=== riscv_fetch ===
**riscv_fetch: cells coloured by class**

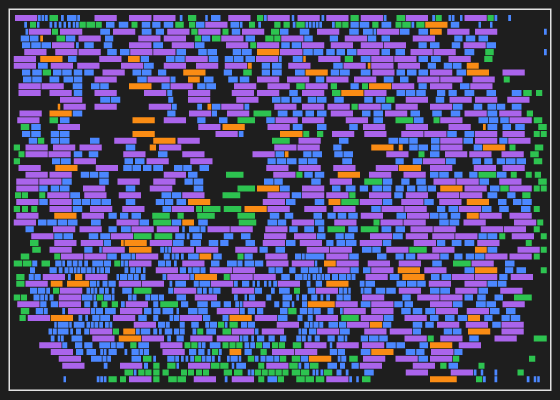

File: src/rtl/riscv_fetch.sv
// riscv_fetch: instruction-fetch stage for the riscv32i core.
//
// A PC generator issues word-aligned requests on a request/grant memory port
// (responses in order, at least one cycle after grant). Responses land in a
// prefetch FIFO whose head is offered to decode over valid/ready. Requests are
// credit-limited so buffered plus in-flight words never exceed FIFO_DEPTH.
// A redirect flushes the FIFO and marks every in-flight response for discard.
//
// Parameters:
//   N_param    - address/data width
//   FIFO_DEPTH - prefetch entries / fetch credit (power of 2, >= 2)
//   RESET_PC   - first fetch address
//
// Ports:
//   clk, reset            - clock, asynchronous active-low reset
//   imem_req_o/addr_o     - fetch request and word-aligned address
//   imem_gnt_i            - memory accepts the request this cycle
//   imem_rvalid_i/rdata_i - in-order response
//   instr_valid_o/instr_o/instr_pc_o, instr_ready_i - decode handshake
//   redirect_i/redirect_pc_i - flush and refetch from new PC
//   perf_fetched_o/perf_flushed_o - delivered / discarded counters
//
// Configuration macro: RISCV_FETCH_PERF_EN enables the perf counters; when
// undefined both perf ports are tied to 0.

module riscv_fetch #(
    parameter int unsigned        N_param    = 32,
    parameter int unsigned        FIFO_DEPTH = 4,
    parameter logic [N_param-1:0] RESET_PC   = '0
) (
    input  logic               clk,
    input  logic               reset,
    output logic               imem_req_o,
    output logic [N_param-1:0] imem_addr_o,
    input  logic               imem_gnt_i,
    input  logic               imem_rvalid_i,
    input  logic [N_param-1:0] imem_rdata_i,
    output logic               instr_valid_o,
    output logic [N_param-1:0] instr_o,
    output logic [N_param-1:0] instr_pc_o,
    input  logic               instr_ready_i,
    input  logic               redirect_i,
    input  logic [N_param-1:0] redirect_pc_i,
    output logic [31:0]        perf_fetched_o,
    output logic [31:0]        perf_flushed_o
);

    localparam int unsigned PTR_W = (FIFO_DEPTH > 1) ? $clog2(FIFO_DEPTH) : 1;
    localparam int unsigned CNT_W = PTR_W + 1;
    localparam int unsigned SUM_W = CNT_W + 1;

    typedef struct packed {
        logic [N_param-1:0] pc;
        logic [N_param-1:0] instr;
    } fetch_entry_t;

    // State
    logic               run_q,      run_d;
    logic               req_q,      req_d;
    logic               valid_q,    valid_d;
    fetch_entry_t       head_q,     head_d;
    logic [N_param-1:0] fetch_pc_q, fetch_pc_d;
    logic [N_param-1:0] resp_pc_q,  resp_pc_d;
    logic [CNT_W-1:0]   out_cnt_q,  out_cnt_d;
    logic [CNT_W-1:0]   drop_cnt_q, drop_cnt_d;
    logic [CNT_W-1:0]   count_q,    count_d;
    logic [PTR_W-1:0]   wr_ptr_q,   wr_ptr_d;
    logic [PTR_W-1:0]   rd_ptr_q,   rd_ptr_d;
    fetch_entry_t       fifo_q [FIFO_DEPTH];
    fetch_entry_t       fifo_d [FIFO_DEPTH];

    // Per-cycle events
    logic               grant;
    logic               drop_now;
    logic               keep;
    logic               pop;
    logic [N_param-1:0] redirect_pc_aligned;

    // Low address bits of the redirect target are architecturally ignored
    logic unused_redirect_lsbs;
    assign unused_redirect_lsbs = ^redirect_pc_i[1:0];

    assign grant               = req_q && imem_gnt_i;
    assign drop_now            = imem_rvalid_i && (drop_cnt_q != '0);
    assign keep                = imem_rvalid_i && (drop_cnt_q == '0) && !redirect_i;
    assign pop                 = valid_q && instr_ready_i;
    assign redirect_pc_aligned = {redirect_pc_i[N_param-1:2], 2'b00};

    // Next-state logic; redirect overrides everything but out_cnt accounting
    always_comb begin
        run_d      = 1'b1;
        fetch_pc_d = fetch_pc_q;
        resp_pc_d  = resp_pc_q;
        out_cnt_d  = out_cnt_q;
        drop_cnt_d = drop_cnt_q;
        count_d    = count_q;
        wr_ptr_d   = wr_ptr_q;
        rd_ptr_d   = rd_ptr_q;
        fifo_d     = fifo_q;

        if (grant && !imem_rvalid_i) begin
            out_cnt_d = out_cnt_q + CNT_W'(1);
        end else if (!grant && imem_rvalid_i) begin
            out_cnt_d = out_cnt_q - CNT_W'(1);
        end

        if (keep) begin
            fifo_d[wr_ptr_q] = '{pc: resp_pc_q, instr: imem_rdata_i};
        end

        if (redirect_i) begin
            fetch_pc_d = redirect_pc_aligned;
            resp_pc_d  = redirect_pc_aligned;
            // Everything still outstanding after this edge is stale
            drop_cnt_d = out_cnt_d;
            count_d    = '0;
            wr_ptr_d   = '0;
            rd_ptr_d   = '0;
        end else begin
            if (grant) begin
                fetch_pc_d = fetch_pc_q + N_param'(4);
            end
            if (drop_now) begin
                drop_cnt_d = drop_cnt_q - CNT_W'(1);
            end
            if (keep) begin
                resp_pc_d = resp_pc_q + N_param'(4);
                wr_ptr_d  = wr_ptr_q + PTR_W'(1);
            end
            if (pop) begin
                rd_ptr_d = rd_ptr_q + PTR_W'(1);
            end
            if (keep && !pop) begin
                count_d = count_q + CNT_W'(1);
            end else if (!keep && pop) begin
                count_d = count_q - CNT_W'(1);
            end
        end

        // Outputs registered from next-state values
        req_d   = run_d && ((SUM_W'(count_d) + SUM_W'(out_cnt_d)) < SUM_W'(FIFO_DEPTH));
        valid_d = (count_d != '0);
        head_d  = fifo_d[rd_ptr_d];
    end

    // State registers
    always_ff @(posedge clk or negedge reset) begin
        if (!reset) begin
            run_q      <= 1'b0;
            req_q      <= 1'b0;
            valid_q    <= 1'b0;
            head_q     <= '0;
            fetch_pc_q <= RESET_PC;
            resp_pc_q  <= RESET_PC;
            out_cnt_q  <= '0;
            drop_cnt_q <= '0;
            count_q    <= '0;
            wr_ptr_q   <= '0;
            rd_ptr_q   <= '0;
            for (int i = 0; i < int'(FIFO_DEPTH); i++) begin
                fifo_q[i] <= '0;
            end
        end else begin
            run_q      <= run_d;
            req_q      <= req_d;
            valid_q    <= valid_d;
            head_q     <= head_d;
            fetch_pc_q <= fetch_pc_d;
            resp_pc_q  <= resp_pc_d;
            out_cnt_q  <= out_cnt_d;
            drop_cnt_q <= drop_cnt_d;
            count_q    <= count_d;
            wr_ptr_q   <= wr_ptr_d;
            rd_ptr_q   <= rd_ptr_d;
            fifo_q     <= fifo_d;
        end
    end

    assign imem_req_o    = req_q;
    assign imem_addr_o   = fetch_pc_q;
    assign instr_valid_o = valid_q;
    assign instr_o       = head_q.instr;
    assign instr_pc_o    = head_q.pc;

`ifdef RISCV_FETCH_PERF_EN
    logic [31:0] perf_fetched_q, perf_fetched_d;
    logic [31:0] perf_flushed_q, perf_flushed_d;

    // Flushed = discarded responses plus FIFO entries lost to a redirect
    // (a head popped in the redirect cycle counts as delivered instead)
    always_comb begin
        perf_fetched_d = perf_fetched_q + 32'(pop);
        perf_flushed_d = perf_flushed_q;
        if (redirect_i) begin
            perf_flushed_d = perf_flushed_q + 32'(imem_rvalid_i) + 32'(count_q) - 32'(pop);
        end else if (drop_now) begin
            perf_flushed_d = perf_flushed_q + 32'd1;
        end
    end

    always_ff @(posedge clk or negedge reset) begin
        if (!reset) begin
            perf_fetched_q <= '0;
            perf_flushed_q <= '0;
        end else begin
            perf_fetched_q <= perf_fetched_d;
            perf_flushed_q <= perf_flushed_d;
        end
    end

    assign perf_fetched_o = perf_fetched_q;
    assign perf_flushed_o = perf_flushed_q;
`else
    assign perf_fetched_o = 32'd0;
    assign perf_flushed_o = 32'd0;
`endif

endmodule

File: config.mk
export PLATFORM = sky130hd
export DESIGN_NAME = riscv_fetch
export DESIGN_NICKNAME = d
export VERILOG_FILES = /design/src/rtl/riscv_fetch.sv
export SDC_FILE = /design/constraint.sdc
export NUM_CORES = 1
export LEC_CHECK = 0
export CAP_MARGIN = 20
export CORE_ASPECT_RATIO = 0.7
export CORE_UTILIZATION = 56
export DETAILED_ROUTE_END_ITERATION = 10
export GPL_ROUTABILITY_DRIVEN = 0
export PLACE_DENSITY = 0.81
export SETUP_SLACK_MARGIN = 0.02
export SYNTH_ARGS = -nofsm -noshare
export SYNTH_HDL_FRONTEND = slang
export SYNTH_SLANG_ARGS = --single-unit
File: constraint.sdc
create_clock -name clk -period 3.15 [get_ports clk]
set_clock_uncertainty 0.1 [all_clocks]
set_input_delay 0.7875 -clock clk [delete_from_list [all_inputs] [get_ports clk]]
set_output_delay 0.7875 -clock clk [all_outputs]
set_load 0.1 [all_outputs]
=== apb_regfile ===
===== src/rtl/apb_regfile.sv =====
// APB3 completer register bank: ID, CTRL (wait states), STATUS (transfer counters), SCRATCH.
// Optional error responses are enabled by defining APB_REGFILE_SLVERR_EN.
module apb_regfile #(
   parameter int unsigned NUM_REGS = 16,
   parameter logic [31:0] ID_VALUE = 32'hA9B0_0001
) (
   input  logic        clk,
   input  logic        rst_n,
   input  logic        psel_i,
   input  logic        penable_i,
   input  logic [31:0] paddr_i,
   input  logic        pwrite_i,
   input  logic [31:0] pwdata_i,
   output logic        pready_o,
   output logic [31:0] prdata_o,
   output logic        pslverr_o
);

   localparam int unsigned   AW         = $clog2(NUM_REGS);
   localparam logic [31:0]   ADDR_LIMIT = 32'(NUM_REGS * 4);
   localparam logic [AW-1:0] IDX_ID     = '0;
   localparam logic [AW-1:0] IDX_CTRL   = AW'(1);
   localparam logic [AW-1:0] IDX_STATUS = AW'(2);

   typedef enum logic {
      IDLE,
      ACCESS
   } state_t;

   state_t        state, state_next;

   logic [AW-1:0] idx_q;
   logic          write_q;
   logic [31:0]   wdata_q;
   logic          err_q;
   logic [3:0]    wait_cnt;
   logic [31:0]   prdata_q;

   logic [3:0]    ctrl_wait;
   logic [15:0]   wr_count;
   logic [15:0]   rd_count;
   logic [31:0]   scratch [NUM_REGS];

   logic [AW-1:0] idx;
   logic          addr_bad;
   logic          acc_err;
   logic          setup;
   logic          done;
   logic [31:0]   rd_val;

   assign idx      = paddr_i[2 +: AW];
   assign addr_bad = (paddr_i[1:0] != 2'b00) || (paddr_i >= ADDR_LIMIT);
   assign acc_err  = addr_bad || (pwrite_i && ((idx == IDX_ID) || (idx == IDX_STATUS)));
   assign setup    = (state == IDLE) && psel_i && !penable_i;
   assign done     = psel_i && penable_i && pready_o;

   always_ff @(posedge clk or negedge rst_n) begin
      if (!rst_n) begin
         state <= IDLE;
      end else begin
         state <= state_next;
      end
   end

   // NOTE: every signal written here gets a default first so no latch is inferred.
   always_comb begin
      state_next = state;
      pready_o   = 1'b0;
      case (state)
         IDLE: begin
            if (setup) begin
               state_next = ACCESS;
            end
         end
         ACCESS: begin
            pready_o = (wait_cnt == 4'd0);
            if (!psel_i) begin
               state_next = IDLE;
            end else if (psel_i && penable_i && (wait_cnt == 4'd0)) begin
               state_next = IDLE;
            end
         end
         default: state_next = IDLE;
      endcase
   end

   // Read value sampled at setup; STATUS therefore excludes the read's own increment.
   always_comb begin
      rd_val = '0;
      if (!addr_bad) begin
         case (idx)
            IDX_ID:     rd_val = ID_VALUE;
            IDX_CTRL:   rd_val = {28'd0, ctrl_wait};
            IDX_STATUS: rd_val = {rd_count, wr_count};
            default:    rd_val = scratch[idx];
         endcase
      end
   end

   // NOTE: sequential state uses non-blocking assignments so every register samples pre-edge values.
   always_ff @(posedge clk or negedge rst_n) begin
      if (!rst_n) begin
         idx_q    <= '0;
         write_q  <= 1'b0;
         wdata_q  <= '0;
         err_q    <= 1'b0;
         wait_cnt <= '0;
         prdata_q <= '0;
      end else if (setup) begin
         idx_q    <= idx;
         write_q  <= pwrite_i;
         wdata_q  <= pwdata_i;
         err_q    <= acc_err;
         wait_cnt <= ctrl_wait;
         prdata_q <= pwrite_i ? 32'd0 : rd_val;
      end else if ((state == ACCESS) && (wait_cnt != 4'd0)) begin
         wait_cnt <= wait_cnt - 4'd1;
      end
   end

   always_ff @(posedge clk or negedge rst_n) begin
      if (!rst_n) begin
         ctrl_wait <= '0;
         wr_count  <= '0;
         rd_count  <= '0;
      end else if (done && !err_q) begin
         if (write_q) begin
            if (idx_q == IDX_CTRL) begin
               ctrl_wait <= wdata_q[3:0];
            end
            if (wr_count != 16'hFFFF) begin
               wr_count <= wr_count + 16'd1;
            end
         end else if (rd_count != 16'hFFFF) begin
            rd_count <= rd_count + 16'd1;
         end
      end
   end

   // NOTE: the register array is small and software-visible, so it is reset like ordinary flops.
   always_ff @(posedge clk or negedge rst_n) begin
      if (!rst_n) begin
         for (int i = 0; i < NUM_REGS; i++) begin
            scratch[i] <= '0;
         end
      end else if (done && !err_q && write_q && (idx_q != IDX_CTRL)) begin
         scratch[idx_q] <= wdata_q;
      end
   end

   assign prdata_o = prdata_q;

`ifdef APB_REGFILE_SLVERR_EN
   assign pslverr_o = pready_o && err_q;
`else
   assign pslverr_o = 1'b0;
`endif

endmodule


===== config.mk =====
export PLATFORM = sky130hd
export DESIGN_NAME = apb_regfile
export DESIGN_NICKNAME = d
export VERILOG_FILES = /design/src/rtl/apb_regfile.sv
export SDC_FILE = /design/constraint.sdc
export NUM_CORES = 1
export LEC_CHECK = 0
export CAP_MARGIN = 20
export CORE_ASPECT_RATIO = 2
export CORE_MARGIN = 2
export CORE_UTILIZATION = 35
export DETAILED_ROUTE_END_ITERATION = 12
export SLEW_MARGIN = 5
export SYNTH_ARGS = -nofsm -noshare
export SYNTH_HDL_FRONTEND = slang
export SYNTH_SLANG_ARGS = --single-unit

===== constraint.sdc =====
create_clock -name clk -period 5.22 [get_ports clk]
set_input_delay 1.044 -clock clk [delete_from_list [all_inputs] [get_ports clk]]
set_output_delay 1.044 -clock clk [all_outputs]
set_load 0.01 [all_outputs]

=== mem_arbiter ===
$ cat src/rtl/cpu_types_pkg.sv
// Shared CPU-wide types: machine word width and the word type used by
// every datapath and memory-side block.
package cpu_types_pkg;

  localparam int unsigned WORD_W = 32;

  typedef logic [WORD_W-1:0] word_t;

endpackage

$ cat src/rtl/mem_arbiter_types_pkg.sv
// Types private to the memory arbiter: the ownership state of the RAM.
package mem_arbiter_types_pkg;

  // IDLE is the arbitration cycle; IGRANT/DGRANT mean that requester owns the RAM
  typedef enum logic [1:0] {
    IDLE   = 2'd0,
    IGRANT = 2'd1,
    DGRANT = 2'd2
  } arb_state_t;

  localparam int unsigned STARVE_MAX_DEFAULT = 3;

endpackage

$ cat src/rtl/mem_arbiter.sv
// Single-ported RAM arbiter between instruction fetch and data memory.
// Data wins by default; after STARVE_MAX consecutive data grants with a
// fetch waiting, the fetch is forced through. Every grant returns to IDLE,
// so there is always one arbitration cycle between two RAM accesses.
module mem_arbiter
  import cpu_types_pkg::*;
  import mem_arbiter_types_pkg::*;
#(
  parameter int unsigned STARVE_MAX = STARVE_MAX_DEFAULT
) (
  input  logic  CLK,
  input  logic  nRST,
  input  logic  iREN,
  input  word_t iaddr,
  output word_t iload,
  output logic  iwait,
  input  logic  dREN,
  input  logic  dWEN,
  input  word_t daddr,
  input  word_t dstore,
  output word_t dload,
  output logic  dwait,
  output logic  ramREN,
  output logic  ramWEN,
  output word_t ramaddr,
  output word_t ramstore,
  input  word_t ramload,
  input  logic  ramready
);

  localparam int unsigned CNT_W = (STARVE_MAX < 2) ? 1 : $clog2(STARVE_MAX + 1);

  arb_state_t       state_q, state_d;
  logic [CNT_W-1:0] starveCnt_q, starveCnt_d;
  logic             dreq;
  logic             starved;

  assign dreq    = dREN | dWEN;
  assign starved = (starveCnt_q == CNT_W'(STARVE_MAX));

  // Read data is shared; only the owner's wait flag says whether it is valid
  assign iload = ramload;
  assign dload = ramload;

  // Ownership state and starvation count, cleared by the synchronous reset
  always_ff @(posedge CLK) begin
    if (!nRST) begin
      state_q     <= IDLE;
      starveCnt_q <= '0;
    end else begin
      state_q     <= state_d;
      starveCnt_q <= starveCnt_d;
    end
  end

  // Pick the next owner in IDLE; leave a grant on completion or when the owner drops its request
  always_comb begin
    state_d     = state_q;
    starveCnt_d = starveCnt_q;
    unique case (state_q)
      IDLE: begin
        if (iREN && starved) begin
          state_d     = IGRANT;
          starveCnt_d = '0;
        end else if (dreq) begin
          state_d = DGRANT;
          if (iREN) begin
            starveCnt_d = starved ? starveCnt_q : starveCnt_q + CNT_W'(1);
          end else begin
            starveCnt_d = '0;
          end
        end else if (iREN) begin
          state_d     = IGRANT;
          starveCnt_d = '0;
        end
      end
      IGRANT: begin
        if (!iREN || ramready) begin
          state_d = IDLE;
        end
      end
      DGRANT: begin
        if (!dreq || ramready) begin
          state_d = IDLE;
        end
      end
      default: begin
        state_d = IDLE;
      end
    endcase
  end

  // Steer the owner's request onto the RAM and release its wait when the RAM is ready
  always_comb begin
    ramREN   = 1'b0;
    ramWEN   = 1'b0;
    ramaddr  = '0;
    ramstore = '0;
    iwait    = 1'b1;
    dwait    = 1'b1;
    unique case (state_q)
      IGRANT: begin
        ramREN  = iREN;
        ramaddr = iaddr;
        iwait   = ~(iREN & ramready);
      end
      DGRANT: begin
        ramWEN   = dWEN;
        ramREN   = dREN & ~dWEN;
        ramaddr  = daddr;
        ramstore = dstore;
        dwait    = ~(dreq & ramready);
      end
      default: begin
        ramREN = 1'b0;
      end
    endcase
  end

endmodule

$ cat config.mk
export PLATFORM = sky130hd
export DESIGN_NAME = mem_arbiter
export DESIGN_NICKNAME = d
export VERILOG_FILES = /design/src/rtl/cpu_types_pkg.sv /design/src/rtl/mem_arbiter_types_pkg.sv /design/src/rtl/mem_arbiter.sv
export SDC_FILE = /design/constraint.sdc
export NUM_CORES = 1
export LEC_CHECK = 0
export CAP_MARGIN = 20
export CORE_AREA = 2 2 102 104
export DETAILED_ROUTE_END_ITERATION = 12
export DIE_AREA = 0 0 104 106
export HOLD_SLACK_MARGIN = 0.12
export PLACE_DENSITY_LB_ADDON = 0.2
export SYNTH_ARGS = -nofsm -noshare
export SYNTH_HDL_FRONTEND = slang
export SYNTH_SLANG_ARGS = --single-unit
$ cat constraint.sdc
create_clock -name CLK -period 1.8 [get_ports CLK]
set_input_delay 0.18 -clock CLK [delete_from_list [all_inputs] [get_ports CLK]]
set_output_delay 0.18 -clock CLK [all_outputs]
set_load 0.03 [all_outputs]
=== rpn_sequencer ===
**config.mk**
```make
export PLATFORM = sky130hd
export DESIGN_NAME = rpn_sequencer
export DESIGN_NICKNAME = d
export VERILOG_FILES = /design/src/rtl/rpn_sequencer.sv
export SDC_FILE = /design/constraint.sdc
export NUM_CORES = 1
export LEC_CHECK = 0
export CAP_MARGIN = 5
export CELL_PAD_IN_SITES_DETAIL_PLACEMENT = 1
export CELL_PAD_IN_SITES_GLOBAL_PLACEMENT = 2
export CORE_ASPECT_RATIO = 0.8
export CORE_UTILIZATION = 28
export DETAILED_ROUTE_END_ITERATION = 10
export PLACE_DENSITY = 0.77
export SETUP_SLACK_MARGIN = 0.4
export SLEW_MARGIN = 0
export SYNTH_ARGS = -nofsm -noshare
export SYNTH_HDL_FRONTEND = slang
export SYNTH_SLANG_ARGS = --single-unit
```
**constraint.sdc**
```tcl
create_clock -name clk -period 2.7 [get_ports clk]
set_input_delay 0.54 -clock clk [delete_from_list [all_inputs] [get_ports clk]]
set_output_delay 0.54 -clock clk [all_outputs]
set_load 0.02 [all_outputs]
```
**src/rtl/rpn_sequencer.sv**
```systemverilog
// Reverse-Polish token sequencer driving an external LIFO stack, with its own occupancy and error tracking.
// Define RPN_SEQ_SAT_EN to make ADD/SUB saturate unsigned instead of wrapping.
module rpn_sequencer #(
  parameter int WIDTH      = 8,
  parameter int ADDR_WIDTH = 4
) (
  input  logic                  clk,
  input  logic                  reset,
  input  logic                  tok_valid,
  output logic                  tok_ready,
  input  logic [2:0]            tok_op,
  input  logic [WIDTH-1:0]      tok_data,
  output logic                  stk_push,
  output logic                  stk_pop,
  output logic [WIDTH-1:0]      stk_data_in,
  input  logic [WIDTH-1:0]      stk_data_out,
  input  logic                  stk_full,
  output logic                  res_valid,
  output logic [WIDTH-1:0]      res_data,
  output logic [ADDR_WIDTH:0]   depth,
  output logic [1:0]            err
);

  localparam int DEPTH = 1 << ADDR_WIDTH;
  localparam logic [ADDR_WIDTH:0] DEPTH_MAX  = (ADDR_WIDTH+1)'(DEPTH);
  localparam logic [ADDR_WIDTH:0] DEPTH_ONE  = (ADDR_WIDTH+1)'(1);
  localparam logic [ADDR_WIDTH:0] DEPTH_TWO  = (ADDR_WIDTH+1)'(2);
  localparam logic [ADDR_WIDTH:0] DEPTH_ZERO = '0;

  localparam logic [2:0] OP_PUSH = 3'b000;
  localparam logic [2:0] OP_ADD  = 3'b001;
  localparam logic [2:0] OP_SUB  = 3'b010;
  localparam logic [2:0] OP_AND  = 3'b011;
  localparam logic [2:0] OP_OR   = 3'b100;
  localparam logic [2:0] OP_XOR  = 3'b101;
  localparam logic [2:0] OP_DROP = 3'b110;
  localparam logic [2:0] OP_PEEK = 3'b111;

  typedef enum logic [2:0] {
    IDLE,
    PUSHI,
    POPA,
    POPB,
    WAITB,
    WAITA,
    PUSHR
  } state_t;

  state_t               state;
  logic [2:0]           op_q;
  logic [WIDTH-1:0]     a_q;
  logic                 push_q;
  logic                 pop_q;
  logic                 res_valid_q;
  logic [WIDTH-1:0]     data_in_q;
  logic [WIDTH-1:0]     res_data_q;
  logic [ADDR_WIDTH:0]  depth_q;
  logic [1:0]           err_q;

  // b is the value beneath the former top a, so SUB yields b - a.
  function automatic logic [WIDTH-1:0] alu(input logic [2:0] op,
                                           input logic [WIDTH-1:0] b,
                                           input logic [WIDTH-1:0] a);
    logic [WIDTH-1:0] r;
`ifdef RPN_SEQ_SAT_EN
    logic [WIDTH:0] sum;
    sum = {1'b0, b} + {1'b0, a};
`endif
    r = a;
    case (op)
`ifdef RPN_SEQ_SAT_EN
      OP_ADD:  r = sum[WIDTH] ? '1 : sum[WIDTH-1:0];
      OP_SUB:  r = (b < a) ? '0 : (b - a);
`else
      OP_ADD:  r = b + a;
      OP_SUB:  r = b - a;
`endif
      OP_AND:  r = b & a;
      OP_OR:   r = b | a;
      OP_XOR:  r = b ^ a;
      default: r = a;
    endcase
    return r;
  endfunction

  function automatic logic is_binary(input logic [2:0] op);
    return (op == OP_ADD) || (op == OP_SUB) || (op == OP_AND) ||
           (op == OP_OR)  || (op == OP_XOR);
  endfunction

  // Strobes are registered on the same edge that moves depth, so occupancy always matches the stack.
  always_ff @(posedge clk) begin
    if (reset) begin
      state       <= IDLE;
      op_q        <= OP_PUSH;
      a_q         <= '0;
      push_q      <= 1'b0;
      pop_q       <= 1'b0;
      res_valid_q <= 1'b0;
      data_in_q   <= '0;
      res_data_q  <= '0;
      depth_q     <= DEPTH_ZERO;
      err_q       <= 2'b00;
    end else begin
      push_q      <= 1'b0;
      pop_q       <= 1'b0;
      res_valid_q <= 1'b0;
      case (state)
        IDLE: begin
          if (tok_valid) begin
            op_q <= tok_op;
            if (tok_op == OP_PUSH) begin
              if ((depth_q == DEPTH_MAX) || stk_full) begin
                err_q[1] <= 1'b1;
              end else begin
                push_q    <= 1'b1;
                data_in_q <= tok_data;
                depth_q   <= depth_q + DEPTH_ONE;
                state     <= PUSHI;
              end
            end else if (is_binary(tok_op)) begin
              if (depth_q < DEPTH_TWO) begin
                err_q[0] <= 1'b1;
              end else begin
                pop_q   <= 1'b1;
                depth_q <= depth_q - DEPTH_ONE;
                state   <= POPA;
              end
            end else begin
              if (depth_q == DEPTH_ZERO) begin
                err_q[0] <= 1'b1;
              end else begin
                pop_q   <= 1'b1;
                depth_q <= depth_q - DEPTH_ONE;
                state   <= POPA;
              end
            end
          end
        end
        PUSHI: state <= IDLE;
        POPA: begin
          if (op_q == OP_DROP) begin
            state <= IDLE;
          end else if (op_q == OP_PEEK) begin
            state <= WAITA;
          end else begin
            pop_q   <= 1'b1;
            depth_q <= depth_q - DEPTH_ONE;
            state   <= POPB;
          end
        end
        POPB: begin
          a_q   <= stk_data_out;
          state <= WAITB;
        end
        // stk_data_out now holds B; the result is formed straight from it.
        WAITB: begin
          data_in_q   <= alu(op_q, stk_data_out, a_q);
          res_data_q  <= alu(op_q, stk_data_out, a_q);
          push_q      <= 1'b1;
          res_valid_q <= 1'b1;
          depth_q     <= depth_q + DEPTH_ONE;
          state       <= PUSHR;
        end
        WAITA: begin
          a_q         <= stk_data_out;
          data_in_q   <= stk_data_out;
          res_data_q  <= stk_data_out;
          push_q      <= 1'b1;
          res_valid_q <= 1'b1;
          depth_q     <= depth_q + DEPTH_ONE;
          state       <= PUSHR;
        end
        PUSHR:   state <= IDLE;
        default: state <= IDLE;
      endcase
    end
  end

  assign tok_ready   = (state == IDLE) && !reset;
  assign stk_push    = push_q && !reset;
  assign stk_pop     = pop_q && !reset;
  assign res_valid   = res_valid_q && !reset;
  assign stk_data_in = data_in_q;
  assign res_data    = res_data_q;
  assign depth       = depth_q;
  assign err         = err_q;

endmodule

```
**rpn_sequencer: congestion heat map**

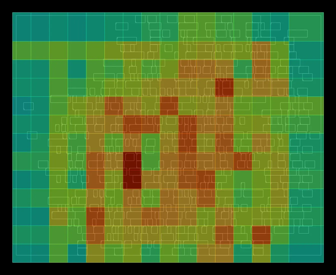
global-route layer with the greatest usage: met2
met3 Usage GRT: 2.85%
met2 GRT Util: 28.4%
met1 usage: 27.2%
post-layout util: 41.9%

**rpn_sequencer: wiring heat map**

The bar under the picture is 20 µm long. 23 x 19 tiles, from dark blue (low) to red (high), scaled to the fullest tile. Values are wire area over tile area, all layers added.
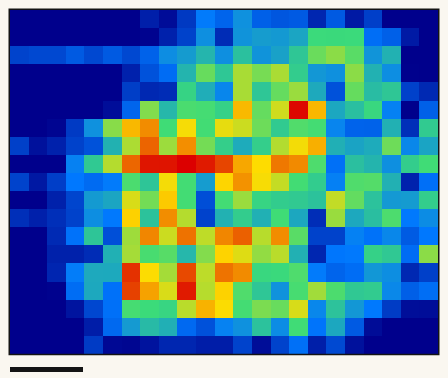
nearly empty tiles = 18%
densest ninth of the die = centre
emptiest ninth of the die = north-west
mean over tiles = 0.14
Post-Route WL: 9.64 mm
gr usage total: 18.7%
DR WL/cell: 16.3 µm
Vias: 3011

==> impl_metrics.yaml, rpn_sequencer <==
# synthesis and place-and-route metrics
sta:
  setup_viol: 0
  finalHoldViolations: 0
  period_used_pct: 96.8
drt:
  avgViaCountPerCell: 5.09
  wl_met2_mm: 4.11
  firstDrtPassIters: 4
critical_path:
  crit_end: "res_data[7]"
  worstSetupPathType: "flop to flop"
pwr:
  pwr_density_cell_nw_per_um2: 665
  power_leader: "combinational cells"
  comb_power_share_pct: 52.1
logic_synthesis:
  top_area_cell: "dfxtp_1"
  most_common_cell: "nor2_1"
  yosys_warnings: 0
  ys_ff: 40
finish:
  comb_area_um2: 2170
  clock_buffer_count: 5
status:
  status: "finished clean"
worst_hold_path:
  worstHoldStart: "res_data[3]"
clock_network:
  cts_hold_buf: 0
place:
  pre_cts_ws_ps: -130
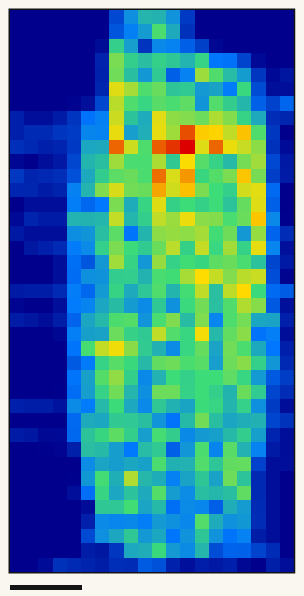
**Above:** apb_regfile (wiring heat map).
The bar under the picture is 50 µm long. 20 x 39 tiles, from dark blue (low) to red (high), scaled to the fullest tile. Values are wire area over tile area, all layers added.
fullest tile = 0.50
mean over tiles = 0.15
tiles over half the peak = 23%
emptiest ninth of the die = north-west
gr usage total: 18.8%
Post-Route WL: 71.5 mm
DR WL/cell: 24.2 µm
Vias: 15700

==> impl_metrics.yaml, apb_regfile <==
# synthesis and place-and-route metrics
status:
  status: "finished clean"
critical_path:
  worst-r2r-setup-slack_ps: 2170
  reg2reg_depth: 8
  crit_required_ps: 4180
finish:
  drive_above_1_share_pct: 37.9
  final-clk-cell-share_pct: 5.71
drt:
  ant_nets: 0
  m1WireLength_mm: 26.6
  dr.max_layer_used: "met4"
logic_synthesis:
  ys_sh_simple_pct: 6.03
pwr:
  pwr_density_cell_nw_per_um2: 311
clock_network:
  insertion_delay_ps: 600
  cts_setup_buffers: 0
sta:
  worst_slack_ps: 1810
  fin_crit_ps: 3410
worst_hold_path:
  min_path_cells: 0
run:
  max_cap_violations: 0
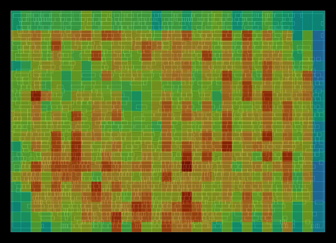
**Above:** riscv_fetch (congestion heat map).
met2 GRT Util: 37.2%
gr usage total: 23.2%
post-layout util: 67.9%
met3 Usage GRT: 3.49%
DR WL/cell: 19.1 µm

**riscv_fetch: wiring heat map**

The bar under the picture is 50 µm long. 22 x 15 tiles, from dark blue (low) to red (high), scaled to the fullest tile. Values are wire area over tile area, all layers added.
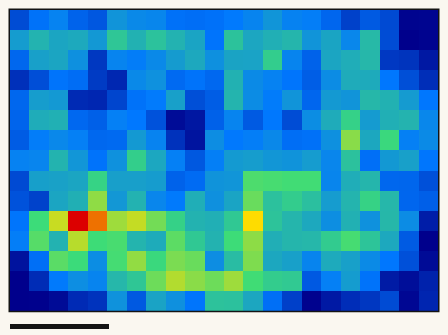
fullest tile = 0.57
tiles over half the peak = 10%
nearly empty tiles = 3.0%
mean over tiles = 0.18
densest ninth of the die = south
Vias: 10700
Post-Route WL: 37.3 mm

About 'cells coloured by class' of riscv_fetch:
remaining buffers and delay cells -> green  # cells 212
clock drivers and dummy loads -> orange  # cells 70
combinational and other logic -> blue  # cells 861
sequential cells -> purple  # cells 395
Final Instance Area: 21200 µm²
fraction of area in registers: 46.5%
CORE AREA: 31300 µm²

==> impl_metrics.yaml, riscv_fetch <==
# synthesis and place-and-route metrics
critical_path:
  reg2reg_depth: 9
  crit_path_cell_trace: "clkdlybuf4s50_1, and4bb_1, buf_12, nand2_4, buf_12, mux2_1, mux2i_1, mux2i_1"
  critPathSlowestCell: "clkdlybuf4s50_1"
  crit_required_ps: 3440
  cp_top_family: "buffers and inverters"
  crit_buf_inv: 3
  crit_path_end_kind: "flop"
finish:
  diodes: 0
  final-clk-cell-share_pct: 6.36
  n_all_inverters: 18
  logic_gates: 843
  final_cells: 1958
  drive_above_1_share_pct: 24.0
floorplan:
  n_tap_cell: 420
logic_synthesis:
  logic_family: "multiplexers"
  xor_share_pct: 2.65
  yosys-top-cells-area: "dfrtp_1 (55%), mux2i_1 (11%), mux2_2 (8.8%)"
  ys_ff: 395
  synthAoiAreaFrac_pct: 2.49
  ys_area_um2: 17900
sta:
  final.setup.tns_ps: 0
  finalHoldViolations: 0
  holdWs_ps: 107
  maxSlewViolCount: 0
  relSlewSlack_pct: 61.4
drt:
  drtIter0Drc: 638
run:
  warnings: 34
worst_hold_path:
  hold_class: "primary input to asynchronous set/reset pin"
global_route:
  met1_usage_pct: 33.6
  grt.overflow.total: 0
status:
  status: "finished clean"
pwr:
  power_frac_clock_pct: 24.8
  leakage_nw: 9.76
clock_network:
  root_buffer: "clkbuf_16"
  cts_tree: "yes"
**mem_arbiter: congestion heat map**

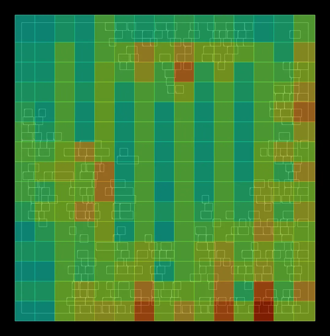
DR WL/cell: 13.2 µm
gr usage total: 9.92%

==> impl_metrics.yaml, mem_arbiter <==
# synthesis and place-and-route metrics
drt:
  ant_nets: 0
  dr_wl_met3_um: 412
  drc: 0
  wirelength_mm: 5.91
finish:
  mostFrequentLayoutCell: "clkdlybuf4s50_1"
  post-route-util_pct: 27.7
  diodes: 0
  final-clk-cell-share_pct: 1.49
  drive_above_1_share_pct: 26.7
  buffers_excl_clock: 176
  logic_gates: 126
critical_path:
  critPathSlowestCell: "dfxtp_1"
  crit_cells: 6
  crit_fanout: 29
  crit_end: "ramaddr[7]"
  critPathLaunchType: "flop"
pwr:
  pg_comb_mw: 0.890
  p_clk_mw: 0.183
  intPower_mw: 0.698
  peakVddDrop_uv: 366
  p_sw_mw: 0.475
sta:
  worst_slack_ps: 109
  worstMarginPinSlew_ps: 301
  finalHoldViolations: 0
  period_used_pct: 93.9
  final.setup.tns_ps: 0
floorplan:
  dieArea_um2: 11000
  n_tap_cell: 136
  die_width_um: 104
  die_y_um: 106
global_route:
  grt_pass1_wl_mm: 8.89
  grt.met2_usage_pct: 18.1
clock_network:
  clkTransAtPathRegs_ps: 30
  cts_setup_buffers: 0
logic_synthesis:
  top_area_cell: "buf_4"
  ys_sh_adder_pct: 3.36
  synth-edff-count: 0
  most_common_cell: "buf_4"
  ys_area_um2: 1490
place:
  hpwl_mm: 4.72
  dp_cells: 444
status:
  status: "finished clean"
worst_hold_path:
  hold_class: "primary input to primary output"
  worstHoldStart: "ramload[16]"

==> notes/layouts.md <==
Pictures saved along the way, in no particular order.

Cell density map.
shot_01.png
The bar under the picture is 50 µm long. 20 x 39 tiles, from dark blue (low) to red (high), 0 to 100% covered.
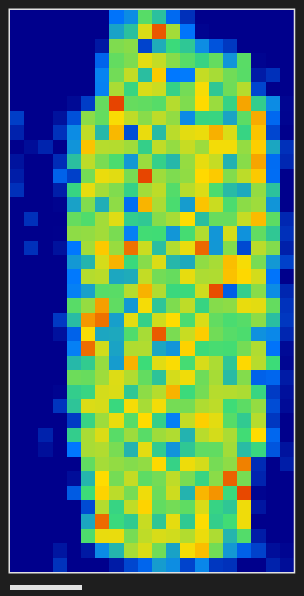
shot_02.png
The bar under the picture is 50 µm long. 22 x 15 tiles, from dark blue (low) to red (high), 0 to 100% covered.
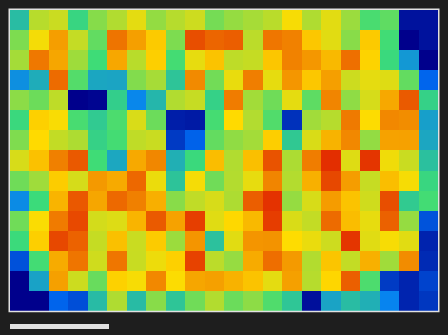
shot_03.png
The bar under the picture is 20 µm long. 10 x 11 tiles, from dark blue (low) to red (high), 0 to 100% covered.
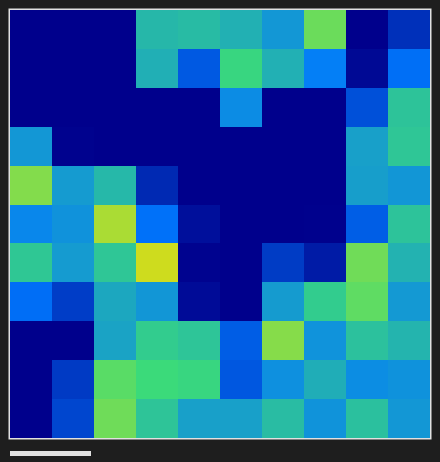
shot_04.png
The bar under the picture is 20 µm long. 12 x 9 tiles, from dark blue (low) to red (high), 0 to 100% covered.
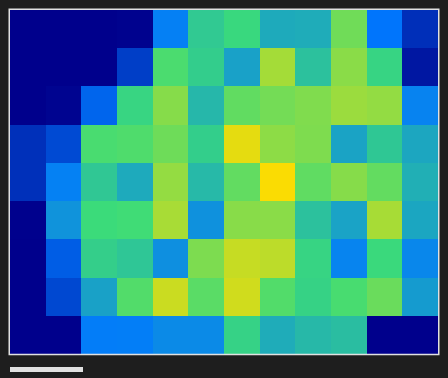
rpn_sequencer -> shot_04.png
mem_arbiter -> shot_03.png
apb_regfile -> shot_01.png
riscv_fetch -> shot_02.png

Key to shot_04.png:
nearly empty tiles = 15%
densest ninth of the die = centre
fullest tile = 74%
emptiest ninth of the die = north-west
mean over tiles = 38%


=== wiener_output_writer_flat ===
--- src/rtl/wiener_output_writer_if.sv ---
// rtl/wiener_output_writer_if.sv - pixel stream and burst write-control bundle
// master = the output writer, slave = the pixel source plus AXI burst master.
interface wiener_output_writer_if #(
  parameter int ADDR_WIDTH = 32,
  parameter int DATA_WIDTH = 32
);
  logic                    pixel_valid;
  logic [DATA_WIDTH-1:0]   pixel_data;
  logic                    pixel_ready;
  logic                    start_write;
  logic [ADDR_WIDTH-1:0]   write_addr;
  logic [31:0]             write_len;
  logic [2:0]              write_size;
  logic [1:0]              write_burst;
  logic [DATA_WIDTH-1:0]   write_data;
  logic [DATA_WIDTH/8-1:0] write_strb;
  logic                    write_beat_ack;
  logic                    write_done;

  modport master (
    input  pixel_valid, pixel_data, write_beat_ack, write_done,
    output pixel_ready, start_write, write_addr, write_len, write_size,
           write_burst, write_data, write_strb
  );

  modport slave (
    output pixel_valid, pixel_data, write_beat_ack, write_done,
    input  pixel_ready, start_write, write_addr, write_len, write_size,
           write_burst, write_data, write_strb
  );
endinterface

--- src/rtl/wiener_output_writer.sv ---
// rtl/wiener_output_writer.sv - buffers filtered block rows and bursts each one
// to its raster position in the output frame buffer.
module wiener_output_writer #(
  parameter int ADDR_WIDTH = 32,
  parameter int DATA_WIDTH = 32,
  parameter int BLOCK_SIZE = 8,
  parameter int FIFO_DEPTH = 16
) (
  input  logic                  clk,
  input  logic                  rst,
  input  logic [15:0]           frame_height,
  input  logic [15:0]           frame_width,
  input  logic [ADDR_WIDTH-1:0] base_addr_in,
  input  logic                  start_of_frame,
  output logic                  frame_done,
  output logic                  busy,
  wiener_output_writer_if.master bus
);
  localparam int LOG_BS = $clog2(BLOCK_SIZE);
  localparam int PTR_W  = $clog2(FIFO_DEPTH);
  localparam int CNT_W  = PTR_W + 1;

  typedef enum logic [2:0] {S_IDLE, S_COLLECT, S_ISSUE, S_DATA, S_RESP, S_DONE} state_t;

  state_t                state_q, state_d;
  logic [DATA_WIDTH-1:0] mem_q [FIFO_DEPTH];
  logic [PTR_W-1:0]      wr_ptr_q, rd_ptr_q;
  logic [CNT_W-1:0]      count_q;
  logic [LOG_BS-1:0]     r_q, r_d, beat_q, beat_d;
  logic [15:0]           bx_q, bx_d, by_q, by_d;
  logic [15:0]           fw_q, fw_d, fh_q, fh_d;
  logic [ADDR_WIDTH-1:0] base_q, base_d, addr_q, addr_d;
  logic                  const_en_q;

  logic        ready, push, pop, start_write_c, frame_done_c, last_row;
  logic [15:0] bw_last, bh_last;
  logic [31:0] row_off, row_addr_32;

  assign ready = (state_q != S_IDLE) && (count_q != CNT_W'(FIFO_DEPTH));
  assign push  = bus.pixel_valid && ready;

  assign bw_last  = (fw_q >> LOG_BS) - 16'd1;
  assign bh_last  = (fh_q >> LOG_BS) - 16'd1;
  assign last_row = (r_q == LOG_BS'(BLOCK_SIZE - 1)) && (bx_q == bw_last) && (by_q == bh_last);

  // Byte offset of the current block row inside the frame, 32-bit unsigned.
  assign row_off = ((32'(by_q) * 32'(BLOCK_SIZE) + 32'(r_q)) * 32'(fw_q)
                    + 32'(bx_q) * 32'(BLOCK_SIZE)) << 2;
  assign row_addr_32 = 32'(base_q) + row_off;

  always_ff @(posedge clk) begin
    if (rst) begin
      state_q    <= S_IDLE;
      r_q        <= '0;
      beat_q     <= '0;
      bx_q       <= '0;
      by_q       <= '0;
      fw_q       <= '0;
      fh_q       <= '0;
      base_q     <= '0;
      addr_q     <= '0;
      const_en_q <= 1'b0;
    end else begin
      state_q    <= state_d;
      r_q        <= r_d;
      beat_q     <= beat_d;
      bx_q       <= bx_d;
      by_q       <= by_d;
      fw_q       <= fw_d;
      fh_q       <= fh_d;
      base_q     <= base_d;
      addr_q     <= addr_d;
      const_en_q <= 1'b1;
    end
  end

  always_comb begin
    state_d       = state_q;
    r_d           = r_q;
    beat_d        = beat_q;
    bx_d          = bx_q;
    by_d          = by_q;
    fw_d          = fw_q;
    fh_d          = fh_q;
    base_d        = base_q;
    addr_d        = addr_q;
    pop           = 1'b0;
    start_write_c = 1'b0;
    frame_done_c  = 1'b0;
    case (state_q)
      S_IDLE: begin
        if (start_of_frame) begin
          fw_d    = frame_width;
          fh_d    = frame_height;
          base_d  = base_addr_in;
          r_d     = '0;
          bx_d    = '0;
          by_d    = '0;
          state_d = S_COLLECT;
        end
      end
      S_COLLECT: begin
        if (count_q >= CNT_W'(BLOCK_SIZE)) begin
          addr_d  = ADDR_WIDTH'(row_addr_32);
          state_d = S_ISSUE;
        end
      end
      S_ISSUE: begin
        start_write_c = 1'b1;
        beat_d        = '0;
        state_d       = S_DATA;
      end
      S_DATA: begin
        if (bus.write_beat_ack) begin
          pop    = 1'b1;
          beat_d = beat_q + LOG_BS'(1);
          if (beat_q == LOG_BS'(BLOCK_SIZE - 1)) state_d = S_RESP;
        end
      end
      S_RESP: begin
        if (bus.write_done) begin
          // Row inside the block first, then block column, then block row.
          if (r_q == LOG_BS'(BLOCK_SIZE - 1)) begin
            r_d = '0;
            if (bx_q == bw_last) begin
              bx_d = '0;
              by_d = (by_q == bh_last) ? 16'd0 : by_q + 16'd1;
            end else begin
              bx_d = bx_q + 16'd1;
            end
          end else begin
            r_d = r_q + LOG_BS'(1);
          end
          state_d = last_row ? S_DONE : S_COLLECT;
        end
      end
      S_DONE: begin
        frame_done_c = 1'b1;
        state_d      = S_IDLE;
      end
      default: state_d = S_IDLE;
    endcase
  end

  always_ff @(posedge clk) begin
    if (rst) begin
      wr_ptr_q <= '0;
      rd_ptr_q <= '0;
      count_q  <= '0;
    end else begin
      if (push) wr_ptr_q <= wr_ptr_q + PTR_W'(1);
      if (pop)  rd_ptr_q <= rd_ptr_q + PTR_W'(1);
      case ({push, pop})
        2'b10:   count_q <= count_q + CNT_W'(1);
        2'b01:   count_q <= count_q - CNT_W'(1);
        default: count_q <= count_q;
      endcase
    end
  end

  always_ff @(posedge clk) begin
    if (push) mem_q[wr_ptr_q] <= bus.pixel_data;
  end

  // Constant burst attributes read as zero until the first cycle out of reset.
  assign bus.pixel_ready = ready;
  assign bus.start_write = start_write_c;
  assign bus.write_addr  = addr_q;
  assign bus.write_len   = const_en_q ? 32'(BLOCK_SIZE - 1) : 32'd0;
  assign bus.write_size  = const_en_q ? 3'b010 : 3'b000;
  assign bus.write_burst = const_en_q ? 2'b01 : 2'b00;
  assign bus.write_strb  = const_en_q ? '1 : '0;
  assign bus.write_data  = (state_q == S_DATA) ? mem_q[rd_ptr_q] : '0;
  assign frame_done      = frame_done_c;
  assign busy            = (state_q != S_IDLE);
endmodule

--- src/flat_wrapper.sv ---
// flat-port wrapper written by rule: the top's interface ports become plain ports
module wiener_output_writer_flat 
#(
  parameter int ADDR_WIDTH = 32,
  parameter int DATA_WIDTH = 32,
  parameter int BLOCK_SIZE = 8,
  parameter int FIFO_DEPTH = 16
)
  (clk, rst, frame_height, frame_width, base_addr_in, start_of_frame, frame_done, busy, bus_pixel_valid, bus_pixel_data, bus_write_beat_ack, bus_write_done, bus_pixel_ready, bus_start_write, bus_write_addr, bus_write_len, bus_write_size, bus_write_burst, bus_write_data, bus_write_strb);
  wiener_output_writer_if #(.ADDR_WIDTH(ADDR_WIDTH), .DATA_WIDTH(DATA_WIDTH)) bus_i ();
  input  logic clk;
  input  logic rst;
  input  logic [15:0] frame_height;
  input  logic [15:0] frame_width;
  input  logic [ADDR_WIDTH-1:0] base_addr_in;
  input  logic start_of_frame;
  output logic frame_done;
  output logic busy;
  input wire logic [$bits(bus_i.pixel_valid)-1:0] bus_pixel_valid;
  input wire logic [$bits(bus_i.pixel_data)-1:0] bus_pixel_data;
  input wire logic [$bits(bus_i.write_beat_ack)-1:0] bus_write_beat_ack;
  input wire logic [$bits(bus_i.write_done)-1:0] bus_write_done;
  output wire logic [$bits(bus_i.pixel_ready)-1:0] bus_pixel_ready;
  output wire logic [$bits(bus_i.start_write)-1:0] bus_start_write;
  output wire logic [$bits(bus_i.write_addr)-1:0] bus_write_addr;
  output wire logic [$bits(bus_i.write_len)-1:0] bus_write_len;
  output wire logic [$bits(bus_i.write_size)-1:0] bus_write_size;
  output wire logic [$bits(bus_i.write_burst)-1:0] bus_write_burst;
  output wire logic [$bits(bus_i.write_data)-1:0] bus_write_data;
  output wire logic [$bits(bus_i.write_strb)-1:0] bus_write_strb;
  assign bus_i.pixel_valid = bus_pixel_valid;
  assign bus_i.pixel_data = bus_pixel_data;
  assign bus_i.write_beat_ack = bus_write_beat_ack;
  assign bus_i.write_done = bus_write_done;
  assign bus_pixel_ready = bus_i.pixel_ready;
  assign bus_start_write = bus_i.start_write;
  assign bus_write_addr = bus_i.write_addr;
  assign bus_write_len = bus_i.write_len;
  assign bus_write_size = bus_i.write_size;
  assign bus_write_burst = bus_i.write_burst;
  assign bus_write_data = bus_i.write_data;
  assign bus_write_strb = bus_i.write_strb;
  wiener_output_writer #(.ADDR_WIDTH(ADDR_WIDTH), .DATA_WIDTH(DATA_WIDTH), .BLOCK_SIZE(BLOCK_SIZE), .FIFO_DEPTH(FIFO_DEPTH)) u_core (.clk(clk), .rst(rst), .frame_height(frame_height), .frame_width(frame_width), .base_addr_in(base_addr_in), .start_of_frame(start_of_frame), .frame_done(frame_done), .busy(busy), .bus(bus_i));
endmodule
--- config.mk ---
export PLATFORM = sky130hd
export DESIGN_NAME = wiener_output_writer_flat
export DESIGN_NICKNAME = d
export VERILOG_FILES = /design/src/rtl/wiener_output_writer_if.sv /design/src/rtl/wiener_output_writer.sv /design/src/flat_wrapper.sv
export SDC_FILE = /design/constraint.sdc
export NUM_CORES = 1
export LEC_CHECK = 0
export CORE_ASPECT_RATIO = 0.7
export CORE_UTILIZATION = 50
export CTS_CLUSTER_DIAMETER = 50
export DETAILED_ROUTE_END_ITERATION = 10
export HOLD_SLACK_MARGIN = 0.03
export PLACE_DENSITY = 0.73
export SLEW_MARGIN = 40
export SYNTH_ARGS = -nofsm -noshare
export SYNTH_HDL_FRONTEND = slang
export SYNTH_SLANG_ARGS = --single-unit
export TNS_END_PERCENT = 20
--- constraint.sdc ---
create_clock -name clk -period 9 [get_ports clk]
set_input_delay 2.7 -clock clk [delete_from_list [all_inputs] [get_ports clk]]
set_output_delay 2.7 -clock clk [all_outputs]
set_load 0.03 [all_outputs]
=== ram_arbiter ===
`config.mk`:
```
export PLATFORM = sky130hd
export DESIGN_NAME = ram_arbiter
export DESIGN_NICKNAME = d
export VERILOG_FILES = /design/src/rtl/ram_arbiter.sv
export SDC_FILE = /design/constraint.sdc
export NUM_CORES = 1
export LEC_CHECK = 0
export ABC_CLOCK_PERIOD_IN_PS = 3080
export CAP_MARGIN = 25
export CELL_PAD_IN_SITES_DETAIL_PLACEMENT = 0
export CELL_PAD_IN_SITES_GLOBAL_PLACEMENT = 1
export CORE_UTILIZATION = 14
export DETAILED_ROUTE_END_ITERATION = 8
export GPL_ROUTABILITY_DRIVEN = 0
export PLACE_DENSITY = 0.9
export SLEW_MARGIN = 20
export SYNTH_ARGS = -nofsm -noshare
export SYNTH_HDL_FRONTEND = slang
export SYNTH_SLANG_ARGS = --single-unit
export TNS_END_PERCENT = 50
```
`constraint.sdc`:
```
create_clock -name clock -period 3.08 [get_ports clock]
set_clock_uncertainty 0.1 [all_clocks]
set_input_delay 0.616 -clock clock [delete_from_list [all_inputs] [get_ports clock]]
set_output_delay 0.616 -clock clock [all_outputs]
set_load 0.03 [all_outputs]
```
`src/rtl/ram_arbiter.sv`:
```
// Two-master round-robin arbiter in front of a single-port synchronous RAM.
// One grant per cycle; an owner keeps the port for at most BURST_LEN grants while the other waits.
module ram_arbiter #(
    parameter int ADDR_W    = 9,
    parameter int DATA_W    = 32,
    parameter int BURST_LEN = 4
) (
    input  logic              clock,
    input  logic              reset_n,
    input  logic              req_a,
    input  logic              req_b,
    input  logic              we_a,
    input  logic              we_b,
    input  logic [ADDR_W-1:0] addr_a,
    input  logic [ADDR_W-1:0] addr_b,
    input  logic [DATA_W-1:0] wdata_a,
    input  logic [DATA_W-1:0] wdata_b,
    output logic              gnt_a,
    output logic              gnt_b,
    output logic              rvalid_a,
    output logic              rvalid_b,
    output logic [DATA_W-1:0] rdata_a,
    output logic [DATA_W-1:0] rdata_b,
    output logic [ADDR_W-1:0] ram_addr,
    output logic              ram_wen,
    output logic [DATA_W-1:0] ram_wdat,
    output logic              ram_ren,
    input  logic [DATA_W-1:0] ram_rdat
);

    typedef enum logic [1:0] {
        OWN_NONE = 2'd0,
        OWN_A    = 2'd1,
        OWN_B    = 2'd2
    } owner_e;

    localparam logic       LAST_A  = 1'b0;
    localparam logic       LAST_B  = 1'b1;
    localparam logic [3:0] CNT_MAX = 4'(BURST_LEN);

    owner_e     owner_q, owner_d;
    logic [3:0] burst_cnt_q, burst_cnt_d;
    logic       last_q, last_d;
    logic       rd_pend_a_q, rd_pend_b_q;
    logic       sel_a, sel_b;
    logic       burst_left;

    assign burst_left = (burst_cnt_q < CNT_MAX);

    always_comb begin
        owner_d     = owner_q;
        burst_cnt_d = burst_cnt_q;
        last_d      = last_q;
        sel_a       = 1'b0;
        sel_b       = 1'b0;
        case (owner_q)
            OWN_A: begin
                if (req_a && burst_left) begin
                    sel_a       = 1'b1;
                    burst_cnt_d = burst_cnt_q + 4'd1;
                end else if (req_b) begin
                    sel_b       = 1'b1;
                    owner_d     = OWN_B;
                    burst_cnt_d = 4'd1;
                end else if (req_a) begin
                    sel_a       = 1'b1;
                    burst_cnt_d = 4'd1;
                end else begin
                    owner_d     = OWN_NONE;
                    burst_cnt_d = 4'd0;
                end
            end
            OWN_B: begin
                if (req_b && burst_left) begin
                    sel_b       = 1'b1;
                    burst_cnt_d = burst_cnt_q + 4'd1;
                end else if (req_a) begin
                    sel_a       = 1'b1;
                    owner_d     = OWN_A;
                    burst_cnt_d = 4'd1;
                end else if (req_b) begin
                    sel_b       = 1'b1;
                    burst_cnt_d = 4'd1;
                end else begin
                    owner_d     = OWN_NONE;
                    burst_cnt_d = 4'd0;
                end
            end
            default: begin
                // Tie from idle goes to whoever was not granted last.
                if (req_a && (!req_b || last_q == LAST_B)) begin
                    sel_a       = 1'b1;
                    owner_d     = OWN_A;
                    burst_cnt_d = 4'd1;
                end else if (req_b) begin
                    sel_b       = 1'b1;
                    owner_d     = OWN_B;
                    burst_cnt_d = 4'd1;
                end else begin
                    owner_d     = OWN_NONE;
                    burst_cnt_d = 4'd0;
                end
            end
        endcase
        if (sel_a) last_d = LAST_A;
        if (sel_b) last_d = LAST_B;
    end

    assign gnt_a = sel_a & reset_n;
    assign gnt_b = sel_b & reset_n;

    assign ram_addr = gnt_b ? addr_b  : addr_a;
    assign ram_wdat = gnt_b ? wdata_b : wdata_a;
    assign ram_wen  = (gnt_a & we_a)  | (gnt_b & we_b);
    assign ram_ren  = (gnt_a & ~we_a) | (gnt_b & ~we_b);

    always_ff @(posedge clock or negedge reset_n) begin
        if (!reset_n) begin
            owner_q     <= OWN_NONE;
            burst_cnt_q <= 4'd0;
            last_q      <= LAST_B;
            rd_pend_a_q <= 1'b0;
            rd_pend_b_q <= 1'b0;
        end else begin
            owner_q     <= owner_d;
            burst_cnt_q <= burst_cnt_d;
            last_q      <= last_d;
            rd_pend_a_q <= gnt_a & ~we_a;
            rd_pend_b_q <= gnt_b & ~we_b;
        end
    end

    assign rvalid_a = rd_pend_a_q;
    assign rvalid_b = rd_pend_b_q;
    assign rdata_a  = ram_rdat;
    assign rdata_b  = ram_rdat;

endmodule

```
=== weight_loader ===
[config.mk]
export PLATFORM = sky130hd
export DESIGN_NAME = weight_loader
export DESIGN_NICKNAME = d
export VERILOG_FILES = /design/src/rtl/weight_loader_pkg.sv /design/src/rtl/weight_loader_row_packer.sv /design/src/rtl/weight_loader.sv
export SDC_FILE = /design/constraint.sdc
export NUM_CORES = 1
export LEC_CHECK = 0
export CAP_MARGIN = 10
export CORE_AREA = 2 2 127 129
export CTS_CLUSTER_SIZE = 30
export DETAILED_ROUTE_END_ITERATION = 10
export DIE_AREA = 0 0 129 131
export PLACE_DENSITY = 0.83
export SYNTH_ARGS = -nofsm -noshare
export SYNTH_HDL_FRONTEND = slang
export SYNTH_HIERARCHICAL = 1
export SYNTH_SLANG_ARGS = --single-unit
[constraint.sdc]
create_clock -name clk_i -period 3.5 [get_ports clk_i]
set_input_delay 0.35 -clock clk_i [delete_from_list [all_inputs] [get_ports clk_i]]
set_output_delay 0.35 -clock clk_i [all_outputs]
set_load 0.005 [all_outputs]
[src/rtl/weight_loader_pkg.sv]
// Shared definitions for the weight loader: default row geometry, SRAM depth and FSM state type.
package weight_loader_pkg;

   localparam int unsigned K_CHANNELS = 8;
   localparam int unsigned INT_WIDTH  = 8;
   localparam int unsigned SRAM_DEPTH = 512;

   typedef enum logic [1:0] {IDLE, LOAD, FINISH} wl_state_e;

   // Counter width that stays at least one bit for degenerate sizes.
   function automatic int unsigned cnt_bits(input int unsigned n);
      return (n > 1) ? $clog2(n) : 1;
   endfunction

endpackage

[src/rtl/weight_loader_row_packer.sv]
// Packs consecutive weights into one SRAM row (lane 0 = first weight). Row-complete fires on the
// last lane or on the job's final word; unfilled lanes stay zero because the pack register clears per row.
module weight_row_packer #(
   parameter int unsigned K_CHANNELS = weight_loader_pkg::K_CHANNELS,
   parameter int unsigned INT_WIDTH  = weight_loader_pkg::INT_WIDTH
) (
   input  logic                            clk_i,
   input  logic                            rst_i,
   input  logic                            clear_i,
   input  logic                            push_i,
   input  logic                            last_i,
   input  logic [INT_WIDTH-1:0]            data_i,
   output logic [K_CHANNELS*INT_WIDTH-1:0] row_o,
   output logic                            row_done_o
);
   import weight_loader_pkg::*;

   localparam int unsigned LANE_W = cnt_bits(K_CHANNELS);

   logic [LANE_W-1:0]               lane_q, lane_d;
   logic [K_CHANNELS*INT_WIDTH-1:0] pack_q, pack_d;

   always_comb begin
      row_o = pack_q;
      row_o[lane_q*INT_WIDTH +: INT_WIDTH] = data_i;
      row_done_o = push_i && (last_i || (lane_q == LANE_W'(K_CHANNELS - 1)));
   end

   always_comb begin
      pack_d = pack_q;
      lane_d = lane_q;
      if (clear_i || row_done_o) begin
         pack_d = '0;
         lane_d = '0;
      end else if (push_i) begin
         pack_d = row_o;
         lane_d = lane_q + 1'b1;
      end
   end

   always_ff @(posedge clk_i) begin
      if (rst_i) begin
         pack_q <= '0;
         lane_q <= '0;
      end else begin
         pack_q <= pack_d;
         lane_q <= lane_d;
      end
   end

endmodule

[src/rtl/weight_loader.sv]
// Weight-buffer loader: packs a valid/ready weight stream into rows and writes them to consecutive
// SRAM addresses with modulo-DEPTH wrap. Define WEIGHT_LOADER_CKSUM_EN to add the cksum_o port.
module weight_loader #(
   parameter  int unsigned K_CHANNELS = weight_loader_pkg::K_CHANNELS,
   parameter  int unsigned INT_WIDTH  = weight_loader_pkg::INT_WIDTH,
   parameter  int unsigned DEPTH      = weight_loader_pkg::SRAM_DEPTH,
   localparam int unsigned ADDR_W     = $clog2(DEPTH),
   localparam int unsigned CNT_W      = $clog2(DEPTH*K_CHANNELS+1)
) (
   input  logic                            clk_i,
   input  logic                            rst_i,
   input  logic                            start_i,
   input  logic [ADDR_W-1:0]               cfg_base_addr_i,
   input  logic [CNT_W-1:0]                cfg_num_words_i,
   output logic                            busy_o,
   output logic                            done_o,
   input  logic                            s_valid_i,
   input  logic [INT_WIDTH-1:0]            s_data_i,
   output logic                            s_ready_o,
   output logic                            wr_en_o,
   output logic [ADDR_W-1:0]               wr_addr_o,
   output logic [K_CHANNELS*INT_WIDTH-1:0] wr_data_o,
   output logic [ADDR_W:0]                 rows_written_o
`ifdef WEIGHT_LOADER_CKSUM_EN
  ,output logic [31:0]                     cksum_o
`endif
);
   import weight_loader_pkg::*;

   wl_state_e state_q, state_d;

   logic                            busy, ready, done_d, done_q;
   logic                            accept, xfer, last_word, row_done;
   logic [ADDR_W-1:0]               cur_addr_q, cur_addr_d, wr_addr_q, wr_addr_d;
   logic [CNT_W-1:0]                words_left_q, words_left_d;
   logic [ADDR_W:0]                 rows_q, rows_d;
   logic                            wr_en_q, wr_en_d;
   logic [K_CHANNELS*INT_WIDTH-1:0] wr_data_q, wr_data_d, row;

   assign accept    = start_i && (state_q == IDLE);
   assign xfer      = s_valid_i && ready;
   assign last_word = (words_left_q == CNT_W'(1));

   weight_row_packer #(
      .K_CHANNELS (K_CHANNELS),
      .INT_WIDTH  (INT_WIDTH)
   ) u_packer (
      .clk_i      (clk_i),
      .rst_i      (rst_i),
      .clear_i    (accept),
      .push_i     (xfer),
      .last_i     (last_word),
      .data_i     (s_data_i),
      .row_o      (row),
      .row_done_o (row_done)
   );

   always_ff @(posedge clk_i) begin
      if (rst_i) state_q <= IDLE;
      else       state_q <= state_d;
   end

   always_comb begin
      state_d = state_q;
      unique case (state_q)
         IDLE:    if (start_i) state_d = (cfg_num_words_i == '0) ? FINISH : LOAD;
         LOAD:    if (xfer && last_word) state_d = FINISH;
         FINISH:  state_d = IDLE;
         default: state_d = IDLE;
      endcase
   end

   // done is registered off FINISH so it lands the cycle after the final row write.
   always_comb begin
      busy   = 1'b0;
      ready  = 1'b0;
      done_d = 1'b0;
      unique case (state_q)
         LOAD: begin
            busy  = 1'b1;
            ready = 1'b1;
         end
         FINISH: begin
            busy   = 1'b1;
            done_d = 1'b1;
         end
         default: ;
      endcase
   end

   always_comb begin
      cur_addr_d   = cur_addr_q;
      words_left_d = words_left_q;
      rows_d       = rows_q;
      wr_addr_d    = wr_addr_q;
      wr_data_d    = wr_data_q;
      wr_en_d      = row_done;
      if (wr_en_q) rows_d = rows_q + 1'b1;
      if (accept) begin
         cur_addr_d   = cfg_base_addr_i;
         words_left_d = cfg_num_words_i;
         rows_d       = '0;
      end
      if (xfer) words_left_d = words_left_q - 1'b1;
      if (row_done) begin
         wr_addr_d  = cur_addr_q;
         wr_data_d  = row;
         cur_addr_d = (cur_addr_q == ADDR_W'(DEPTH - 1)) ? '0 : cur_addr_q + 1'b1;
      end
   end

   always_ff @(posedge clk_i) begin
      if (rst_i) begin
         cur_addr_q   <= '0;
         words_left_q <= '0;
         rows_q       <= '0;
         wr_addr_q    <= '0;
         wr_data_q    <= '0;
         wr_en_q      <= 1'b0;
         done_q       <= 1'b0;
      end else begin
         cur_addr_q   <= cur_addr_d;
         words_left_q <= words_left_d;
         rows_q       <= rows_d;
         wr_addr_q    <= wr_addr_d;
         wr_data_q    <= wr_data_d;
         wr_en_q      <= wr_en_d;
         done_q       <= done_d;
      end
   end

`ifdef WEIGHT_LOADER_CKSUM_EN
   logic [31:0] cksum_q, cksum_d;

   always_comb begin
      cksum_d = cksum_q;
      if (accept)    cksum_d = '0;
      else if (xfer) cksum_d = cksum_q + 32'(signed'(s_data_i));
   end

   always_ff @(posedge clk_i) begin
      if (rst_i) cksum_q <= '0;
      else       cksum_q <= cksum_d;
   end

   assign cksum_o = cksum_q;
`endif

   assign busy_o         = busy;
   assign s_ready_o      = ready;
   assign done_o         = done_q;
   assign wr_en_o        = wr_en_q;
   assign wr_addr_o      = wr_addr_q;
   assign wr_data_o      = wr_data_q;
   assign rows_written_o = rows_q;

endmodule

**wiener_output_writer_flat: drive-strength map**

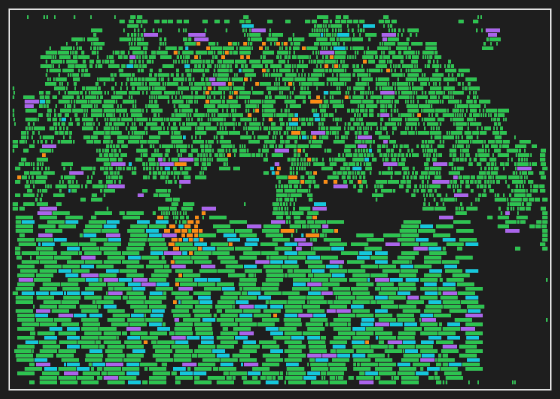
_0 and _1 cells -> green  # cells 2797, share 88%
_3 and _4 cells -> orange  # cells 90, share 2.8%
_6 and larger -> purple  # cells 100, share 3.1%
_2 cells -> cyan  # cells 199, share 6.2%
Final Instance Area: 42800 µm²
Final WS setup: 367 ps
Syn-to-layout area delta: 14.0%
nonclk buf count: 243

**wiener_output_writer_flat: wiring heat map**

The bar under the picture is 100 µm long. 33 x 23 tiles, from dark blue (low) to red (high), scaled to the fullest tile. Values are wire area over tile area, all layers added.
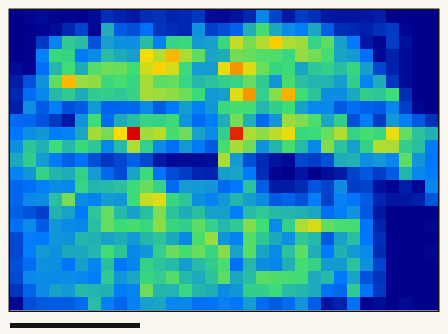
mean over tiles = 0.20
nearly empty tiles = 9.9%
fullest tile = 0.64
Vias: 23800
DR WL/cell: 22.1 µm
gr usage total: 24.6%

==> impl_metrics.yaml, wiener_output_writer_flat <==
# synthesis and place-and-route metrics
clock_network:
  cts_hold_buf: 0
  clock_path_buffers: 3
run:
  warnings: 35
logic_synthesis:
  most_common_cell: "edfxtp_1"
  ys_top_cells_by_count: "edfxtp_1 (512), nand2_1 (396), inv_1 (347), fa_1 (246), mux4_2 (160)"
  xor_share_pct: 2.97
  synth-edff-count: 512
  yosys-top-cells-area: "edfxtp_1 (41%), fa_1 (13%), mux4_2 (9.6%)"
  ys_area_um2: 37600
finish:
  buf_share_pct: 5.36
  flops: 664
  lay_top_cells: "edfxtp_1 (512), nand2_1 (395), inv_1 (347)"
  comb_area_um2: 17200
drt:
  wirelength_mm: 91.9
sta:
  fin_crit_ps: 8630
  final.setup.tns_ps: 0
  skew_ps: 28.3
  maxSlewViolCount: 0
status:
  status: "finished clean"
floorplan:
  coreArea_um2: 73800
  die_width_um: 330
  num_io_pins: 211
critical_path:
  crit_cells: 30
pwr:
  p_clk_mw: 2.99
  p_sw_share_pct: 23.7
  comb_power_share_pct: 5.3
worst_hold_path:
  min_to: "u_core.bus.write_addr[5]"
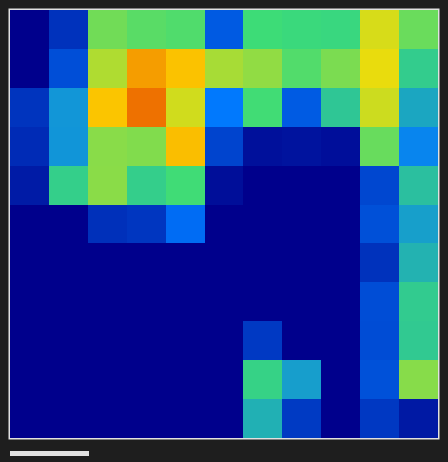
**Above:** ram_arbiter (cell density map).
The bar under the picture is 20 µm long. 11 x 11 tiles, from dark blue (low) to red (high), 0 to 100% covered.
emptiest ninth of the die = south-west
fullest tile = 87%
tiles over 75% full = 4.1%
nearly empty tiles = 42%
mean over tiles = 22%
post-layout util: 25.5%
CORE AREA: 10900 µm²
Core Util at FP: 14.4%

**ram_arbiter: drive-strength map**

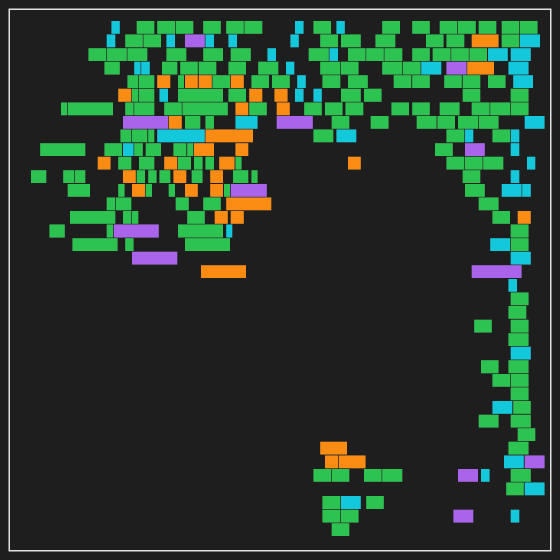
_3 and _4 cells -> orange  # cells 33, share 13%
_0 and _1 cells -> green  # cells 173, share 66%
_2 cells -> cyan  # cells 46, share 17%
_6 and larger -> purple  # cells 12, share 4.5%
nonclk buf count: 158
Syn-to-layout area delta: 76.9%
Final Instance Area: 2790 µm²

==> impl_metrics.yaml, ram_arbiter <==
# synthesis and place-and-route metrics
floorplan:
  dieArea_um2: 11700
finish:
  drive_above_1_share_pct: 34.5
  buf_share_pct: 51.8
  n_all_inverters: 8
logic_synthesis:
  syn_nets: 297
  mux_area_share_pct: 30.5
  ys_top_cells_by_count: "buf_4 (67), mux2_1 (37), dfrtp_1 (8), inv_1 (7)"
  synthAoiAreaFrac_pct: 9.83
  yosys_warnings: 0
global_route:
  antenna_found_initial: 0
  grt.overflow.total: 0
  use_met3_pct: 2.23
pwr:
  intPower_mw: 0.943
critical_path:
  rr_endpoint: "rvalid_a"
  cp_common_cell: "buf_12"
  crit_path_start: "owner_q[0]"
  worstSetupPathType: "flop to primary output"
clock_network:
  clock-sinks: 9
drt:
  dr_wl_met3_um: 468
  wl_met2_mm: 2.88
sta:
  fmax_mhz: 332
run:
  warnings: 28
status:
  status: "finished clean"
**weight_loader: drive-strength map**

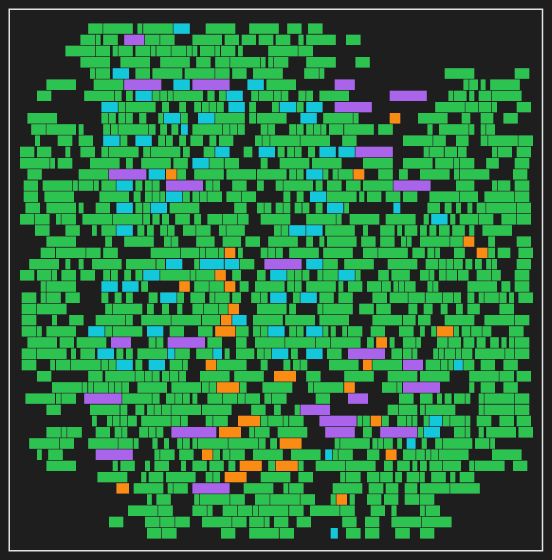
_3 and _4 cells -> orange  # cells 30, share 2.9%
_6 and larger -> purple  # cells 25, share 2.4%
_2 cells -> cyan  # cells 64, share 6.2%
_0 and _1 cells -> green  # cells 906, share 88%
nonclk buf count: 137
Final Instance Area: 10400 µm²
Syn-to-layout area delta: 23.2%
Final WS setup: 482 ps

**weight_loader: cells coloured by class**

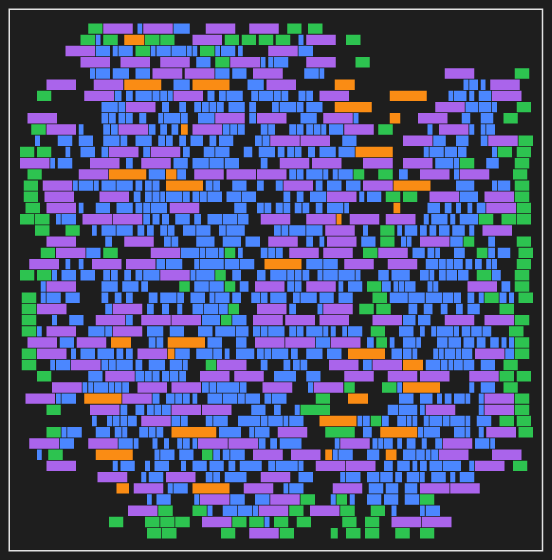
combinational and other logic -> blue  # cells 680
clock drivers and dummy loads -> orange  # cells 32
sequential cells -> purple  # cells 176
remaining buffers and delay cells -> green  # cells 137
CORE AREA: 15600 µm²
fraction of area in registers: 34.0%
post-layout util: 66.4%
row count: 46

==> impl_metrics.yaml, weight_loader <==
# synthesis and place-and-route metrics
logic_synthesis:
  syn_nets: 969
  xor_share_pct: 1.56
  ys_area_um2: 8400
  logic_family: "multiplexers"
  yosys-top-cells-area: "dfxtp_1 (42%), mux2i_1 (12%), mux2_2 (6.7%)"
  top_area_cell: "dfxtp_1"
  synth_cell_types: 62
worst_hold_path:
  worstHoldStart: "u_packer/pack_q[7]"
clock_network:
  insertion_delay_ps: 430
  cts_tree: "yes"
  clkTransAtPathRegs_ps: 60
  root_buffer: "clkbuf_16"
  cts_buffers: 17
floorplan:
  die_width_um: 129
  fp-utilization_pct: 53.9
  num_io_pins: 121
pwr:
  leakage_nw: 3.66
  power_frac_clock_pct: 41.2
  p_sw_mw: 1.14
  p_clk_mw: 1.85
  peakVddDrop_uv: 369
finish:
  drive_above_1_share_pct: 11.6
  dominant_cells: "combinational gates"
  finalNetCount: 1061
  final_cells: 1241
  buf_share_pct: 13.0
  n_all_inverters: 26
drt:
  m1WireLength_mm: 9.57
  avgViaCountPerCell: 5.79
  dr.max_layer_used: "met4"
status:
  status: "finished clean"
critical_path:
  crit_path_start: "u_packer/lane_q[1]"
  critPathSlowestCell: "nor3_1"
  r2r-start: "u_packer/lane_q[1]"
  rr_endpoint: "wr_data_o[52]"
  critPathLaunchType: "flop"
global_route:
  grt.overflow.total: 0
  met1_usage_pct: 34.7
sta:
  fin_crit_ps: 3020
place:
  port_buffers: 120
  gp_congestion: 0.911

=== sdram_local_arbiter ===
**sdram_local_arbiter: wiring heat map**

The bar under the picture is 20 µm long. 24 x 24 tiles, from dark blue (low) to red (high), scaled to the fullest tile. Values are wire area over tile area, all layers added.
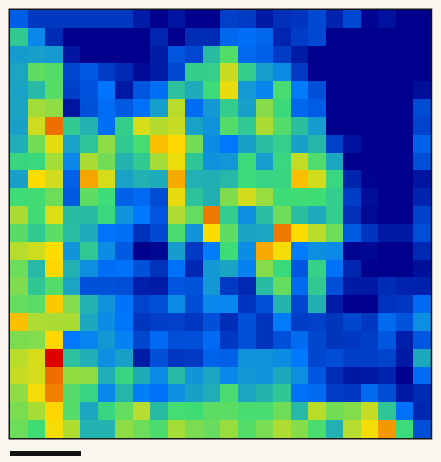

[config.mk]
export PLATFORM = sky130hd
export DESIGN_NAME = sdram_local_arbiter
export DESIGN_NICKNAME = d
export VERILOG_FILES = /design/src/rtl/sdram_local_arbiter.sv
export SDC_FILE = /design/constraint.sdc
export NUM_CORES = 1
export LEC_CHECK = 0
export ABC_AREA = 1
export CORE_AREA = 2 2 116 118
export DETAILED_ROUTE_END_ITERATION = 10
export DIE_AREA = 0 0 118 120
export PLACE_DENSITY = 0.74
export SLEW_MARGIN = 20
export SYNTH_ARGS = -nofsm -noshare
export SYNTH_HDL_FRONTEND = slang
export SYNTH_SLANG_ARGS = --single-unit
[constraint.sdc]
create_clock -name phy_clk -period 7.2 [get_ports phy_clk]
set_clock_uncertainty 0.15 [all_clocks]
set_input_delay 1.8 -clock phy_clk [delete_from_list [all_inputs] [get_ports phy_clk]]
set_output_delay 1.8 -clock phy_clk [all_outputs]
set_load 0.02 [all_outputs]
[src/rtl/sdram_local_arbiter.sv]
// Two-port round-robin arbiter in front of an SDRAM controller local interface.
// Writes hold the grant for the whole burst; reads issue a single command and
// leave a {requester, size} tag so returning data can be steered back.
module sdram_local_arbiter #(
  parameter int unsigned TAG_DEPTH = 8
) (
  input  logic        phy_clk,
  input  logic        reset_phy_clk,
  input  logic [20:0] p0_address,
  input  logic        p0_read,
  input  logic        p0_write,
  input  logic [2:0]  p0_size,
  input  logic        p0_burstbegin,
  input  logic [31:0] p0_wdata,
  input  logic [3:0]  p0_be,
  output logic        p0_ready,
  output logic [31:0] p0_rdata,
  output logic        p0_rdata_valid,
  input  logic [20:0] p1_address,
  input  logic        p1_read,
  input  logic        p1_write,
  input  logic [2:0]  p1_size,
  input  logic        p1_burstbegin,
  input  logic [31:0] p1_wdata,
  input  logic [3:0]  p1_be,
  output logic        p1_ready,
  output logic [31:0] p1_rdata,
  output logic        p1_rdata_valid,
  output logic [20:0] local_address,
  output logic        local_read_req,
  output logic        local_write_req,
  output logic [2:0]  local_size,
  output logic        local_burstbegin,
  output logic [31:0] local_wdata,
  output logic [3:0]  local_be,
  input  logic        local_ready,
  input  logic [31:0] local_rdata,
  input  logic        local_rdata_valid,
  input  logic        local_init_done,
  output logic        rd_orphan_err
);

  localparam int unsigned PW = (TAG_DEPTH > 1) ? $clog2(TAG_DEPTH) : 1;

  typedef enum logic {IDLE, BUSY} state_t;

  state_t        state_q, state_d;
  logic          grant_q, grant_d;
  logic          last_grant_q, last_grant_d;
  logic [2:0]    beat_cnt_q, beat_cnt_d;
  logic [2:0]    len_q, len_d;
  logic [2:0]    ret_cnt_q, ret_cnt_d;
  logic [PW-1:0] wr_ptr_q, wr_ptr_d;
  logic [PW-1:0] rd_ptr_q, rd_ptr_d;
  logic [PW:0]   count_q, count_d;
  logic          orphan_q, orphan_d;

  logic          tag_id_mem [TAG_DEPTH];
  logic [2:0]    tag_sz_mem [TAG_DEPTH];

  logic          g_read, g_write, g_burstbegin;
  logic [2:0]    g_size, g_eff_size, cur_len;
  logic          fifo_full, fifo_empty, push, pop, g_ready, rd_stall;
  logic          head_id;
  logic [2:0]    head_sz;

  assign g_read       = grant_q ? p1_read : p0_read;
  assign g_write      = grant_q ? p1_write : p0_write;
  assign g_burstbegin = grant_q ? p1_burstbegin : p0_burstbegin;
  assign g_size       = grant_q ? p1_size : p0_size;
  assign g_eff_size   = (g_size == 3'd0) ? 3'd1 : g_size;
  assign cur_len      = (beat_cnt_q == 3'd0) ? g_eff_size : len_q;

  assign fifo_full  = (count_q == (PW+1)'(TAG_DEPTH));
  assign fifo_empty = (count_q == '0);
  assign head_id    = tag_id_mem[rd_ptr_q];
  assign head_sz    = tag_sz_mem[rd_ptr_q];
  assign rd_stall   = g_read & ~g_write & fifo_full;

  assign p0_rdata      = local_rdata;
  assign p1_rdata      = local_rdata;
  assign rd_orphan_err = orphan_q;

  // Arbitration FSM, command mirroring and burst/beat tracking
  always_comb begin
    state_d          = state_q;
    grant_d          = grant_q;
    last_grant_d     = last_grant_q;
    beat_cnt_d       = beat_cnt_q;
    len_d            = len_q;
    push             = 1'b0;
    local_address    = grant_q ? p1_address : p0_address;
    local_size       = g_size;
    local_wdata      = grant_q ? p1_wdata : p0_wdata;
    local_be         = grant_q ? p1_be : p0_be;
    local_read_req   = 1'b0;
    local_write_req  = 1'b0;
    local_burstbegin = 1'b0;
    g_ready          = 1'b0;
    unique case (state_q)
      IDLE: begin
        beat_cnt_d = '0;
        if (local_init_done && (p0_read || p0_write || p1_read || p1_write)) begin
          if ((p0_read || p0_write) && (p1_read || p1_write)) begin
            grant_d = ~last_grant_q;
          end else begin
            grant_d = p1_read || p1_write;
          end
          last_grant_d = grant_d;
          state_d      = BUSY;
        end
      end
      BUSY: begin
        local_write_req  = g_write & local_init_done;
        local_read_req   = g_read & ~g_write & ~fifo_full & local_init_done;
        local_burstbegin = g_burstbegin & local_init_done;
        g_ready          = local_ready & local_init_done & ~rd_stall;
        if (beat_cnt_q == 3'd0 && !g_read && !g_write) begin
          state_d = IDLE;
        end else if (local_write_req && local_ready) begin
          if (beat_cnt_q == 3'd0) len_d = g_eff_size;
          if (beat_cnt_q + 3'd1 == cur_len) begin
            beat_cnt_d = '0;
            state_d    = IDLE;
          end else begin
            beat_cnt_d = beat_cnt_q + 3'd1;
          end
        end else if (beat_cnt_q == 3'd0 && local_read_req && local_ready) begin
          push    = 1'b1;
          state_d = IDLE;
        end
      end
      default: state_d = IDLE;
    endcase
    p0_ready = g_ready & ~grant_q;
    p1_ready = g_ready & grant_q;
  end

  // Read return steering, tag FIFO bookkeeping and orphan detection
  always_comb begin
    pop            = 1'b0;
    ret_cnt_d      = ret_cnt_q;
    orphan_d       = orphan_q | (local_rdata_valid & fifo_empty);
    p0_rdata_valid = local_rdata_valid & ~fifo_empty & ~head_id;
    p1_rdata_valid = local_rdata_valid & ~fifo_empty & head_id;
    if (local_rdata_valid && !fifo_empty) begin
      if (ret_cnt_q + 3'd1 == head_sz) begin
        pop       = 1'b1;
        ret_cnt_d = '0;
      end else begin
        ret_cnt_d = ret_cnt_q + 3'd1;
      end
    end
    wr_ptr_d = push ? wr_ptr_q + 1'b1 : wr_ptr_q;
    rd_ptr_d = pop ? rd_ptr_q + 1'b1 : rd_ptr_q;
    unique case ({push, pop})
      2'b10:   count_d = count_q + 1'b1;
      2'b01:   count_d = count_q - 1'b1;
      default: count_d = count_q;
    endcase
  end

  // State registers; reset discards any burst in progress and all tags
  always_ff @(posedge phy_clk) begin
    if (reset_phy_clk) begin
      state_q      <= IDLE;
      grant_q      <= 1'b0;
      last_grant_q <= 1'b1;
      beat_cnt_q   <= '0;
      len_q        <= 3'd1;
      ret_cnt_q    <= '0;
      wr_ptr_q     <= '0;
      rd_ptr_q     <= '0;
      count_q      <= '0;
      orphan_q     <= 1'b0;
    end else begin
      state_q      <= state_d;
      grant_q      <= grant_d;
      last_grant_q <= last_grant_d;
      beat_cnt_q   <= beat_cnt_d;
      len_q        <= len_d;
      ret_cnt_q    <= ret_cnt_d;
      wr_ptr_q     <= wr_ptr_d;
      rd_ptr_q     <= rd_ptr_d;
      count_q      <= count_d;
      orphan_q     <= orphan_d;
    end
  end

  // Tag storage; contents are don't-care while the pointers mark it empty
  always_ff @(posedge phy_clk) begin
    if (push) begin
      tag_id_mem[wr_ptr_q] <= grant_q;
      tag_sz_mem[wr_ptr_q] <= g_eff_size;
    end
  end

endmodule

=== vga_glyph_fetch ===
`src/rtl/vga_glyph_fetch_pkg.sv`:
```
// Shared slot assignments, memory bases and state encodings for the
// text-mode glyph fetcher, so the arbiter and memory controller agree.
package vga_glyph_fetch_pkg;

  localparam int DW = 16;
  localparam int PW = 8;
  localparam int DEF_COLS = 80;

  localparam logic [DW-1:0] DEF_FB_BASE = 16'h8000;
  localparam logic [DW-1:0] DEF_GLYPH_BASE = 16'h0000;

  localparam logic [2:0] DEF_CHAR_SLOT = 3'd1;
  localparam logic [2:0] DEF_GLYPH_SLOT = 3'd5;

  typedef logic [2:0] state_t;

  localparam state_t ST_IDLE = 3'd0;
  localparam state_t ST_FETCH_CHAR = 3'd1;
  localparam state_t ST_FETCH_GLYPH = 3'd2;
  localparam state_t ST_WAIT = 3'd3;
  localparam state_t ST_DRAIN = 3'd4;

endpackage

```
`src/rtl/vga_glyph_fetch_shifter.sv`:
```
// Glyph row serialiser: 8-bit shift register, pixel counter and the
// cell-load / underrun decision.
module vga_glyph_fetch_shifter
  import vga_glyph_fetch_pkg::*;
(
  input  logic          clk,
  input  logic          rst,
  input  logic          line_start,
  input  logic          pix_en,
  input  logic          active,
  input  logic          drain,
  input  logic          pat_valid,
  input  logic [PW-1:0] next_pat,
  output logic          load,
  output logic          pix_out,
  output logic          underrun
);

  logic [PW-1:0] shift_q, shift_d;
  logic [2:0]    cnt_q, cnt_d;
  logic          first_q, first_d;
  logic          pix_q, pix_d;
  logic          und_q, und_d;
  logic          step;

  assign step = pix_en & active & ~line_start;
  assign load = step & (first_q | (cnt_q == 3'd7));

  always_comb begin
    shift_d = shift_q;
    cnt_d   = cnt_q;
    first_d = first_q;
    pix_d   = pix_q;
    und_d   = und_q;
    if (line_start) begin
      shift_d = '0;
      cnt_d   = 3'd0;
      first_d = 1'b1;
      und_d   = 1'b0;
    end else if (step) begin
      first_d = 1'b0;
      if (load) begin
        // drain end and missed fetches both show a blank cell
        cnt_d   = 3'd0;
        shift_d = (drain || !pat_valid) ? '0 : next_pat;
        if (!pat_valid && !drain) und_d = 1'b1;
      end else begin
        cnt_d   = cnt_q + 3'd1;
        shift_d = shift_q << 1;
      end
      pix_d = shift_d[PW-1];
    end
  end

  always_ff @(posedge clk or posedge rst) begin
    if (rst) begin
      shift_q <= '0;
      cnt_q   <= 3'd0;
      first_q <= 1'b0;
      pix_q   <= 1'b0;
      und_q   <= 1'b0;
    end else begin
      shift_q <= shift_d;
      cnt_q   <= cnt_d;
      first_q <= first_d;
      pix_q   <= pix_d;
      und_q   <= und_d;
    end
  end

  assign pix_out  = pix_q;
  assign underrun = und_q;

endmodule

```
`src/rtl/vga_glyph_fetch.sv`:
```
// Display-side reader: fetches char code then glyph row in the VGA
// arbiter slots and feeds the serialiser, one cell ahead of the beam.
module vga_glyph_fetch
  import vga_glyph_fetch_pkg::*;
#(
  parameter int                   DATAWIDTH  = DW,
  parameter int                   COLS       = DEF_COLS,
  parameter logic [DATAWIDTH-1:0] FB_BASE    = DEF_FB_BASE,
  parameter logic [DATAWIDTH-1:0] GLYPH_BASE = DEF_GLYPH_BASE,
  parameter logic [2:0]           CHAR_SLOT  = DEF_CHAR_SLOT,
  parameter logic [2:0]           GLYPH_SLOT = DEF_GLYPH_SLOT
) (
  input  logic                 clk,
  input  logic                 rst,
  input  logic [2:0]           acnt,
  input  logic [DATAWIDTH-1:0] dmem,
  input  logic                 line_start,
  input  logic [9:0]           vline,
  input  logic                 pix_en,
  output logic [DATAWIDTH-1:0] glyph_addr,
  output logic                 pix_out,
  output logic                 busy,
  output logic                 underrun
);

  localparam int CW = $clog2(COLS + 1);

  state_t               state_q, state_d;
  logic [CW-1:0]        col_q, col_d;
  logic [DATAWIDTH-1:0] base_q, base_d;
  logic [3:0]           grow_q, grow_d;
  logic [7:0]           code_q, code_d;
  logic [PW-1:0]        pat_q, pat_d;
  logic                 pat_valid_q, pat_valid_d;
  logic [DATAWIDTH-1:0] addr_q, addr_d;

  logic [DATAWIDTH-1:0] fb_addr;
  logic [DATAWIDTH-1:0] rom_addr;
  logic [CW-1:0]        col_nxt;
  logic                 load;
  logic                 drain;
  logic                 unused_dmem;

  assign unused_dmem = ^dmem[DATAWIDTH-1:8];

  assign busy    = (state_q != ST_IDLE);
  assign drain   = (state_q == ST_DRAIN);
  assign col_nxt = col_q + CW'(1);

  // line base is loaded once per line; the cell path is a single add
  assign fb_addr  = base_q + DATAWIDTH'(col_q);
  assign rom_addr = GLYPH_BASE + DATAWIDTH'({code_q, 4'b0000})
                  + DATAWIDTH'(grow_q);

  always_comb begin
    state_d     = state_q;
    col_d       = col_q;
    base_d      = base_q;
    grow_d      = grow_q;
    code_d      = code_q;
    pat_d       = pat_q;
    pat_valid_d = pat_valid_q;
    if (line_start) begin
      base_d      = FB_BASE
                  + DATAWIDTH'(int'(vline[9:4]) * COLS);
      grow_d      = vline[3:0];
      col_d       = '0;
      pat_valid_d = 1'b0;
      state_d     = ST_FETCH_CHAR;
    end else if (load && drain) begin
      state_d = ST_IDLE;
    end else if (load) begin
      pat_valid_d = 1'b0;
      col_d       = col_nxt;
      state_d     = (col_nxt == CW'(COLS)) ? ST_DRAIN
                                           : ST_FETCH_CHAR;
    end else begin
      unique case (state_q)
        ST_FETCH_CHAR: begin
          if (acnt == CHAR_SLOT) begin
            code_d  = dmem[7:0];
            state_d = ST_FETCH_GLYPH;
          end
        end
        ST_FETCH_GLYPH: begin
          if (acnt == GLYPH_SLOT) begin
            pat_d       = dmem[PW-1:0];
            pat_valid_d = 1'b1;
            state_d     = ST_WAIT;
          end
        end
        default: ;
      endcase
    end
  end

  always_comb begin
    addr_d = addr_q;
    unique case (state_q)
      ST_FETCH_CHAR:  addr_d = fb_addr;
      ST_FETCH_GLYPH: addr_d = rom_addr;
      default:        addr_d = addr_q;
    endcase
  end

  assign glyph_addr = addr_d;

  always_ff @(posedge clk or posedge rst) begin
    if (rst) begin
      state_q     <= ST_IDLE;
      col_q       <= '0;
      base_q      <= '0;
      grow_q      <= 4'd0;
      code_q      <= 8'd0;
      pat_q       <= '0;
      pat_valid_q <= 1'b0;
      addr_q      <= '0;
    end else begin
      state_q     <= state_d;
      col_q       <= col_d;
      base_q      <= base_d;
      grow_q      <= grow_d;
      code_q      <= code_d;
      pat_q       <= pat_d;
      pat_valid_q <= pat_valid_d;
      addr_q      <= addr_d;
    end
  end

  vga_glyph_fetch_shifter u_shifter (
    .clk        (clk),
    .rst        (rst),
    .line_start (line_start),
    .pix_en     (pix_en),
    .active     (busy),
    .drain      (drain),
    .pat_valid  (pat_valid_q),
    .next_pat   (pat_q),
    .load       (load),
    .pix_out    (pix_out),
    .underrun   (underrun)
  );

endmodule
```
`config.mk`:
```
export PLATFORM = sky130hd
export DESIGN_NAME = vga_glyph_fetch
export DESIGN_NICKNAME = d
export VERILOG_FILES = /design/src/rtl/vga_glyph_fetch_pkg.sv /design/src/rtl/vga_glyph_fetch_shifter.sv /design/src/rtl/vga_glyph_fetch.sv
export SDC_FILE = /design/constraint.sdc
export NUM_CORES = 1
export LEC_CHECK = 0
export ABC_AREA = 1
export CAP_MARGIN = 20
export CORE_UTILIZATION = 41
export CTS_CLUSTER_DIAMETER = 150
export DETAILED_ROUTE_END_ITERATION = 12
export PLACE_DENSITY_LB_ADDON = 0.15
export SETUP_SLACK_MARGIN = 0.4
export SYNTH_ARGS = -nofsm -noshare
export SYNTH_HDL_FRONTEND = slang
export SYNTH_SLANG_ARGS = --single-unit
```
`constraint.sdc`:
```
create_clock -name clk -period 2.37 [get_ports clk]
set_input_delay 0.237 -clock clk [delete_from_list [all_inputs] [get_ports clk]]
set_output_delay 0.237 -clock clk [all_outputs]
set_load 0.02 [all_outputs]
```
=== swan_key_schedule_seq ===
<file path="src/rtl/swan_pkg.sv">
// SWAN key schedule shared types and helpers.
// Mode/state encodings, delta constants, key rotations.
package swan_pkg;

  typedef enum logic {
    ENC = 1'b0,
    DEC = 1'b1
  } ks_mode_e;

  typedef enum logic [1:0] {
    S_IDLE,
    S_FWD,
    S_EMIT
  } ks_state_e;

  localparam logic [15:0] DELTA_16 = 16'h9e37;
  localparam logic [31:0] DELTA_32 = 32'h9e3779b9;
  localparam logic [63:0] DELTA_64 = 64'h9e3779b97f4a7c15;

  localparam int KEY_MAX = 512;
  localparam int KEY_AW  = 9;

  // Rotations act on the low w bits of a KEY_MAX-wide carrier.
  function automatic logic [KEY_MAX-1:0] rotr(
    input logic [KEY_MAX-1:0] k,
    input int                 w,
    input int                 n
  );
    logic [KEY_MAX-1:0] r;
    r = '0;
    for (int i = 0; i < KEY_MAX; i++) begin
      if (i < w) r[KEY_AW'(i)] = k[KEY_AW'((i + n) % w)];
    end
    return r;
  endfunction

  function automatic logic [KEY_MAX-1:0] rotl(
    input logic [KEY_MAX-1:0] k,
    input int                 w,
    input int                 n
  );
    logic [KEY_MAX-1:0] r;
    r = '0;
    for (int i = 0; i < KEY_MAX; i++) begin
      if (i < w) r[KEY_AW'(i)] = k[KEY_AW'((i + w - n) % w)];
    end
    return r;
  endfunction

endpackage

</file>
<file path="src/rtl/swan_ks_step.sv">
// SWAN key schedule step: forward F (inv=0) or inverse G (inv=1).
// Purely combinational.
module swan_ks_step
  import swan_pkg::*;
#(
  parameter int BLOCK_SIZE = 64,
  parameter int KEY_SIZE   = 256,
  parameter int PD         = 24,
  parameter logic [BLOCK_SIZE/2-1:0] DELTA0 = DELTA_32
) (
  input  logic [KEY_SIZE-1:0]     key,
  input  logic [BLOCK_SIZE/2-1:0] delta,
  input  logic                    inv,
  output logic [KEY_SIZE-1:0]     key_nxt,
  output logic [BLOCK_SIZE/2-1:0] delta_nxt
);

  localparam int S = BLOCK_SIZE / 2;

  logic [KEY_SIZE-1:0] k0f;
  logic [KEY_SIZE-1:0] k0g;
  logic [S-1:0]        df;
  logic [S-1:0]        sf;
  logic [S-1:0]        lg;

  assign k0f = KEY_SIZE'(rotr(KEY_MAX'(key), KEY_SIZE, PD));
  assign df  = delta + DELTA0;
  assign sf  = k0f[S-1:0] + df;

  // Undo the low-word add before undoing the rotation.
  assign lg  = key[S-1:0] - delta;
  assign k0g = KEY_SIZE'(rotl(KEY_MAX'({key[KEY_SIZE-1:S], lg}),
                              KEY_SIZE, PD));

  assign key_nxt   = inv ? k0g : {k0f[KEY_SIZE-1:S], sf};
  assign delta_nxt = inv ? (delta - DELTA0) : df;

endmodule

</file>
<file path="src/rtl/swan_key_schedule_seq.sv">
// Sequential SWAN round-key generator with valid/ready output.
// Decrypt fast-forwards the schedule, then walks it backwards.
module swan_key_schedule_seq
  import swan_pkg::*;
#(
  parameter int BLOCK_SIZE = 64,
  parameter int KEY_SIZE   = 256,
  parameter int ROUNDS     = 64,
  parameter int PD         = 24,
  parameter logic [BLOCK_SIZE/2-1:0] DELTA0 = DELTA_32
) (
  input  logic                         clk,
  input  logic                         rst_n,
  input  logic                         start,
  input  logic                         mode,
  input  logic [KEY_SIZE-1:0]          key_in,
  output logic [BLOCK_SIZE/2-1:0]      sk,
  output logic                         sk_valid,
  input  logic                         sk_ready,
  output logic [$clog2(ROUNDS+1)-1:0]  round_idx,
  output logic                         busy,
  output logic                         done
);

  localparam int S  = BLOCK_SIZE / 2;
  localparam int CW = $clog2(ROUNDS + 1);
  localparam logic [CW-1:0] RMAX = CW'(ROUNDS);
  localparam logic [CW-1:0] ONE  = CW'(1);

  ks_state_e           state, state_n;
  ks_mode_e            mode_r, mode_n;
  logic [KEY_SIZE-1:0] key_r, key_n;
  logic [S-1:0]        delta_r, delta_n;
  logic [CW-1:0]       cnt, cnt_n;
  logic                valid_n;
  logic                done_n;

  logic [KEY_SIZE-1:0] step_key;
  logic [S-1:0]        step_delta;
  logic                step_inv;
  logic [KEY_SIZE-1:0] nxt_key;
  logic [S-1:0]        nxt_delta;
  logic                last;

  swan_ks_step #(
    .BLOCK_SIZE (BLOCK_SIZE),
    .KEY_SIZE   (KEY_SIZE),
    .PD         (PD),
    .DELTA0     (DELTA0)
  ) u_step (
    .key       (step_key),
    .delta     (step_delta),
    .inv       (step_inv),
    .key_nxt   (nxt_key),
    .delta_nxt (nxt_delta)
  );

  assign last = (mode_r == ENC) ? (cnt == RMAX) : (cnt == ONE);

  always_comb begin
    state_n    = state;
    mode_n     = mode_r;
    key_n      = key_r;
    delta_n    = delta_r;
    cnt_n      = cnt;
    valid_n    = sk_valid;
    done_n     = 1'b0;
    step_key   = key_r;
    step_delta = delta_r;
    step_inv   = (state == S_EMIT) && (mode_r == DEC);
    unique case (state)
      S_IDLE: begin
        step_key   = key_in;
        step_delta = '0;
        if (start) begin
          key_n   = nxt_key;
          delta_n = nxt_delta;
          cnt_n   = ONE;
          mode_n  = ks_mode_e'(mode);
          if (ks_mode_e'(mode) == ENC) begin
            valid_n = 1'b1;
            state_n = S_EMIT;
          end else begin
            state_n = S_FWD;
          end
        end
      end
      S_FWD: begin
        if (cnt < RMAX) begin
          key_n   = nxt_key;
          delta_n = nxt_delta;
          cnt_n   = cnt + ONE;
        end else begin
          valid_n = 1'b1;
          state_n = S_EMIT;
        end
      end
      S_EMIT: begin
        if (sk_valid && sk_ready) begin
          if (last) begin
            // Clear the key so sk reads zero while idle.
            valid_n = 1'b0;
            done_n  = 1'b1;
            key_n   = '0;
            delta_n = '0;
            cnt_n   = '0;
            state_n = S_IDLE;
          end else begin
            key_n   = nxt_key;
            delta_n = nxt_delta;
            cnt_n   = (mode_r == ENC) ? cnt + ONE : cnt - ONE;
          end
        end
      end
      default: state_n = S_IDLE;
    endcase
  end

  always_ff @(posedge clk) begin
    if (!rst_n) begin
      state    <= S_IDLE;
      mode_r   <= ENC;
      key_r    <= '0;
      delta_r  <= '0;
      cnt      <= '0;
      sk_valid <= 1'b0;
      done     <= 1'b0;
    end else begin
      state    <= state_n;
      mode_r   <= mode_n;
      key_r    <= key_n;
      delta_r  <= delta_n;
      cnt      <= cnt_n;
      sk_valid <= valid_n;
      done     <= done_n;
    end
  end

  assign sk        = key_r[S-1:0];
  assign round_idx = sk_valid ? cnt : '0;
  assign busy      = (state != S_IDLE);

endmodule

</file>
<file path="config.mk">
export PLATFORM = sky130hd
export DESIGN_NAME = swan_key_schedule_seq
export DESIGN_NICKNAME = d
export VERILOG_FILES = /design/src/rtl/swan_pkg.sv /design/src/rtl/swan_ks_step.sv /design/src/rtl/swan_key_schedule_seq.sv
export SDC_FILE = /design/constraint.sdc
export NUM_CORES = 1
export LEC_CHECK = 0
export CELL_PAD_IN_SITES_DETAIL_PLACEMENT = 1
export CELL_PAD_IN_SITES_GLOBAL_PLACEMENT = 1
export CORE_ASPECT_RATIO = 1.25
export CORE_UTILIZATION = 39
export DETAILED_ROUTE_END_ITERATION = 16
export GPL_ROUTABILITY_DRIVEN = 0
export PLACE_DENSITY = 0.85
export SLEW_MARGIN = 20
export SYNTH_ARGS = -nofsm -noshare
export SYNTH_HDL_FRONTEND = slang
export SYNTH_SLANG_ARGS = --single-unit
export TNS_END_PERCENT = 100
</file>
<file path="constraint.sdc">
create_clock -name clk -period 5.4 [get_ports clk]
set_input_delay 1.08 -clock clk [delete_from_list [all_inputs] [get_ports clk]]
set_output_delay 1.08 -clock clk [all_outputs]
set_load 0.02 [all_outputs]
</file>
=== quire_normalizer ===
$ cat config.mk
export PLATFORM = sky130hd
export DESIGN_NAME = quire_normalizer
export DESIGN_NICKNAME = d
export VERILOG_FILES = /design/src/rtl/quire_normalizer.sv
export SDC_FILE = /design/constraint.sdc
export NUM_CORES = 1
export LEC_CHECK = 0
export CORE_MARGIN = 5
export CORE_UTILIZATION = 56
export DETAILED_ROUTE_END_ITERATION = 8
export GPL_TIMING_DRIVEN = 1
export PLACE_DENSITY_LB_ADDON = 0.05
export SETUP_SLACK_MARGIN = 0.1
export SYNTH_ARGS = -nofsm -noshare
export SYNTH_HDL_FRONTEND = slang
export SYNTH_SLANG_ARGS = --single-unit
$ cat constraint.sdc
create_clock -name clk -period 31.9 [get_ports clk]
set_input_delay 3.19 -clock clk [delete_from_list [all_inputs] [get_ports clk]]
set_output_delay 3.19 -clock clk [all_outputs]
set_load 0.02 [all_outputs]
$ cat src/rtl/quire_normalizer.sv
// Converts a two's-complement quire word into posit field form (sign, scale, fraction,
// guard, sticky, zero, NaR) through a three-stage abs / leading-zero / shift pipeline.
module quire_normalizer #(
   parameter int POSIT_WIDTH     = 8,
   parameter int POSIT_ES        = 0,
   parameter int LOG_NB_ACCUM    = 15,
   parameter int QUIRE_WIDTH     = (2 ** (POSIT_ES + 2)) * (POSIT_WIDTH - 2) + 2 + LOG_NB_ACCUM,
   parameter int QUIRE_FRAC_BITS = (2 ** (POSIT_ES + 1)) * (POSIT_WIDTH - 2),
   parameter int FRAC_OUT_WIDTH  = POSIT_WIDTH,
   parameter int SCALE_OUT_WIDTH = $clog2(QUIRE_WIDTH) + 1
) (
   input  logic                              clk,
   input  logic                              rst_n,
   input  logic                              rts_i,
   output logic                              rtr_o,
   input  logic                              sow_i,
   input  logic                              eow_i,
   input  logic [QUIRE_WIDTH-1:0]            data_i,
   input  logic                              rtr_i,
   output logic                              rts_o,
   output logic                              sow_o,
   output logic                              eow_o,
   output logic                              sign_o,
   output logic                              zero_o,
   output logic                              NaR_o,
   output logic signed [SCALE_OUT_WIDTH-1:0] scale,
   output logic [FRAC_OUT_WIDTH-1:0]         fraction,
   output logic                              guard_o,
   output logic                              sticky_o
);

   localparam int MW    = QUIRE_WIDTH - 1;
   localparam int LZC_W = $clog2(QUIRE_WIDTH);

   // Handshake: a word moves on a clock edge where its valid (rts) and the receiver's
   // ready (rtr) are both high. The whole pipe advances together whenever the output
   // register is empty or being drained, so rtr_o is combinational from rtr_i.
   logic advance;
   assign advance = rtr_i | ~rts_o;
   assign rtr_o   = advance;

   // stage 1: classify and take magnitude
   logic          v1, sow1, eow1, sign1, zero1, nar1;
   logic [MW-1:0] mag1;
   // stage 2: leading-zero count
   logic             v2, sow2, eow2, sign2, zero2, nar2;
   logic [MW-1:0]    mag2;
   logic [LZC_W-1:0] lzc2;

   logic [QUIRE_WIDTH-1:0] neg_data;
   logic                   nar_in, zero_in;
   assign neg_data = -data_i;
   assign nar_in   = (data_i == {1'b1, {MW{1'b0}}});
   assign zero_in  = (data_i == '0);

   function automatic logic [LZC_W-1:0] count_lz(input logic [MW-1:0] v);
      logic [LZC_W-1:0] n;
      logic             found;
      n     = '0;
      found = 1'b0;
      for (int i = MW - 1; i >= 0; i--) begin
         if (!found) begin
            if (v[i]) found = 1'b1;
            else      n = n + LZC_W'(1);
         end
      end
      return n;
   endfunction

   // stage 3 next-state: the shift by lzc+1 pushes the hidden bit out of the top
   logic [LZC_W:0]                  shamt;
   logic [MW-1:0]                   shifted;
   int                              scale_int;
   logic signed [SCALE_OUT_WIDTH-1:0] scale_n;
   logic [FRAC_OUT_WIDTH-1:0]       frac_n;
   logic                            guard_n, sticky_n, special;

   always_comb begin
      shamt     = {1'b0, lzc2} + (LZC_W + 1)'(1);
      shifted   = mag2 << shamt;
      scale_int = QUIRE_WIDTH - 2 - int'(lzc2) - QUIRE_FRAC_BITS;
      special   = zero2 | nar2;
      scale_n   = '0;
      frac_n    = '0;
      guard_n   = 1'b0;
      sticky_n  = 1'b0;
      if (!special) begin
         scale_n  = scale_int[SCALE_OUT_WIDTH-1:0];
         frac_n   = shifted[MW-1 -: FRAC_OUT_WIDTH];
         guard_n  = shifted[MW-1-FRAC_OUT_WIDTH];
         sticky_n = |shifted[MW-2-FRAC_OUT_WIDTH:0];
      end
   end

   always_ff @(posedge clk or negedge rst_n) begin
      if (!rst_n) begin
         v1 <= 1'b0; sow1 <= 1'b0; eow1 <= 1'b0;
         sign1 <= 1'b0; zero1 <= 1'b0; nar1 <= 1'b0; mag1 <= '0;
         v2 <= 1'b0; sow2 <= 1'b0; eow2 <= 1'b0;
         sign2 <= 1'b0; zero2 <= 1'b0; nar2 <= 1'b0; mag2 <= '0; lzc2 <= '0;
         rts_o <= 1'b0; sow_o <= 1'b0; eow_o <= 1'b0;
         sign_o <= 1'b0; zero_o <= 1'b0; NaR_o <= 1'b0;
         scale <= '0; fraction <= '0; guard_o <= 1'b0; sticky_o <= 1'b0;
      end else if (advance) begin
         v1    <= rts_i;
         sow1  <= sow_i;
         eow1  <= eow_i;
         sign1 <= data_i[QUIRE_WIDTH-1];
         zero1 <= zero_in;
         nar1  <= nar_in;
         mag1  <= data_i[QUIRE_WIDTH-1] ? neg_data[MW-1:0] : data_i[MW-1:0];

         v2    <= v1;
         sow2  <= sow1;
         eow2  <= eow1;
         sign2 <= sign1;
         zero2 <= zero1;
         nar2  <= nar1;
         mag2  <= mag1;
         lzc2  <= count_lz(mag1);

         rts_o    <= v2;
         sow_o    <= sow2;
         eow_o    <= eow2;
         sign_o   <= sign2 & ~zero2;
         zero_o   <= zero2;
         NaR_o    <= nar2;
         scale    <= scale_n;
         fraction <= frac_n;
         guard_o  <= guard_n;
         sticky_o <= sticky_n;
      end
   end

endmodule
**vga_glyph_fetch: cells coloured by class**

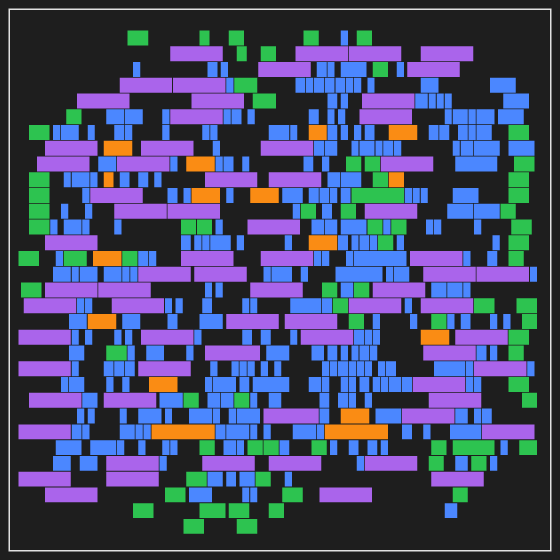
clock drivers and dummy loads -> orange  # cells 16
combinational and other logic -> blue  # cells 308
remaining buffers and delay cells -> green  # cells 74
sequential cells -> purple  # cells 70
fraction of area in registers: 39.0%
Final Instance Area: 4500 µm²
row count: 32

==> impl_metrics.yaml, vga_glyph_fetch <==
# synthesis and place-and-route metrics
drt:
  m1WireLength_mm: 3.75
  drtIter0Drc: 125
global_route:
  first_global_vias: 2783
  met1_usage_pct: 26.1
  grt_pass1_wl_mm: 13.2
pwr:
  peakVddDrop_uv: 414
  leakage_nw: 2.24
floorplan:
  coreArea_um2: 7890
  n_tap_cell: 102
finish:
  mostFrequentLayoutCell: "nand2_1"
  fillers: 744
  flops: 70
logic_synthesis:
  ys_top_cells_by_count: "nand2_1 (107), dfrtp_1 (70), inv_1 (48), nand3_1 (26), o21ai_0 (23)"
  ys_area_um2: 3410
  ys_sh_adder_pct: 6.30
  top_area_share_pct: 51.3
clock_network:
  cts_setup_buffers: 13
place:
  port_buffers: 43
status:
  status: "finished clean"
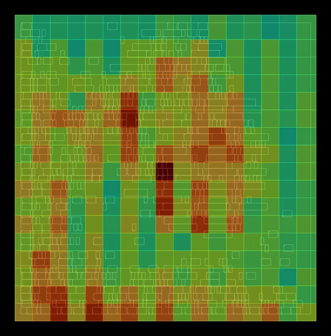
**Above:** sdram_local_arbiter (congestion heat map).
met1 usage: 22.9%
post-layout util: 46.1%

About 'wiring heat map' of sdram_local_arbiter:
tiles over half the peak = 24%
nearly empty tiles = 13%
mean over tiles = 0.16
emptiest ninth of the die = north-east
fullest tile = 0.51
densest ninth of the die = south-west
Vias: 4042
Post-Route WL: 13.6 mm

==> impl_metrics.yaml, sdram_local_arbiter <==
# synthesis and place-and-route metrics
status:
  status: "finished clean"
logic_synthesis:
  synthAoiAreaFrac_pct: 6.02
  yosys_warnings: 0
  mux_area_share_pct: 0.248
  ys_sh_simple_pct: 34.3
worst_hold_path:
  hold_class: "flop to flop"
  min_to: "rd_orphan_err"
critical_path:
  worst-r2r-setup-slack_ps: 4000
  crit_end: "p1_ready"
  cp_top_family: "buffers and inverters"
  crit_path_end_kind: "primary output"
  critPathLaunchType: "primary input"
floorplan:
  die_width_um: 118
  coreArea_um2: 13000
  die_y_um: 120
pwr:
  sequentialPower_mw: 0.359
  comb_power_share_pct: 25.0
  pwr_density_cell_nw_per_um2: 178
  p_sw_share_pct: 25.5
global_route:
  grt_pass1_wl_mm: 21.2
  antenna_found_initial: 2
  grt_max_degree: 78
finish:
  regMostFlops: "tag_sz_mem"
  flops: 58
  drive_above_1_share_pct: 3.47
sta:
  final.setup.tns_ps: 0
  finalHoldViolations: 0
clock_network:
  clock-sinks: 58
place:
  port_buffers: 198
drt:
  avgViaCountPerCell: 4.49
  dr_wl_met3_mm: 1.04
**quire_normalizer: congestion heat map**

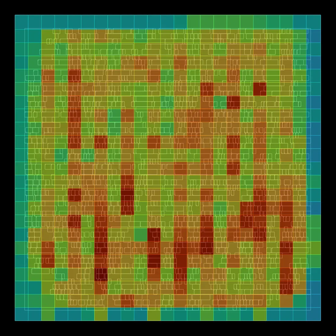
met3 Usage GRT: 3.08%
met1 usage: 35.2%

**quire_normalizer: drive-strength map**

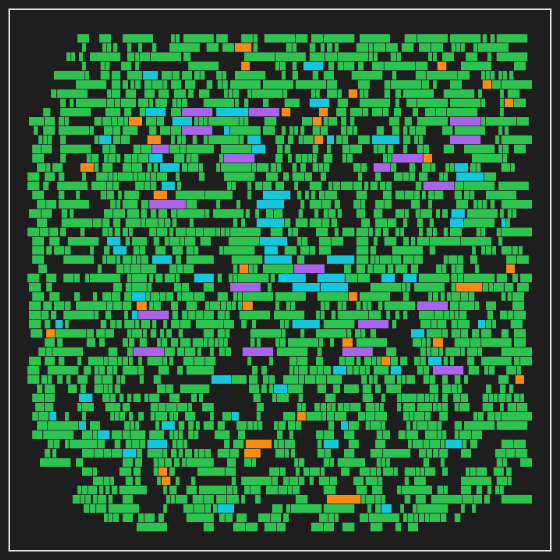
_0 and _1 cells -> green  # cells 1539, share 93%
_2 cells -> cyan  # cells 61, share 3.7%
_6 and larger -> purple  # cells 20, share 1.2%
_3 and _4 cells -> orange  # cells 32, share 1.9%
nonclk buf count: 85
Final Instance Area: 13900 µm²
Syn-to-layout area delta: 11.0%
Final WS setup: 13900 ps

==> impl_metrics.yaml, quire_normalizer <==
# synthesis and place-and-route metrics
place:
  pre_cts_ws_ps: 14240
  dp_cells: 1900
global_route:
  grt.met2_usage_pct: 42.7
  busiest_layer: "met2"
floorplan:
  num_io_pins: 71
  die_width_um: 159
  die_y_um: 159
sta:
  maxSlewViolCount: 0
  period_used_pct: 56.4
  fin_crit_ps: 18000
  skew_ps: 16.0
  rsz0062_at_grt: "false"
pwr:
  p_sw_share_pct: 46.8
  p_seq_share_pct: 24.9
  comb_power_share_pct: 58.2
  pg_comb_mw: 0.640
  leakage_nw: 5.77
  sequentialPower_mw: 0.273
critical_path:
  crit_required_ps: 32170
  rr_endpoint: "lzc2[5]"
  crit_fanout: 8
  worstSetupPathType: "flop to flop"
  worstPathArrival_ps: 18260
finish:
  final-clk-cell-share_pct: 4.05
  mostFrequentLayoutCell: "nand2_1"
  drive_above_1_share_pct: 6.84
  buf_share_pct: 5.85
  logic_gates: 1375
drt:
  dr.max_layer_used: "met4"
  dr_wl_met3_mm: 1.64
  drc: 0
run:
  warnings: 26
logic_synthesis:
  ys_seq_share_pct: 24.2
  synth.avg_cell_area_um2: 7.68
  ys_cells: 1625
status:
  status: "finished clean"
**swan_key_schedule_seq: congestion heat map**

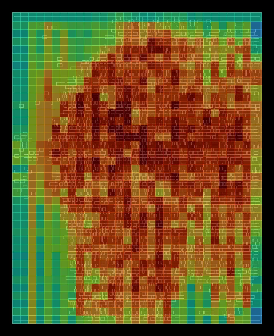
met3 Usage GRT: 11.4%
global-route layer with the greatest usage: met2
met2 GRT Util: 58.3%
post-layout util: 47.7%
gr usage total: 36.8%

==> impl_metrics.yaml, swan_key_schedule_seq <==
# synthesis and place-and-route metrics
logic_synthesis:
  yosys_warnings: 0
  ys_top_cells_by_count: "nor2_1 (351), dfxtp_1 (300), a22oi_1 (218), nand2_1 (214), mux4_2 (165)"
  synth-edff-count: 0
  synthAoiAreaFrac_pct: 21.9
status:
  status: "finished clean"
critical_path:
  crit_path_cell_trace: "inv_1, ha_4, inv_1, nand2_1, inv_1, ha_1, a2111oi_0, o31ai_1, a41oi_1, o22ai_1, a41oi_1, nor2_1, xnor2_1, ha_1, nand4_1, inv_1, a221oi_1, a21boi_0, o21ai_0, xnor2_1, o22ai_1"
  cp_common_cell: "inv_1"
  crit_end: "key_r[31]"
worst_hold_path:
  hold_class: "flop to flop"
  min_to: "key_r[47]"
finish:
  register_area_um2: 6010
  buf_share_pct: 12.8
  fillers: 6394
  seq_share_pct: 22.3
  finalNetCount: 3015
floorplan:
  fp-utilization_pct: 39.8
  num_rows: 97
  dieArea_um2: 58500
pwr:
  p_clk_mw: 2.54
  intPower_mw: 8.99
clock_network:
  cts_buffers: 35
  cts_setup_buffers: 0
global_route:
  antenna_found_initial: 28

## Gallery

Wiring heat map.
picture 1
The bar under the picture is 50 µm long. 32 x 32 tiles, from dark blue (low) to red (high), scaled to the fullest tile. Values are wire area over tile area, all layers added.
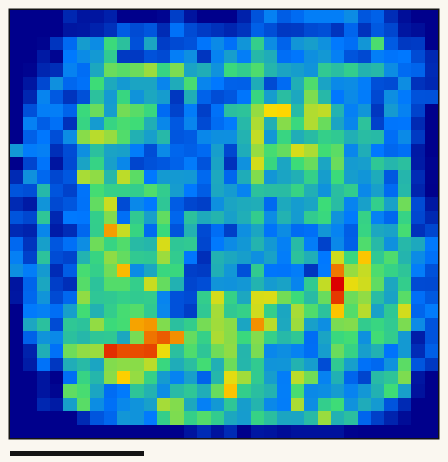
picture 2
The bar under the picture is 50 µm long. 22 x 27 tiles, from dark blue (low) to red (high), scaled to the fullest tile. Values are wire area over tile area, all layers added.
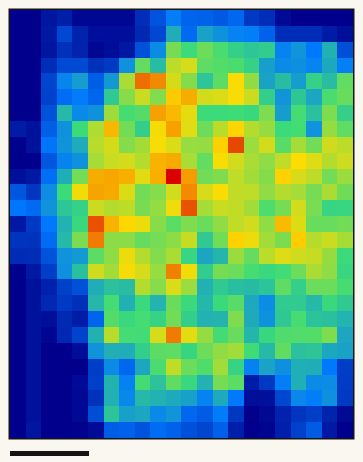
picture 3
The bar under the picture is 20 µm long. 19 x 19 tiles, from dark blue (low) to red (high), scaled to the fullest tile. Values are wire area over tile area, all layers added.
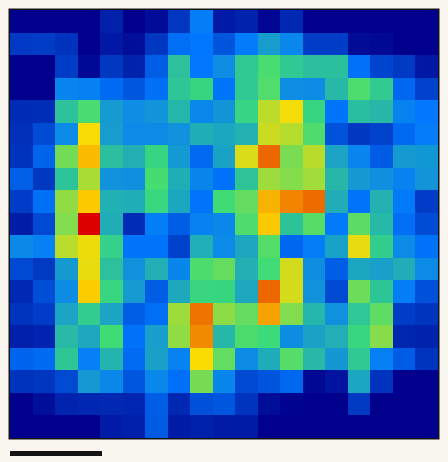
- swan_key_schedule_seq = picture 2
- vga_glyph_fetch = picture 3
- quire_normalizer = picture 1
Of these, smallest die: picture 3
Of these, largest die: picture 2


=== spike_rate_decoder ===
**spike_rate_decoder: drive-strength map**

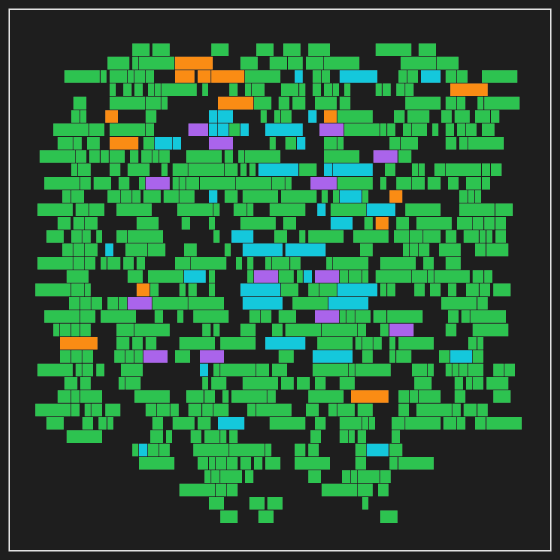

### src/rtl/spike_pkg.sv
// Shared types, default sizing and the saturating-increment helper for spike_rate_decoder.
package spike_pkg;

  localparam int DEF_N_CH   = 8;
  localparam int DEF_WINDOW = 16;
  localparam int DEF_CNT_W  = 5;
  localparam int CH_W       = $clog2(DEF_N_CH);
  localparam int WIN_W      = $clog2(DEF_WINDOW);

  typedef enum logic {
    IDLE  = 1'b0,
    DRAIN = 1'b1
  } state_e;

  // Returns v+1, holding at max_v once reached.
  function automatic int unsigned sat_inc(input int unsigned v, input int unsigned max_v);
    return (v >= max_v) ? v : v + 1;
  endfunction

endpackage

### src/rtl/spike_lane_acc.sv
// One spike lane: saturating window counter plus snapshot register.
// With SPIKE_DECODER_TTFS_EN defined it also captures the window index of the first spike.
module spike_lane_acc
  import spike_pkg::*;
#(
  parameter int CNT_W = DEF_CNT_W
`ifdef SPIKE_DECODER_TTFS_EN
  ,
  parameter int WINDOW = DEF_WINDOW
`endif
) (
  input  logic                       clk,
  input  logic                       rst_n,
  input  logic                       i_spike,
  input  logic                       i_strobe,
  input  logic                       i_clear,
  input  logic                       i_snap,
`ifdef SPIKE_DECODER_TTFS_EN
  input  logic [$clog2(WINDOW)-1:0]  i_win_idx,
  output logic [$clog2(WINDOW)-1:0]  o_snap_ttfs,
`endif
  output logic [CNT_W-1:0]           o_snap_count
);

  localparam int unsigned CNT_MAX = (2 ** CNT_W) - 1;

  logic [CNT_W-1:0] r_acc;
  logic [CNT_W-1:0] r_snap;
  logic [CNT_W-1:0] w_acc_next;

  // The closing strobe's own spike is folded into the snapshot value.
  assign w_acc_next = i_spike ? CNT_W'(sat_inc(32'(r_acc), CNT_MAX)) : r_acc;

  always_ff @(posedge clk) begin
    if (rst_n) begin
      r_acc  <= '0;
      r_snap <= '0;
    end else if (i_strobe) begin
      r_acc <= i_clear ? '0 : w_acc_next;
      if (i_snap) r_snap <= w_acc_next;
    end
  end

  assign o_snap_count = r_snap;

`ifdef SPIKE_DECODER_TTFS_EN
  localparam int WW = $clog2(WINDOW);

  logic [WW-1:0] r_first;
  logic [WW-1:0] r_snap_ttfs;
  logic [WW-1:0] w_first_next;

  // A zero count means no spike yet this window, so this strobe is the first one.
  assign w_first_next = (i_spike && (r_acc == '0)) ? i_win_idx : r_first;

  always_ff @(posedge clk) begin
    if (rst_n) begin
      r_first     <= WW'(WINDOW - 1);
      r_snap_ttfs <= '0;
    end else if (i_strobe) begin
      r_first <= i_clear ? WW'(WINDOW - 1) : w_first_next;
      if (i_snap) r_snap_ttfs <= w_first_next;
    end
  end

  assign o_snap_ttfs = r_snap_ttfs;
`endif

endmodule

### src/rtl/spike_rate_decoder.sv
// Counts spikes per lane over WINDOW strobes and streams the snapshot out one lane per beat.
// Optional macro SPIKE_DECODER_TTFS_EN adds out_ttfs (first-spike time per lane).
module spike_rate_decoder
  import spike_pkg::*;
#(
  parameter int N_CH   = DEF_N_CH,
  parameter int WINDOW = DEF_WINDOW,
  parameter int CNT_W  = DEF_CNT_W
) (
  input  logic                      clk,
  input  logic                      rst_n,
  input  logic [N_CH-1:0]           spike,
  input  logic                      spike_valid,
  output logic                      out_valid,
  input  logic                      out_ready,
  output logic [$clog2(N_CH)-1:0]   out_chan,
  output logic [CNT_W-1:0]          out_count,
  output logic                      out_last,
  output logic                      overrun
`ifdef SPIKE_DECODER_TTFS_EN
  ,
  output logic [$clog2(WINDOW)-1:0] out_ttfs
`endif
);

  localparam int CHW = $clog2(N_CH);
  localparam int WW  = $clog2(WINDOW);

  state_e           r_state;
  state_e           w_state_next;
  logic [CHW-1:0]   r_chan;
  logic [CHW-1:0]   w_chan_next;
  logic [WW-1:0]    r_win_cnt;
  logic             r_overrun;
  logic             w_win_end;
  logic             w_snap;
  logic             w_xfer;
  logic [CNT_W-1:0] w_snap_count [N_CH];
`ifdef SPIKE_DECODER_TTFS_EN
  logic [WW-1:0]    w_snap_ttfs [N_CH];
`endif

  assign w_win_end = spike_valid && (r_win_cnt == WW'(WINDOW - 1));
  assign w_snap    = w_win_end && (r_state == IDLE);

  always_ff @(posedge clk) begin
    if (rst_n) begin
      r_win_cnt <= '0;
    end else if (spike_valid) begin
      r_win_cnt <= w_win_end ? '0 : r_win_cnt + 1'b1;
    end
  end

  for (genvar g = 0; g < N_CH; g++) begin : g_lane
    spike_lane_acc #(
      .CNT_W (CNT_W)
`ifdef SPIKE_DECODER_TTFS_EN
      ,
      .WINDOW(WINDOW)
`endif
    ) u_lane (
      .clk         (clk),
      .rst_n       (rst_n),
      .i_spike     (spike[g]),
      .i_strobe    (spike_valid),
      .i_clear     (w_win_end),
      .i_snap      (w_snap),
`ifdef SPIKE_DECODER_TTFS_EN
      .i_win_idx   (r_win_cnt),
      .o_snap_ttfs (w_snap_ttfs[g]),
`endif
      .o_snap_count(w_snap_count[g])
    );
  end

  // Handshake: a beat moves on any edge where out_valid && out_ready; while out_valid is
  // high and out_ready low, all out_* hold, and out_valid only drops after the last beat moves.
  assign w_xfer = (r_state == DRAIN) && out_ready;

  always_ff @(posedge clk) begin
    if (rst_n) begin
      r_state <= IDLE;
      r_chan  <= '0;
    end else begin
      r_state <= w_state_next;
      r_chan  <= w_chan_next;
    end
  end

  always_comb begin
    w_state_next = r_state;
    w_chan_next  = r_chan;
    case (r_state)
      IDLE: begin
        if (w_snap) begin
          w_state_next = DRAIN;
          w_chan_next  = '0;
        end
      end
      DRAIN: begin
        if (w_xfer) begin
          if (r_chan == CHW'(N_CH - 1)) begin
            w_state_next = IDLE;
            w_chan_next  = '0;
          end else begin
            w_chan_next = r_chan + 1'b1;
          end
        end
      end
      default: begin
        w_state_next = IDLE;
        w_chan_next  = '0;
      end
    endcase
  end

  // A window closing mid-drain is dropped; remember it until reset.
  always_ff @(posedge clk) begin
    if (rst_n) begin
      r_overrun <= 1'b0;
    end else if (w_win_end && (r_state == DRAIN)) begin
      r_overrun <= 1'b1;
    end
  end

  assign out_valid = (r_state == DRAIN);
  assign out_chan  = r_chan;
  assign out_count = out_valid ? w_snap_count[r_chan] : '0;
  assign out_last  = out_valid && (r_chan == CHW'(N_CH - 1));
  assign overrun   = r_overrun;
`ifdef SPIKE_DECODER_TTFS_EN
  assign out_ttfs  = out_valid ? w_snap_ttfs[r_chan] : '0;
`endif

endmodule

### config.mk
export PLATFORM = sky130hd
export DESIGN_NAME = spike_rate_decoder
export DESIGN_NICKNAME = d
export VERILOG_FILES = /design/src/rtl/spike_pkg.sv /design/src/rtl/spike_lane_acc.sv /design/src/rtl/spike_rate_decoder.sv
export SDC_FILE = /design/constraint.sdc
export NUM_CORES = 1
export LEC_CHECK = 0
export ABC_CLOCK_PERIOD_IN_PS = 2500
export CORE_MARGIN = 5
export CORE_UTILIZATION = 49
export CTS_CLUSTER_SIZE = 8
export DETAILED_ROUTE_END_ITERATION = 7
export GPL_TIMING_DRIVEN = 0
export HOLD_SLACK_MARGIN = 0.02
export MAX_ROUTING_LAYER = met4
export PLACE_DENSITY = 0.67
export SLEW_MARGIN = 20
export SYNTH_ARGS = -nofsm -noshare
export SYNTH_HDL_FRONTEND = slang
export SYNTH_SLANG_ARGS = --single-unit
export TNS_END_PERCENT = 1
### constraint.sdc
create_clock -name clk -period 2.5 [get_ports clk]
set_input_delay 0.375 -clock clk [delete_from_list [all_inputs] [get_ports clk]]
set_output_delay 0.375 -clock clk [all_outputs]
set_load 0.02 [all_outputs]
=== alu_operand_sequencer ===
$ cat config.mk
export PLATFORM = sky130hd
export DESIGN_NAME = alu_operand_sequencer
export DESIGN_NICKNAME = d
export VERILOG_FILES = /design/src/rtl/alu_operand_sequencer.sv
export SDC_FILE = /design/constraint.sdc
export NUM_CORES = 1
export LEC_CHECK = 0
export CORE_MARGIN = 1.5
export CORE_UTILIZATION = 49
export CTS_CLUSTER_SIZE = 30
export DETAILED_ROUTE_END_ITERATION = 7
export HOLD_SLACK_MARGIN = 0.12
export PLACE_DENSITY = 0.81
export SYNTH_ARGS = -nofsm -noshare
export SYNTH_HDL_FRONTEND = slang
export SYNTH_SLANG_ARGS = --single-unit
$ cat constraint.sdc
create_clock -name clk -period 1.4 [get_ports clk]
set_input_delay 0.28 -clock clk [delete_from_list [all_inputs] [get_ports clk]]
set_output_delay 0.28 -clock clk [all_outputs]
set_load 0.005 [all_outputs]
$ cat src/rtl/alu_operand_sequencer.sv
`default_nettype none
// ============================================================================
//  Module   : alu_operand_sequencer
//  Purpose  : Board front-end for the combinational ALU. Synchronizes and
//             debounces ENTER and the four op buttons, captures operand A and
//             then B from the switch bank, issues one one-hot opcode and
//             latches the ALU result/flag for the display path.
//  Revision : 1.0  initial release
// ============================================================================
module alu_operand_sequencer #(
    parameter int bits     = 16,
    parameter int DEBOUNCE = 1_000_000
) (
    input  logic            clk,
    input  logic            reset,
    input  logic [bits-1:0] sw,
    input  logic            btn_enter,
    input  logic [3:0]      btn_op,
    output logic [bits-1:0] A,
    output logic [bits-1:0] B,
    output logic [3:0]      botones,
    input  logic [bits:0]   salida_in,
    input  logic            invalido_in,
    output logic [bits:0]   resultado,
    output logic            resultado_ok,
    output logic            resultado_valido,
    output logic [1:0]      estado,
    output logic            error
);

    // Counter only has to reach DEBOUNCE-1; one extra edge performs the toggle.
    localparam int c_CW = (DEBOUNCE < 2) ? 1 : $clog2(DEBOUNCE);
    localparam logic [c_CW-1:0] c_CNT_MAX = c_CW'(DEBOUNCE - 1);

    // State encoding: the low two bits are the LED code, so CALC shares 2'b10
    // with ESPERA_OP and bit 2 tells them apart.
    localparam logic [2:0] S_CARGA_A   = 3'b000;
    localparam logic [2:0] S_CARGA_B   = 3'b001;
    localparam logic [2:0] S_ESPERA_OP = 3'b010;
    localparam logic [2:0] S_CALC      = 3'b110;
    localparam logic [2:0] S_RESULTADO = 3'b011;

    // Bit 4 is ENTER, bits 3:0 are the op buttons in ALU order.
    logic [4:0] w_raw;
    logic [4:0] w_pulse;

    assign w_raw = {btn_enter, btn_op};

    generate
        for (genvar gi = 0; gi < 5; gi++) begin : g_btn
            logic            r_sync1;
            logic            r_sync2;
            logic            r_db;
            logic            r_db_prev;
            logic [c_CW-1:0] r_cnt;

            // Synchronize, then require DEBOUNCE consecutive mismatching
            // cycles before the debounced level follows the input.
            always_ff @(posedge clk) begin
                if (reset) begin
                    r_sync1   <= 1'b0;
                    r_sync2   <= 1'b0;
                    r_db      <= 1'b0;
                    r_db_prev <= 1'b0;
                    r_cnt     <= '0;
                end else begin
                    r_sync1   <= w_raw[gi];
                    r_sync2   <= r_sync1;
                    r_db_prev <= r_db;
                    if (r_sync2 != r_db) begin
                        if (r_cnt == c_CNT_MAX) begin
                            r_db  <= ~r_db;
                            r_cnt <= '0;
                        end else begin
                            r_cnt <= r_cnt + 1'b1;
                        end
                    end else begin
                        r_cnt <= '0;
                    end
                end
            end

            // Rising edges only; releases never reach the state machine.
            assign w_pulse[gi] = r_db & ~r_db_prev;
        end
    endgenerate

    logic       w_enter;
    logic [3:0] w_op;
    logic       w_op_one;
    logic       w_op_multi;

    assign w_enter    = w_pulse[4];
    assign w_op       = w_pulse[3:0];
    assign w_op_one   = (w_op != 4'd0) && ((w_op & (w_op - 4'd1)) == 4'd0);
    assign w_op_multi = (w_op != 4'd0) && !w_op_one;

    logic [2:0]      r_state;
    logic [bits-1:0] r_a;
    logic [bits-1:0] r_b;
    logic [3:0]      r_botones;
    logic [bits:0]   r_resultado;
    logic            r_ok;
    logic            r_valido;
    logic            r_error;

    // Operand capture, opcode issue and result latching.
    always_ff @(posedge clk) begin
        if (reset) begin
            r_state     <= S_CARGA_A;
            r_a         <= '0;
            r_b         <= '0;
            r_botones   <= 4'd0;
            r_resultado <= '0;
            r_ok        <= 1'b0;
            r_valido    <= 1'b0;
            r_error     <= 1'b0;
        end else begin
            r_error <= 1'b0;
            case (r_state)
                S_CARGA_A: begin
                    if (w_enter) begin
                        r_a     <= sw;
                        r_state <= S_CARGA_B;
                    end
                end
                S_CARGA_B: begin
                    if (w_enter) begin
                        r_b     <= sw;
                        r_state <= S_ESPERA_OP;
                    end
                end
                S_ESPERA_OP: begin
                    // ENTER is deliberately ignored here; the op decides.
                    if (w_op_one) begin
                        r_botones <= w_op;
                        r_state   <= S_CALC;
                    end else if (w_op_multi) begin
                        r_error <= 1'b1;
                    end
                end
                S_CALC: begin
                    // ALU has had a full cycle with the new opcode applied.
                    r_resultado <= salida_in;
                    r_ok        <= invalido_in;
                    r_valido    <= 1'b1;
                    r_state     <= S_RESULTADO;
                end
                S_RESULTADO: begin
                    if (w_enter) begin
                        r_botones <= 4'd0;
                        r_valido  <= 1'b0;
                        r_state   <= S_CARGA_A;
                    end else if (w_op_one) begin
                        r_botones <= w_op;
                        r_state   <= S_CALC;
                    end else if (w_op_multi) begin
                        r_error <= 1'b1;
                    end
                end
                default: begin
                    r_state <= S_CARGA_A;
                end
            endcase
        end
    end

    assign A                = r_a;
    assign B                = r_b;
    assign botones          = r_botones;
    assign resultado        = r_resultado;
    assign resultado_ok     = r_ok;
    assign resultado_valido = r_valido;
    assign estado           = r_state[1:0];
    assign error            = r_error;

endmodule
`default_nettype wire

=== rf_alu_sequencer ===
### config.mk
export PLATFORM = sky130hd
export DESIGN_NAME = rf_alu_sequencer
export DESIGN_NICKNAME = d
export VERILOG_FILES = /design/src/rtl/rf_alu_pkg.sv /design/src/rtl/rf_alu_opdecode.sv /design/src/rtl/rf_alu_sequencer.sv
export SDC_FILE = /design/constraint.sdc
export NUM_CORES = 1
export LEC_CHECK = 0
export ABC_AREA = 1
export CORE_AREA = 4 4 133 135
export DETAILED_ROUTE_END_ITERATION = 8
export DIE_AREA = 0 0 137 139
export GPL_TIMING_DRIVEN = 0
export MAX_ROUTING_LAYER = met4
export PLACE_DENSITY = 0.66
export SLEW_MARGIN = 10
export SYNTH_ARGS = -nofsm -noshare
export SYNTH_HDL_FRONTEND = slang
export SYNTH_SLANG_ARGS = --single-unit
### constraint.sdc
create_clock -name clock -period 3.2 [get_ports clock]
set_input_delay 0.8 -clock clock [delete_from_list [all_inputs] [get_ports clock]]
set_output_delay 0.8 -clock clock [all_outputs]
set_load 0.01 [all_outputs]
### src/rtl/rf_alu_pkg.sv
// Shared definitions for the RF/ALU command sequencer and its opcode decoder.
//   - Supported LEGv8 R-format opcodes
//   - ALUOp class encodings
//   - Sequencer FSM state enum
//   - R-format field layout and slice helper
package rf_alu_pkg;

  localparam logic [10:0] OP_AND   = 11'b10001010000;
  localparam logic [10:0] OP_ORR   = 11'b10101010000;
  localparam logic [10:0] OP_ADD   = 11'b10001011000;
  localparam logic [10:0] OP_SUB   = 11'b11001011000;
  localparam logic [10:0] OP_PASSB = 11'b11111000010;
  localparam logic [10:0] OP_NOR   = 11'b11101010000;

  localparam logic [1:0] ALUOP_ADD   = 2'd0;  // add / idle
  localparam logic [1:0] ALUOP_RTYPE = 2'd2;  // R-type, ALU control looks at Opcode

  typedef enum logic [1:0] {
    ST_IDLE,
    ST_EXEC,
    ST_WB,
    ST_RESP
  } state_t;

  typedef struct packed {
    logic [10:0] opcode;
    logic [4:0]  rm;
    logic [5:0]  shamt;
    logic [4:0]  rn;
    logic [4:0]  rd;
  } rfmt_t;

  function automatic rfmt_t split_rfmt(input logic [31:0] instr);
    return rfmt_t'(instr);
  endfunction

endpackage

### src/rtl/rf_alu_opdecode.sv
// Combinational R-format opcode decoder.
//   opcode     in  11  raw opcode field
//   supported  out 1   opcode is one of the six supported operations
//   alu_op     out 2   RTYPE when supported, ADD otherwise
//   opcode_out out 11  opcode when supported, zero otherwise
module rf_alu_opdecode
  import rf_alu_pkg::*;
(
  input  logic [10:0] opcode,
  output logic        supported,
  output logic [1:0]  alu_op,
  output logic [10:0] opcode_out
);

  always_comb begin
    supported = 1'b0;
    case (opcode)
      OP_AND, OP_ORR, OP_ADD, OP_SUB, OP_PASSB, OP_NOR: supported = 1'b1;
      default:                                          supported = 1'b0;
    endcase
    alu_op     = supported ? ALUOP_RTYPE : ALUOP_ADD;
    opcode_out = supported ? opcode : 11'd0;
  end

endmodule

### src/rtl/rf_alu_sequencer.sv
// Command-side sequencer for the register-file/ALU datapath.
// Accepts one R-format execute or one register-load command per handshake,
// drives RF read addresses and ALU control, captures the result, writes it
// back to Rd and returns it on a valid/ready response channel.
//   clock, reset                      clock, synchronous active-high reset
//   cmd_valid/cmd_ready               command handshake
//   cmd_load, cmd_instr, cmd_data     command payload
//   Read1, Read2                      RF read addresses (Rn, Rm)
//   WriteReg, WriteData, RegWrite     RF write port
//   ALUOp, Opcode                     ALU control
//   ALU_Result, Zero                  ALU outputs
//   resp_valid/resp_ready             response handshake
//   resp_result, resp_zero, resp_err  response payload
module rf_alu_sequencer
  import rf_alu_pkg::*;
#(
  parameter int XZR_IDX = 31,
  parameter int DATA_W  = 64
) (
  input  logic              clock,
  input  logic              reset,
  input  logic              cmd_valid,
  output logic              cmd_ready,
  input  logic              cmd_load,
  input  logic [31:0]       cmd_instr,
  input  logic [DATA_W-1:0] cmd_data,
  output logic [4:0]        Read1,
  output logic [4:0]        Read2,
  output logic [4:0]        WriteReg,
  output logic [DATA_W-1:0] WriteData,
  output logic              RegWrite,
  output logic [1:0]        ALUOp,
  output logic [10:0]       Opcode,
  input  logic [DATA_W-1:0] ALU_Result,
  input  logic              Zero,
  output logic              resp_valid,
  input  logic              resp_ready,
  output logic [DATA_W-1:0] resp_result,
  output logic              resp_zero,
  output logic              resp_err
);

  localparam logic [4:0] XZR = 5'(XZR_IDX);

  state_t state, next_state;
  rfmt_t  cmd_f;

  logic [10:0]       op_p1;
  logic [4:0]        rn_p1, rm_p1, rd_p1;
  logic [DATA_W-1:0] result_p2;
  logic              zero_p2, err_p2;

  logic              dec_supported;
  logic [1:0]        dec_alu_op;
  logic [10:0]       dec_opcode;

  // shamt has no meaning for any supported operation
  logic unused_shamt;

  assign cmd_f        = split_rfmt(cmd_instr);
  assign unused_shamt = ^cmd_f.shamt;

  rf_alu_opdecode u_opdecode (
    .opcode     (op_p1),
    .supported  (dec_supported),
    .alu_op     (dec_alu_op),
    .opcode_out (dec_opcode)
  );

  always_ff @(posedge clock) begin
    if (reset) begin
      state     <= ST_IDLE;
      op_p1     <= '0;
      rn_p1     <= '0;
      rm_p1     <= '0;
      rd_p1     <= '0;
      result_p2 <= '0;
      zero_p2   <= 1'b0;
      err_p2    <= 1'b0;
    end else begin
      state <= next_state;
      case (state)
        // command latch
        ST_IDLE: begin
          if (cmd_valid) begin
            op_p1 <= cmd_f.opcode;
            rd_p1 <= cmd_f.rd;
            if (cmd_load) begin
              result_p2 <= cmd_data;
              zero_p2   <= (cmd_data == '0);
              err_p2    <= 1'b0;
            end else begin
              // read addresses only move for executes; loads leave them held
              rn_p1 <= cmd_f.rn;
              rm_p1 <= cmd_f.rm;
            end
          end
        end
        // ALU result capture
        ST_EXEC: begin
          result_p2 <= ALU_Result;
          zero_p2   <= Zero;
          err_p2    <= ~dec_supported;
        end
        default: ;
      endcase
    end
  end

  always_comb begin
    next_state = state;
    cmd_ready  = 1'b0;
    RegWrite   = 1'b0;
    resp_valid = 1'b0;
    ALUOp      = ALUOP_ADD;
    Opcode     = 11'd0;
    case (state)
      ST_IDLE: begin
        cmd_ready = ~reset;
        if (cmd_valid && !reset) next_state = cmd_load ? ST_WB : ST_EXEC;
      end
      ST_EXEC: begin
        ALUOp      = dec_alu_op;
        Opcode     = dec_opcode;
        next_state = ST_WB;
      end
      ST_WB: begin
        // unaffected by reset in this cycle: the write lands on the reset edge
        RegWrite   = ~err_p2 && (rd_p1 != XZR);
        next_state = ST_RESP;
      end
      ST_RESP: begin
        resp_valid = 1'b1;
        if (resp_ready) next_state = ST_IDLE;
      end
      default: next_state = ST_IDLE;
    endcase
  end

  assign Read1       = rn_p1;
  assign Read2       = rm_p1;
  assign WriteReg    = rd_p1;
  assign WriteData   = result_p2;
  assign resp_result = result_p2;
  assign resp_zero   = zero_p2;
  assign resp_err    = err_p2;

endmodule

=== mem_port_arbiter ===
<file path="config.mk">
export PLATFORM = sky130hd
export DESIGN_NAME = mem_port_arbiter
export DESIGN_NICKNAME = d
export VERILOG_FILES = /design/src/rtl/mem_arb_pkg.sv /design/src/rtl/mem_arb_pick.sv /design/src/rtl/mem_port_arbiter.sv
export SDC_FILE = /design/constraint.sdc
export NUM_CORES = 1
export LEC_CHECK = 0
export CORE_AREA = 3 3 84 86
export DETAILED_ROUTE_END_ITERATION = 7
export DIE_AREA = 0 0 87 89
export PLACE_DENSITY = 0.79
export SYNTH_ARGS = -nofsm -noshare
export SYNTH_HDL_FRONTEND = slang
export SYNTH_SLANG_ARGS = --single-unit
</file>
<file path="constraint.sdc">
create_clock -name clk -period 2.33 [get_ports clk]
set_input_delay 0.233 -clock clk [delete_from_list [all_inputs] [get_ports clk]]
set_output_delay 0.233 -clock clk [all_outputs]
set_load 0.05 [all_outputs]
</file>
<file path="src/rtl/mem_arb_pkg.sv">
// Shared definitions for the main-memory port arbiter: state encoding and
// the default memory geometry used by the memory unit.
package mem_arb_pkg;

  localparam int ADDR_W_DEF = 12;
  localparam int DATA_W_DEF = 16;

  typedef enum logic [1:0] {
    ARB   = 2'b00,
    LOCK0 = 2'b01,
    LOCK1 = 2'b10
  } arb_state_e;

  // Locked state owned by the given port.
  function automatic arb_state_e lock_state(input logic port);
    return port ? LOCK1 : LOCK0;
  endfunction

endpackage

</file>
<file path="src/rtl/mem_arb_pick.sv">
// Combinational grant selector: decides which master owns the memory port
// this cycle from the requests, the last winner and the lock state.
module mem_arb_pick
  import mem_arb_pkg::*;
#(
  parameter int FIXED_PRIO = 0
) (
  input  logic       req0,
  input  logic       req1,
  input  logic       last,
  input  arb_state_e state,
  output logic       gnt0,
  output logic       gnt1
);

  // Grant selection; a locked state shuts out the other master entirely.
  always_comb begin
    gnt0 = 1'b0;
    gnt1 = 1'b0;
    case (state)
      ARB: begin
        if (req0 && req1) begin
          if (FIXED_PRIO != 0) begin
            gnt0 = 1'b1;
          end else begin
            gnt0 = last;
            gnt1 = ~last;
          end
        end else begin
          gnt0 = req0;
          gnt1 = req1;
        end
      end
      LOCK0:   gnt0 = req0;
      LOCK1:   gnt1 = req1;
      default: begin
        gnt0 = 1'b0;
        gnt1 = 1'b0;
      end
    endcase
  end

endmodule

</file>
<file path="src/rtl/mem_port_arbiter.sv">
// Two-master arbiter for the single main-memory port, with lock support for
// atomic read-modify-write and a fixed one-cycle read return path.
module mem_port_arbiter
  import mem_arb_pkg::*;
#(
  parameter int ADDR_W     = ADDR_W_DEF,
  parameter int DATA_W     = DATA_W_DEF,
  parameter int MAX_HOLD   = 8,
  parameter int FIXED_PRIO = 0
) (
  input  logic              clk,
  input  logic              rst,
  input  logic              req0,
  input  logic              req1,
  input  logic              lock0,
  input  logic              lock1,
  input  logic              we0,
  input  logic              we1,
  input  logic [ADDR_W-1:0] addr0,
  input  logic [ADDR_W-1:0] addr1,
  input  logic [DATA_W-1:0] wdata0,
  input  logic [DATA_W-1:0] wdata1,
  output logic              gnt0,
  output logic              gnt1,
  output logic              rvalid0,
  output logic              rvalid1,
  output logic [DATA_W-1:0] rdata0,
  output logic [DATA_W-1:0] rdata1,
  output logic              mem_en,
  output logic              mem_we,
  output logic [ADDR_W-1:0] mem_addr,
  output logic [DATA_W-1:0] mem_wdata,
  input  logic [DATA_W-1:0] mem_rdata
);

  localparam int HOLD_W = $clog2(MAX_HOLD + 1);
  localparam logic [HOLD_W-1:0] HOLD_MAX = HOLD_W'(MAX_HOLD);
  localparam logic [HOLD_W-1:0] HOLD_ONE = HOLD_W'(1);

  arb_state_e        state_r, state_nxt_s;
  logic              last_r, last_nxt_s;
  logic [HOLD_W-1:0] hold_r, hold_nxt_s;
  logic              pick_g0_s, pick_g1_s;
  logic              rtag0_r, rtag1_r;
  logic [DATA_W-1:0] rhold0_r, rhold1_r;

  mem_arb_pick #(.FIXED_PRIO(FIXED_PRIO)) u_pick (
    .req0  (req0),
    .req1  (req1),
    .last  (last_r),
    .state (state_r),
    .gnt0  (pick_g0_s),
    .gnt1  (pick_g1_s)
  );

  assign gnt0   = pick_g0_s & ~rst;
  assign gnt1   = pick_g1_s & ~rst;
  assign mem_en = gnt0 | gnt1;

  // Pending reads are dropped by reset; rdata holds until the next return.
  assign rvalid0 = rtag0_r & ~rst;
  assign rvalid1 = rtag1_r & ~rst;
  assign rdata0  = rvalid0 ? mem_rdata : rhold0_r;
  assign rdata1  = rvalid1 ? mem_rdata : rhold1_r;

  // Memory bus mux from the granted master.
  always_comb begin
    mem_we    = 1'b0;
    mem_addr  = {ADDR_W{1'b0}};
    mem_wdata = {DATA_W{1'b0}};
    if (gnt0) begin
      mem_we    = we0;
      mem_addr  = addr0;
      mem_wdata = wdata0;
    end else if (gnt1) begin
      mem_we    = we1;
      mem_addr  = addr1;
      mem_wdata = wdata1;
    end else begin
      mem_we    = 1'b0;
      mem_addr  = {ADDR_W{1'b0}};
      mem_wdata = {DATA_W{1'b0}};
    end
  end

  // Next state, last winner and lock hold count.
  always_comb begin
    state_nxt_s = state_r;
    last_nxt_s  = last_r;
    hold_nxt_s  = hold_r;
    if (gnt0) begin
      last_nxt_s = 1'b0;
    end else if (gnt1) begin
      last_nxt_s = 1'b1;
    end else begin
      last_nxt_s = last_r;
    end
    case (state_r)
      ARB: begin
        if ((gnt0 && lock0) || (gnt1 && lock1)) begin
          hold_nxt_s  = HOLD_ONE;
          // A single-access budget is already spent by the winning grant.
          state_nxt_s = (HOLD_ONE == HOLD_MAX) ? ARB : lock_state(gnt1);
        end else begin
          hold_nxt_s  = {HOLD_W{1'b0}};
          state_nxt_s = ARB;
        end
      end
      LOCK0: begin
        if (gnt0 && (hold_r != HOLD_MAX)) begin
          hold_nxt_s = hold_r + HOLD_ONE;
        end else begin
          hold_nxt_s = hold_r;
        end
        if (!lock0 || (hold_nxt_s == HOLD_MAX)) begin
          state_nxt_s = ARB;
        end else begin
          state_nxt_s = LOCK0;
        end
      end
      LOCK1: begin
        if (gnt1 && (hold_r != HOLD_MAX)) begin
          hold_nxt_s = hold_r + HOLD_ONE;
        end else begin
          hold_nxt_s = hold_r;
        end
        if (!lock1 || (hold_nxt_s == HOLD_MAX)) begin
          state_nxt_s = ARB;
        end else begin
          state_nxt_s = LOCK1;
        end
      end
      default: begin
        state_nxt_s = ARB;
        hold_nxt_s  = {HOLD_W{1'b0}};
      end
    endcase
  end

  // State, hold counter and read-return tag registers.
  always_ff @(posedge clk) begin
    if (rst) begin
      state_r  <= ARB;
      last_r   <= 1'b1;
      hold_r   <= {HOLD_W{1'b0}};
      rtag0_r  <= 1'b0;
      rtag1_r  <= 1'b0;
      rhold0_r <= {DATA_W{1'b0}};
      rhold1_r <= {DATA_W{1'b0}};
    end else begin
      state_r  <= state_nxt_s;
      last_r   <= last_nxt_s;
      hold_r   <= hold_nxt_s;
      rtag0_r  <= gnt0 & ~we0;
      rtag1_r  <= gnt1 & ~we1;
      rhold0_r <= rdata0;
      rhold1_r <= rdata1;
    end
  end

endmodule
</file>
**mem_port_arbiter: cell density map**

The bar under the picture is 20 µm long. 9 x 9 tiles, from dark blue (low) to red (high), 0 to 100% covered.
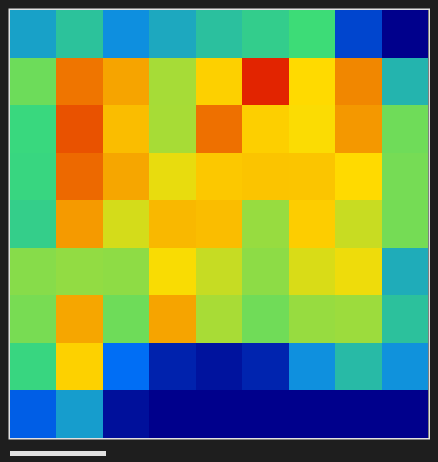
fullest tile = 96%
emptiest ninth of the die = south
densest ninth of the die = centre
tiles over 75% full = 30%
post-layout util: 67.0%
Core Util at FP: 36.4%
CORE AREA: 6350 µm²

**mem_port_arbiter: wiring heat map**

The bar under the picture is 20 µm long. 17 x 18 tiles, from dark blue (low) to red (high), scaled to the fullest tile. Values are wire area over tile area, all layers added.
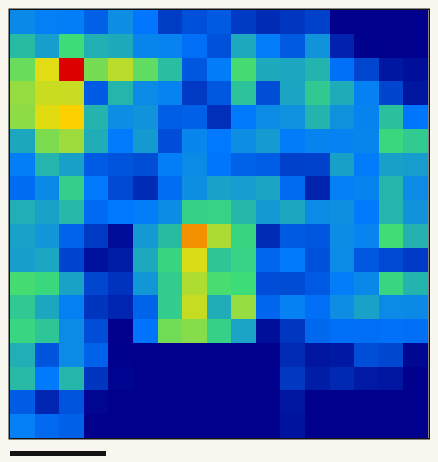
densest ninth of the die = north-west
fullest tile = 0.64
emptiest ninth of the die = south-east
tiles over half the peak = 8.8%
nearly empty tiles = 16%
mean over tiles = 0.16
DR WL/cell: 16.3 µm
Post-Route WL: 7.54 mm
Vias: 2393
gr usage total: 18.3%

==> impl_metrics.yaml, mem_port_arbiter <==
# synthesis and place-and-route metrics
status:
  status: "finished clean"
pwr:
  pg_comb_mw: 0.794
  pwr_density_cell_nw_per_um2: 469
  p_sw_mw: 0.645
  leakage_nw: 1.82
drt:
  firstDrtPassIters: 4
global_route:
  grt.overflow.total: 0
  met1_usage_pct: 20.9
critical_path:
  r2r-start: "hold_r[0]"
  crit_path_cell_trace: "clkdlybuf4s50_1, or3b_1, nand2_1, inv_2, buf_12, a22o_1, buf_12"
sta:
  finalHoldViolations: 0
  setup_viol: 0
  rsz0062_at_grt: "false"
  holdWs_ps: 406
floorplan:
  die_y_um: 89
finish:
  flops: 41
  finalNetCount: 468
  final-clk-cell-share_pct: 2.12
logic_synthesis:
  ys_cells: 239
  synth.avg_cell_area_um2: 9.67
  synth-edff-count: 0
  ys_top_cells_by_count: "dfxtp_1 (41), nor2b_1 (38), a22o_1 (29), mux2_1 (26), clkbuf_1 (13)"
  ys_sh_adder_pct: 1.08
clock_network:
  insertion_delay_ps: 290
  ctsResizeCount: 0
run:
  warnings: 27
**spike_rate_decoder: cell density map**

The bar under the picture is 20 µm long. 11 x 11 tiles, from dark blue (low) to red (high), 0 to 100% covered.
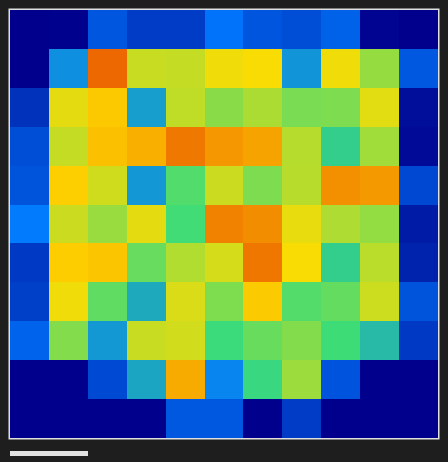
densest ninth of the die = centre
nearly empty tiles = 14%
mean over tiles = 44%
tiles over 75% full = 14%
post-layout util: 56.0%
CORE AREA: 9770 µm²
Core Util at FP: 50.2%

**spike_rate_decoder: cells coloured by class**

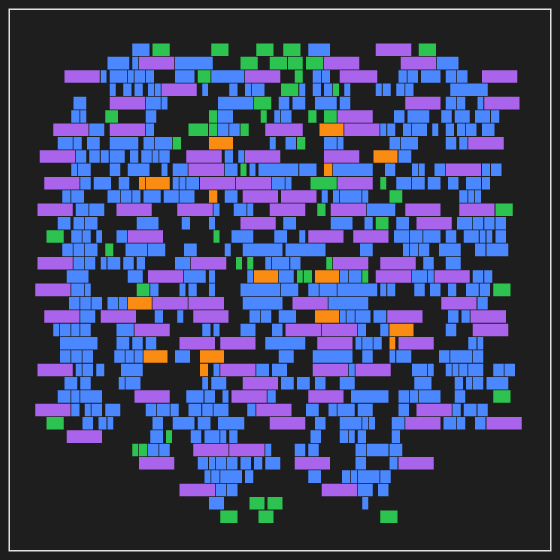
remaining buffers and delay cells -> green  # cells 52
sequential cells -> purple  # cells 89
combinational and other logic -> blue  # cells 415
clock drivers and dummy loads -> orange  # cells 16
Final Instance Area: 5470 µm²
row count: 36
fraction of area in registers: 32.6%

Notes on 'drive-strength map' of spike_rate_decoder above:
_6 and larger -> purple  # cells 13, share 2.3%
_0 and _1 cells -> green  # cells 507, share 89%
_2 cells -> cyan  # cells 38, share 6.6%
_3 and _4 cells -> orange  # cells 14, share 2.4%
nonclk buf count: 52
Syn-to-layout area delta: 11.5%
Final WS setup: 69.1 ps

==> impl_metrics.yaml, spike_rate_decoder <==
# synthesis and place-and-route metrics
run:
  max_cap_violations: 0
place:
  dp_cells: 689
  placed_area_um2: 5290
  port_buffers: 21
critical_path:
  critPathLaunchType: "flop"
  worst-r2r-setup-slack_ps: 230
  crit_required_ps: 2120
finish:
  final-clk-cell-share_pct: 3.18
  register_area_um2: 1780
  comb_area_um2: 2950
logic_synthesis:
  most_common_cell: "dfxtp_1"
  netlist_instances: 535
  top_area_cell: "dfxtp_1"
  synthAoiAreaFrac_pct: 23.1
  xor_share_pct: 1.07
  logic_family: "simple AND/OR/NAND/NOR gates"
drt:
  wl_met2_mm: 6.56
  dr.max_layer_used: "met4"
  ant_nets: 0
global_route:
  grt_max_degree: 14
  met1_usage_pct: 32.1
pwr:
  power_frac_clock_pct: 30.4
  pwr_density_cell_nw_per_um2: 552
  comb_power_share_pct: 14.2
  leakage_nw: 2.00
floorplan:
  dieArea_um2: 12100
  num_io_pins: 23
  die_width_um: 110
sta:
  final.setup.tns_ps: 0
status:
  status: "finished clean"
clock_network:
  insertion_delay_ps: 370
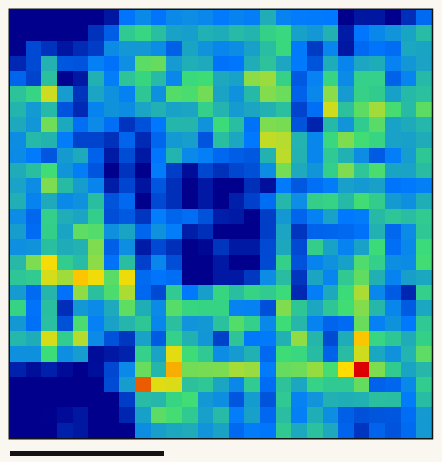
**Above:** rf_alu_sequencer (wiring heat map).
The bar under the picture is 50 µm long. 27 x 28 tiles, from dark blue (low) to red (high), scaled to the fullest tile. Values are wire area over tile area, all layers added.
tiles over half the peak = 12%
nearly empty tiles = 7.9%
emptiest ninth of the die = centre
fullest tile = 0.55
mean over tiles = 0.17
Post-Route WL: 19.9 mm
DR WL/cell: 16.4 µm
gr usage total: 21.1%

==> impl_metrics.yaml, rf_alu_sequencer <==
# synthesis and place-and-route metrics
status:
  status: "finished clean"
clock_network:
  clkTransAtPathRegs_ps: 70
critical_path:
  worst-r2r-setup-slack_ps: 1410
  slowest_delay_ps: 570
  crit_path_start: "state[1]"
  critPathLaunchType: "flop"
  cp_top_family: "buffers and inverters"
finish:
  finalNetCount: 1160
  register_area_um2: 1880
  buf_share_pct: 44.3
logic_synthesis:
  yosys-top-cells-area: "dfxtp_1 (37%), nand2_1 (14%), a311oi_2 (12%)"
sta:
  relSlewSlack_pct: 49.7
  fmax_mhz: 328
  worstMarginPinSlew_ps: 755
  setup_viol: 0
floorplan:
  num_rows: 47
**alu_operand_sequencer: drive-strength map**

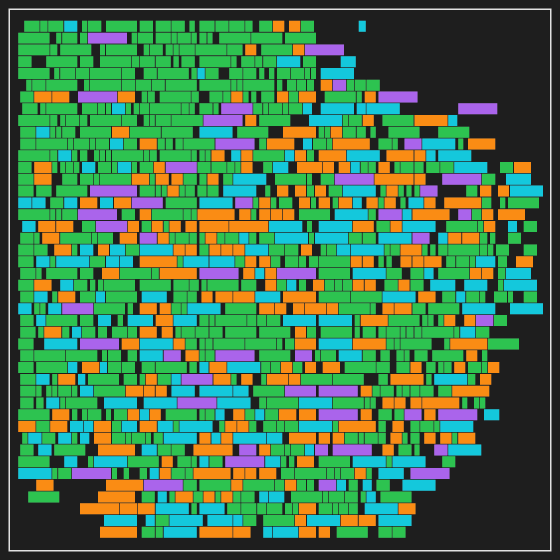
_6 and larger -> purple  # cells 47, share 4.4%
_3 and _4 cells -> orange  # cells 230, share 21%
_0 and _1 cells -> green  # cells 630, share 59%
_2 cells -> cyan  # cells 167, share 16%
Final WS setup: -223 ps
Syn-to-layout area delta: 55.6%
Final Instance Area: 11300 µm²
nonclk buf count: 247

**alu_operand_sequencer: cells coloured by class**

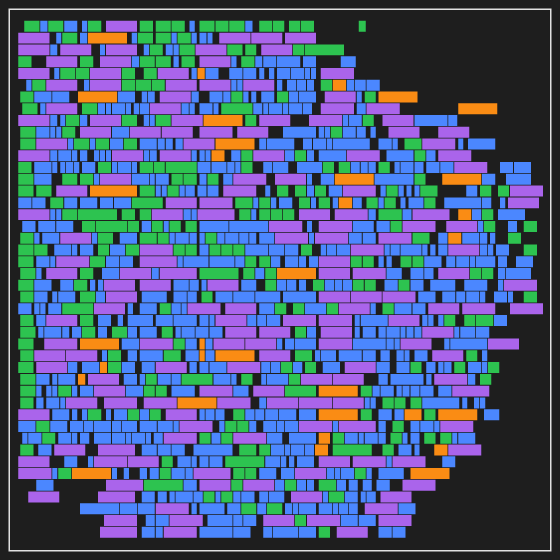
combinational and other logic -> blue  # cells 616
clock drivers and dummy loads -> orange  # cells 32
sequential cells -> purple  # cells 179
remaining buffers and delay cells -> green  # cells 247
row count: 44
post-layout util: 77.8%
CORE AREA: 14500 µm²
fraction of area in registers: 32.7%

==> impl_metrics.yaml, alu_operand_sequencer <==
# synthesis and place-and-route metrics
status:
  status: "finished with violations"
  violations: "negative setup slack"
clock_network:
  root_buffer: "clkbuf_16"
  insertion_delay_ps: 440
sta:
  rsz0062_at_grt: "true"
  relSlewSlack_pct: 68.8
  worstMarginPinSlew_ps: 469
  worst_slack_ps: -223
  setup_viol: 107
  maxSlewViolCount: 0
drt:
  vias: 6991
  drtIter0Drc: 426
  dr.max_layer_used: "met4"
  wl_met2_mm: 12.2
pwr:
  p_sw_mw: 2.34
  p_clk_mw: 4.65
finish:
  final-clk-cell-share_pct: 4.93
logic_synthesis:
  synth_cell_types: 48
  most_common_cell: "dfxtp_1"
worst_hold_path:
  worstHoldStart: "reset"
critical_path:
  worst-r2r-setup-slack_ps: -220
  rr_endpoint: "botones[1]"
global_route:
  antenna_found_initial: 0
  grt_max_degree: 36

==> gallery <==
Congestion heat map.
panel A
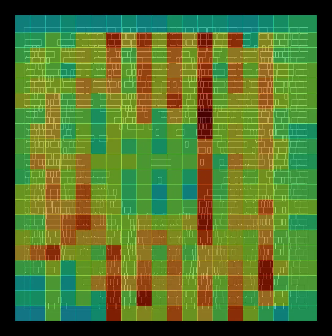
panel B
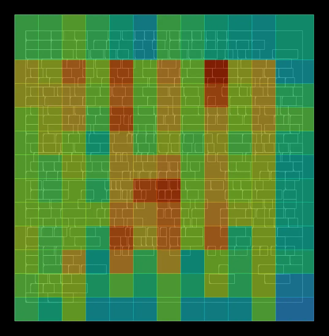
panel C
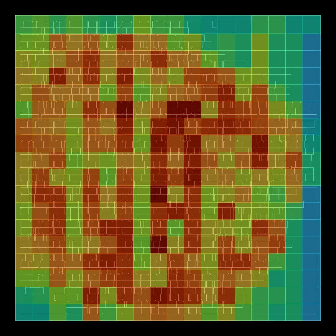
panel D
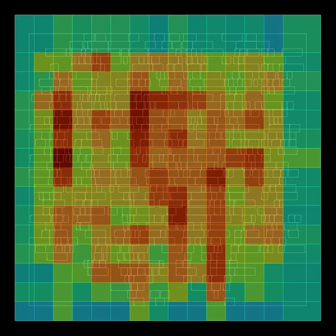
rf_alu_sequencer is panel A.
spike_rate_decoder is panel D.
mem_port_arbiter is panel B.
alu_operand_sequencer is panel C.
- highest utilization: panel C
- lowest track usage: panel B



==> notes/layouts.md <==
Pictures saved along the way, in no particular order.

Congestion heat map.
Plate I
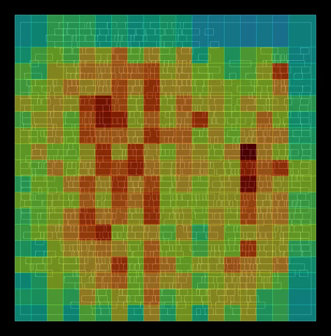
Plate II
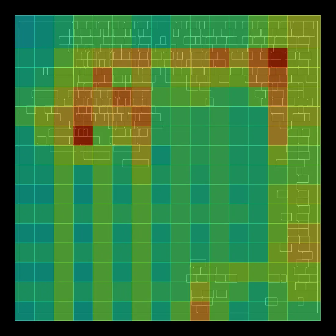
Plate III
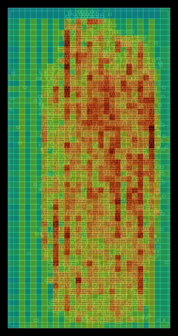
Plate IV
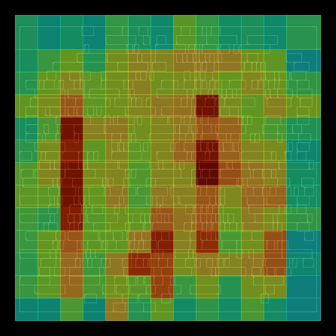
Plate V
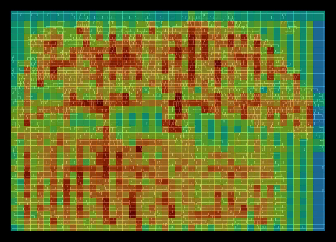
Of these, lowest utilization: Plate II
Of these, lowest track usage: Plate II
Plate III -> apb_regfile
Plate IV -> vga_glyph_fetch
Plate II -> ram_arbiter
Plate I -> weight_loader
Plate V -> wiener_output_writer_flat


## Gallery

Cells coloured by class.
image #1
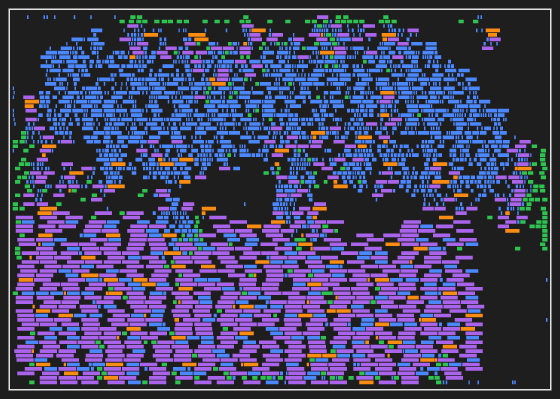
image #2
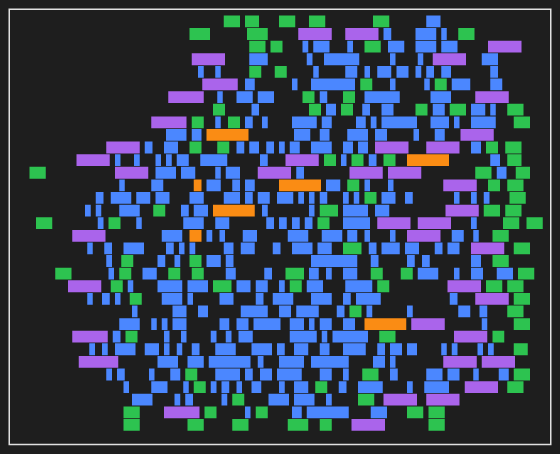
image #3
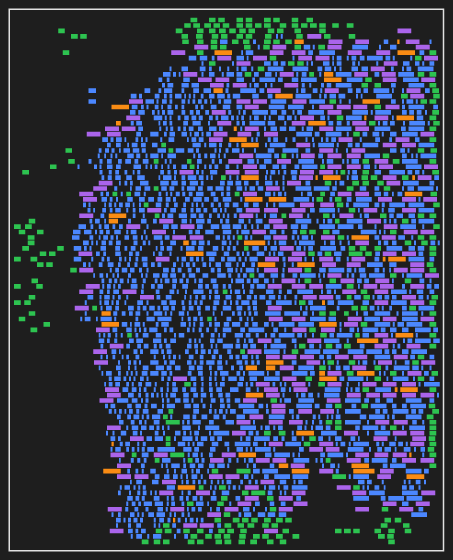
image #4
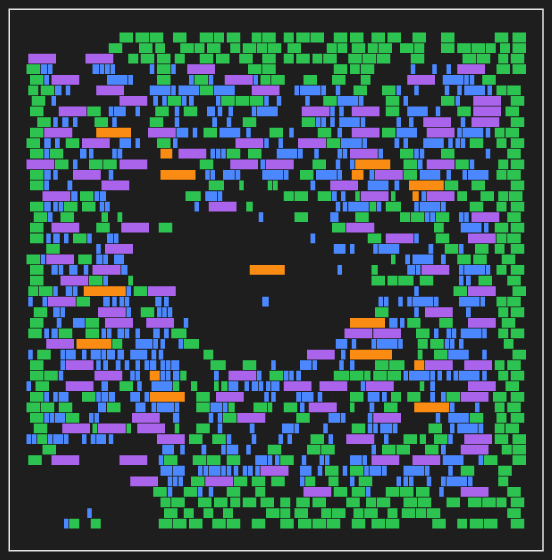
image #5
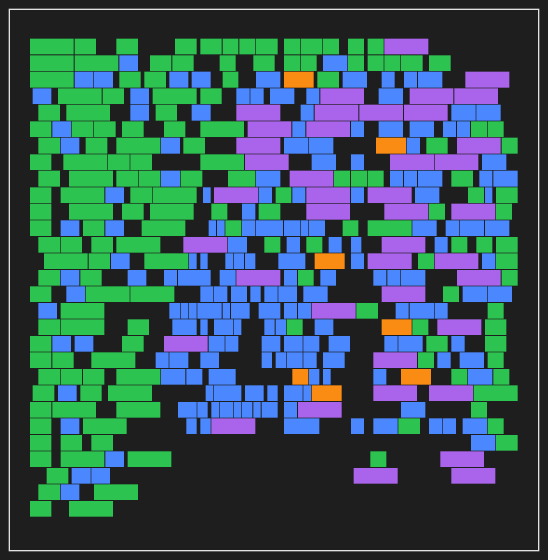
image #6
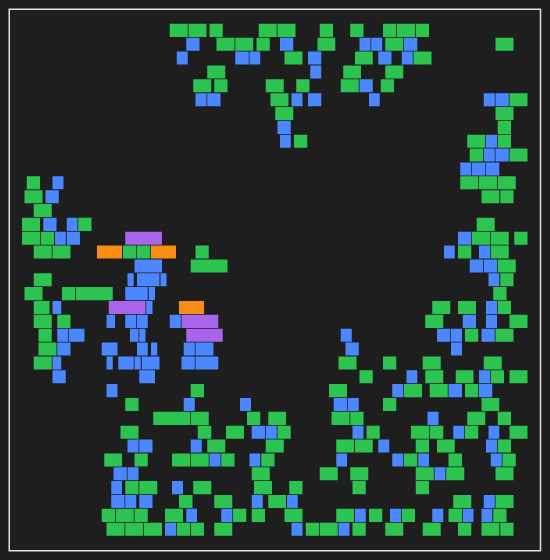
The one with the most cells is image #1.
The one with the highest utilization is image #5.
swan_key_schedule_seq: image #3
rf_alu_sequencer: image #4
mem_arbiter: image #6
mem_port_arbiter: image #5
wiener_output_writer_flat: image #1
rpn_sequencer: image #2

Key to image #4:
combinational and other logic -> blue  # cells 461
remaining buffers and delay cells -> green  # cells 424
sequential cells -> purple  # cells 94
clock drivers and dummy loads -> orange  # cells 16

Power is estimated from default activity; no workload was simulated.
